# pipelined_instr_decoder

## src/rtl/pipelined_instr_decoder.sv

```systemverilog
`default_nettype none
// ============================================================================
// Module   : pipelined_instr_decoder
// Purpose  : Decodes 32-bit MIPS-subset instructions into a 5-bit operation
//            code plus register fields, an extended immediate and a jump
//            target.  Decoded entries are queued in a DEPTH-entry FIFO so
//            that fetch and execute can stall independently.
// Ports    : clk, rst_n (async, active low), flush (sync clear of FIFO)
//            in_valid / in_ready / in_instr          - instruction input
//            out_valid / out_ready                   - decoded output
//            out_op, out_rs, out_rt, out_rd, out_shamt, out_imm,
//            out_target, out_illegal                 - FIFO head fields
//            out_level                               - FIFO occupancy
//            stat_clr, stat_decoded, stat_illegal    - only with the macro
// Options  : DECODE_STATS_EN adds saturating push / illegal-push counters.
// Revision : 1.0 - initial release
// ============================================================================
module pipelined_instr_decoder #(
    parameter int XLEN  = 32,
    parameter int DEPTH = 4,
    parameter int CNT_W = 16
) (
    input  logic                       clk,
    input  logic                       rst_n,
    input  logic                       flush,
    input  logic                       in_valid,
    output logic                       in_ready,
    input  logic [31:0]                in_instr,
    output logic                       out_valid,
    input  logic                       out_ready,
    output logic [4:0]                 out_op,
    output logic [4:0]                 out_rs,
    output logic [4:0]                 out_rt,
    output logic [4:0]                 out_rd,
    output logic [4:0]                 out_shamt,
    output logic [XLEN-1:0]            out_imm,
    output logic [25:0]                out_target,
    output logic                       out_illegal,
`ifdef DECODE_STATS_EN
    input  logic                       stat_clr,
    output logic [CNT_W-1:0]           stat_decoded,
    output logic [CNT_W-1:0]           stat_illegal,
`endif
    output logic [$clog2(DEPTH):0]     out_level
);

    localparam int PTR_W = $clog2(DEPTH);
    localparam int LVL_W = PTR_W + 1;

    // Elaboration-time sanity check on the configuration.
    if (XLEN < 16 || XLEN > 64 || DEPTH < 2 || DEPTH > 16 ||
        (DEPTH & (DEPTH - 1)) != 0 || CNT_W < 1) begin : g_bad_params
        $error("pipelined_instr_decoder: illegal parameter combination");
    end

    // ------------------------------------------------------------------
    // Combinational decode of the incoming instruction
    // ------------------------------------------------------------------
    logic [5:0] opcode;
    logic [5:0] funct;
    logic [4:0] dec_op;

    assign opcode = in_instr[31:26];
    assign funct  = in_instr[5:0];

    always_comb begin
        dec_op = 5'd0;
        if (opcode == 6'b000000) begin
            case (funct)
                6'b100000: dec_op = 5'd1;
                6'b100001: dec_op = 5'd2;
                6'b100100: dec_op = 5'd3;
                6'b011010: dec_op = 5'd4;
                6'b011000: dec_op = 5'd5;
                6'b100101: dec_op = 5'd6;
                6'b100111: dec_op = 5'd7;
                6'b000000: dec_op = 5'd8;
                6'b100010: dec_op = 5'd9;
                6'b100110: dec_op = 5'd10;
                default:   dec_op = 5'd0;
            endcase
        end else begin
            case (opcode)
                6'b000010: dec_op = 5'd11;
                6'b000011: dec_op = 5'd12;
                6'b001000: dec_op = 5'd13;
                6'b001001: dec_op = 5'd14;
                6'b001100: dec_op = 5'd15;
                6'b001101: dec_op = 5'd16;
                6'b000100: dec_op = 5'd17;
                6'b000101: dec_op = 5'd18;
                6'b100011: dec_op = 5'd19;
                6'b101011: dec_op = 5'd20;
                default:   dec_op = 5'd0;
            endcase
        end
    end

    // ------------------------------------------------------------------
    // FIFO state
    // Only the low 26 instruction bits are stored: every output field is
    // a slice of them, and the opcode/funct meaning is captured in op.
    // The illegal flag is stored separately so that a reset FIFO drives
    // out_illegal = 0 instead of deriving 1 from a zero op.
    // ------------------------------------------------------------------
    logic [4:0]       op_mem_q  [DEPTH];
    logic [4:0]       op_mem_d  [DEPTH];
    logic [25:0]      fld_mem_q [DEPTH];
    logic [25:0]      fld_mem_d [DEPTH];
    logic             ill_mem_q [DEPTH];
    logic             ill_mem_d [DEPTH];
    logic [PTR_W-1:0] wr_ptr_q, wr_ptr_d;
    logic [PTR_W-1:0] rd_ptr_q, rd_ptr_d;
    logic [LVL_W-1:0] level_q,  level_d;

    logic push;
    logic pop;

    assign in_ready  = (level_q < LVL_W'(DEPTH));
    assign out_valid = (level_q != '0);
    assign push      = in_valid  && in_ready;
    assign pop       = out_valid && out_ready;

    always_comb begin
        op_mem_d  = op_mem_q;
        fld_mem_d = fld_mem_q;
        ill_mem_d = ill_mem_q;
        wr_ptr_d  = wr_ptr_q;
        rd_ptr_d  = rd_ptr_q;
        level_d   = level_q;
        if (flush) begin
            // Flush wins over any same-cycle push or pop; storage contents
            // are left alone because they are don't-care once empty.
            wr_ptr_d = '0;
            rd_ptr_d = '0;
            level_d  = '0;
        end else begin
            if (push) begin
                op_mem_d[wr_ptr_q]  = dec_op;
                fld_mem_d[wr_ptr_q] = in_instr[25:0];
                ill_mem_d[wr_ptr_q] = (dec_op == 5'd0);
                wr_ptr_d            = wr_ptr_q + PTR_W'(1);
            end
            if (pop) begin
                rd_ptr_d = rd_ptr_q + PTR_W'(1);
            end
            case ({push, pop})
                2'b10:   level_d = level_q + LVL_W'(1);
                2'b01:   level_d = level_q - LVL_W'(1);
                default: level_d = level_q;
            endcase
        end
    end

    always_ff @(posedge clk or negedge rst_n) begin
        if (!rst_n) begin
            for (int i = 0; i < DEPTH; i++) begin
                op_mem_q[i]  <= 5'd0;
                fld_mem_q[i] <= 26'd0;
                ill_mem_q[i] <= 1'b0;
            end
            wr_ptr_q <= '0;
            rd_ptr_q <= '0;
            level_q  <= '0;
        end else begin
            op_mem_q  <= op_mem_d;
            fld_mem_q <= fld_mem_d;
            ill_mem_q <= ill_mem_d;
            wr_ptr_q  <= wr_ptr_d;
            rd_ptr_q  <= rd_ptr_d;
            level_q   <= level_d;
        end
    end

    // ------------------------------------------------------------------
    // Head-of-FIFO output fields
    // ------------------------------------------------------------------
    logic [4:0]  head_op;
    logic [25:0] head_fld;

    assign head_op  = op_mem_q[rd_ptr_q];
    assign head_fld = fld_mem_q[rd_ptr_q];

    assign out_op      = head_op;
    assign out_rs      = head_fld[25:21];
    assign out_rt      = head_fld[20:16];
    assign out_rd      = head_fld[15:11];
    assign out_shamt   = head_fld[10:6];
    assign out_target  = head_fld;
    assign out_illegal = ill_mem_q[rd_ptr_q];
    assign out_level   = level_q;

    // andi / ori take a zero-extended immediate, everything else is signed.
    always_comb begin
        if (head_op == 5'd15 || head_op == 5'd16) begin
            out_imm = XLEN'(head_fld[15:0]);
        end else begin
            out_imm = XLEN'($signed(head_fld[15:0]));
        end
    end

`ifdef DECODE_STATS_EN
    // ------------------------------------------------------------------
    // Saturating decode statistics; flush does not touch them.
    // ------------------------------------------------------------------
    logic [CNT_W-1:0] stat_decoded_q, stat_decoded_d;
    logic [CNT_W-1:0] stat_illegal_q, stat_illegal_d;

    always_comb begin
        stat_decoded_d = stat_decoded_q;
        stat_illegal_d = stat_illegal_q;
        if (stat_clr) begin
            stat_decoded_d = '0;
            stat_illegal_d = '0;
        end else if (push) begin
            if (stat_decoded_q != '1) begin
                stat_decoded_d = stat_decoded_q + CNT_W'(1);
            end
            if (dec_op == 5'd0 && stat_illegal_q != '1) begin
                stat_illegal_d = stat_illegal_q + CNT_W'(1);
            end
        end
    end

    always_ff @(posedge clk or negedge rst_n) begin
        if (!rst_n) begin
            stat_decoded_q <= '0;
            stat_illegal_q <= '0;
        end else begin
            stat_decoded_q <= stat_decoded_d;
            stat_illegal_q <= stat_illegal_d;
        end
    end

    assign stat_decoded = stat_decoded_q;
    assign stat_illegal = stat_illegal_q;
`endif

endmodule
`default_nettype wire

```

## config.mk

```make
export PLATFORM = sky130hd
export DESIGN_NAME = pipelined_instr_decoder
export DESIGN_NICKNAME = d
export VERILOG_FILES = /design/src/rtl/pipelined_instr_decoder.sv
export SDC_FILE = /design/constraint.sdc
export NUM_CORES = 1
export LEC_CHECK = 0
export CORE_UTILIZATION = 53
export DETAILED_ROUTE_END_ITERATION = 12
export GPL_TIMING_DRIVEN = 0
export PLACE_DENSITY_LB_ADDON = 0.25
export SYNTH_ARGS = -nofsm -noshare
export SYNTH_HDL_FRONTEND = slang
export SYNTH_SLANG_ARGS = --single-unit
```

## constraint.sdc

```tcl
create_clock -name clk -period 3.6 [get_ports clk]
set_clock_uncertainty 0.15 [all_clocks]
set_input_delay 0.9 -clock clk [delete_from_list [all_inputs] [get_ports clk]]
set_output_delay 0.9 -clock clk [all_outputs]
set_load 0.02 [all_outputs]
```

# scarv_cop_palu_ctrl

$ cat src/rtl/scarv_cop_palu_ctrl.sv
// Issue/writeback controller for the coprocessor packed ALU.
// Holds one decoded instruction stable while the PALU executes it, then
// holds the PALU result in a write-back register until the CPR file takes
// it. A flush drops the instruction in flight and forces one idle cycle so
// the PALU sees its valid input go low before the next instruction starts.
module scarv_cop_palu_ctrl (
    input  logic        g_clk,
    input  logic        g_resetn,
    input  logic        flush,

    // Decode-stage issue port
    input  logic        id_valid,
    output logic        id_ready,
    input  logic [2:0]  id_class,
    input  logic [3:0]  id_subclass,
    input  logic [2:0]  id_pw,
    input  logic [31:0] id_imm,
    input  logic [3:0]  id_rd,
    input  logic [31:0] id_gpr_rs1,
    input  logic [31:0] id_crs1,
    input  logic [31:0] id_crs2,
    input  logic [31:0] id_crs3,

    // PALU instruction / result port
    output logic        palu_ivalid,
    output logic [2:0]  palu_class,
    output logic [3:0]  palu_subclass,
    output logic [2:0]  palu_pw,
    output logic [31:0] palu_imm,
    output logic [31:0] palu_gpr_rs1,
    output logic [31:0] palu_rs1,
    output logic [31:0] palu_rs2,
    output logic [31:0] palu_rs3,
    input  logic        palu_idone,
    input  logic [3:0]  palu_ben,
    input  logic [31:0] palu_wdata,

    // CPR write port
    output logic        wb_valid,
    input  logic        wb_ready,
    output logic [3:0]  wb_rd,
    output logic [3:0]  wb_ben,
    output logic [31:0] wb_wdata,

    // Hazard / status
    output logic        busy_rd_valid,
    output logic [3:0]  busy_rd,
    output logic [7:0]  last_lat
);

    typedef enum logic [1:0] {
        S_IDLE  = 2'd0,
        S_EXEC  = 2'd1,
        S_WB    = 2'd2,
        S_DRAIN = 2'd3
    } state_t;

    state_t      state;
    state_t      state_n;

    // Accept strobe for a new instruction; result capture strobe on completion.
    logic        accept;
    logic        capture_res;

    logic [3:0]  rd_q;
    logic [7:0]  exec_cnt;

    // State register.
    always_ff @(posedge g_clk) begin
        if (!g_resetn) begin
            state <= S_IDLE;
        end else begin
            state <= state_n;
        end
    end

    // Next state, issue acceptance and result capture; flush overrides all.
    always_comb begin
        state_n     = state;
        id_ready    = 1'b0;
        accept      = 1'b0;
        capture_res = 1'b0;
        case (state)
            S_IDLE: begin
                id_ready = 1'b1;
                // A flush in IDLE swallows any same-cycle offer.
                if (!flush && id_valid) begin
                    accept  = 1'b1;
                    state_n = S_EXEC;
                end
            end
            S_EXEC: begin
                if (flush) begin
                    state_n = S_DRAIN;
                end else if (palu_idone) begin
                    capture_res = 1'b1;
                    state_n     = S_WB;
                end
            end
            S_WB: begin
                // Re-accept in the same cycle the result leaves, so a
                // single-cycle op stream runs at one op per two cycles.
                id_ready = wb_ready;
                if (flush) begin
                    state_n = S_DRAIN;
                end else if (wb_ready) begin
                    if (id_valid) begin
                        accept  = 1'b1;
                        state_n = S_EXEC;
                    end else begin
                        state_n = S_IDLE;
                    end
                end
            end
            S_DRAIN: begin
                state_n = S_IDLE;
            end
            default: begin
                state_n = S_IDLE;
            end
        endcase
    end

    // Instruction fields and operands: only change on an accepted issue.
    always_ff @(posedge g_clk) begin
        if (!g_resetn) begin
            palu_class    <= 3'd0;
            palu_subclass <= 4'd0;
            palu_pw       <= 3'd0;
            palu_imm      <= 32'd0;
            palu_gpr_rs1  <= 32'd0;
            palu_rs1      <= 32'd0;
            palu_rs2      <= 32'd0;
            palu_rs3      <= 32'd0;
            rd_q          <= 4'd0;
        end else if (accept) begin
            palu_class    <= id_class;
            palu_subclass <= id_subclass;
            palu_pw       <= id_pw;
            palu_imm      <= id_imm;
            palu_gpr_rs1  <= id_gpr_rs1;
            palu_rs1      <= id_crs1;
            palu_rs2      <= id_crs2;
            palu_rs3      <= id_crs3;
            rd_q          <= id_rd;
        end
    end

    // EXEC cycle counter (starts at 1) and latency of the last completion.
    always_ff @(posedge g_clk) begin
        if (!g_resetn) begin
            exec_cnt <= 8'd0;
            last_lat <= 8'd0;
        end else begin
            if (accept) begin
                exec_cnt <= 8'd1;
            end else if (state == S_EXEC && !flush && !palu_idone &&
                         exec_cnt != 8'hFF) begin
                exec_cnt <= exec_cnt + 8'd1;
            end
            if (capture_res) begin
                last_lat <= exec_cnt;
            end
        end
    end

    // Write-back result register; a zero byte enable is still presented.
    always_ff @(posedge g_clk) begin
        if (!g_resetn) begin
            wb_ben   <= 4'd0;
            wb_wdata <= 32'd0;
        end else if (capture_res) begin
            wb_ben   <= palu_ben;
            wb_wdata <= palu_wdata;
        end
    end

    assign palu_ivalid   = (state == S_EXEC);
    assign wb_valid      = (state == S_WB);
    assign busy_rd_valid = (state == S_EXEC) || (state == S_WB);
    assign busy_rd       = rd_q;
    assign wb_rd         = rd_q;

endmodule

$ cat config.mk
export PLATFORM = sky130hd
export DESIGN_NAME = scarv_cop_palu_ctrl
export DESIGN_NICKNAME = d
export VERILOG_FILES = /design/src/rtl/scarv_cop_palu_ctrl.sv
export SDC_FILE = /design/constraint.sdc
export NUM_CORES = 1
export LEC_CHECK = 0
export ABC_AREA = 1
export ABC_CLOCK_PERIOD_IN_PS = 3900
export CORE_AREA = 10 10 166 168
export CTS_CLUSTER_SIZE = 10
export DETAILED_ROUTE_END_ITERATION = 10
export DIE_AREA = 0 0 176 178
export PLACE_DENSITY = 0.82
export SLEW_MARGIN = 20
export SYNTH_ARGS = -nofsm -noshare
export SYNTH_HDL_FRONTEND = slang
export SYNTH_SLANG_ARGS = --single-unit
$ cat constraint.sdc
create_clock -name g_clk -period 3.9 [get_ports g_clk]
set_clock_uncertainty 0.1 [all_clocks]
set_input_delay 0.78 -clock g_clk [delete_from_list [all_inputs] [get_ports g_clk]]
set_output_delay 0.78 -clock g_clk [all_outputs]
set_load 0.1 [all_outputs]
# key_search_ctrl_flat

==> src/rtl/key_search_pkg.sv <==
// Shared types and constants for the brute-force DES key search sequencer.
package key_search_pkg;

  // DES block width and the width of a DES key without its parity bits.
  localparam int DES_W    = 64;
  localparam int KEY_BITS = 56;

  // Known plaintext of the target file: "%pdf%pdf".
  localparam logic [DES_W-1:0] PLAIN_DEFAULT = 64'h2570_6466_2570_6466;

  // Sequencer states. The encoding is also what the debug state port reports.
  typedef enum logic [2:0] {
    ST_IDLE        = 3'd0,
    ST_WAIT_CIPHER = 3'd1,
    ST_ISSUE       = 3'd2,
    ST_WAIT_CORE   = 3'd3,
    ST_CHECK       = 3'd4,
    ST_FOUND       = 3'd5,
    ST_EXHAUSTED   = 3'd6
  } state_e;

endpackage

==> src/rtl/key_search_ctrl_if.sv <==
// Bundle of every non-clock signal of key_search_ctrl.
// The slave modport is the sequencer itself; the master modport is its
// environment (file reader, DES core and status consumer together).
//
// Handshakes: start/abort are one-cycle pulses sampled on the rising edge.
// cipher_valid is a level; cipher_in is taken on the first edge it is high
// while the sequencer waits for it. des_start is a one-cycle request and
// des_key/des_data stay stable until the core answers with a one-cycle
// des_done pulse, des_result valid in that same cycle.
interface key_search_ctrl_if #(
  parameter int KEY_W = 56
);
  logic             start;
  logic             abort;
  logic             cipher_valid;
  logic [63:0]      cipher_in;
  logic             des_start;
  logic [63:0]      des_key;
  logic [63:0]      des_data;
  logic             des_done;
  logic [63:0]      des_result;
  logic             busy;
  logic             found;
  logic             exhausted;
  logic [KEY_W-1:0] key_out;
  logic [KEY_W:0]   tries;
  logic [2:0]       dbg_state;

  modport master (
    output start, abort, cipher_valid, cipher_in, des_done, des_result,
    input  des_start, des_key, des_data, busy, found, exhausted,
           key_out, tries, dbg_state
  );

  modport slave (
    input  start, abort, cipher_valid, cipher_in, des_done, des_result,
    output des_start, des_key, des_data, busy, found, exhausted,
           key_out, tries, dbg_state
  );
endinterface

==> src/rtl/key_expand.sv <==
// Combinational 56->64 DES key expansion. Byte i (byte 0 is the MSB) carries
// seven key bits followed by a low-order bit.
// Build option KEY_PARITY_EN: when defined, the low-order bit of each byte is
// odd parity over the byte's seven key bits; otherwise it is 0. The DES core
// ignores these bits, so the option only changes what is seen on des_key.
module key_expand
  import key_search_pkg::*;
(
  input  logic [KEY_BITS-1:0] key_i,
  output logic [DES_W-1:0]    des_key_o
);

  // Spread the key seven bits per byte and fill in the low-order bit.
  always_comb begin
    des_key_o = '0;
    for (int i = 0; i < 8; i++) begin
      des_key_o[DES_W-1-8*i -: 7] = key_i[KEY_BITS-1-7*i -: 7];
`ifdef KEY_PARITY_EN
      des_key_o[DES_W-8-8*i] = ~(^key_i[KEY_BITS-1-7*i -: 7]);
`endif
    end
  end

endmodule

==> src/rtl/key_search_ctrl.sv <==
// Brute-force key search sequencer. Waits for the file reader's ciphertext,
// walks candidate keys KEY_FIRST..KEY_LAST through the DES core one at a
// time and stops on a plaintext match, on the last key, or on abort.
// Build option KEY_PARITY_EN (see key_expand) selects parity bits in des_key.
module key_search_ctrl
  import key_search_pkg::*;
#(
  parameter int               KEY_W     = 56,
  parameter logic [KEY_W-1:0] KEY_FIRST = '0,
  parameter logic [KEY_W-1:0] KEY_LAST  = '1,
  parameter logic [DES_W-1:0] PLAIN     = PLAIN_DEFAULT
) (
  input logic          clk,
  input logic          rst,
  key_search_ctrl_if.slave bus
);

  localparam logic [2:0] S_IDLE        = ST_IDLE;
  localparam logic [2:0] S_WAIT_CIPHER = ST_WAIT_CIPHER;
  localparam logic [2:0] S_ISSUE       = ST_ISSUE;
  localparam logic [2:0] S_WAIT_CORE   = ST_WAIT_CORE;
  localparam logic [2:0] S_CHECK       = ST_CHECK;
  localparam logic [2:0] S_FOUND       = ST_FOUND;
  localparam logic [2:0] S_EXHAUSTED   = ST_EXHAUSTED;

  logic [2:0]       state_q,  state_d;
  logic [KEY_W-1:0] key_q,    key_d;
  logic [DES_W-1:0] data_q,   data_d;
  logic [DES_W-1:0] result_q, result_d;
  logic [KEY_W:0]   tries_q,  tries_d;

  // Next-state logic; abort wins over everything, including the CHECK
  // decision and a des_done arriving in the same cycle.
  always_comb begin
    state_d  = state_q;
    key_d    = key_q;
    data_d   = data_q;
    result_d = result_q;
    tries_d  = tries_q;
    if (bus.abort) begin
      state_d = S_IDLE;
      key_d   = KEY_FIRST;
    end else begin
      case (state_q)
        S_IDLE, S_FOUND, S_EXHAUSTED: begin
          if (bus.start) begin
            state_d = S_WAIT_CIPHER;
            key_d   = KEY_FIRST;
            tries_d = '0;
          end
        end
        S_WAIT_CIPHER: begin
          if (bus.cipher_valid) begin
            data_d  = bus.cipher_in;
            state_d = S_ISSUE;
          end
        end
        S_ISSUE: begin
          state_d = S_WAIT_CORE;
        end
        S_WAIT_CORE: begin
          if (bus.des_done) begin
            result_d = bus.des_result;
            tries_d  = tries_q + (KEY_W+1)'(1);
            state_d  = S_CHECK;
          end
        end
        S_CHECK: begin
          if (result_q == PLAIN) begin
            state_d = S_FOUND;
          end else if (key_q == KEY_LAST) begin
            // Stop on the last key rather than wrapping the counter.
            state_d = S_EXHAUSTED;
          end else begin
            key_d   = key_q + KEY_W'(1);
            state_d = S_ISSUE;
          end
        end
        default: begin
          state_d = S_IDLE;
        end
      endcase
    end
  end

  // State and datapath registers.
  always_ff @(posedge clk or posedge rst) begin
    if (rst) begin
      state_q  <= S_IDLE;
      key_q    <= KEY_FIRST;
      data_q   <= '0;
      result_q <= '0;
      tries_q  <= '0;
    end else begin
      state_q  <= state_d;
      key_q    <= key_d;
      data_q   <= data_d;
      result_q <= result_d;
      tries_q  <= tries_d;
    end
  end

  key_expand u_key_expand (
    .key_i     (KEY_BITS'(key_q)),
    .des_key_o (bus.des_key)
  );

  // Moore outputs decoded from the state register.
  assign bus.des_start = (state_q == S_ISSUE);
  assign bus.busy      = (state_q == S_WAIT_CIPHER) || (state_q == S_ISSUE) ||
                         (state_q == S_WAIT_CORE)   || (state_q == S_CHECK);
  assign bus.found     = (state_q == S_FOUND);
  assign bus.exhausted = (state_q == S_EXHAUSTED);
  assign bus.des_data  = data_q;
  assign bus.key_out   = key_q;
  assign bus.tries     = tries_q;
  assign bus.dbg_state = state_q;

endmodule

==> src/flat_wrapper.sv <==
// flat-port wrapper written by rule: the top's interface ports become plain ports
module key_search_ctrl_flat import key_search_pkg::*;
#(
  parameter int               KEY_W     = 56,
  parameter logic [KEY_W-1:0] KEY_FIRST = '0,
  parameter logic [KEY_W-1:0] KEY_LAST  = '1,
  parameter logic [DES_W-1:0] PLAIN     = PLAIN_DEFAULT
)
  (clk, rst, bus_start, bus_abort, bus_cipher_valid, bus_cipher_in, bus_des_done, bus_des_result, bus_des_start, bus_des_key, bus_des_data, bus_busy, bus_found, bus_exhausted, bus_key_out, bus_tries, bus_dbg_state);
  key_search_ctrl_if #(.KEY_W(KEY_W)) bus_i ();
  input logic clk;
  input logic rst;
  input wire logic [$bits(bus_i.start)-1:0] bus_start;
  input wire logic [$bits(bus_i.abort)-1:0] bus_abort;
  input wire logic [$bits(bus_i.cipher_valid)-1:0] bus_cipher_valid;
  input wire logic [$bits(bus_i.cipher_in)-1:0] bus_cipher_in;
  input wire logic [$bits(bus_i.des_done)-1:0] bus_des_done;
  input wire logic [$bits(bus_i.des_result)-1:0] bus_des_result;
  output wire logic [$bits(bus_i.des_start)-1:0] bus_des_start;
  output wire logic [$bits(bus_i.des_key)-1:0] bus_des_key;
  output wire logic [$bits(bus_i.des_data)-1:0] bus_des_data;
  output wire logic [$bits(bus_i.busy)-1:0] bus_busy;
  output wire logic [$bits(bus_i.found)-1:0] bus_found;
  output wire logic [$bits(bus_i.exhausted)-1:0] bus_exhausted;
  output wire logic [$bits(bus_i.key_out)-1:0] bus_key_out;
  output wire logic [$bits(bus_i.tries)-1:0] bus_tries;
  output wire logic [$bits(bus_i.dbg_state)-1:0] bus_dbg_state;
  assign bus_i.start = bus_start;
  assign bus_i.abort = bus_abort;
  assign bus_i.cipher_valid = bus_cipher_valid;
  assign bus_i.cipher_in = bus_cipher_in;
  assign bus_i.des_done = bus_des_done;
  assign bus_i.des_result = bus_des_result;
  assign bus_des_start = bus_i.des_start;
  assign bus_des_key = bus_i.des_key;
  assign bus_des_data = bus_i.des_data;
  assign bus_busy = bus_i.busy;
  assign bus_found = bus_i.found;
  assign bus_exhausted = bus_i.exhausted;
  assign bus_key_out = bus_i.key_out;
  assign bus_tries = bus_i.tries;
  assign bus_dbg_state = bus_i.dbg_state;
  key_search_ctrl #(.KEY_W(KEY_W), .KEY_FIRST(KEY_FIRST), .KEY_LAST(KEY_LAST), .PLAIN(PLAIN)) u_core (.clk(clk), .rst(rst), .bus(bus_i));
endmodule
==> config.mk <==
export PLATFORM = sky130hd
export DESIGN_NAME = key_search_ctrl_flat
export DESIGN_NICKNAME = d
export VERILOG_FILES = /design/src/rtl/key_search_pkg.sv /design/src/rtl/key_search_ctrl_if.sv /design/src/rtl/key_expand.sv /design/src/rtl/key_search_ctrl.sv /design/src/flat_wrapper.sv
export SDC_FILE = /design/constraint.sdc
export NUM_CORES = 1
export LEC_CHECK = 0
export CAP_MARGIN = 20
export CORE_ASPECT_RATIO = 1.5
export CORE_MARGIN = 10
export CORE_UTILIZATION = 30
export DETAILED_ROUTE_END_ITERATION = 10
export GPL_TIMING_DRIVEN = 0
export SLEW_MARGIN = 30
export SYNTH_ARGS = -nofsm -noshare
export SYNTH_HDL_FRONTEND = slang
export SYNTH_HIERARCHICAL = 1
export SYNTH_SLANG_ARGS = --single-unit
==> constraint.sdc <==
create_clock -name clk -period 10.15 [get_ports clk]
set_clock_uncertainty 0.2 [all_clocks]
set_input_delay 2.03 -clock clk [delete_from_list [all_inputs] [get_ports clk]]
set_output_delay 2.03 -clock clk [all_outputs]
set_load 0.005 [all_outputs]
# mem_load_store_unit

===== src/rtl/mem_load_store_unit.sv =====
// mem_load_store_unit: MEM-stage initiator turning pipeline loads/stores into
// req/ack transactions on a word-addressed data memory.
//   - LB/LBU/LH/LHU/LW/SB/SH/SW; sub-word stores use read-modify-write.
//   - Pipeline side: MemRead_MEM, MemWrite_MEM, Mem_Size_MEM, Mem_Signed_MEM,
//     ALU_Result_MEM (byte address), Write_Data_MEM -> Load_Data_MEM,
//     Stall_MEM (comb), Misaligned_MEM (comb), Bus_Error_MEM.
//   - Memory side: Mem_Req, Mem_We, Mem_Addr, Mem_Wdata <- Mem_Rdata, Mem_Ack.
//   - Clk, Reset: synchronous active-high reset.
// Optional: define MEM_TIMEOUT_EN to abort a wait after TIMEOUT_CYCLES
// cycles without ack (Bus_Error_MEM pulse); otherwise waits forever.
module mem_load_store_unit #(
  parameter int unsigned ADDR_W         = 9,
  parameter int unsigned TIMEOUT_CYCLES = 16
) (
  input  logic              Clk,
  input  logic              Reset,
  input  logic              MemRead_MEM,
  input  logic              MemWrite_MEM,
  input  logic [1:0]        Mem_Size_MEM,
  input  logic              Mem_Signed_MEM,
  input  logic [31:0]       ALU_Result_MEM,
  input  logic [31:0]       Write_Data_MEM,
  output logic [31:0]       Load_Data_MEM,
  output logic              Stall_MEM,
  output logic              Misaligned_MEM,
  output logic              Bus_Error_MEM,
  output logic              Mem_Req,
  output logic              Mem_We,
  output logic [ADDR_W-1:0] Mem_Addr,
  output logic [31:0]       Mem_Wdata,
  input  logic [31:0]       Mem_Rdata,
  input  logic              Mem_Ack
);

  localparam logic [2:0] S_IDLE    = 3'd0;
  localparam logic [2:0] S_RD_WAIT = 3'd1;
  localparam logic [2:0] S_RMW_RD  = 3'd2;
  localparam logic [2:0] S_RMW_WR  = 3'd3;
  localparam logic [2:0] S_WR_WAIT = 3'd4;
  localparam logic [2:0] S_DONE    = 3'd5;

  logic [2:0]        state_q, state_d;
  logic [1:0]        size_q, size_d;
  logic [1:0]        lane_q, lane_d;
  logic              sign_q, sign_d;
  logic [15:0]       wsub_q, wsub_d;
  logic              req_d, we_d, berr_d;
  logic [ADDR_W-1:0] addr_d;
  logic [31:0]       wdata_d, load_d;

  logic has_req, misal, ack_ok, in_wait;
  logic unused_ok;

`ifdef MEM_TIMEOUT_EN
  localparam int unsigned CNT_W = $clog2(TIMEOUT_CYCLES + 1);
  logic [CNT_W-1:0] cnt_q, cnt_d;
`endif

  // Upper address bits are ignored so the address wraps.
  assign unused_ok = ^{ALU_Result_MEM[31:ADDR_W+2], 32'(TIMEOUT_CYCLES)};

  assign has_req = MemRead_MEM | MemWrite_MEM;
  assign misal   = (Mem_Size_MEM == 2'b01) ? ALU_Result_MEM[0]
                 : (Mem_Size_MEM[1] ? (ALU_Result_MEM[1:0] != 2'b00) : 1'b0);
  // An ack only counts while a request is actually outstanding.
  assign ack_ok  = Mem_Ack & Mem_Req;
  assign in_wait = (state_q == S_RD_WAIT) || (state_q == S_RMW_RD) ||
                   (state_q == S_RMW_WR)  || (state_q == S_WR_WAIT);

  assign Stall_MEM      = ~Reset & (((state_q == S_IDLE) & has_req & ~misal) | in_wait);
  assign Misaligned_MEM = ~Reset & (state_q == S_IDLE) & has_req & misal;

  // Little-endian lane extraction with optional sign extension.
  function automatic logic [31:0] extend_lane(input logic [31:0] word, input logic [1:0] size,
                                              input logic sgn, input logic [1:0] lane);
    logic [7:0]  b;
    logic [15:0] h;
    b = word[{lane, 3'b000} +: 8];
    h = lane[1] ? word[31:16] : word[15:0];
    case (size)
      2'b00:   return {{24{sgn & b[7]}}, b};
      2'b01:   return {{16{sgn & h[15]}}, h};
      default: return word;
    endcase
  endfunction

  // Insert store byte/half into the word read back from memory.
  function automatic logic [31:0] merge_lane(input logic [31:0] word, input logic [1:0] size,
                                             input logic [1:0] lane, input logic [15:0] data);
    logic [31:0] m;
    m = word;
    if (size == 2'b00) m[{lane, 3'b000} +: 8]  = data[7:0];
    else               m[{lane[1], 4'b0000} +: 16] = data;
    return m;
  endfunction

  // Next-state and next-output logic.
  always_comb begin
    state_d = state_q;
    size_d  = size_q;
    lane_d  = lane_q;
    sign_d  = sign_q;
    wsub_d  = wsub_q;
    req_d   = Mem_Req;
    we_d    = Mem_We;
    addr_d  = Mem_Addr;
    wdata_d = Mem_Wdata;
    load_d  = Load_Data_MEM;
    berr_d  = 1'b0;
`ifdef MEM_TIMEOUT_EN
    cnt_d   = cnt_q;
`endif
    case (state_q)
      S_IDLE: begin
        if (has_req && !misal) begin
          addr_d = ALU_Result_MEM[ADDR_W+1:2];
          size_d = Mem_Size_MEM;
          lane_d = ALU_Result_MEM[1:0];
          sign_d = Mem_Signed_MEM;
          wsub_d = Write_Data_MEM[15:0];
          req_d  = 1'b1;
          if (MemRead_MEM) begin
            we_d    = 1'b0;
            state_d = S_RD_WAIT;
          end else if (Mem_Size_MEM[1]) begin
            we_d    = 1'b1;
            wdata_d = Write_Data_MEM;
            state_d = S_WR_WAIT;
          end else begin
            we_d    = 1'b0;
            state_d = S_RMW_RD;
          end
        end
      end
      S_RD_WAIT: begin
        if (ack_ok) begin
          load_d  = extend_lane(Mem_Rdata, size_q, sign_q, lane_q);
          req_d   = 1'b0;
          state_d = S_DONE;
        end
      end
      S_RMW_RD: begin
        if (ack_ok) begin
          wdata_d = merge_lane(Mem_Rdata, size_q, lane_q, wsub_q);
          req_d   = 1'b0;
          state_d = S_RMW_WR;
        end
      end
      S_RMW_WR: begin
        // First cycle here has Mem_Req low; the write is issued on the next.
        if (!Mem_Req) begin
          req_d = 1'b1;
          we_d  = 1'b1;
        end else if (ack_ok) begin
          req_d   = 1'b0;
          we_d    = 1'b0;
          state_d = S_DONE;
        end
      end
      S_WR_WAIT: begin
        if (ack_ok) begin
          req_d   = 1'b0;
          we_d    = 1'b0;
          state_d = S_DONE;
        end
      end
      S_DONE:  state_d = S_IDLE;
      default: state_d = S_IDLE;
    endcase
`ifdef MEM_TIMEOUT_EN
    // Ack wait watchdog; cleared on ack and on every state change.
    if (!in_wait || ack_ok || (state_d != state_q)) begin
      cnt_d = '0;
    end else if (cnt_q == CNT_W'(TIMEOUT_CYCLES - 1)) begin
      cnt_d   = '0;
      req_d   = 1'b0;
      we_d    = 1'b0;
      berr_d  = 1'b1;
      load_d  = 32'h0;
      state_d = S_DONE;
    end else begin
      cnt_d = cnt_q + CNT_W'(1);
    end
`endif
  end

  // State and registered outputs.
  always_ff @(posedge Clk) begin
    if (Reset) begin
      state_q       <= S_IDLE;
      size_q        <= 2'b00;
      lane_q        <= 2'b00;
      sign_q        <= 1'b0;
      wsub_q        <= 16'h0;
      Mem_Req       <= 1'b0;
      Mem_We        <= 1'b0;
      Mem_Addr      <= '0;
      Mem_Wdata     <= 32'h0;
      Load_Data_MEM <= 32'h0;
      Bus_Error_MEM <= 1'b0;
`ifdef MEM_TIMEOUT_EN
      cnt_q         <= '0;
`endif
    end else begin
      state_q       <= state_d;
      size_q        <= size_d;
      lane_q        <= lane_d;
      sign_q        <= sign_d;
      wsub_q        <= wsub_d;
      Mem_Req       <= req_d;
      Mem_We        <= we_d;
      Mem_Addr      <= addr_d;
      Mem_Wdata     <= wdata_d;
      Load_Data_MEM <= load_d;
      Bus_Error_MEM <= berr_d;
`ifdef MEM_TIMEOUT_EN
      cnt_q         <= cnt_d;
`endif
    end
  end

endmodule


===== config.mk =====
export PLATFORM = sky130hd
export DESIGN_NAME = mem_load_store_unit
export DESIGN_NICKNAME = d
export VERILOG_FILES = /design/src/rtl/mem_load_store_unit.sv
export SDC_FILE = /design/constraint.sdc
export NUM_CORES = 1
export LEC_CHECK = 0
export ABC_AREA = 1
export CELL_PAD_IN_SITES_DETAIL_PLACEMENT = 1
export CELL_PAD_IN_SITES_GLOBAL_PLACEMENT = 1
export CORE_MARGIN = 5
export CORE_UTILIZATION = 34
export CTS_CLUSTER_SIZE = 16
export DETAILED_ROUTE_END_ITERATION = 6
export PLACE_DENSITY_LB_ADDON = 0.3
export SETUP_SLACK_MARGIN = 0.5
export SLEW_MARGIN = 20
export SYNTH_ARGS = -nofsm -noshare
export SYNTH_HDL_FRONTEND = slang
export SYNTH_SLANG_ARGS = --single-unit
export TNS_END_PERCENT = 1

===== constraint.sdc =====
create_clock -name Clk -period 4.1 [get_ports Clk]
set_clock_uncertainty 0.05 [all_clocks]
set_input_delay 0.41 -clock Clk [delete_from_list [all_inputs] [get_ports Clk]]
set_output_delay 0.41 -clock Clk [all_outputs]
set_load 0.1 [all_outputs]

Figure 1. Wires at chosen ports, followed through buffers (mem_load_store_unit).
(2 px per um)
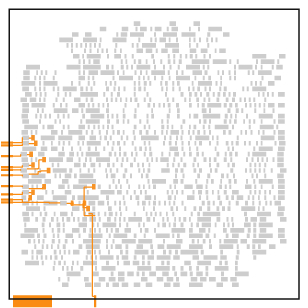
legend:
  `ALU_Result_MEM`:
    color: orange
    bits: 32
    direction: input
    end_cells: 13
    buffers: 11
    wire: 208 um

Figure 2. Placement view (mem_load_store_unit).
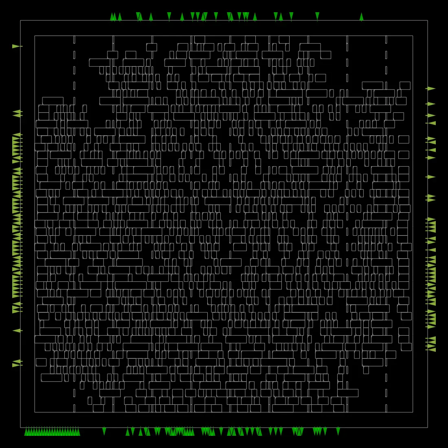
Tap Count: 229
non-filler cells, final: 1419

==> flow_summary.ini, mem_load_store_unit <==
; flow metrics
[yosys]
ys_warn_count = 0
yosysUniqueCellTypes = 27
flop_cell = dfxtp_1
syn_inst = 1064
area_leaders = dfxtp_1 (32%), nand2_1 (24%), nor2_1 (9.8%)
ys_async_sr_fraction = 0
netlist.area_leader.share = 0.324

[finish]
layout-drive-gt1-share = 0.0429
final_cell_mix = nand2_1 (392), nor2_1 (159), clkdlybuf4s50_1 (157)
final_nets = 1294
final_common_cell = nand2_1

[final_timing]
slew_viol_final = 0
timing.hold.ws_ns = 0.435
setup_viol = 0
tightest_slew_ns = 1.01
clock.fmax_mhz = 395
fin_crit_sh = 0.618
layout_setup_ws_ns = 1.57

[worst_setup_path]
worstSetupEndpointType = flop
reg2reg_slack_ns = 1.57
cp-start-kind = flop
reg2reg_from = state_q[2]$_SDFFE_PP0P_
endpoint = Mem_Wdata[7]$_SDFFE_PP0P_
startpoint = state_q[2]$_SDFFE_PP0P_
worstPathRequired_ns = 4.35

[global_route]
grt_max_degree = 65
grt_util_all_layers = 0.219
first_global_vias = 7114
grt.overflow.total = 0
grtUsageMet1 = 0.262
grt_util_met3 = 0.0479
grt_pass1_wl_um = 36400
antenna_found_initial = 0

[routing]
drt_pre_antenna_iters = 4
wire_per_inst_um = 15.9
wl_met1_um = 9650

[pwr]
intPower_mw = 2.41
p_clk_frac = 0.180
sequentialPowerShare = 0.258
power.share.combinational = 0.562
finalPower_mw = 5.08

[die]
fp_util = 0.343
die_h_um = 144
rows = 49
fp.dieW_um = 144

[cts]
cts.sink_count = 99
post_cts_buffers = 0

[hold_path]
min_to = Mem_Addr[7]$_SDFFE_PP0P_

[outcome]
status = complete, no violations

[job]
warnings = 51

[placement]
io_buffers = 159
[mem_load_store_unit: worst max-delay path, cell delays in order (launching register included)]
cell and delay, ns:
dfxtp_1 0.40, nor2_4 0.18, nand2_4 0.25, inv_2 0.58
nand2_1 0.14, nand2_2 0.13, nand2_4 0.33, nand2_1 0.22
nand2_1 0.07, nor2_1 0.09
[mem_load_store_unit: final cells by class]
cell class	count	area (sq um)
inverter	102	383
clock buffer	12	267
clock inverter	4	47.5
timing repair buffer	168	1650
sequential	99	1980
tap	229	287
fill	2446	9770
multi-input combinational	805	3450
[mem_load_store_unit: sequential cells by signal, summed over array words and instances (netlist names)]
signal,count
lane_q,2
Mem_Addr,9
Mem_Req,1
sign_q,1
wsub_q,16
Mem_Wdata,32
state_q,3
Load_Data_MEM,32
Mem_We,1
size_q,2
[mem_load_store_unit: kinds of logic (layout without fill, tap and decap cells)]
group | count (synthesis) | in the layout | synth area share
AND/OR/NAND/NOR | 649 | 649 | 0.428
buffers and inverters | 160 | 286 | 0.114
AND-OR/OR-AND | 150 | 150 | 0.123
flip-flops | 99 | 99 | 0.324
adder cells (fa/ha/maj) | 5 | 5 | 0.0102
other | 1 | 1 | 0.000613
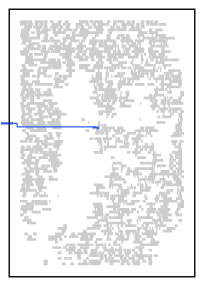
Figure 3: key_search_ctrl_flat, wires at chosen ports, followed through buffers.
(1 px per um)
legend:
  `bus_des_start`:
    color: blue
    bits: 1
    direction: output
    end_cells: 1
    buffers: 1
    wire: 93.4 um

Figure 4. Placement view (key_search_ctrl_flat).
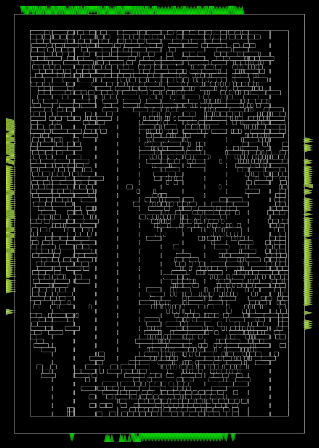
non-filler cells, final: 2040
row cnt: 90
area of the core: 40100 sq um
Tap Count: 506
sequential cells: 244

==> flow_summary.ini, key_search_ctrl_flat <==
; flow metrics
[outcome]
status = complete, no violations

[finish]
buffers_excl_clock = 485
fillers = 3779
n_antenna_cell = 0
final-comb-area_sq_um = 5250
clock_area_frac = 0.0546
fin_area_sq_um = 17500
final_util = 0.437

[final_timing]
tightest_slew_ns = 0.769

[worst_setup_path]
path_depth = 9
rr_endpoint = u_core/bus.key_out[29]$_DFFE_PP0P_
crit_buf_inv = 5

[yosys]
synth_seq_share = 0.504
edf_count = 0
synth_flops = 244
ys_sh_xor = 0.0347
synthAoiAreaFrac = 0.0830
yosys.area_share.simple = 0.188

[global_route]
grt_max_degree = 89
grt_util_met3 = 0.0419
grtUsageMet1 = 0.173

[die]
die_area_sq_um = 49000

[pwr]
intPower_mw = 2.36
p_leak_nw = 7.45

[cts]
clock_path_buffers = 3

[routing]
drc = 0

[hold_path]
holdPathStages = 1

[placement]
place_ws_ns = 5.03
[key_search_ctrl_flat: cell usage in the layout, fill, tap and decap left out, drive strengths merged, types with 5 or more instances in the layout]
cell / synthesis / routed
nor2: 88 / 88
or3: 16 / 16
and4: 10 / 10
a211o: 5 / 5
nor3: 47 / 47
buf: 77 / 79
nor4bb: 9 / 9
nor3b: 7 / 7
clkbuf: 34 / 67
bufinv: 0 / 5
a221o: 27 / 27
dfrtp: 244 / 244
conb: 1 / 8
nand3: 46 / 46
a21boi: 5 / 5
clkdlybuf4s50: 0 / 372
and2: 14 / 14
a21oi: 13 / 13
nand4: 32 / 32
mux2: 130 / 130
inv: 27 / 28
nand2: 55 / 55
a21o: 7 / 7
xnor2: 44 / 44
nor4b: 5 / 5
o21ai: 43 / 43
nor4: 23 / 23
clkinv: 0 / 6
and3: 33 / 33
[key_search_ctrl_flat: power by group through the flow]
stage | Clock [mW] | Combinational [mW] | Sequential, mW
global placement | 0 | 0.834 | 1.33
detailed placement | 0 | 0.848 | 1.34
floorplan | 0 | 0.370 | 1.33
finish | 1.07 | 0.833 | 1.32
CTS | 1.11 | 0.852 | 1.32
global route | 1.14 | 0.897 | 1.35
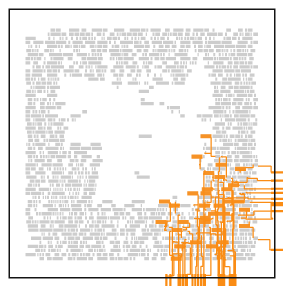
Figure 5: scarv_cop_palu_ctrl, wires at chosen ports, followed through buffers.
(1.5 px per um)
legend:
  `palu_rs3`:
    color: orange
    bits: 32
    direction: output
    end_cells: 32
    buffers: 32
    wire: 1600 um

Figure 6. Placement view (scarv_cop_palu_ctrl).
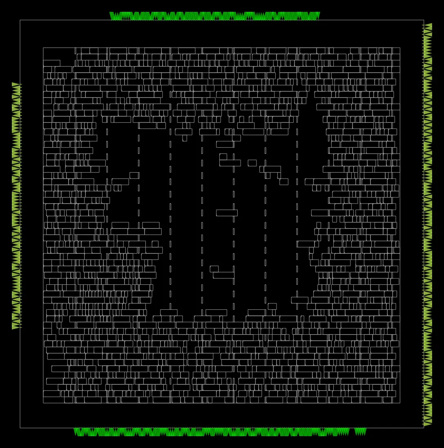
non-filler cells, final: 1787
sequential cells: 228

==> flow_summary.ini, scarv_cop_palu_ctrl <==
; flow metrics
[job]
maxCapViolCount = 0

[yosys]
synth.largest_area_cell = dfxtp_1
ys_warn_count = 0
synth_flops = 228
ys_async_sr_fraction = 0
area_leaders = dfxtp_1 (53%), a21oi_1 (13%), nand3_1 (11%)

[routing]
vias = 8959
drt_pre_antenna_iters = 5
met2WireLength_um = 16900
drc = 0
wl_met1_um = 12300
wl_um = 33200
postRouteAntennaNets = 0

[finish]
final_util = 0.572
fin_area_sq_um = 13800
fillers = 2087
nClkBuffers = 34
seq_share = 0.331
final-comb-area_sq_um = 3280
layout-drive-gt1-share = 0.0383

[final_timing]
slew_viol_final = 0
setup_tns_ns = 0
timing.final.crit_period_ns = 2.96
finalHoldViolCount = 0

[pwr]
power.share.combinational = 0.404
switching_power_mw = 3.50
p_sw_frac = 0.430
irDropWorstVdd_mv = 0.407
p_clk_frac = 0.268

[worst_setup_path]
crit_chain = clkdlybuf4s50_1
cp-start-kind = flop
endpoint = palu_rs2[7]
worstSetupEndpointType = primary output
reg2reg_from = state[0]$_SDFFE_PN0P_

[hold_path]
hp-start = wb_wdata[26]$_SDFFE_PN0P_

[global_route]
grt_util_all_layers = 0.195
grt_pass1_wl_um = 49700
first_global_vias = 8791

[die]
die_h_um = 178
nWellTaps = 324
fp.coreArea_sq_um = 24100

[cts]
insertion_delay_ns = 0.53
clock_path_buffers = 3
cts-resized-gates = 0
cts_buffers = 27

[placement]
placed_area_sq_um = 13000
dpl.hpwl_um = 23800

[outcome]
status = complete, no violations
scarv_cop_palu_ctrl: flip-flops by register name, indices dropped and copies added, names as in the netlist:
register       flops
wb_wdata          32
palu_gpr_rs1      32
palu_imm          32
wb_ben             4
palu_subclass      4
palu_class         3
palu_pw            3
exec_cnt           8
palu_rs3          32
last_lat           8
palu_rs2          32
palu_rs1          32
state              2
busy_rd            4
scarv_cop_palu_ctrl: metrics by stage:
stage | instances | hold WS [ns] | setup slack [ns]
final | 1787 | 0.345 | 0.939
after global routing | 1787 | 0.358 | 0.893
after CTS | 1787 | 0.346 | 0.898
after detailed placement | 1751 | 0.337 | 1.12
after global placement | 1751 | 0.331 | 1.13
after floorplan | 1069 | 0.374 | 0.924
scarv_cop_palu_ctrl: kinds of logic after synthesis:
logic type,count (synthesis),synth area share
buffers and inverters,153,0.0869
AND/OR/NAND/NOR,405,0.208
AND-OR/OR-AND,275,0.161
flip-flops,228,0.533
adder cells (fa/ha/maj),5,0.00731
XOR/XNOR,3,0.00307
scarv_cop_palu_ctrl: routing by layer:
layer,vias to the layer above,global-route usage
li1,4324,-
met1,4194,0.214
met2,385,0.351
met3,56,0.0653
met4,0,0.0576
met5,-,0
Figure 7. Placement view (pipelined_instr_decoder).
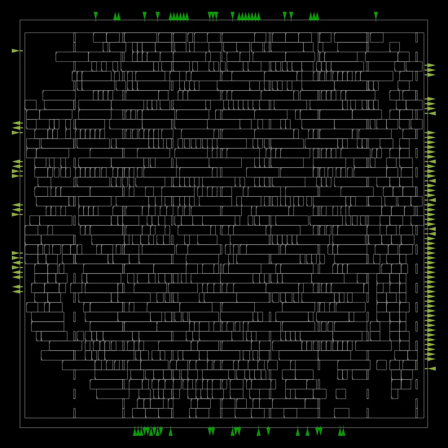
non-filler cells, final: 1042
fillcell total: 874
Tap Count: 168
sequential cells: 135

Figure 8. Signal wires by layer (pipelined_instr_decoder).
(4 px per um) Only two layers are drawn.
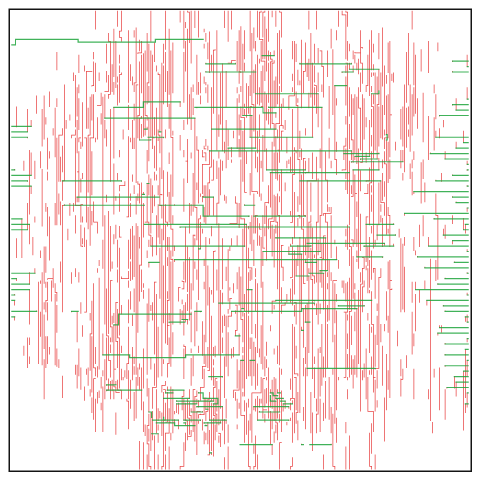
legend:
  metal 2:
    color: red
    wire_length: 8840 um
  metal 3:
    color: green
    wire_length: 1320 um

==> flow_summary.ini, pipelined_instr_decoder <==
; flow metrics
[yosys]
netlist.area_leader.share = 0.498
synthAoiAreaFrac = 0.0550
ys_warn_count = 0
fp_nets = 762
syn_area_sq_um = 6780
yosysUniqueCellTypes = 50
area_leaders = dfrtp_1 (50%), nand2_1 (18%), mux4_2 (11%)
syn_inst = 720
ys_sh_xor = 0.00775
synthTopCellsByCount = nand2_1 (319), dfrtp_1 (135), buf_4 (55)
synth_flops = 135

[global_route]
grt_max_degree = 97
grt_pass1_wl_um = 28300
first_global_vias = 5719
antenna_found_initial = 0
grt.overflow.total = 0

[final_timing]
worst_slew_margin_rel = 0.593
setup_tns_ns = 0
clock.fmax_mhz = 285
rsz0062_at_grt = false

[finish]
logic_gates = 486
seq_share = 0.381
final_cell_mix = nand2_1 (319), dfrtp_1 (134), clkdlybuf4s50_1 (76)
final_nets = 903
final_util = 0.723

[worst_setup_path]
path_delay_family = buffers and inverters
slowest_delay_ns = 0.58
arrival_ns = 2.46
cp-start-kind = flop
worstSetupEndpointType = primary output
crit_buf_inv = 3
crit_chain = buf_6, mux4_2, nor4_4, a21oi_4, buf_12, dlygate4sd2_1

[cts]
ctsHoldBuffers = 0
cts.sink_count = 135
clkTransAtPathRegs_ns = 0.06

[outcome]
status = complete, no violations

[placement]
dpl.hpwl_um = 11500
routabilityCongestion = 0.794

[routing]
vias = 5652
vias_per_cell = 5.42

[hold_path]
hold_path.class = input port to async pin

[pwr]
finalPower_mw = 9.01
intPower_mw = 5.69
p_leak_nw = 4.44
comb-power_mw = 4.67

[die]
die_area_sq_um = 13300
fp.coreArea_sq_um = 12300
fp_util = 0.553
ios = 126

[job]
warnings = 29
pipelined_instr_decoder: through the flow:
step | area, sq um | hold slack, ns | std cells | setup WS, ns
2_1_floorplan | 6780 | 0.290 | 720 | 0.135
3_3_place_gp | 8180 | 0.302 | 1007 | -3.47
3_5_place_dp | 8210 | 0.309 | 1008 | -0.518
4_1_cts | 8880 | 0.243 | 1042 | 0.000770
5_1_grt | 8860 | 0.256 | 1042 | 0.0194
6_report | 8860 | 0.243 | 1042 | 0.0921
pipelined_instr_decoder: registers in the layout, summed over array words and instances (netlist names):
register / cells
ill_mem_q: 4
op_mem_q: 20
out_level: 3
wr_ptr_q: 2
rd_ptr_q: 2
fld_mem_q: 104
pipelined_instr_decoder: timing repair:
action,CTS,global route
pin swaps,1,1
buffers inserted,2,0
endpoints found under the setup margin,63,21
resized,54,28
pipelined_instr_decoder: metal layers:
metal | routed length [um] | vias up | track usage
met5 | 0 | - | 0
met4 | 403 | 0 | 0.115
met3 | 1320 | 44 | 0.0675
met2 | 8830 | 283 | 0.481
met1 | 7040 | 2747 | 0.359
li1 | - | 2578 | -

==> screenshots <==
Ports around the boundary.
image #1
(2 px per um) Pins as bars across the die edge, other pins in gray.
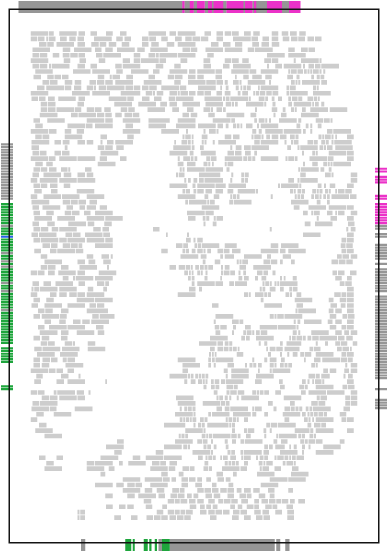
image #2
(3 px per um) Pins as bars across the die edge, other pins in gray.
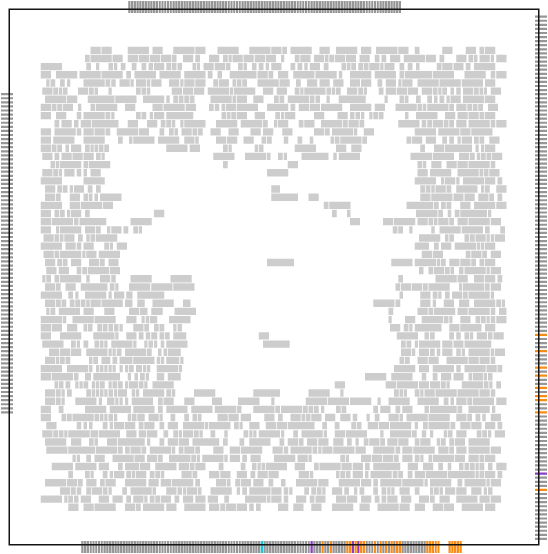
image #3
(3 px per um) Pins as bars across the die edge, other pins in gray.
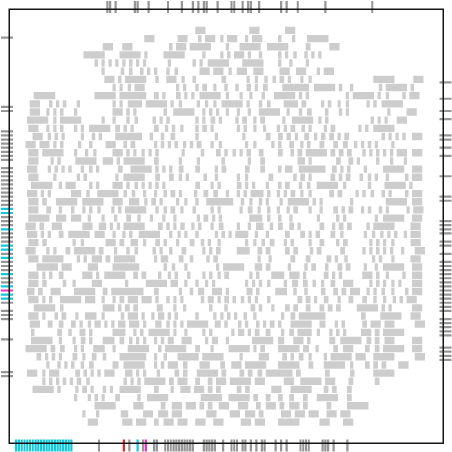
image #4
(4 px per um) Pins as bars across the die edge, other pins in gray.
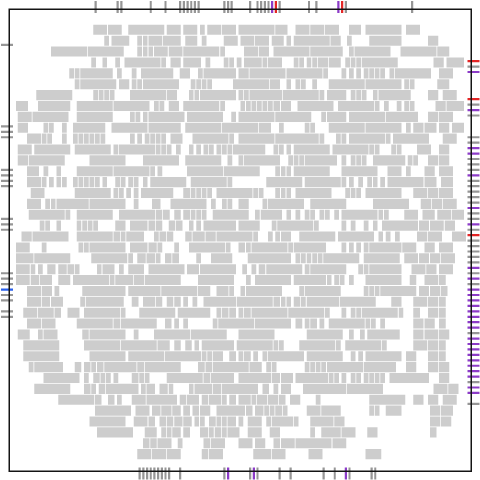
| picture | from |
|---|---|
| image #3 | mem_load_store_unit |
| image #1 | key_search_ctrl_flat |
| image #2 | scarv_cop_palu_ctrl |
| image #4 | pipelined_instr_decoder |
- largest die: image #1
- most pins: image #2


# i_ap_mac_acc_flat

Figure 9. Wires at chosen ports, followed through buffers (i_ap_mac_acc_flat).
(3 px per um)
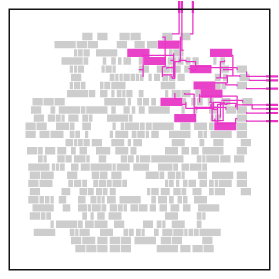

==> src/rtl/i_ap_mac_acc_if.sv <==
// Handshake bundle for the saturating MAC accumulator: start/bias, term beats
// upstream, result with valid/ready downstream, plus status.
interface i_ap_mac_acc_if #(
  parameter int bitlength = 16,
  parameter int cntlength = 10
);
  logic                        start;
  logic signed [bitlength-1:0] bias;
  logic                        in_valid;
  logic                        in_ready;
  logic signed [bitlength-1:0] w;
  logic                        v;
  logic                        in_last;
  logic                        out_valid;
  logic                        out_ready;
  logic signed [bitlength-1:0] sum;
  logic                        sat_flag;
  logic [cntlength-1:0]        term_cnt;
  logic                        busy;

  modport master (
    output start, bias, in_valid, w, v, in_last, out_ready,
    input  in_ready, out_valid, sum, sat_flag, term_cnt, busy
  );

  modport slave (
    input  start, bias, in_valid, w, v, in_last, out_ready,
    output in_ready, out_valid, sum, sat_flag, term_cnt, busy
  );
endinterface

==> src/rtl/i_ap_mac_acc.sv <==
// Saturating accumulator of binary-gated weights: acc = bias + sum(v_i * w_i),
// clamped to +/-Inf on every step, with a term counter and sticky saturation flag.
module i_ap_mac_acc #(
  parameter int                          bitlength = 16,
  parameter logic signed [bitlength-1:0] Inf       = 16'b0111_1111_1111_1111,
  parameter int                          cntlength = 10
) (
  input  logic           clk,
  input  logic           rst,
  i_ap_mac_acc_if.slave  bus
);

  localparam logic signed [bitlength-1:0] NegInf = -Inf;
  localparam int                          Msb    = bitlength - 1;

  typedef enum logic [1:0] {
    IDLE,
    ACC,
    DONE
  } state_t;

  state_t                      state_q;
  logic signed [bitlength-1:0] acc_q;
  logic                        sat_q;
  logic [cntlength-1:0]        cnt_q;
  logic                        in_ready_q;
  logic                        out_valid_q;
  logic                        busy_q;

  logic signed [bitlength-1:0] add_t;
  logic signed [bitlength-1:0] sat_sum_d;
  logic                        clamp_d;
  logic                        pos_ovf;
  logic                        neg_ovf;

  // The single bitlength-bit adder; overflow is read from operand and result signs.
  always_comb begin
    // NOTE: every always_comb output gets a value on every path, so no latch is inferred.
    add_t     = acc_q + bus.w;
    pos_ovf   = ~acc_q[Msb] & ~bus.w[Msb] &  add_t[Msb];
    neg_ovf   =  acc_q[Msb] &  bus.w[Msb] & ~add_t[Msb];
    clamp_d   = pos_ovf | neg_ovf;
    sat_sum_d = add_t;
    if (pos_ovf) begin
      sat_sum_d = Inf;
    end else if (neg_ovf) begin
      sat_sum_d = NegInf;
    end
  end

  always_ff @(posedge clk) begin
    // NOTE: sequential state uses non-blocking assignments so all flops update together.
    if (rst) begin
      state_q     <= IDLE;
      acc_q       <= '0;
      sat_q       <= 1'b0;
      cnt_q       <= '0;
      in_ready_q  <= 1'b0;
      out_valid_q <= 1'b0;
      busy_q      <= 1'b0;
    end else begin
      case (state_q)
        IDLE: begin
          if (bus.start) begin
            state_q    <= ACC;
            acc_q      <= bus.bias;
            sat_q      <= 1'b0;
            cnt_q      <= '0;
            in_ready_q <= 1'b1;
            busy_q     <= 1'b1;
          end
        end
        ACC: begin
          if (bus.in_valid) begin
            // Counter saturates at all-ones so long vectors never alias to small counts.
            if (cnt_q != '1) begin
              cnt_q <= cnt_q + 1'b1;
            end
            if (bus.v) begin
              acc_q <= sat_sum_d;
              if (clamp_d) begin
                sat_q <= 1'b1;
              end
            end
            if (bus.in_last) begin
              state_q     <= DONE;
              in_ready_q  <= 1'b0;
              out_valid_q <= 1'b1;
            end
          end
        end
        DONE: begin
          if (bus.out_ready) begin
            state_q     <= IDLE;
            out_valid_q <= 1'b0;
            busy_q      <= 1'b0;
          end
        end
        default: begin
          state_q     <= IDLE;
          in_ready_q  <= 1'b0;
          out_valid_q <= 1'b0;
          busy_q      <= 1'b0;
        end
      endcase
    end
  end

  assign bus.in_ready  = in_ready_q;
  assign bus.out_valid = out_valid_q;
  assign bus.busy      = busy_q;
  assign bus.sum       = acc_q;
  assign bus.sat_flag  = sat_q;
  assign bus.term_cnt  = cnt_q;

endmodule

==> src/flat_wrapper.sv <==
// flat-port wrapper written by rule: the top's interface ports become plain ports
module i_ap_mac_acc_flat 
#(
  parameter int                          bitlength = 16,
  parameter logic signed [bitlength-1:0] Inf       = 16'b0111_1111_1111_1111,
  parameter int                          cntlength = 10
)
  (clk, rst, bus_start, bus_bias, bus_in_valid, bus_w, bus_v, bus_in_last, bus_out_ready, bus_in_ready, bus_out_valid, bus_sum, bus_sat_flag, bus_term_cnt, bus_busy);
  i_ap_mac_acc_if #(.bitlength(bitlength), .cntlength(cntlength)) bus_i ();
  input  logic clk;
  input  logic rst;
  input wire logic [$bits(bus_i.start)-1:0] bus_start;
  input wire logic [$bits(bus_i.bias)-1:0] bus_bias;
  input wire logic [$bits(bus_i.in_valid)-1:0] bus_in_valid;
  input wire logic [$bits(bus_i.w)-1:0] bus_w;
  input wire logic [$bits(bus_i.v)-1:0] bus_v;
  input wire logic [$bits(bus_i.in_last)-1:0] bus_in_last;
  input wire logic [$bits(bus_i.out_ready)-1:0] bus_out_ready;
  output wire logic [$bits(bus_i.in_ready)-1:0] bus_in_ready;
  output wire logic [$bits(bus_i.out_valid)-1:0] bus_out_valid;
  output wire logic [$bits(bus_i.sum)-1:0] bus_sum;
  output wire logic [$bits(bus_i.sat_flag)-1:0] bus_sat_flag;
  output wire logic [$bits(bus_i.term_cnt)-1:0] bus_term_cnt;
  output wire logic [$bits(bus_i.busy)-1:0] bus_busy;
  assign bus_i.start = bus_start;
  assign bus_i.bias = bus_bias;
  assign bus_i.in_valid = bus_in_valid;
  assign bus_i.w = bus_w;
  assign bus_i.v = bus_v;
  assign bus_i.in_last = bus_in_last;
  assign bus_i.out_ready = bus_out_ready;
  assign bus_in_ready = bus_i.in_ready;
  assign bus_out_valid = bus_i.out_valid;
  assign bus_sum = bus_i.sum;
  assign bus_sat_flag = bus_i.sat_flag;
  assign bus_term_cnt = bus_i.term_cnt;
  assign bus_busy = bus_i.busy;
  i_ap_mac_acc #(.bitlength(bitlength), .Inf(Inf), .cntlength(cntlength)) u_core (.clk(clk), .rst(rst), .bus(bus_i));
endmodule
==> config.mk <==
export PLATFORM = sky130hd
export DESIGN_NAME = i_ap_mac_acc_flat
export DESIGN_NICKNAME = d
export VERILOG_FILES = /design/src/rtl/i_ap_mac_acc_if.sv /design/src/rtl/i_ap_mac_acc.sv /design/src/flat_wrapper.sv
export SDC_FILE = /design/constraint.sdc
export NUM_CORES = 1
export LEC_CHECK = 0
export CAP_MARGIN = 5
export CORE_MARGIN = 5
export CORE_UTILIZATION = 40
export CTS_BUF_LIST = sky130_fd_sc_hd__clkbuf_4 sky130_fd_sc_hd__clkbuf_8 sky130_fd_sc_hd__clkbuf_16
export CTS_CLUSTER_SIZE = 40
export DETAILED_ROUTE_END_ITERATION = 8
export PLACE_DENSITY = 0.69
export SLEW_MARGIN = 10
export SYNTH_ARGS = -nofsm -noshare
export SYNTH_HDL_FRONTEND = slang
export SYNTH_SLANG_ARGS = --single-unit
==> constraint.sdc <==
create_clock -name clk -period 5.5 [get_ports clk]
set_input_delay 1.1 -clock clk [delete_from_list [all_inputs] [get_ports clk]]
set_output_delay 1.1 -clock clk [all_outputs]
set_load 0.02 [all_outputs]
# serialtoparallel_rx

===== config.mk =====
export PLATFORM = sky130hd
export DESIGN_NAME = serialtoparallel_rx
export DESIGN_NICKNAME = d
export VERILOG_FILES = /design/src/rtl/serialtoparallel_rx.sv
export SDC_FILE = /design/constraint.sdc
export NUM_CORES = 1
export LEC_CHECK = 0
export CORE_MARGIN = 2
export CORE_UTILIZATION = 45
export CTS_CLUSTER_DIAMETER = 60
export DETAILED_ROUTE_END_ITERATION = 10
export PLACE_DENSITY = 0.7
export SYNTH_ARGS = -nofsm -noshare
export SYNTH_HDL_FRONTEND = slang
export SYNTH_SLANG_ARGS = --single-unit

===== constraint.sdc =====
create_clock -name Clock -period 5.3 [get_ports Clock]
set_input_delay 0.53 -clock Clock [delete_from_list [all_inputs] [get_ports Clock]]
set_output_delay 0.53 -clock Clock [all_outputs]
set_load 0.005 [all_outputs]

===== src/rtl/serialtoparallel_rx.sv =====
// Serial-to-parallel receiver: shifts in a framesize+1 bit MSB-first frame while
// receive is high and presents the last WIDTH bits as a registered word.
module serialtoparallel_rx #(
   parameter int WIDTH = 8
) (
   input  logic             Clock,
   input  logic             Reset,
   input  logic             Enable,
   input  logic [WIDTH-1:0] framesize,
   input  logic             receive,
   input  logic             serial,
   output logic [WIDTH-1:0] parallel,
   output logic             valid,
   output logic             busy,
   output logic             abort,
   output logic [WIDTH-1:0] frame_count
);

   typedef enum logic [1:0] {IDLE, SHIFT, WAIT_LOW} state_t;

   state_t           state_q, state_d;
   logic [WIDTH-1:0] fs_q, fs_d;
   logic [WIDTH-1:0] bitcnt_q, bitcnt_d;
   logic [WIDTH-1:0] shreg_q, shreg_d;
   logic [WIDTH-1:0] parallel_q, parallel_d;
   logic [WIDTH-1:0] count_q, count_d;
   logic             valid_q, valid_d;
   logic             abort_q, abort_d;
   logic [WIDTH-1:0] shifted;
   logic [WIDTH-1:0] first_word;

   assign shifted    = {shreg_q[WIDTH-2:0], serial};
   assign first_word = {{(WIDTH-1){1'b0}}, serial};

   always_ff @(posedge Clock) begin
      if (Reset) begin
         state_q    <= IDLE;
         fs_q       <= '0;
         bitcnt_q   <= '0;
         shreg_q    <= '0;
         parallel_q <= '0;
         count_q    <= '0;
         valid_q    <= 1'b0;
         abort_q    <= 1'b0;
      end else begin
         state_q    <= state_d;
         fs_q       <= fs_d;
         bitcnt_q   <= bitcnt_d;
         shreg_q    <= shreg_d;
         parallel_q <= parallel_d;
         count_q    <= count_d;
         valid_q    <= valid_d;
         abort_q    <= abort_d;
      end
   end

   always_comb begin
      state_d    = state_q;
      fs_d       = fs_q;
      bitcnt_d   = bitcnt_q;
      shreg_d    = shreg_q;
      parallel_d = parallel_q;
      count_d    = count_q;
      valid_d    = 1'b0;
      abort_d    = 1'b0;
      case (state_q)
         IDLE: begin
            if (Enable && receive) begin
               fs_d     = framesize;
               shreg_d  = first_word;
               bitcnt_d = WIDTH'(1);
               // A one-bit frame completes on the very edge that starts it.
               if (framesize == '0) begin
                  parallel_d = first_word;
                  valid_d    = 1'b1;
                  count_d    = count_q + WIDTH'(1);
                  state_d    = WAIT_LOW;
               end else begin
                  state_d = SHIFT;
               end
            end
         end
         SHIFT: begin
            // A dropped receive truncates the frame even when Enable is low.
            if (!receive) begin
               abort_d = 1'b1;
               state_d = IDLE;
            end else if (Enable) begin
               shreg_d  = shifted;
               bitcnt_d = bitcnt_q + WIDTH'(1);
               if (bitcnt_q == fs_q) begin
                  parallel_d = shifted;
                  valid_d    = 1'b1;
                  count_d    = count_q + WIDTH'(1);
                  state_d    = WAIT_LOW;
               end
            end
         end
         WAIT_LOW: begin
            if (!receive) state_d = IDLE;
         end
         default: state_d = IDLE;
      endcase
   end

   assign parallel    = parallel_q;
   assign valid       = valid_q;
   assign abort       = abort_q;
   assign busy        = (state_q == SHIFT);
   assign frame_count = count_q;

endmodule


# bytecode_fetch

==> config.mk <==
export PLATFORM = sky130hd
export DESIGN_NAME = bytecode_fetch
export DESIGN_NICKNAME = d
export VERILOG_FILES = /design/src/rtl/bytecode_fetch.sv
export SDC_FILE = /design/constraint.sdc
export NUM_CORES = 1
export LEC_CHECK = 0
export CAP_MARGIN = 20
export CORE_ASPECT_RATIO = 1.1
export CORE_UTILIZATION = 35
export DETAILED_ROUTE_END_ITERATION = 8
export HOLD_SLACK_MARGIN = 0.1
export MAX_ROUTING_LAYER = met4
export PLACE_DENSITY = 0.64
export SETUP_SLACK_MARGIN = 0.5
export SYNTH_ARGS = -nofsm -noshare
export SYNTH_HDL_FRONTEND = slang
export SYNTH_SLANG_ARGS = --single-unit
==> constraint.sdc <==
create_clock -name clk -period 2.6 [get_ports clk]
set_input_delay 0.26 -clock clk [delete_from_list [all_inputs] [get_ports clk]]
set_output_delay 0.26 -clock clk [all_outputs]
set_load 0.05 [all_outputs]
==> src/rtl/bytecode_fetch.sv <==
// Bytecode fetch stage: reads opcode and 0-2 immediate bytes from the class-area RAM,
// presents the assembled instruction via valid/ready, and owns the program counter.
module bytecode_fetch #(
  parameter int                 ADDR_W   = 8,
  parameter logic [ADDR_W-1:0]  RESET_PC = '0
) (
  input  logic              clk,
  input  logic              rst,
  output logic [ADDR_W-1:0] mem_addr,
  input  logic [7:0]        mem_data,
  output logic [7:0]        op_code,
  output logic [7:0]        arg1,
  output logic [7:0]        arg2,
  output logic [1:0]        argc,
  output logic [ADDR_W-1:0] instr_pc,
  output logic              instr_valid,
  input  logic              instr_ready,
  input  logic              jump,
  input  logic [ADDR_W-1:0] jump_target
);

  typedef enum logic [2:0] {
    S_REQ   = 3'd0,
    S_OP    = 3'd1,
    S_ARG1  = 3'd2,
    S_ARG2  = 3'd3,
    S_VALID = 3'd4
  } state_t;

  state_t            state_q;
  logic [ADDR_W-1:0] pc_q;
  logic [ADDR_W-1:0] instr_pc_q;
  logic [7:0]        op_q;
  logic [7:0]        arg1_q;
  logic [7:0]        arg2_q;
  logic [1:0]        argc_q;
  logic              valid_q;
  logic [ADDR_W-1:0] pc_d;
  logic [1:0]        op_len_d;

  function automatic logic [1:0] arg_len(input logic [7:0] op);
    logic [1:0] len;
    len = 2'd0;
    if (op == 8'h10 || op == 8'h12 || op == 8'h15 || op == 8'h36)
      len = 2'd1;
    else if (op == 8'h11 || op == 8'h84 || (op >= 8'h99 && op <= 8'hA7))
      len = 2'd2;
    return len;
  endfunction

  assign op_len_d = arg_len(mem_data);
  assign pc_d     = pc_q + ADDR_W'(1) + ADDR_W'(argc_q);

  // The RAM registers the address, so each state requests the byte the next state consumes.
  always_comb begin
    mem_addr = pc_q;
    case (state_q)
      S_OP:    mem_addr = pc_q + ADDR_W'(1);
      S_ARG1:  mem_addr = pc_q + ADDR_W'(2);
      default: mem_addr = pc_q;
    endcase
  end

  always_ff @(posedge clk or posedge rst) begin
    if (rst) begin
      state_q    <= S_REQ;
      pc_q       <= RESET_PC;
      instr_pc_q <= '0;
      op_q       <= 8'h00;
      arg1_q     <= 8'h00;
      arg2_q     <= 8'h00;
      argc_q     <= 2'd0;
      valid_q    <= 1'b0;
    end else if (jump) begin
      state_q    <= S_REQ;
      pc_q       <= jump_target;
      instr_pc_q <= '0;
      op_q       <= 8'h00;
      arg1_q     <= 8'h00;
      arg2_q     <= 8'h00;
      argc_q     <= 2'd0;
      valid_q    <= 1'b0;
    end else begin
      case (state_q)
        S_REQ: state_q <= S_OP;
        S_OP: begin
          op_q       <= mem_data;
          instr_pc_q <= pc_q;
          argc_q     <= op_len_d;
          if (op_len_d == 2'd0) begin
            state_q <= S_VALID;
            valid_q <= 1'b1;
          end else begin
            state_q <= S_ARG1;
          end
        end
        S_ARG1: begin
          arg1_q <= mem_data;
          if (argc_q == 2'd1) begin
            state_q <= S_VALID;
            valid_q <= 1'b1;
          end else begin
            state_q <= S_ARG2;
          end
        end
        S_ARG2: begin
          arg2_q  <= mem_data;
          state_q <= S_VALID;
          valid_q <= 1'b1;
        end
        S_VALID: begin
          if (instr_ready) begin
            pc_q       <= pc_d;
            instr_pc_q <= '0;
            op_q       <= 8'h00;
            arg1_q     <= 8'h00;
            arg2_q     <= 8'h00;
            argc_q     <= 2'd0;
            valid_q    <= 1'b0;
            state_q    <= S_REQ;
          end
        end
        default: begin
          state_q <= S_REQ;
          valid_q <= 1'b0;
        end
      endcase
    end
  end

  // Control idles on 8'h00, so the opcode is masked until the instruction is complete.
  assign op_code     = valid_q ? op_q : 8'h00;
  assign arg1        = arg1_q;
  assign arg2        = arg2_q;
  assign argc        = argc_q;
  assign instr_pc    = instr_pc_q;
  assign instr_valid = valid_q;

endmodule

# rough_s_lut

===== config.mk =====
export PLATFORM = sky130hd
export DESIGN_NAME = rough_s_lut
export DESIGN_NICKNAME = d
export VERILOG_FILES = /design/src/rtl/rough_s_lut.sv
export SDC_FILE = /design/constraint.sdc
export NUM_CORES = 1
export LEC_CHECK = 0
export CAP_MARGIN = 40
export CORE_ASPECT_RATIO = 1.1
export CORE_MARGIN = 5
export CORE_UTILIZATION = 35
export DETAILED_ROUTE_END_ITERATION = 16
export GPL_TIMING_DRIVEN = 0
export PLACE_DENSITY = 0.63
export REMOVE_ABC_BUFFERS = 1
export SETUP_SLACK_MARGIN = 0.15
export SLEW_MARGIN = 10
export SYNTH_ARGS = -nofsm -noshare
export SYNTH_HDL_FRONTEND = slang
export SYNTH_SLANG_ARGS = --single-unit
export TNS_END_PERCENT = 50

===== constraint.sdc =====
create_clock -name CLK -period 2.9 [get_ports CLK]
set_clock_uncertainty 0.05 [all_clocks]
set_input_delay 0.725 -clock CLK [delete_from_list [all_inputs] [get_ports CLK]]
set_output_delay 0.725 -clock CLK [all_outputs]
set_load 0.01 [all_outputs]

===== src/rtl/rough_s_lut.sv =====
// Three-round byte-wide decryption core: key XOR followed by the PRESENT inverse S-box on every nibble.
// Round keys are derived from KEY0 on the first clock after reset release.
module rough_s_lut #(
  parameter logic [7:0] KEY0 = 8'h3C
) (
  input  logic        CLK,
  input  logic        RST_N,
  input  logic        GLOBAL_EN,
  input  logic [31:0] CipherText,
  output logic [7:0]  OUT1,
  output logic [7:0]  OUT2,
  output logic [7:0]  OUT3,
  output logic [7:0]  OUT4,
  output logic [7:0]  OUT_1,
  output logic [7:0]  OUT_2,
  output logic [7:0]  OUT_3,
  output logic [7:0]  OUT_4,
  output logic [7:0]  K_1,
  output logic [7:0]  K_2,
  output logic [7:0]  K_3,
  output logic        EN,
  output logic        Sel
);

  // state | meaning
  // IDLE  | waiting for GLOBAL_EN with keys loaded; Sel=0 loads CipherText
  // R1-R3 | applying round 1..3 on the working state
  // DONE  | capturing the working state into the result bytes
  typedef enum logic [2:0] {
    S_IDLE = 3'd0,
    S_R1   = 3'd1,
    S_R2   = 3'd2,
    S_R3   = 3'd3,
    S_DONE = 3'd4
  } state_t;

  localparam logic [7:0] KEY1 = KEY0;
  localparam logic [7:0] KEY2 = {KEY1[6:0], KEY1[7]} ^ 8'h01;
  localparam logic [7:0] KEY3 = {KEY2[6:0], KEY2[7]} ^ 8'h02;

  state_t      state, state_nxt;
  logic        keys_loaded;
  logic [31:0] work;
  logic [31:0] result;
  logic [7:0]  round_key;

  function automatic logic [3:0] inv_s(input logic [3:0] n);
    logic [3:0] r;
    case (n)
      4'h0: r = 4'h5;
      4'h1: r = 4'hE;
      4'h2: r = 4'hF;
      4'h3: r = 4'h8;
      4'h4: r = 4'hC;
      4'h5: r = 4'h1;
      4'h6: r = 4'h2;
      4'h7: r = 4'hD;
      4'h8: r = 4'hB;
      4'h9: r = 4'h4;
      4'hA: r = 4'h6;
      4'hB: r = 4'h3;
      4'hC: r = 4'h0;
      4'hD: r = 4'h7;
      4'hE: r = 4'h9;
      default: r = 4'hA;
    endcase
    return r;
  endfunction

  function automatic logic [31:0] round_fn(input logic [31:0] s, input logic [7:0] k);
    logic [31:0] x;
    logic [31:0] r;
    x = s ^ {4{k}};
    r = '0;
    for (int i = 0; i < 8; i++) r[i*4 +: 4] = inv_s(x[i*4 +: 4]);
    return r;
  endfunction

  always_ff @(posedge CLK or negedge RST_N) begin
    if (!RST_N) state <= S_IDLE;
    else        state <= state_nxt;
  end

  always_comb begin
    state_nxt = state;
    case (state)
      S_IDLE:  if (GLOBAL_EN && keys_loaded) state_nxt = S_R1;
      S_R1:    state_nxt = GLOBAL_EN ? S_R2 : S_IDLE;
      S_R2:    state_nxt = GLOBAL_EN ? S_R3 : S_IDLE;
      S_R3:    state_nxt = GLOBAL_EN ? S_DONE : S_IDLE;
      S_DONE:  state_nxt = S_IDLE;
      default: state_nxt = S_IDLE;
    endcase
  end

  always_comb begin
    EN  = 1'b0;
    Sel = 1'b0;
    case (state)
      S_R1, S_R2, S_R3: begin
        EN  = 1'b1;
        Sel = 1'b1;
      end
      S_DONE:  Sel = 1'b1;
      default: ;
    endcase
  end

  always_comb begin
    round_key = K_1;
    case (state)
      S_R2:    round_key = K_2;
      S_R3:    round_key = K_3;
      default: round_key = K_1;
    endcase
  end

  // Keys load once per reset release; starts are gated on keys_loaded.
  always_ff @(posedge CLK or negedge RST_N) begin
    if (!RST_N) begin
      keys_loaded <= 1'b0;
      K_1         <= 8'h00;
      K_2         <= 8'h00;
      K_3         <= 8'h00;
    end else if (!keys_loaded) begin
      keys_loaded <= 1'b1;
      K_1         <= KEY1;
      K_2         <= KEY2;
      K_3         <= KEY3;
    end
  end

  // An abort edge (GLOBAL_EN low) leaves both working state and result untouched.
  always_ff @(posedge CLK or negedge RST_N) begin
    if (!RST_N) begin
      work   <= '0;
      result <= '0;
    end else if (GLOBAL_EN) begin
      case (state)
        S_IDLE:           if (keys_loaded) work <= CipherText;
        S_R1, S_R2, S_R3: work <= round_fn(work, round_key);
        S_DONE:           result <= work;
        default: ;
      endcase
    end
  end

  assign OUT1  = work[31:24];
  assign OUT2  = work[23:16];
  assign OUT3  = work[15:8];
  assign OUT4  = work[7:0];
  assign OUT_1 = result[31:24];
  assign OUT_2 = result[23:16];
  assign OUT_3 = result[15:8];
  assign OUT_4 = result[7:0];

endmodule


# bcd_counter_mux7seg

--- config.mk ---
export PLATFORM = sky130hd
export DESIGN_NAME = bcd_counter_mux7seg
export DESIGN_NICKNAME = d
export VERILOG_FILES = /design/src/rtl/bcd_counter_mux7seg.sv
export SDC_FILE = /design/constraint.sdc
export NUM_CORES = 1
export LEC_CHECK = 0
export CAP_MARGIN = 10
export CORE_ASPECT_RATIO = 0.8
export CORE_MARGIN = 2
export CORE_UTILIZATION = 57
export CTS_CLUSTER_DIAMETER = 80
export DETAILED_ROUTE_END_ITERATION = 12
export HOLD_SLACK_MARGIN = 0.1
export PLACE_DENSITY = 0.82
export SLEW_MARGIN = 25
export SYNTH_ARGS = -nofsm -noshare
export SYNTH_HDL_FRONTEND = slang
export SYNTH_SLANG_ARGS = --single-unit
--- constraint.sdc ---
create_clock -name clk -period 6.8 [get_ports clk]
set_clock_uncertainty 0.05 [all_clocks]
set_input_delay 1.02 -clock clk [delete_from_list [all_inputs] [get_ports clk]]
set_output_delay 1.02 -clock clk [all_outputs]
set_load 0.05 [all_outputs]
--- src/rtl/bcd_counter_mux7seg.sv ---
// Multi-digit BCD up/down counter with load and terminal-count pulse,
// driving a time-multiplexed active-low 7-segment display.
module bcd_counter_mux7seg #(
    parameter int unsigned DIGITS   = 4,
    parameter int unsigned SCAN_DIV = 1000,
    parameter int unsigned BLANK_LZ = 1
) (
    input  logic                  clk,
    input  logic                  rst,
    input  logic                  en,
    input  logic                  up,
    input  logic                  load,
    input  logic [4*DIGITS-1:0]   load_val,
    output logic [4*DIGITS-1:0]   count,
    output logic                  tc,
    output logic [DIGITS-1:0]     an,
    output logic [6:0]            seg
);

    localparam int unsigned CNT_W = 4 * DIGITS;
    localparam int unsigned IDX_W = (DIGITS > 1) ? $clog2(DIGITS) : 1;
    localparam int unsigned PS_W  = (SCAN_DIV > 1) ? $clog2(SCAN_DIV) : 1;
    localparam logic [IDX_W-1:0] IDX_LAST = IDX_W'(DIGITS - 1);
    localparam logic [PS_W-1:0]  PS_LAST  = PS_W'(SCAN_DIV - 1);

    logic [CNT_W-1:0]  count_q, count_d;
    logic              tc_q, tc_d;
    logic [IDX_W-1:0]  idx_q, idx_d;
    logic [PS_W-1:0]   presc_q, presc_d;
    logic [DIGITS-1:0] an_q, an_d;
    logic [6:0]        seg_q, seg_d;

    function automatic logic [6:0] seg_decode(input logic [3:0] d);
        case (d)
            4'd0:    seg_decode = 7'b0000001;
            4'd1:    seg_decode = 7'b1001111;
            4'd2:    seg_decode = 7'b0010010;
            4'd3:    seg_decode = 7'b0000110;
            4'd4:    seg_decode = 7'b1001100;
            4'd5:    seg_decode = 7'b0100100;
            4'd6:    seg_decode = 7'b0100000;
            4'd7:    seg_decode = 7'b0001111;
            4'd8:    seg_decode = 7'b0000000;
            4'd9:    seg_decode = 7'b0000100;
            default: seg_decode = 7'b1111111;
        endcase
    endfunction

    // Counter next state: load sanitises non-BCD nibbles; a step ripples carry/borrow.
    logic       carry;
    logic [3:0] nib;
    always_comb begin
        count_d = count_q;
        tc_d    = 1'b0;
        carry   = 1'b0;
        nib     = 4'd0;
        if (load) begin
            for (int i = 0; i < int'(DIGITS); i++) begin
                nib = load_val[4*i +: 4];
                count_d[4*i +: 4] = (nib > 4'd9) ? 4'd0 : nib;
            end
        end else if (en) begin
            carry = 1'b1;
            for (int i = 0; i < int'(DIGITS); i++) begin
                nib = count_q[4*i +: 4];
                if (carry) begin
                    if (up) begin
                        if (nib == 4'd9) begin
                            count_d[4*i +: 4] = 4'd0;
                        end else begin
                            count_d[4*i +: 4] = nib + 4'd1;
                            carry = 1'b0;
                        end
                    end else begin
                        if (nib == 4'd0) begin
                            count_d[4*i +: 4] = 4'd9;
                        end else begin
                            count_d[4*i +: 4] = nib - 4'd1;
                            carry = 1'b0;
                        end
                    end
                end
            end
            tc_d = carry;
        end
    end

    // Scan prescaler and digit index, free-running regardless of en/load.
    always_comb begin
        presc_d = presc_q + PS_W'(1);
        idx_d   = idx_q;
        if (presc_q == PS_LAST) begin
            presc_d = '0;
            idx_d   = (idx_q == IDX_LAST) ? '0 : idx_q + IDX_W'(1);
        end
    end

    // upper_zero[i]: digits i..DIGITS-1 are all zero (leading-zero candidate).
    logic [DIGITS-1:0] upper_zero;
    logic              all_zero;
    logic [3:0]        sel_nib;
    logic              sel_blank;
    always_comb begin
        upper_zero = '0;
        all_zero   = 1'b1;
        for (int i = int'(DIGITS) - 1; i >= 0; i--) begin
            all_zero      = all_zero & (count_q[4*i +: 4] == 4'd0);
            upper_zero[i] = all_zero;
        end
        an_d      = '1;
        sel_nib   = 4'd0;
        sel_blank = 1'b0;
        for (int i = 0; i < int'(DIGITS); i++) begin
            if (idx_q == IDX_W'(i)) begin
                an_d[i]   = 1'b0;
                sel_nib   = count_q[4*i +: 4];
                sel_blank = (BLANK_LZ != 0) && (i > 0) && upper_zero[i];
            end
        end
        seg_d = sel_blank ? 7'b1111111 : seg_decode(sel_nib);
    end

    always_ff @(posedge clk) begin
        if (rst) begin
            count_q <= '0;
            tc_q    <= 1'b0;
            idx_q   <= '0;
            presc_q <= '0;
            an_q    <= '1;
            seg_q   <= 7'b1111111;
        end else begin
            count_q <= count_d;
            tc_q    <= tc_d;
            idx_q   <= idx_d;
            presc_q <= presc_d;
            an_q    <= an_d;
            seg_q   <= seg_d;
        end
    end

    assign count = count_q;
    assign tc    = tc_q;
    assign an    = an_q;
    assign seg   = seg_q;

endmodule

Figure 10. Signal wires by layer (i_ap_mac_acc_flat).
(6 px per um) Only two layers are drawn.
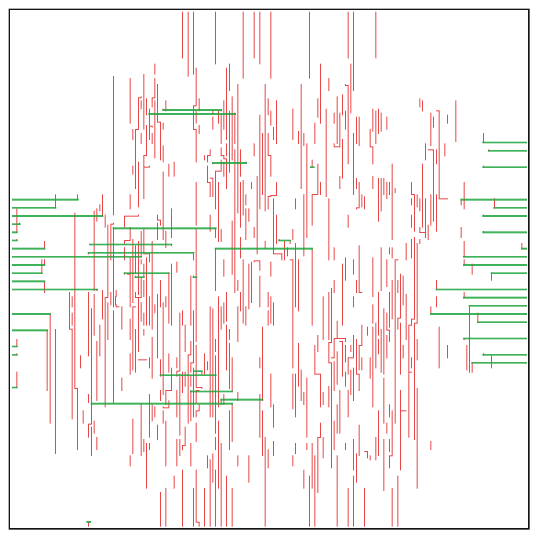
legend:
  metal 3:
    color: green
    wire_length: 421 um
  metal 2:
    color: red
    wire_length: 2820 um

## Picture notes: Figure 9
legend:
  `bus_term_cnt`:
    color: magenta
    bits: 10
    direction: output
    end_cells: 10
    buffers: 10
    wire: 342 um

==> flow_summary.ini, i_ap_mac_acc_flat <==
; flow metrics
[outcome]
status = complete, no violations

[global_route]
grt.overflow.total = 0
grt_pass1_wl_um = 10500

[final_timing]
setup_viol = 0
timing.final.crit_period_ns = 3.42
rsz0062_at_grt = false

[worst_setup_path]
slowest_delay_ns = 0.69
worstPathRequired_ns = 5.67
critPathKind = input port to flop
crit_chain = clkdlybuf4s50_1, ha_1, a21o_1, a21oi_2, o221a_4, a211oi_2, nor3b_2, o21ai_0, o21bai_1

[finish]
largest_reg_flops = 16
n_antenna_cell = 0
logic_gates = 243
fin_area_sq_um = 3160
seqCellArea_sq_um = 641

[pwr]
power.share.combinational = 0.367
irDropWorstVdd_mv = 0.142
p_sw_frac = 0.337

[routing]
vias = 2348
drc = 0

[yosys]
ys_sh_mux = 0.0241
yosysCellCount = 295
synthTopCellsByCount = dfxtp_1 (32), o21ai_0 (32), nand2_1 (30)
yosysUniqueCellTypes = 53
ys_sh_xor = 0.0601
syn_inst = 295
top_logic_kind = AND-OR/OR-AND gates

[cts]
cts-resized-gates = 0
insertion_delay_ns = 0.29
clkTransAtPathRegs_ns = 0.08

[placement]
placedCellCount = 425

[job]
warnings = 27

[hold_path]
hp-start = u_core.bus.sum[3]$_SDFFE_PP0P_
-- i_ap_mac_acc_flat: cell usage in the layout (no fill, tap or decap), types with 6 or more instances in the layout --
master	n
inv_1	9
xnor2_1	7
a31oi_1	9
a21boi_1	8
nand4_1	6
o21a_1	6
xor2_1	9
o21ai_1	10
o21ai_0	32
nand2_1	30
ha_1	18
nor2_1	23
dfxtp_1	32
a21oi_1	22
clkdlybuf4s50_1	68
-- i_ap_mac_acc_flat: worst paths after layout --
path	endpoint	slack, ns	cells after the start
worst max register to register	u_core.bus.sum[14]$_SDFFE_PP0P_	2.95	8
worst min register to register	u_core.bus.sum[3]$_SDFFE_PP0P_	0.47	2
worst min-delay path	u_core.bus.sum[3]$_SDFFE_PP0P_	0.47	2
worst max-delay path	u_core.bus.sum[14]$_SDFFE_PP0P_	2.08	9
-- i_ap_mac_acc_flat: worst min-delay path, cell delays in order, from the launching register on --
cell and delay [ns]:
dfxtp_1 0.33, nand2_1 0.05, o21ai_1 0.05
Figure 11. Signal wires by layer (serialtoparallel_rx).
(6 px per um) Only two layers are drawn.
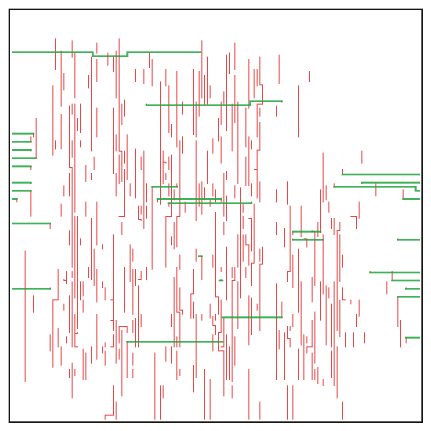
legend:
  metal 3:
    color: green
    wire_length: 219 um
  metal 2:
    color: red
    wire_length: 1630 um

==> flow_summary.ini, serialtoparallel_rx <==
; flow metrics
[outcome]
status = complete, no violations

[pwr]
p_leak_nw = 0.816
power.share.combinational = 0.072
sequentialPowerShare = 0.490
switching_power_uw = 145

[placement]
placedCellCount = 288

[routing]
drc = 0
wl_met1_um = 2000
vias = 1618
wl_um = 3920
met2WireLength_um = 1630

[cts]
post_cts_buffers = 0
cts_max_level = 2
cts-resized-gates = 0
ctsHoldBuffers = 0
cts.sink_count = 43

[global_route]
first_global_vias = 1412

[hold_path]
hp-start = shreg_q[6]$_SDFFE_PP0P_
min_to = shreg_q[6]$_SDFFE_PP0P_

[final_timing]
slew_viol_final = 0
finalHoldViolCount = 0
timing.final.crit_period_ns = 2.89
worst_slew_margin_rel = 0.251

[worst_setup_path]
reg2reg_slack_ns = 2.88
rr_endpoint = frame_count[5]$_SDFFE_PP0P_
r2r_cells = 5
reg2reg_from = bitcnt_q[5]$_SDFFE_PP0P_
arrival_ns = 2.36

[yosys]
edf_count = 0
netlist.area_leader.share = 0.459
yosysUniqueCellTypes = 33
ys_warn_count = 0
ys_area_sq_um = 1880
yosys.area_share.simple = 0.264

[finish]
area_growth_pct = 24.3
final_common_cell = dfxtp_1

[die]
fp.dieW_um = 68.6
ios = 32
==> serialtoparallel_rx: cell type report <==
class | instances | area (sq um)
inverters | 3 | 11.3
multi-input cells | 160 | 947
fillers | 382 | 1670
well taps | 50 | 62.6
clock buffers | 6 | 72.6
clock inverters | 2 | 60.1
flip-flops and latches | 43 | 861
repair buffers | 32 | 318
==> serialtoparallel_rx: power groups by stage <==
stage / logic, mW / clock network (mW) / registers [mW]
2_1_floorplan: 0.0319 / 0 / 0.338
3_3_place_gp: 0.0492 / 0 / 0.340
3_5_place_dp: 0.0489 / 0 / 0.341
4_1_cts: 0.0492 / 0.308 / 0.333
5_1_grt: 0.0543 / 0.317 / 0.334
6_report: 0.0487 / 0.299 / 0.333
==> serialtoparallel_rx: registers in the layout, summed over array words and instances (netlist names) <==
| signal | count |
|---|---|
| frame_count | 8 |
| bitcnt_q | 8 |
| shreg_q | 7 |
| fs_q | 8 |
| parallel | 8 |
| state_q | 2 |
| abort | 1 |
| valid | 1 |
==> serialtoparallel_rx: worst max-delay path, delay by kind of cell (launching register included) <==
kind	cells	cell delay, ns
and+or+nand+nor	1	0.71
buffers and inverters	1	0.64
DFF	1	0.71
Figure 12. Placement view (rough_s_lut).
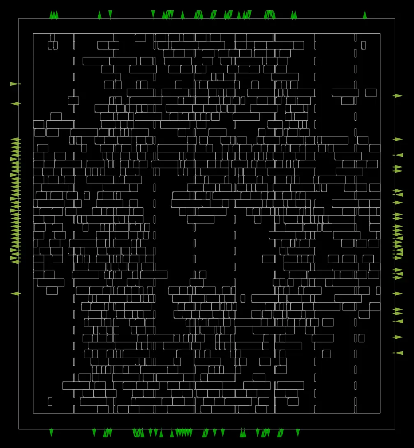
non-filler cells, final: 904
fillcell total: 1453
sequential cells: 69
Seq/total area: 0.243

Figure 13. Signal wires by layer (rough_s_lut).
(3 px per um) Only two layers are drawn.
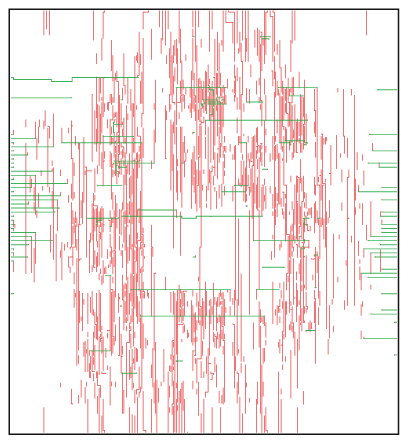
legend:
  metal 2:
    color: red
    wire_length: 8050 um
  metal 3:
    color: green
    wire_length: 877 um

==> flow_summary.ini, rough_s_lut <==
; flow metrics
[yosys]
syn_avg_cell_area_sq_um = 8.94
synthTopCellsByCount = dfrtp_1 (69), a21oi_1 (46), nor2_1 (45)
syn_inst = 612
area_leaders = dfrtp_1 (32%), ha_1 (8.2%), mux2_2 (6.6%)
yosysUniqueCellTypes = 64
yosysCellCount = 612
edf_count = 0
ys_async_sr_fraction = 1.00
flop_cell = dfrtp_1

[worst_setup_path]
crit_chain = nor2_4, xnor2_1, clkdlybuf4s50_1
cp-start-kind = flop
slowest_delay_ns = 0.58
rr_endpoint = work[27]$_DFFE_PN0P_
r2r_cells = 8
worstSetupEndpointType = primary output

[routing]
wire_per_inst_um = 17.8
top_layer = met4
vias = 4927
met2WireLength_um = 8050
wl_met1_um = 6720

[cts]
root_buffer = clkbuf_16
cts.sink_count = 69
insertion_delay_ns = 0.34
cts-resized-gates = 13
ctsHoldBuffers = 0

[final_timing]
layout_setup_ws_ns = 0.226
slew_viol_final = 0

[global_route]
first_global_vias = 4995
grt_pass1_wl_um = 26100

[die]
ios = 125
rows = 48
die_area_sq_um = 18200

[placement]
place_ws_ns = -0.606
io_buffers = 113

[finish]
area_growth_pct = 30.3
final_util = 0.458

[outcome]
status = complete, no violations
-- rough_s_lut: through the flow --
stage / area, sq um / TNS [ns] / cells
detailed placement: 6710 / -7.79 / 883
CTS: 7060 / 0 / 900
finish: 7130 / 0 / 904
floorplan: 5160 / -28.24 / 561
global placement: 6540 / -190.36 / 874
global route: 7130 / 0 / 904
-- rough_s_lut: logic make-up (layout without fill, tap and decap cells) --
logic type | count (synthesis) | count (layout) | synth area share
multiplexers | 42 | 42 | 0.0846
buffers and inverters | 84 | 165 | 0.0802
AND/OR/NAND/NOR | 180 | 181 | 0.168
adder cells (fa/ha/maj) | 36 | 36 | 0.0823
flip-flops | 69 | 69 | 0.316
XOR/XNOR | 39 | 39 | 0.0773
other | 2 | 12 | 0.00137
AND-OR/OR-AND | 160 | 160 | 0.191
-- rough_s_lut: flip-flops by register name, indices dropped and copies added, names as in the netlist --
register,count
result,32
work,32
state,3
K_3,1
keys_loaded,1
-- rough_s_lut: area by class of cell --
class	instances	area [sq um]	area share
multi-input cells	470	3420	0.480
flip-flops and latches	69	1730	0.243
repair buffers	127	1320	0.185
well taps	200	250	0.0351
clock buffers	11	243	0.0340
inverters	23	90.1	0.0126
clock inverters	4	72.6	0.0102
Figure 14. Placement view (bcd_counter_mux7seg).
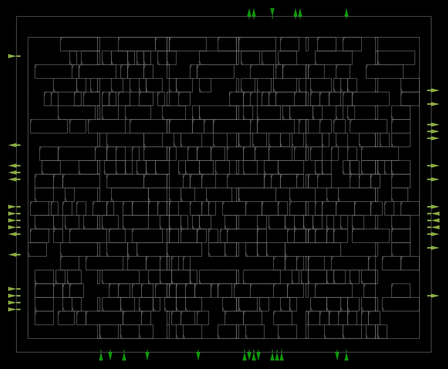
fillcell total: 407
Tap Count: 60
row cnt: 22
non-filler cells, final: 446

Figure 15. Ports around the boundary (bcd_counter_mux7seg).
(6 px per um) Pins as bars across the die edge, other pins in gray.
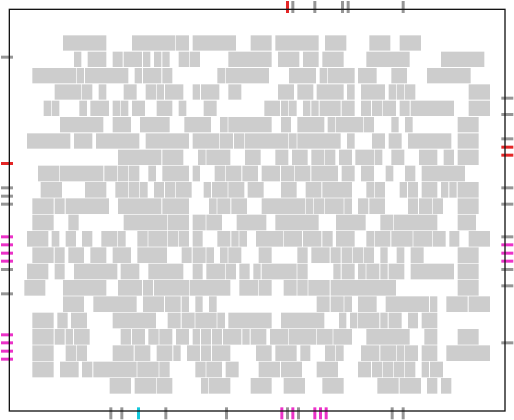
legend:
  `an`:
    color: red
    pins: 4
    direction: output
    edge: 2 right, 1 left, 1 top
  `load_val`:
    color: magenta
    pins: 16
    direction: input
    edge: 8 left, 5 bottom, 3 right
  `up`:
    color: cyan
    pins: 1
    direction: input
    edge: bottom

==> flow_summary.ini, bcd_counter_mux7seg <==
; flow metrics
[die]
fp.dieW_um = 82.4
fp_util = 0.602
fp.coreArea_sq_um = 4650

[yosys]
area_leaders = dfxtp_1 (29%), ha_1 (4.5%), o21ai_0 (4.5%)
ys_warn_count = 0
ys_sh_xor = 0.0469
flop_cell = dfxtp_1
top_logic_kind = simple AND/OR/NAND/NOR gates
synth_seq_share = 0.286
synthAoiAreaFrac = 0.227
yosysCellCount = 361
ys_area_sq_um = 2800
yosys.area_share.simple = 0.290
fp_nets = 392
ys_async_sr_fraction = 0

[global_route]
grt_util_met3 = 0.0447
antenna_found_initial = 0
grt.overflow.total = 0
grt_max_degree = 44

[hold_path]
holdPathStages = 1
min_to = presc_q[0]$_SDFF_PP0_

[final_timing]
fin_crit_sh = 0.433
setup_tns_ns = 0
layout_setup_ws_ns = 3.85

[routing]
vias = 2629
met2WireLength_um = 2760
postRouteAntennaNets = 0

[pwr]
p_clk_uw = 192
top_power_group = sequential cells
p_per_area_nw_per_um2 = 194
p_leak_nw = 1.21

[cts]
insertion_delay_ns = 0.29
ctsHoldBuffers = 0

[worst_setup_path]
worstPathRequired_ns = 6.97
reg2reg_slack_ns = 4.23
worstSetupEndpointType = flop
crit_chain = clkdlybuf4s50_1, inv_1, or4_1, a21oi_1
path_delay_family = buffers and inverters
r2r_cells = 7

[outcome]
status = complete, no violations

[job]
warnings = 33

[placement]
dpl.hpwl_um = 4270
io_buffers = 48

[finish]
final_cell_mix = clkdlybuf4s50_1 (48), dfxtp_1 (40), nor2_1 (33)
-- bcd_counter_mux7seg: worst max path at each step --
| stage | startpoint | depth (start not counted) | to |
|---|---|---|---|
| floorplan | en | 7 | count[11]$_SDFFE_PP0P_ |
| global placement | load | 4 | count[7]$_SDFFE_PP0P_ |
| detailed placement | load | 4 | count[7]$_SDFFE_PP0P_ |
| CTS | count[8]$_SDFFE_PP0P_ | 1 | count[8] |
| global route | load | 4 | count[3]$_SDFFE_PP0P_ |
| finish | load | 4 | count[3]$_SDFFE_PP0P_ |
-- bcd_counter_mux7seg: cell type report --
class                      count  area [sq um]
clock buffer                   6          72.6
multi-input combinational    273          1770
fill                         407          1350
sequential                    40           801
clock inverter                 2          35.0
tap                           60          75.1
timing repair buffer          50           495
inverter                      15          56.3
-- bcd_counter_mux7seg: state kept, by name, summed over array words and instances, names as in the netlist --
register  flops
presc_q      10
tc            1
idx_q         2
seg           7
an            4
count        16
-- bcd_counter_mux7seg: per-stage QoR --
stage | util | std cells
floorplan | - | 361
global placement | 0.686 | 438
detailed placement | 0.686 | 438
CTS | 0.710 | 446
global route | 0.710 | 446
finish | 0.710 | 446
Figure 16. Placement view (bytecode_fetch).
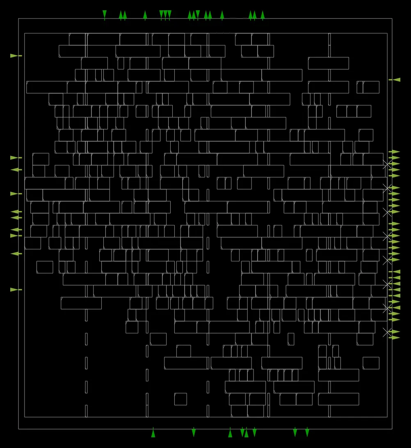
Tap Count: 85
final core occ: 0.503
area of the core: 7170 sq um

==> flow_summary.ini, bytecode_fetch <==
; flow metrics
[outcome]
status = finished, violations left
failed_checks = DRC

[global_route]
first_global_vias = 2249
grt_max_degree = 27

[final_timing]
timing.final.crit_period_ns = 2.08
rsz0062_at_grt = true

[yosys]
synthTopCellsByCount = nand2_1 (55), dfrtp_1 (46), o21ai_0 (43)
most_common_cell = nand2_1

[worst_setup_path]
reg2reg_from = pc_q[0]$_DFFE_PP0P_
crit_chain = ha_4, a22o_1, and3_4, and3_4, xor2_4, buf_12
path_delay_family = flip-flops
crit_buf_inv = 1
crit_path_frequent_cell = and3_4
startpoint = pc_q[1]$_DFFE_PP0P_

[finish]
num-nonclk-inverters = 6
largestClassByArea = logic gates
seq_cell_count = 46

[cts]
ctsHoldBuffers = 0
cts_buffers = 5
root_buffer = clkbuf_8

[placement]
placed_area_sq_um = 3350

[pwr]
sequentialPowerShare = 0.419

[job]
maxCapViolCount = 0

[routing]
drc = 8
bytecode_fetch: per-layer routing:
metal	GRT usage	wire length, um	vias up
met1	0.251	3190	1125
met4	0.0678	108	0
met3	0.0282	373	8
met5	-	0	-
met2	0.300	3370	90
li1	-	-	1168
bytecode_fetch: cells in the final DEF, fill, tap and decap left out, drive strengths merged, types with 4 or more instances in the layout:
| cell type | Yosys | routed |
|---|---|---|
| nor2 | 15 | 15 |
| inv | 6 | 4 |
| o21ai | 43 | 43 |
| nand3b | 4 | 4 |
| dlygate4sd2 | 0 | 6 |
| nand3 | 7 | 7 |
| xor2 | 6 | 6 |
| clkbuf | 7 | 5 |
| xnor2 | 5 | 5 |
| nor2b | 5 | 5 |
| nor3 | 6 | 6 |
| dfrtp | 46 | 46 |
| ha | 4 | 4 |
| a21o | 4 | 4 |
| and3 | 4 | 4 |
| a21oi | 10 | 10 |
| a31oi | 4 | 4 |
| a22o | 9 | 9 |
| buf | 11 | 18 |
| nand2 | 55 | 55 |
| clkdlybuf4s50 | 0 | 46 |
| and2 | 14 | 14 |

==> gallery <==
Wires at chosen ports, followed through buffers.
picture 1
(3 px per um)
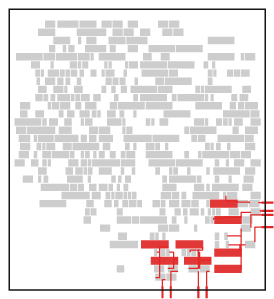
picture 2
(2 px per um)
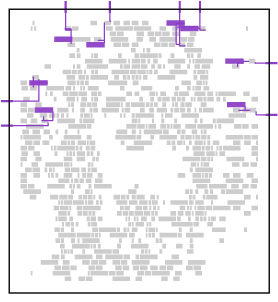
picture 3
(4 px per um)
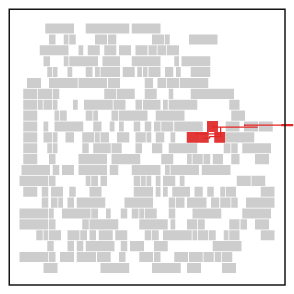
picture 4
(3 px per um)
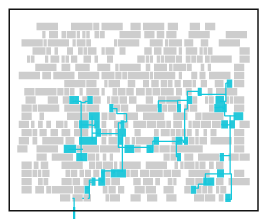
serialtoparallel_rx -> picture 3
rough_s_lut -> picture 2
bytecode_fetch -> picture 1
bcd_counter_mux7seg -> picture 4


# hazard_stall_ctrl

Figure 17. Signal wires by layer (hazard_stall_ctrl).
(8 px per um) Only two layers are drawn.
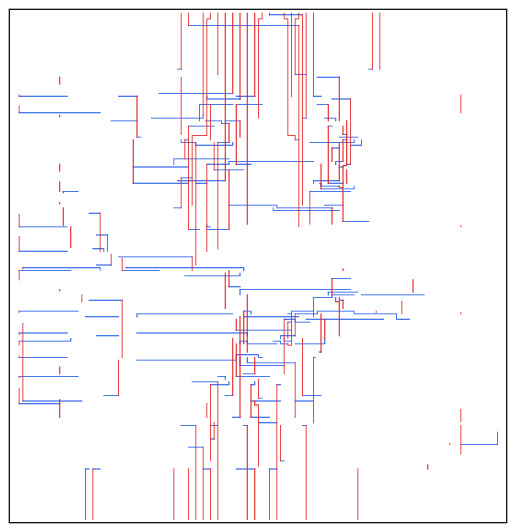

### config.mk
export PLATFORM = sky130hd
export DESIGN_NAME = hazard_stall_ctrl
export DESIGN_NICKNAME = d
export VERILOG_FILES = /design/src/rtl/hazard_stall_ctrl.sv
export SDC_FILE = /design/constraint.sdc
export NUM_CORES = 1
export LEC_CHECK = 0
export CAP_MARGIN = 20
export CORE_AREA = 5 5 57 59
export CTS_CLUSTER_DIAMETER = 100
export DETAILED_ROUTE_END_ITERATION = 12
export DIE_AREA = 0 0 62 64
export HOLD_SLACK_MARGIN = 0.05
export PLACE_DENSITY_LB_ADDON = 0.2
export RECOVER_POWER = 50
export REMOVE_ABC_BUFFERS = 1
export SYNTH_ARGS = -nofsm -noshare
export SYNTH_HDL_FRONTEND = slang
export SYNTH_SLANG_ARGS = --single-unit
### constraint.sdc
create_clock -name clk -period 2.55 [get_ports clk]
set_clock_uncertainty 0.2 [all_clocks]
set_input_delay 0.51 -clock clk [delete_from_list [all_inputs] [get_ports clk]]
set_output_delay 0.51 -clock clk [all_outputs]
set_load 0.1 [all_outputs]
### src/rtl/hazard_stall_ctrl.sv
// hazard_stall_ctrl: load-use and data-memory stall controller for the 5-stage LC-3b pipeline.
//
// Handshake semantics: imem_resp / dmem_resp are single-cycle "access complete" strobes
// sampled in the same cycle as the request; every stall control is a zero-latency
// combinational function of the pipeline-register inputs and the FSM state.
//
// Optional macro STALL_PERF_EN adds saturating load-use and dmem-stall counters;
// with it undefined no counter flops exist and both count outputs are 0.
//
// The data-memory FSM state is observable on dmem_phase (RUN=0, PHASE2=1).
module hazard_stall_ctrl #(
    parameter int CNT_W = 16
) (
    input  logic             clk,
    input  logic             reset_n,
    input  logic [15:0]      id_ir,
    input  logic             id_valid,
    input  logic [15:0]      ex_ir,
    input  logic             ex_valid,
    input  logic [15:0]      mem_ir,
    input  logic             mem_valid,
    input  logic             imem_resp,
    input  logic             dmem_resp,
    output logic             pc_load,
    output logic             if_id_load,
    output logic             if_id_bubble,
    output logic             id_ex_load,
    output logic             id_ex_bubble,
    output logic             ex_mem_load,
    output logic             mem_wb_bubble,
    output logic             dmem_phase,
    output logic [CNT_W-1:0] lu_count,
    output logic [CNT_W-1:0] dmem_stall_count
);

    localparam logic ST_RUN    = 1'b0;
    localparam logic ST_PHASE2 = 1'b1;

    localparam logic [3:0] OP_BR  = 4'b0000;
    localparam logic [3:0] OP_ADD = 4'b0001;
    localparam logic [3:0] OP_LDB = 4'b0010;
    localparam logic [3:0] OP_STB = 4'b0011;
    localparam logic [3:0] OP_JSR = 4'b0100;
    localparam logic [3:0] OP_AND = 4'b0101;
    localparam logic [3:0] OP_LDR = 4'b0110;
    localparam logic [3:0] OP_STR = 4'b0111;
    localparam logic [3:0] OP_RTI = 4'b1000;
    localparam logic [3:0] OP_NOT = 4'b1001;
    localparam logic [3:0] OP_LDI = 4'b1010;
    localparam logic [3:0] OP_STI = 4'b1011;
    localparam logic [3:0] OP_JMP = 4'b1100;
    localparam logic [3:0] OP_SHF = 4'b1101;

    logic       state;
    logic       state_next;
    logic [3:0] mem_opc;
    logic [3:0] ex_opc;
    logic [3:0] id_opc;
    logic       mem_single;
    logic       mem_double;
    logic       mem_op;
    logic       dmem_stall;
    logic       ex_is_load;
    logic [2:0] ex_dest;
    logic       need_sr1;
    logic       need_sr2;
    logic       need_sd;
    logic       load_use;
    logic       unused_bits;

    // Instruction fields that never influence a hazard decision.
    assign unused_bits = ^{id_ir[4:3], ex_ir[8:0], mem_ir[11:0]};

    assign mem_opc = mem_ir[15:12];
    assign ex_opc  = ex_ir[15:12];
    assign id_opc  = id_ir[15:12];
    assign ex_dest = ex_ir[11:9];

    // Classify the MEM-stage instruction and decide whether data memory stalls this cycle.
    always_comb begin
        mem_single = (mem_opc == OP_LDB) || (mem_opc == OP_LDR) ||
                     (mem_opc == OP_STB) || (mem_opc == OP_STR);
        mem_double = (mem_opc == OP_LDI) || (mem_opc == OP_STI);
        mem_op     = mem_valid && (mem_single || mem_double);
        dmem_stall = 1'b0;
        state_next = state;
        if (state == ST_PHASE2) begin
            // Second access of LDI/STI: finishes on its response regardless of the MEM word.
            dmem_stall = !dmem_resp;
            if (dmem_resp) begin
                state_next = ST_RUN;
            end
        end else if (mem_op) begin
            if (mem_double) begin
                // First access of a double op always holds the pipe for the second one.
                dmem_stall = 1'b1;
                if (dmem_resp) begin
                    state_next = ST_PHASE2;
                end
            end else begin
                dmem_stall = !dmem_resp;
            end
        end
    end

    // Decode which registers the ID instruction reads and compare with the EX load's destination.
    always_comb begin
        need_sr1 = 1'b0;
        need_sr2 = 1'b0;
        need_sd  = 1'b0;
        case (id_opc)
            OP_ADD, OP_AND: begin
                need_sr1 = 1'b1;
                need_sr2 = !id_ir[5];
            end
            OP_NOT, OP_SHF, OP_JMP, OP_LDB, OP_LDI, OP_LDR: need_sr1 = 1'b1;
            OP_JSR: need_sr1 = !id_ir[11];
            OP_STB, OP_STI, OP_STR: begin
                need_sr1 = 1'b1;
                need_sd  = 1'b1;
            end
            OP_RTI: begin
                need_sr1 = 1'b1;
                need_sr2 = 1'b1;
            end
            OP_BR:   need_sr1 = 1'b0;
            default: need_sr1 = 1'b0;
        endcase
        ex_is_load = (ex_opc == OP_LDB) || (ex_opc == OP_LDI) || (ex_opc == OP_LDR);
        load_use   = ex_valid && id_valid && ex_is_load &&
                     ((need_sr1 && (id_ir[8:6]  == ex_dest)) ||
                      (need_sr2 && (id_ir[2:0]  == ex_dest)) ||
                      (need_sd  && (id_ir[11:9] == ex_dest)));
    end

    // Priority-ordered stall controls: reset, data-memory stall, load-use, fetch wait.
    always_comb begin
        pc_load       = 1'b1;
        if_id_load    = 1'b1;
        if_id_bubble  = 1'b0;
        id_ex_load    = 1'b1;
        id_ex_bubble  = 1'b0;
        ex_mem_load   = 1'b1;
        mem_wb_bubble = 1'b0;
        dmem_phase    = 1'b0;
        if (!reset_n) begin
            pc_load       = 1'b0;
            if_id_load    = 1'b0;
            if_id_bubble  = 1'b1;
            id_ex_load    = 1'b0;
            id_ex_bubble  = 1'b1;
            ex_mem_load   = 1'b0;
            mem_wb_bubble = 1'b1;
        end else begin
            dmem_phase = state;
            if (dmem_stall) begin
                pc_load       = 1'b0;
                if_id_load    = 1'b0;
                id_ex_load    = 1'b0;
                ex_mem_load   = 1'b0;
                mem_wb_bubble = 1'b1;
            end else if (load_use) begin
                // Hold PC and IF/ID (the fetched word is kept, so no IF/ID bubble even
                // if fetch is also waiting) and push one NOP into EX.
                pc_load      = 1'b0;
                if_id_load   = 1'b0;
                id_ex_bubble = 1'b1;
            end else if (!imem_resp) begin
                pc_load      = 1'b0;
                if_id_bubble = 1'b1;
            end
        end
    end

    // Data-memory FSM register; reset discards any outstanding second access.
    always_ff @(posedge clk or negedge reset_n) begin
        if (!reset_n) begin
            state <= ST_RUN;
        end else begin
            state <= state_next;
        end
    end

`ifdef STALL_PERF_EN
    logic [CNT_W-1:0] lu_cnt;
    logic [CNT_W-1:0] ds_cnt;
    logic             lu_inc;

    assign lu_inc = load_use && !dmem_stall;

    // Saturating event counters for load-use bubbles and data-memory stall cycles.
    always_ff @(posedge clk or negedge reset_n) begin
        if (!reset_n) begin
            lu_cnt <= '0;
            ds_cnt <= '0;
        end else begin
            if (lu_inc && (lu_cnt != {CNT_W{1'b1}})) begin
                lu_cnt <= lu_cnt + 1'b1;
            end
            if (dmem_stall && (ds_cnt != {CNT_W{1'b1}})) begin
                ds_cnt <= ds_cnt + 1'b1;
            end
        end
    end

    assign lu_count         = lu_cnt;
    assign dmem_stall_count = ds_cnt;
`else
    assign lu_count         = '0;
    assign dmem_stall_count = '0;
`endif

endmodule

# transition_energy_meter

<file path="config.mk">
export PLATFORM = sky130hd
export DESIGN_NAME = transition_energy_meter
export DESIGN_NICKNAME = d
export VERILOG_FILES = /design/src/rtl/transition_energy_meter.sv
export SDC_FILE = /design/constraint.sdc
export NUM_CORES = 1
export LEC_CHECK = 0
export ABC_AREA = 0
export CORE_ASPECT_RATIO = 1.5
export CORE_MARGIN = 2
export CORE_UTILIZATION = 46
export DETAILED_ROUTE_END_ITERATION = 8
export GPL_TIMING_DRIVEN = 1
export PLACE_DENSITY = 0.77
export SLEW_MARGIN = 10
export SYNTH_ARGS = -nofsm -noshare
export SYNTH_HDL_FRONTEND = slang
export SYNTH_SLANG_ARGS = --single-unit
export TNS_END_PERCENT = 1
</file>
<file path="constraint.sdc">
create_clock -name clk -period 3.1 [get_ports clk]
set_input_delay 0.62 -clock clk [delete_from_list [all_inputs] [get_ports clk]]
set_output_delay 0.62 -clock clk [all_outputs]
set_load 0.03 [all_outputs]
</file>
<file path="src/rtl/transition_energy_meter.sv">
// Counts 0->1 transitions on monitored gate outputs over a cycle window and reports energy.
// Optional per-line rise counters are enabled by defining TEM_PERLINE_EN.
module transition_energy_meter #(
  parameter int unsigned N_LINES     = 4,
  parameter int unsigned CNT_W       = 16,
  parameter int unsigned E_PER_TRANS = 3
) (
  input  logic                  clk,
  input  logic                  reset,
  input  logic [N_LINES-1:0]    y_in,
  input  logic [CNT_W-1:0]      window_len,
  input  logic                  start,
  input  logic                  ack,
  output logic                  busy,
  output logic                  valid,
`ifdef TEM_PERLINE_EN
  output logic [N_LINES*8-1:0]  line_cnt,
`endif
  output logic [CNT_W-1:0]      trans_total,
  output logic [CNT_W+7:0]      energy
);

  localparam int unsigned SUM_W = CNT_W + 8;
  localparam int unsigned PW    = CNT_W + 32;

  typedef enum logic [1:0] {IDLE, RUN, DONE} state_t;

  state_t             state_q, state_d;
  logic [CNT_W-1:0]   remaining_q, remaining_d;
  logic [CNT_W-1:0]   total_q, total_d;
  logic [N_LINES-1:0] prev_q, prev_d;
  logic [N_LINES-1:0] rise;
  logic [SUM_W-1:0]   sum;
  logic [PW-1:0]      prod;

  always_ff @(posedge clk) begin
    if (reset) state_q <= IDLE;
    else       state_q <= state_d;
  end

  always_comb begin
    state_d = state_q;
    case (state_q)
      IDLE: if (start) state_d = (window_len == '0) ? DONE : RUN;
      RUN:  if (remaining_q <= CNT_W'(1)) state_d = DONE;
      DONE: if (ack) state_d = IDLE;
      default: state_d = IDLE;
    endcase
  end

  always_comb begin
    busy  = (state_q == RUN);
    valid = (state_q == DONE);
  end

  // Wide accumulator so the saturation test sees the true sum before clamping.
  always_comb begin
    rise = y_in & ~prev_q;
    sum  = SUM_W'(total_q);
    for (int unsigned i = 0; i < N_LINES; i++) begin
      sum = sum + SUM_W'(rise[i]);
    end
  end

  always_comb begin
    remaining_d = remaining_q;
    total_d     = total_q;
    prev_d      = prev_q;
    case (state_q)
      IDLE: if (start) begin
        remaining_d = window_len;
        prev_d      = y_in;
        total_d     = '0;
      end
      RUN: begin
        total_d     = (sum > SUM_W'({CNT_W{1'b1}})) ? '1 : sum[CNT_W-1:0];
        prev_d      = y_in;
        remaining_d = remaining_q - CNT_W'(1);
      end
      default: ;
    endcase
  end

  always_ff @(posedge clk) begin
    if (reset) begin
      remaining_q <= '0;
      total_q     <= '0;
      prev_q      <= '0;
    end else begin
      remaining_q <= remaining_d;
      total_q     <= total_d;
      prev_q      <= prev_d;
    end
  end

  // Energy is derived from the registered total, so it is coherent with valid.
  always_comb begin
    prod        = PW'(total_q) * PW'(E_PER_TRANS);
    energy      = (prod > PW'({(CNT_W+8){1'b1}})) ? '1 : prod[CNT_W+7:0];
    trans_total = total_q;
  end

`ifdef TEM_PERLINE_EN
  logic [7:0] lc_q [N_LINES];
  logic [7:0] lc_d [N_LINES];

  always_comb begin
    for (int unsigned i = 0; i < N_LINES; i++) begin
      lc_d[i] = lc_q[i];
      if (state_q == IDLE && start)
        lc_d[i] = '0;
      else if (state_q == RUN && rise[i] && lc_q[i] != 8'hFF)
        lc_d[i] = lc_q[i] + 8'd1;
    end
  end

  always_ff @(posedge clk) begin
    for (int unsigned i = 0; i < N_LINES; i++) begin
      if (reset) lc_q[i] <= '0;
      else       lc_q[i] <= lc_d[i];
    end
  end

  always_comb begin
    for (int unsigned i = 0; i < N_LINES; i++) begin
      line_cnt[i*8 +: 8] = lc_q[i];
    end
  end
`endif

endmodule

</file>
# hidden_cpu_sequencer

[src/rtl/hidden_cpu_pkg.sv]
`default_nettype none
// +----------------------------------------------------------------------------+
// | Module  : hidden_cpu_pkg                                                   |
// | Purpose : Shared definitions for the HiddenCPU instruction sequencer:      |
// |           FSM state encodings, the idle (NOP) instruction, the             |
// |           instruction field layout and a saturating counter helper.        |
// | Ports   : none (package)                                                   |
// | Rev     : 1.0  initial release                                             |
// +----------------------------------------------------------------------------+
package hidden_cpu_pkg;

  // Encodings are visible on state_out_o, so the values are fixed.
  typedef enum logic [2:0] {
    ST_IDLE  = 3'd0,
    ST_LOAD  = 3'd1,
    ST_RUN   = 3'd2,
    ST_PAUSE = 3'd3,
    ST_DONE  = 3'd4
  } state_t;

  // Instruction layout seen by the core: {op[7:6], rA[5:4], rB[3:2], xx[1:0]}.
  typedef struct packed {
    logic [1:0] op;
    logic [1:0] ra;
    logic [1:0] rb;
    logic [1:0] xx;
  } instr_t;

  localparam logic [7:0] NOP_INSTR_DEFAULT = 8'h00;

  // Issue counter stops at 255 rather than wrapping.
  function automatic logic [7:0] sat_inc8(input logic [7:0] v);
    return (v == 8'hFF) ? v : v + 8'd1;
  endfunction

endpackage
`default_nettype wire

[src/rtl/hidden_cpu_imem.sv]
`default_nettype none
// +----------------------------------------------------------------------------+
// | Module  : hidden_cpu_imem                                                  |
// | Purpose : DEPTH x 8 program memory. Synchronous write, two asynchronous    |
// |           read ports (current PC and next issue address). Not reset.      |
// | Ports   : clk                  clock                                       |
// |           we_i/waddr_i/wdata_i write port                                  |
// |           raddr_a_i/rdata_a_o  read port A                                 |
// |           raddr_b_i/rdata_b_o  read port B                                 |
// | Rev     : 1.0  initial release                                             |
// +----------------------------------------------------------------------------+
module hidden_cpu_imem #(
  parameter int DEPTH = 16,
  parameter int AW    = $clog2(DEPTH)
) (
  input  logic          clk,
  input  logic          we_i,
  input  logic [AW-1:0] waddr_i,
  input  logic [7:0]    wdata_i,
  input  logic [AW-1:0] raddr_a_i,
  output logic [7:0]    rdata_a_o,
  input  logic [AW-1:0] raddr_b_i,
  output logic [7:0]    rdata_b_o
);

  logic [7:0] mem_q [DEPTH];

  always_ff @(posedge clk) begin
    if (we_i) begin
      mem_q[waddr_i] <= wdata_i;
    end
  end

  assign rdata_a_o = mem_q[raddr_a_i];
  assign rdata_b_o = mem_q[raddr_b_i];

endmodule
`default_nettype wire

[src/rtl/hidden_cpu_sequencer.sv]
`default_nettype none
// +----------------------------------------------------------------------------+
// | Module  : hidden_cpu_sequencer                                             |
// | Purpose : Instruction sequencer for the 8-bit HiddenCPU core. Loads a      |
// |           program byte-serially, then issues one instruction per clock,   |
// |           following branch redirects from the core. Run/pause/step/abort. |
// | Ports   : clk, rst (async, active high)                                    |
// |           abort_i, load_start_i, run_i, step_i, pause_req_i   commands    |
// |           load_valid_i/load_last_i/load_data_i/load_ready_o   load port   |
// |           branch_taken_i/branch_offset_i                      core redirect|
// |           instr_out_o/instr_valid_o/pc_out_o                  issue port  |
// |           state_out_o/done_o/issue_count_o                    status      |
// | Rev     : 1.0  initial release                                             |
// +----------------------------------------------------------------------------+
module hidden_cpu_sequencer
  import hidden_cpu_pkg::*;
#(
  parameter int         DEPTH     = 16,
  parameter int         AW        = $clog2(DEPTH),
  parameter logic [7:0] NOP_INSTR = NOP_INSTR_DEFAULT
) (
  input  logic       clk,
  input  logic       rst,
  input  logic       abort_i,
  input  logic       load_start_i,
  input  logic       load_valid_i,
  input  logic       load_last_i,
  input  logic [7:0] load_data_i,
  output logic       load_ready_o,
  input  logic       run_i,
  input  logic       step_i,
  input  logic       pause_req_i,
  input  logic       branch_taken_i,
  input  logic [7:0] branch_offset_i,
  output logic [7:0] instr_out_o,
  output logic       instr_valid_o,
  output logic [7:0] pc_out_o,
  output logic [2:0] state_out_o,
  output logic       done_o,
  output logic [7:0] issue_count_o
);

  state_t        state_q,    state_d;
  logic [7:0]    pc_q,       pc_d;
  instr_t        instr_q,    instr_d;
  logic          valid_q,    valid_d;
  logic          done_q,     done_d;
  logic          step_q,     step_d;     // current issue is a single step
  logic [7:0]    cnt_q,      cnt_d;
  logic [AW-1:0] wr_ptr_q,   wr_ptr_d;
  logic [AW:0]   prog_len_q, prog_len_d; // needs AW+1 bits to hold DEPTH

  logic          mem_we;
  logic [7:0]    npc;
  logic          npc_end;
  logic          has_prog;
  logic [AW-1:0] issue_addr;
  logic [7:0]    rd_pc;
  logic [7:0]    rd_issue;

  // Branches only count while an instruction is actually live.
  assign npc      = (branch_taken_i && valid_q) ? (pc_q + branch_offset_i) : (pc_q + 8'd1);
  assign npc_end  = {1'b0, npc} >= 9'(prog_len_q);
  assign has_prog = (prog_len_q != '0);

  // Port B serves both the in-run next issue and the run-from-0 first issue.
  assign issue_addr = (state_q == ST_RUN) ? npc[AW-1:0] : '0;

  hidden_cpu_imem #(
    .DEPTH (DEPTH),
    .AW    (AW)
  ) u_imem (
    .clk       (clk),
    .we_i      (mem_we),
    .waddr_i   (wr_ptr_q),
    .wdata_i   (load_data_i),
    .raddr_a_i (pc_q[AW-1:0]),
    .rdata_a_o (rd_pc),
    .raddr_b_i (issue_addr),
    .rdata_b_o (rd_issue)
  );

  always_comb begin
    state_d    = state_q;
    pc_d       = pc_q;
    instr_d    = instr_q;
    valid_d    = valid_q;
    done_d     = done_q;
    step_d     = step_q;
    cnt_d      = cnt_q;
    wr_ptr_d   = wr_ptr_q;
    prog_len_d = prog_len_q;
    mem_we     = 1'b0;

    if (abort_i) begin
      state_d = ST_IDLE;
      valid_d = 1'b0;
      instr_d = NOP_INSTR;
      done_d  = 1'b0;
      step_d  = 1'b0;
    end else begin
      case (state_q)
        ST_LOAD: begin
          if (load_valid_i) begin
            mem_we   = 1'b1;
            wr_ptr_d = wr_ptr_q + 1'b1;
            if (load_last_i || (wr_ptr_q == {AW{1'b1}})) begin
              prog_len_d = {1'b0, wr_ptr_q} + {{AW{1'b0}}, 1'b1};
              state_d    = ST_IDLE;
            end
          end
        end

        ST_IDLE, ST_DONE: begin
          if (load_start_i) begin
            state_d  = ST_LOAD;
            wr_ptr_d = '0;
            done_d   = 1'b0;
          end else if ((run_i || step_i) && has_prog) begin
            state_d = ST_RUN;
            pc_d    = 8'd0;
            instr_d = rd_issue;
            valid_d = 1'b1;
            cnt_d   = 8'd1;
            done_d  = 1'b0;
            step_d  = !run_i;
          end
        end

        ST_PAUSE: begin
          if (load_start_i) begin
            state_d  = ST_LOAD;
            wr_ptr_d = '0;
          end else if ((run_i || step_i) && has_prog) begin
            // Resume issues the already-evaluated PC; no new npc here.
            state_d = ST_RUN;
            instr_d = rd_pc;
            valid_d = 1'b1;
            cnt_d   = sat_inc8(cnt_q);
            step_d  = !run_i;
          end
        end

        ST_RUN: begin
          if (npc_end) begin
            state_d = ST_DONE;
            done_d  = 1'b1;
            valid_d = 1'b0;
            instr_d = NOP_INSTR;
            step_d  = 1'b0;
          end else if (pause_req_i || step_q) begin
            // pc parks on the next instruction to issue.
            state_d = ST_PAUSE;
            pc_d    = npc;
            valid_d = 1'b0;
            instr_d = NOP_INSTR;
            step_d  = 1'b0;
          end else begin
            pc_d    = npc;
            instr_d = rd_issue;
            cnt_d   = sat_inc8(cnt_q);
          end
        end

        default: begin
          state_d = ST_IDLE;
          valid_d = 1'b0;
          instr_d = NOP_INSTR;
          done_d  = 1'b0;
          step_d  = 1'b0;
        end
      endcase
    end
  end

  always_ff @(posedge clk or posedge rst) begin
    if (rst) begin
      state_q    <= ST_IDLE;
      pc_q       <= 8'd0;
      instr_q    <= NOP_INSTR;
      valid_q    <= 1'b0;
      done_q     <= 1'b0;
      step_q     <= 1'b0;
      cnt_q      <= 8'd0;
      wr_ptr_q   <= '0;
      prog_len_q <= '0;
    end else begin
      state_q    <= state_d;
      pc_q       <= pc_d;
      instr_q    <= instr_d;
      valid_q    <= valid_d;
      done_q     <= done_d;
      step_q     <= step_d;
      cnt_q      <= cnt_d;
      wr_ptr_q   <= wr_ptr_d;
      prog_len_q <= prog_len_d;
    end
  end

  assign load_ready_o  = (state_q == ST_LOAD);
  assign instr_out_o   = instr_q;
  assign instr_valid_o = valid_q;
  assign pc_out_o      = pc_q;
  assign state_out_o   = state_q;
  assign done_o        = done_q;
  assign issue_count_o = cnt_q;

endmodule
`default_nettype wire

[config.mk]
export PLATFORM = sky130hd
export DESIGN_NAME = hidden_cpu_sequencer
export DESIGN_NICKNAME = d
export VERILOG_FILES = /design/src/rtl/hidden_cpu_pkg.sv /design/src/rtl/hidden_cpu_imem.sv /design/src/rtl/hidden_cpu_sequencer.sv
export SDC_FILE = /design/constraint.sdc
export NUM_CORES = 1
export LEC_CHECK = 0
export ABC_AREA = 1
export CAP_MARGIN = 20
export CELL_PAD_IN_SITES_DETAIL_PLACEMENT = 1
export CELL_PAD_IN_SITES_GLOBAL_PLACEMENT = 1
export CORE_UTILIZATION = 45
export CTS_CLUSTER_SIZE = 16
export DETAILED_ROUTE_END_ITERATION = 8
export PLACE_DENSITY = 0.8
export SYNTH_ARGS = -nofsm -noshare
export SYNTH_HDL_FRONTEND = slang
export SYNTH_SLANG_ARGS = --single-unit
[constraint.sdc]
create_clock -name clk -period 4.3 [get_ports clk]
set_input_delay 0.43 -clock clk [delete_from_list [all_inputs] [get_ports clk]]
set_output_delay 0.43 -clock clk [all_outputs]
set_load 0.02 [all_outputs]
# dmem_responder_flat

--- src/rtl/dmem_if.sv ---
// Request/acknowledge bus between the CPU load/store unit and a data-memory responder.
// The CPU side drives the request fields; the responder drives completion and status.
interface dmem_if #(
    parameter int ADDR_W = 7
);
    logic              req;
    logic              we;
    logic [ADDR_W-1:0] addr;
    logic [1:0]        size;
    logic              sign_ext;
    logic [31:0]       wdata;
    logic              ack;
    logic [31:0]       rdata;
    logic              err;
    logic              busy;

    modport master (
        output req, we, addr, size, sign_ext, wdata,
        input  ack, rdata, err, busy
    );

    modport slave (
        input  req, we, addr, size, sign_ext, wdata,
        output ack, rdata, err, busy
    );
endinterface

--- src/rtl/dmem_responder.sv ---
// Multicycle data-memory responder: latches a request, waits WAIT_CYC cycles, then performs a
// byte/half/word access with lane merging and load extension, flagging misaligned requests.
module dmem_responder #(
    parameter int ADDR_W   = 7,
    parameter int DEPTH    = 32,
    parameter int WAIT_CYC = 0
) (
    input  logic  clk,
    input  logic  rst,
    dmem_if.slave bus
);
    localparam int IDX_W = (DEPTH > 1) ? $clog2(DEPTH) : 1;

    typedef enum logic [1:0] {
        ST_IDLE,
        ST_WAIT,
        ST_RESP
    } state_t;

    state_t            state, state_next;
    logic [3:0]        cnt, cnt_next;
    logic              busy_next, ack_next, err_next;
    logic [31:0]       rdata_next;
    logic              latch, access, misaligned, mem_we;

    logic              l_we, l_sext;
    logic [ADDR_W-1:0] l_addr;
    logic [1:0]        l_size;
    logic [31:0]       l_wdata;

    logic [31:0]       mem [DEPTH];
    logic [IDX_W-1:0]  idx;
    logic [31:0]       word, wlanes, load_val;
    logic [3:0]        be;
    logic [7:0]        sel_byte;
    logic [15:0]       sel_half;

    // Word index wraps modulo DEPTH; wrap is never reported as an error.
    assign idx  = IDX_W'(32'(l_addr[ADDR_W-1:2]) % 32'(DEPTH));
    assign word = mem[idx];

    // Alignment check, store lane enables and load lane selection all use the latched request.
    always_comb begin
        misaligned = 1'b0;
        be         = 4'b0000;
        wlanes     = l_wdata;
        sel_byte   = word[8*l_addr[1:0] +: 8];
        sel_half   = l_addr[1] ? word[31:16] : word[15:0];
        load_val   = word;
        case (l_size)
            2'b00: begin
                be       = 4'b0001 << l_addr[1:0];
                wlanes   = {4{l_wdata[7:0]}};
                load_val = {{24{l_sext & sel_byte[7]}}, sel_byte};
            end
            2'b01: begin
                misaligned = l_addr[0];
                be         = l_addr[1] ? 4'b1100 : 4'b0011;
                wlanes     = {2{l_wdata[15:0]}};
                load_val   = {{16{l_sext & sel_half[15]}}, sel_half};
            end
            2'b10: begin
                misaligned = |l_addr[1:0];
                be         = 4'b1111;
            end
            default: misaligned = 1'b1;
        endcase
    end

    // NOTE: every signal written here gets a default first so no latch is inferred.
    always_comb begin
        state_next = state;
        cnt_next   = cnt;
        busy_next  = bus.busy;
        ack_next   = 1'b0;
        err_next   = bus.err;
        rdata_next = bus.rdata;
        latch      = 1'b0;
        access     = 1'b0;
        case (state)
            ST_IDLE: begin
                if (bus.req) begin
                    latch      = 1'b1;
                    cnt_next   = 4'(WAIT_CYC);
                    busy_next  = 1'b1;
                    state_next = ST_WAIT;
                end
            end
            ST_WAIT: begin
                if (cnt != 4'd0) begin
                    cnt_next = cnt - 4'd1;
                end else begin
                    access     = 1'b1;
                    ack_next   = 1'b1;
                    err_next   = misaligned;
                    rdata_next = (misaligned || l_we) ? 32'd0 : load_val;
                    state_next = ST_RESP;
                end
            end
            ST_RESP: begin
                busy_next  = 1'b0;
                state_next = ST_IDLE;
            end
            default: state_next = ST_IDLE;
        endcase
    end

    // Reset at or before the access edge must suppress the write.
    assign mem_we = access && l_we && !misaligned && !rst;

    // NOTE: non-blocking assignments keep every register updating from pre-edge values.
    always_ff @(posedge clk) begin
        if (rst) begin
            state     <= ST_IDLE;
            cnt       <= 4'd0;
            bus.ack   <= 1'b0;
            bus.err   <= 1'b0;
            bus.rdata <= 32'd0;
            bus.busy  <= 1'b0;
        end else begin
            state     <= state_next;
            cnt       <= cnt_next;
            bus.ack   <= ack_next;
            bus.err   <= err_next;
            bus.rdata <= rdata_next;
            bus.busy  <= busy_next;
        end
    end

    always_ff @(posedge clk) begin
        if (latch && !rst) begin
            l_we    <= bus.we;
            l_addr  <= bus.addr;
            l_size  <= bus.size;
            l_sext  <= bus.sign_ext;
            l_wdata <= bus.wdata;
        end
    end

    // NOTE: the storage array has no reset; contents survive rst like a real RAM.
    always_ff @(posedge clk) begin
        if (mem_we) begin
            for (int k = 0; k < 4; k++) begin
                if (be[k]) mem[idx][8*k +: 8] <= wlanes[8*k +: 8];
            end
        end
    end
endmodule

--- src/flat_wrapper.sv ---
// flat-port wrapper written by rule: the top's interface ports become plain ports
module dmem_responder_flat 
#(
    parameter int ADDR_W   = 7,
    parameter int DEPTH    = 32,
    parameter int WAIT_CYC = 0
)
  (clk, rst, bus_req, bus_we, bus_addr, bus_size, bus_sign_ext, bus_wdata, bus_ack, bus_rdata, bus_err, bus_busy);
  dmem_if #(.ADDR_W(ADDR_W)) bus_i ();
  input  logic clk;
  input  logic rst;
  input wire logic [$bits(bus_i.req)-1:0] bus_req;
  input wire logic [$bits(bus_i.we)-1:0] bus_we;
  input wire logic [$bits(bus_i.addr)-1:0] bus_addr;
  input wire logic [$bits(bus_i.size)-1:0] bus_size;
  input wire logic [$bits(bus_i.sign_ext)-1:0] bus_sign_ext;
  input wire logic [$bits(bus_i.wdata)-1:0] bus_wdata;
  output wire logic [$bits(bus_i.ack)-1:0] bus_ack;
  output wire logic [$bits(bus_i.rdata)-1:0] bus_rdata;
  output wire logic [$bits(bus_i.err)-1:0] bus_err;
  output wire logic [$bits(bus_i.busy)-1:0] bus_busy;
  assign bus_i.req = bus_req;
  assign bus_i.we = bus_we;
  assign bus_i.addr = bus_addr;
  assign bus_i.size = bus_size;
  assign bus_i.sign_ext = bus_sign_ext;
  assign bus_i.wdata = bus_wdata;
  assign bus_ack = bus_i.ack;
  assign bus_rdata = bus_i.rdata;
  assign bus_err = bus_i.err;
  assign bus_busy = bus_i.busy;
  dmem_responder #(.ADDR_W(ADDR_W), .DEPTH(DEPTH), .WAIT_CYC(WAIT_CYC)) u_core (.clk(clk), .rst(rst), .bus(bus_i));
endmodule
--- config.mk ---
export PLATFORM = sky130hd
export DESIGN_NAME = dmem_responder_flat
export DESIGN_NICKNAME = d
export VERILOG_FILES = /design/src/rtl/dmem_if.sv /design/src/rtl/dmem_responder.sv /design/src/flat_wrapper.sv
export SDC_FILE = /design/constraint.sdc
export NUM_CORES = 1
export LEC_CHECK = 0
export ABC_AREA = 1
export CAP_MARGIN = 10
export CORE_MARGIN = 10
export CORE_UTILIZATION = 40
export CTS_BUF_LIST = sky130_fd_sc_hd__clkbuf_8
export CTS_CLUSTER_DIAMETER = 60
export DETAILED_ROUTE_END_ITERATION = 8
export GPL_ROUTABILITY_DRIVEN = 0
export PLACE_DENSITY_LB_ADDON = 0.3
export SLEW_MARGIN = 40
export SYNTH_ARGS = -nofsm -noshare
export SYNTH_HDL_FRONTEND = slang
export SYNTH_SLANG_ARGS = --single-unit
--- constraint.sdc ---
create_clock -name clk -period 4.15 [get_ports clk]
set_clock_uncertainty 0.15 [all_clocks]
set_input_delay 0.83 -clock clk [delete_from_list [all_inputs] [get_ports clk]]
set_output_delay 0.83 -clock clk [all_outputs]
set_load 0.1 [all_outputs]

==> notes/layouts.md <==
Pictures saved along the way, in no particular order.

Ports around the boundary.
(a)
(3 px per um) Pins as bars across the die edge, other pins in gray.
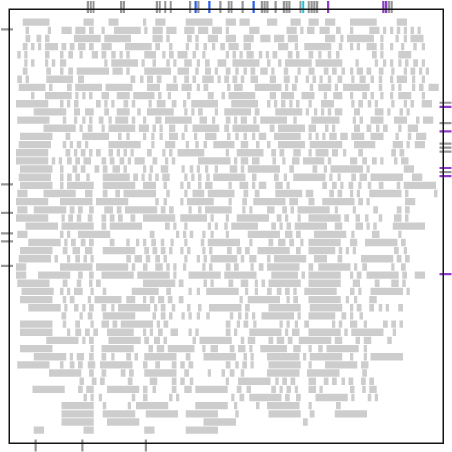
(b)
(8 px per um) Pins as bars across the die edge, other pins in gray.
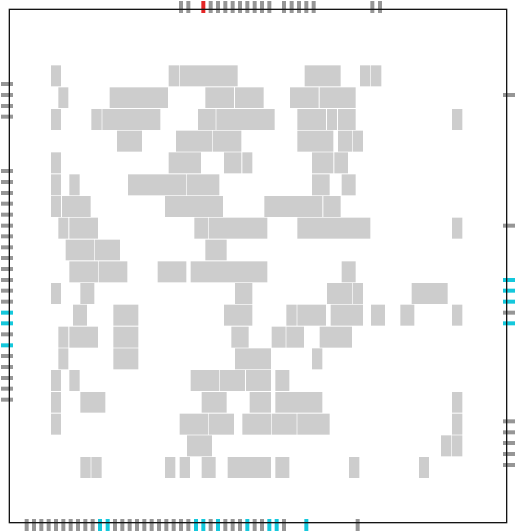
(c)
(4 px per um) Pins as bars across the die edge, other pins in gray.
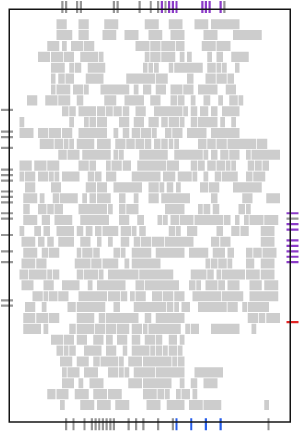
(d)
(1.5 px per um) Pins as bars across the die edge, other pins in gray.
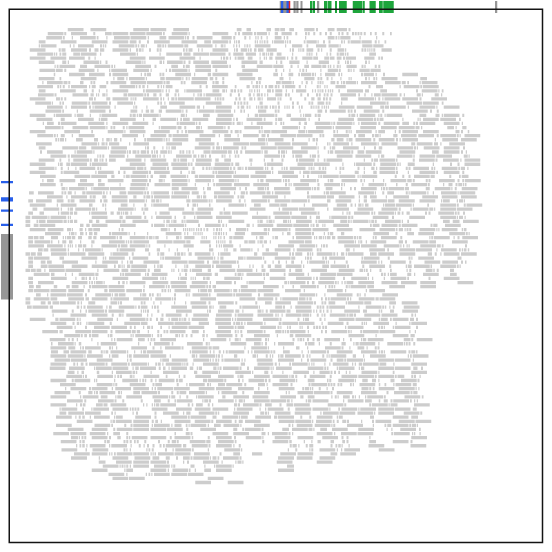
transition_energy_meter: (c)
hazard_stall_ctrl: (b)
dmem_responder_flat: (d)
hidden_cpu_sequencer: (a)
- largest die: (d)
- smallest die: (b)

Figure 18. Placement view (dmem_responder_flat).
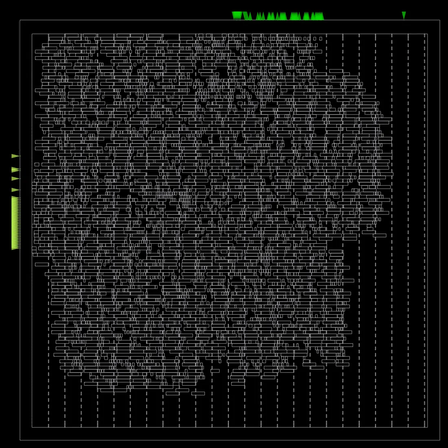
Seq/total area: 0.649
sequential cells: 1113

==> flow_summary.ini, dmem_responder_flat <==
; flow metrics
[outcome]
status = complete, no violations

[worst_setup_path]
rr_endpoint = u_core.mem[5][2]$_DFFE_PP_
worstSetupEndpointType = flop
cp-start-kind = flop
critPathKind = flop to flop

[cts]
cts_max_level = 4

[routing]
drc = 0
wire_per_inst_um = 23.7

[final_timing]
fin_crit_sh = 0.824

[hold_path]
min_to = u_core.bus.rdata[28]$_SDFFE_PP0N_
hold_path.class = flop to flop

[yosys]
ys_sh_xor = 0
yosysUniqueCellTypes = 32
ys_sh_mux = 0

[global_route]
grt_max_degree = 130
dmem_responder_flat: per-layer routing:
layer	share of wire	track usage	wire length [um]	vias up
met5	0	0	0	-
met2	0.45	0.300	57900	1362
li1	-	-	-	13500
met3	0.089	0.0432	11300	225
met1	0.42	0.271	53300	14800
met4	0.041	0.0894	5250	0
dmem_responder_flat: critical path, stage by stage, from the launching register on:
cell and delay [ns]:
edfxtp_1 0.48, inv_2 0.09, nor2_1 0.07, inv_2 0.24
nor2_1 0.07, buf_4 0.19, o22ai_1 0.42, buf_4 0.29
nand2_1 0.08, buf_4 0.27, nor2_1 0.68
dmem_responder_flat: logic make-up (layout without fill, tap and decap cells):
kind of cell             Yosys count  after routing
flip-flops                      1113           1113
adder cells (fa/ha/maj)            1              1
AND-OR/OR-AND                    803            803
buffers and inverters            309            653
AND/OR/NAND/NOR                 1323           1323
other                              0              1
dmem_responder_flat: flip-flops by register name (all words and copies together), names as in the netlist, named ones only:
signal            cells
u_core.state          2
u_core.l_size         2
u_core.bus.rdata     32
u_core.bus.ack        1
u_core.l_wdata       32
u_core.l_addr         7
u_core.l_we           1
u_core.bus.busy       1
u_core.mem         1024
u_core.l_sext         1
u_core.bus.err        1
u_core.cnt            4
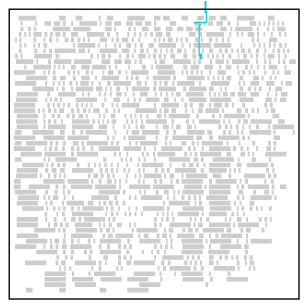
Figure 19: hidden_cpu_sequencer, wires at chosen ports, followed through buffers.
(2 px per um)
legend:
  `pause_req_i`:
    color: cyan
    bits: 1
    direction: input
    end_cells: 1
    buffers: 1
    wire: 29.4 um

Figure 20. Cell sizes after repair (hidden_cpu_sequencer).
(3 px per um)
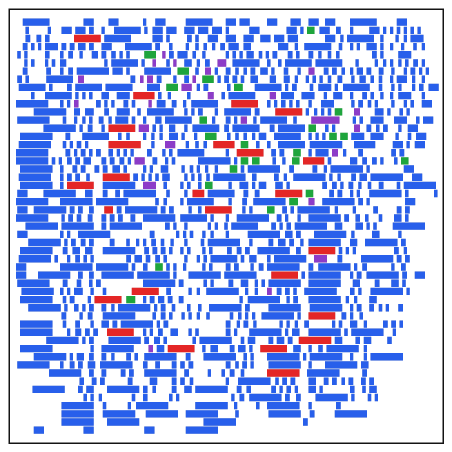
legend:
  _6 and larger:
    color: red
    cells: 25
    most_used: clkbuf_16
  _0 and _1 cells:
    color: blue
    cells: 1033
    most_used: nand2_1
  _3 and _4 cells:
    color: green
    cells: 25
    most_used: buf_4
  _2 cells:
    color: purple
    cells: 28
    most_used: inv_2

==> flow_summary.ini, hidden_cpu_sequencer <==
; flow metrics
[outcome]
status = complete, no violations

[yosys]
synth_seq_share = 0.530
synth.largest_area_cell = edfxtp_1
fp_nets = 1097
area_leaders = edfxtp_1 (42%), nand2_1 (12%), dfrtp_1 (11%)
syn_area_sq_um = 9090
synth_flops = 167

[routing]
top_layer = met4
wl_um = 28700
vias_per_cell = 5.73
dr_wl_met3_um = 1670

[finish]
seq_share = 0.459
buffer_area_frac = 0.0688
final_cell_mix = nand2_1 (280), edfxtp_1 (128), inv_1 (115)
fillers = 2366
logic_gates = 713
n_antenna_cell = 0
top_register = u_imem.mem_q
clock_area_frac = 0.0560
area_growth_pct = 15.4
final_common_cell = nand2_1
final-comb-area_sq_um = 3560

[final_timing]
worst_slew_margin_rel = 0.248
setup_viol = 0
timing.hold.ws_ns = 0.431
rsz0062_at_grt = false
fin_crit_sh = 0.823

[global_route]
grt.overflow.total = 0
grt_pass1_wl_um = 44200
busiest_layer = met2
grt_max_degree = 92

[hold_path]
hold_path.class = input port to async pin

[pwr]
irDropWorstVdd_mv = 0.324
p_per_area_nw_per_um2 = 557
switching_power_mw = 2.36

[worst_setup_path]
arrival_ns = 3.84
crit_buf_inv = 2
cp_max_fo = 13
reg2reg_from = instr_valid_o$_DFFE_PP0P_
crit_path_frequent_cell = nand2_1
path_depth = 20
worstSetupEndpointType = flop
crit_chain = clkdlybuf4s50_1, nand2_1, or2_2, ha_1, fa_1, nand2_1, inv_1, nor2_2, ha_1, nand2_1, nand2_1, nand2_1, nand2_1, nand2_1, nand2_1, nor2_2, o21a_1, nand2_1, nand2_1, o21ai_1
endpoint = pc_out_o[0]$_DFFE_PP0P_

[die]
fp_util = 0.463
fp.dieW_um = 144
rows = 51

[placement]
dpl.hpwl_um = 19100

[cts]
clkTransAtPathRegs_ns = 0.06
cts_tree = built
## hidden_cpu_sequencer: through the flow
| step | instances | worst slack [ns] |
|---|---|---|
| after floorplan | 1053 | 0.832 |
| after global placement | 1343 | 0.531 |
| after detailed placement | 1343 | 0.351 |
| after CTS | 1375 | 0.768 |
| after global routing | 1376 | 0.485 |
| final | 1376 | 0.762 |
## hidden_cpu_sequencer: synth_stat cells, types with 4 or more instances
master    count
o21ai_1      16
nor2_2        5
inv_2         6
buf_2        10
o22ai_1       6
nand2_1     280
clkbuf_1     25
nand2_2       4
o211ai_1     46
buf_1         4
inv_1       116
edfxtp_1    128
nand3_1      89
nor3_1        5
a21oi_1      62
nor2_1       58
o21ai_0      92
dfrtp_1      39
buf_6         8
nand4_1       5
ha_1         17
## hidden_cpu_sequencer: kinds of logic after synthesis
| group | after synthesis | share of synthesized area |
|---|---|---|
| AND-OR/OR-AND | 232 | 0.146 |
| XOR/XNOR | 4 | 0.00385 |
| adder cells (fa/ha/maj) | 18 | 0.0256 |
| buffers and inverters | 173 | 0.0798 |
| flip-flops | 167 | 0.530 |
| AND/OR/NAND/NOR | 459 | 0.215 |
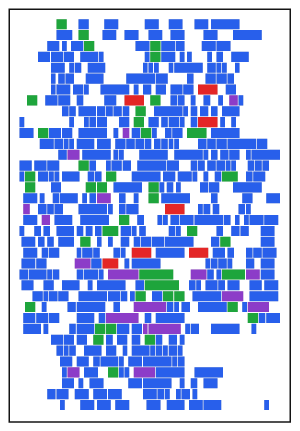
Figure 21: transition_energy_meter, cell sizes after repair.
(4 px per um)
legend:
  _6 and larger:
    color: red
    cells: 7
    most_used: clkbuf_8
  _3 and _4 cells:
    color: green
    cells: 40
    most_used: buf_4
  _2 cells:
    color: purple
    cells: 18
    most_used: fa_2
  _0 and _1 cells:
    color: blue
    cells: 403
    most_used: a21oi_1

Figure 22. Wires at chosen ports, followed through buffers (transition_energy_meter).
(3 px per um)
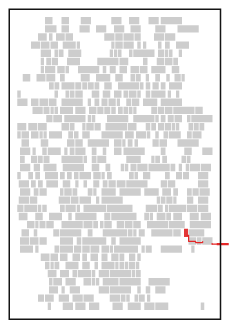
legend:
  `busy`:
    color: red
    bits: 1
    direction: output
    end_cells: 1
    buffers: 1
    wire: 10.2 um

==> flow_summary.ini, transition_energy_meter <==
; flow metrics
[worst_setup_path]
cp-start-kind = flop
r2r_cells = 11
crit_chain = ha_2, inv_1, fa_2, nor2b_2, o31a_1, o211ai_1, a31oi_1, xor2_1, buf_4
cp_max_fo = 5
cp_slowest_cell = dfxtp_4
reg2reg_from = prev_q[2]$_SDFFE_PP0P_

[routing]
drc = 0
drt_pre_antenna_iters = 4

[die]
fp_util = 0.468
ios = 66
die_area_sq_um = 7190
fp.coreArea_sq_um = 6400
die_h_um = 103

[final_timing]
slew_viol_final = 0
clock.fmax_mhz = 331
fin_crit_sh = 0.973
worst_slew_margin_rel = 0.551
timing.hold.ws_ns = 0.454

[yosys]
ys_warn_count = 0
ys_async_sr_fraction = 0
top_logic_kind = AND-OR/OR-AND gates
yosysUniqueCellTypes = 62
flop_cell = dfxtp_1
ys_sh_mux = 0.0175

[hold_path]
hp-start = prev_q[1]$_SDFFE_PP0P_
holdPathStages = 2

[finish]
fillers = 596
seqCellArea_sq_um = 769

[cts]
insertion_delay_ns = 0.30
cts-resized-gates = 8
cts.sink_count = 38

[global_route]
first_global_vias = 3127

[outcome]
status = complete, no violations

[placement]
io_buffers = 59
[transition_energy_meter: synthesized netlist by cell type, types with 5 or more instances]
master | instances | area (sq um)
a21oi_1 | 46 | 230
dfxtp_1 | 38 | 761
nand2_1 | 38 | 143
nor2_1 | 37 | 139
ha_1 | 19 | 238
inv_1 | 18 | 67.6
clkbuf_1 | 15 | 56.3
o21ai_0 | 15 | 75.1
nor3_1 | 14 | 70.1
o211ai_1 | 11 | 82.6
nand3_1 | 9 | 45.0
nor4_1 | 9 | 56.3
a21o_1 | 8 | 60.1
xnor2_1 | 8 | 70.1
a31oi_1 | 7 | 43.8
buf_4 | 7 | 52.6
nand2b_1 | 6 | 37.5
o21a_1 | 6 | 45.0
xor2_1 | 5 | 43.8
[transition_energy_meter: power by group]
part	internal, mW	switching (mW)
clock network	0.180	0.187
registers	0.537	0.0687
logic	0.231	0.306
[transition_energy_meter: state kept, by name, summed over array words and instances (netlist names)]
signal / count
remaining_q: 16
state_q: 2
trans_total: 16
prev_q: 4
[transition_energy_meter: final cells by class]
type,count,share of cell area
clock inverters,1,0.00129
well taps,76,0.0244
multi-input cells,317,0.536
repair buffers,86,0.200
flip-flops and latches,38,0.198
inverters,19,0.0183
clock buffers,7,0.0222
Figure 23. Wires at chosen ports, followed through buffers (hazard_stall_ctrl).
(4 px per um)
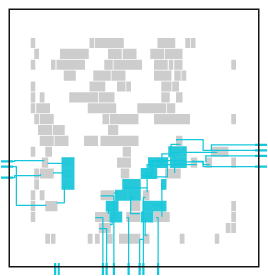
legend:
  `id_ir`:
    color: cyan
    bits: 16
    direction: input
    end_cells: 18
    buffers: 15
    wire: 327 um

Figure 24. Cell sizes after repair (hazard_stall_ctrl).
(8 px per um)
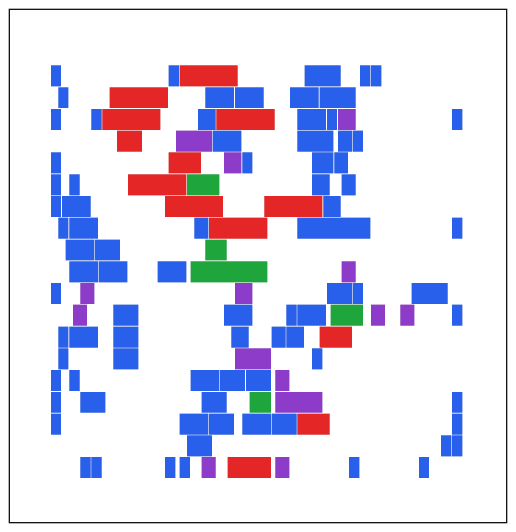
legend:
  _0 and _1 cells:
    color: blue
    cells: 83
    most_used: conb_1
  _2 cells:
    color: purple
    cells: 14
    most_used: buf_2
  _3 and _4 cells:
    color: green
    cells: 5
  _6 and larger:
    color: red
    cells: 13
    most_used: buf_12

About Figure 17:
legend:
  metal 1:
    color: blue
    wire_length: 548 um
  metal 2:
    color: red
    wire_length: 761 um

==> flow_summary.ini, hazard_stall_ctrl <==
; flow metrics
[outcome]
status = finished, violations left
failed_checks = setup timing

[finish]
final_nets = 172
n_antenna_cell = 0
layout-drive-gt1-share = 0.278
final_cell_mix = conb_1 (32), clkdlybuf4s50_1 (9), buf_12 (8)
final_common_cell = conb_1

[hold_path]
hp-start = state$_DFF_PN0_

[cts]
cts-resized-gates = 50
post_cts_buffers = 0

[placement]
placedCellCount = 147
place_ws_ns = -0.597

[pwr]
intPower_uw = 105
p_per_area_nw_per_um2 = 423
switching_power_uw = 309
finalPower_uw = 413
p_leak_nw = 0.487

[global_route]
grtUsageMet1 = 0.0943
first_global_vias = 531
grt_util_all_layers = 0.0670
grt_util_met3 = 0.0101
antenna_found_initial = 0

[final_timing]
layout_setup_ws_ns = -0.128
slew_viol_final = 0
setup_viol = 3
timing.final.crit_period_ns = 2.68

[die]
die_h_um = 64

[worst_setup_path]
critPathKind = input port to primary output
worstSetupEndpointType = primary output
worstPathRequired_ns = 1.84
cp-start-kind = input port

[yosys]
syn_area_sq_um = 536
area_leaders = buf_4 (46%), xor2_1 (8.2%), xnor2_1 (6.5%)
flop_cell = dfrtp_1

[routing]
dr_wl_met3_um = 204
top_layer = met3
drt_pre_antenna_iters = 1
==> hazard_stall_ctrl: power by group through the flow <==
stage	Sequential [mW]	Clock [mW]	Combinational, mW
4_1_cts	0.0171	0	0.395
2_1_floorplan	0.0170	0	0.290
6_report	0.0173	0	0.396
5_1_grt	0.0174	0	0.410
3_5_place_dp	0.0171	0	0.395
3_3_place_gp	0.0171	0	0.394
==> hazard_stall_ctrl: critical path, cell delays in order <==
cell      delay (ns)
buf_6           0.10
xnor2_2         0.13
nand4_1         0.10
o32a_1          0.37
a221oi_4        0.37
a21bo_1         0.20
buf_12          0.18
==> hazard_stall_ctrl: logic make-up (layout without fill, tap and decap cells) <==
family	after synthesis	in the layout	synth area share
xor gates and xnor gates	9	9	0.147
other	1	32	0.00700
buffers and inverters	35	45	0.477
AOI/OAI and AO/OA	9	9	0.140
DFF	1	1	0.0467
and+or+nand+nor	19	19	0.182
==> hazard_stall_ctrl: worst min path at each step <==
stage,end,depth (start not counted)
2_1_floorplan,state$_DFF_PN0_,0
3_3_place_gp,state$_DFF_PN0_,2
3_5_place_dp,state$_DFF_PN0_,2
4_1_cts,state$_DFF_PN0_,2
5_1_grt,state$_DFF_PN0_,2
6_report,state$_DFF_PN0_,2


## Gallery

Signal wires by layer.
panel A
(3 px per um) Only two layers are drawn.
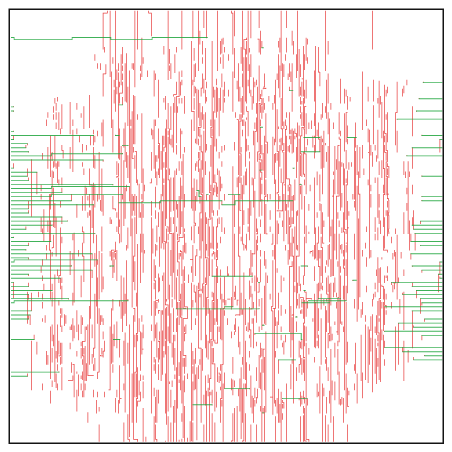
panel B
(3 px per um) Only two layers are drawn.
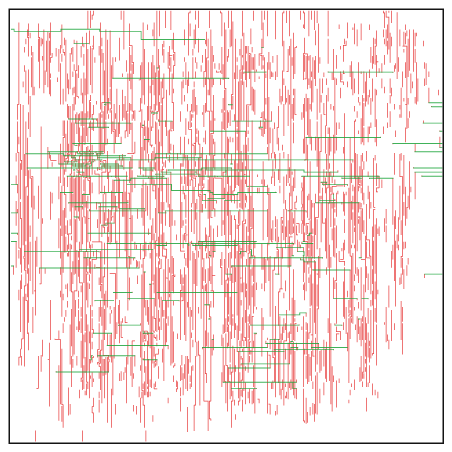
panel C
(4 px per um) Only two layers are drawn.
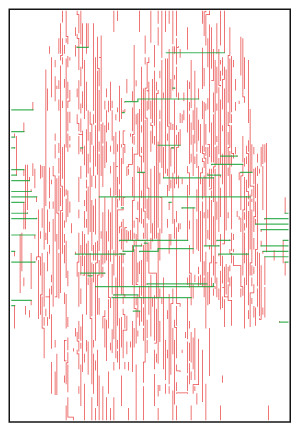
panel D
(6 px per um) Only two layers are drawn.
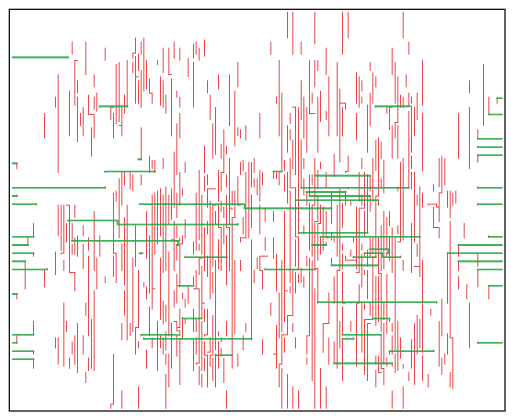
panel E
(4 px per um) Only two layers are drawn.
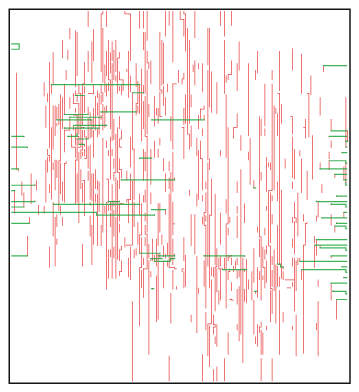
panel F
(2 px per um) Only two layers are drawn.
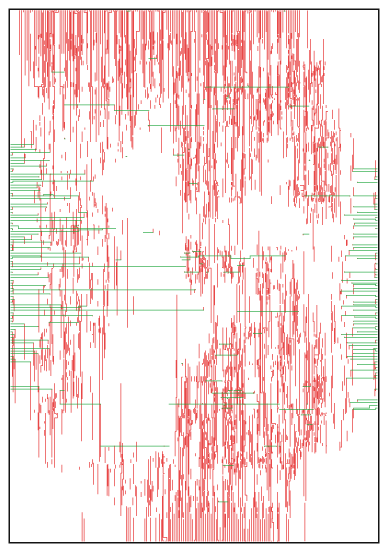
- panel F = key_search_ctrl_flat
- panel A = mem_load_store_unit
- panel E = bytecode_fetch
- panel C = transition_energy_meter
- panel B = hidden_cpu_sequencer
- panel D = bcd_counter_mux7seg


==> screenshots <==
Placement view.
Plate I
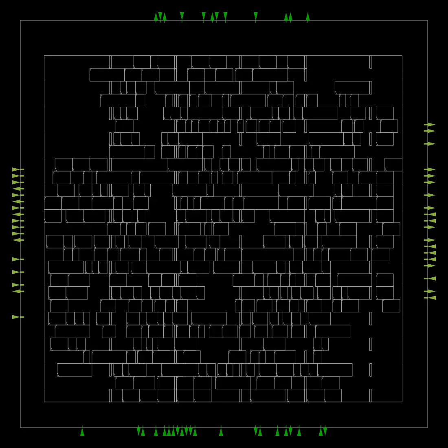
Plate II
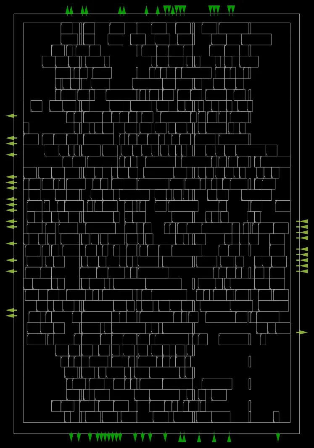
Plate III
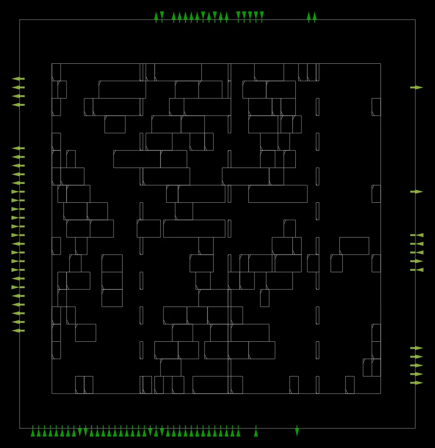
Plate IV
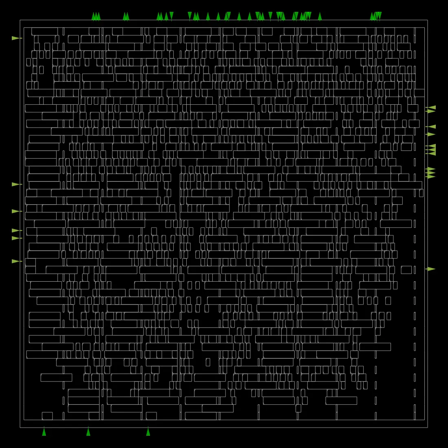
Plate V
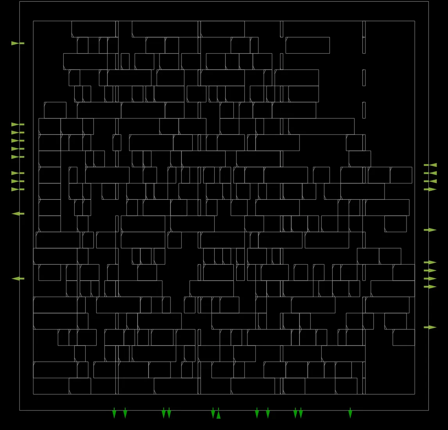
The one with the most sequential cells is Plate IV.
The one with the lowest utilization is Plate III.
For serialtoparallel_rx, see Plate V.
For hazard_stall_ctrl, see Plate III.
For transition_energy_meter, see Plate II.
For hidden_cpu_sequencer, see Plate IV.
For i_ap_mac_acc_flat, see Plate I.

Power figures rest on the tool's default switching activity, not on a simulated workload.
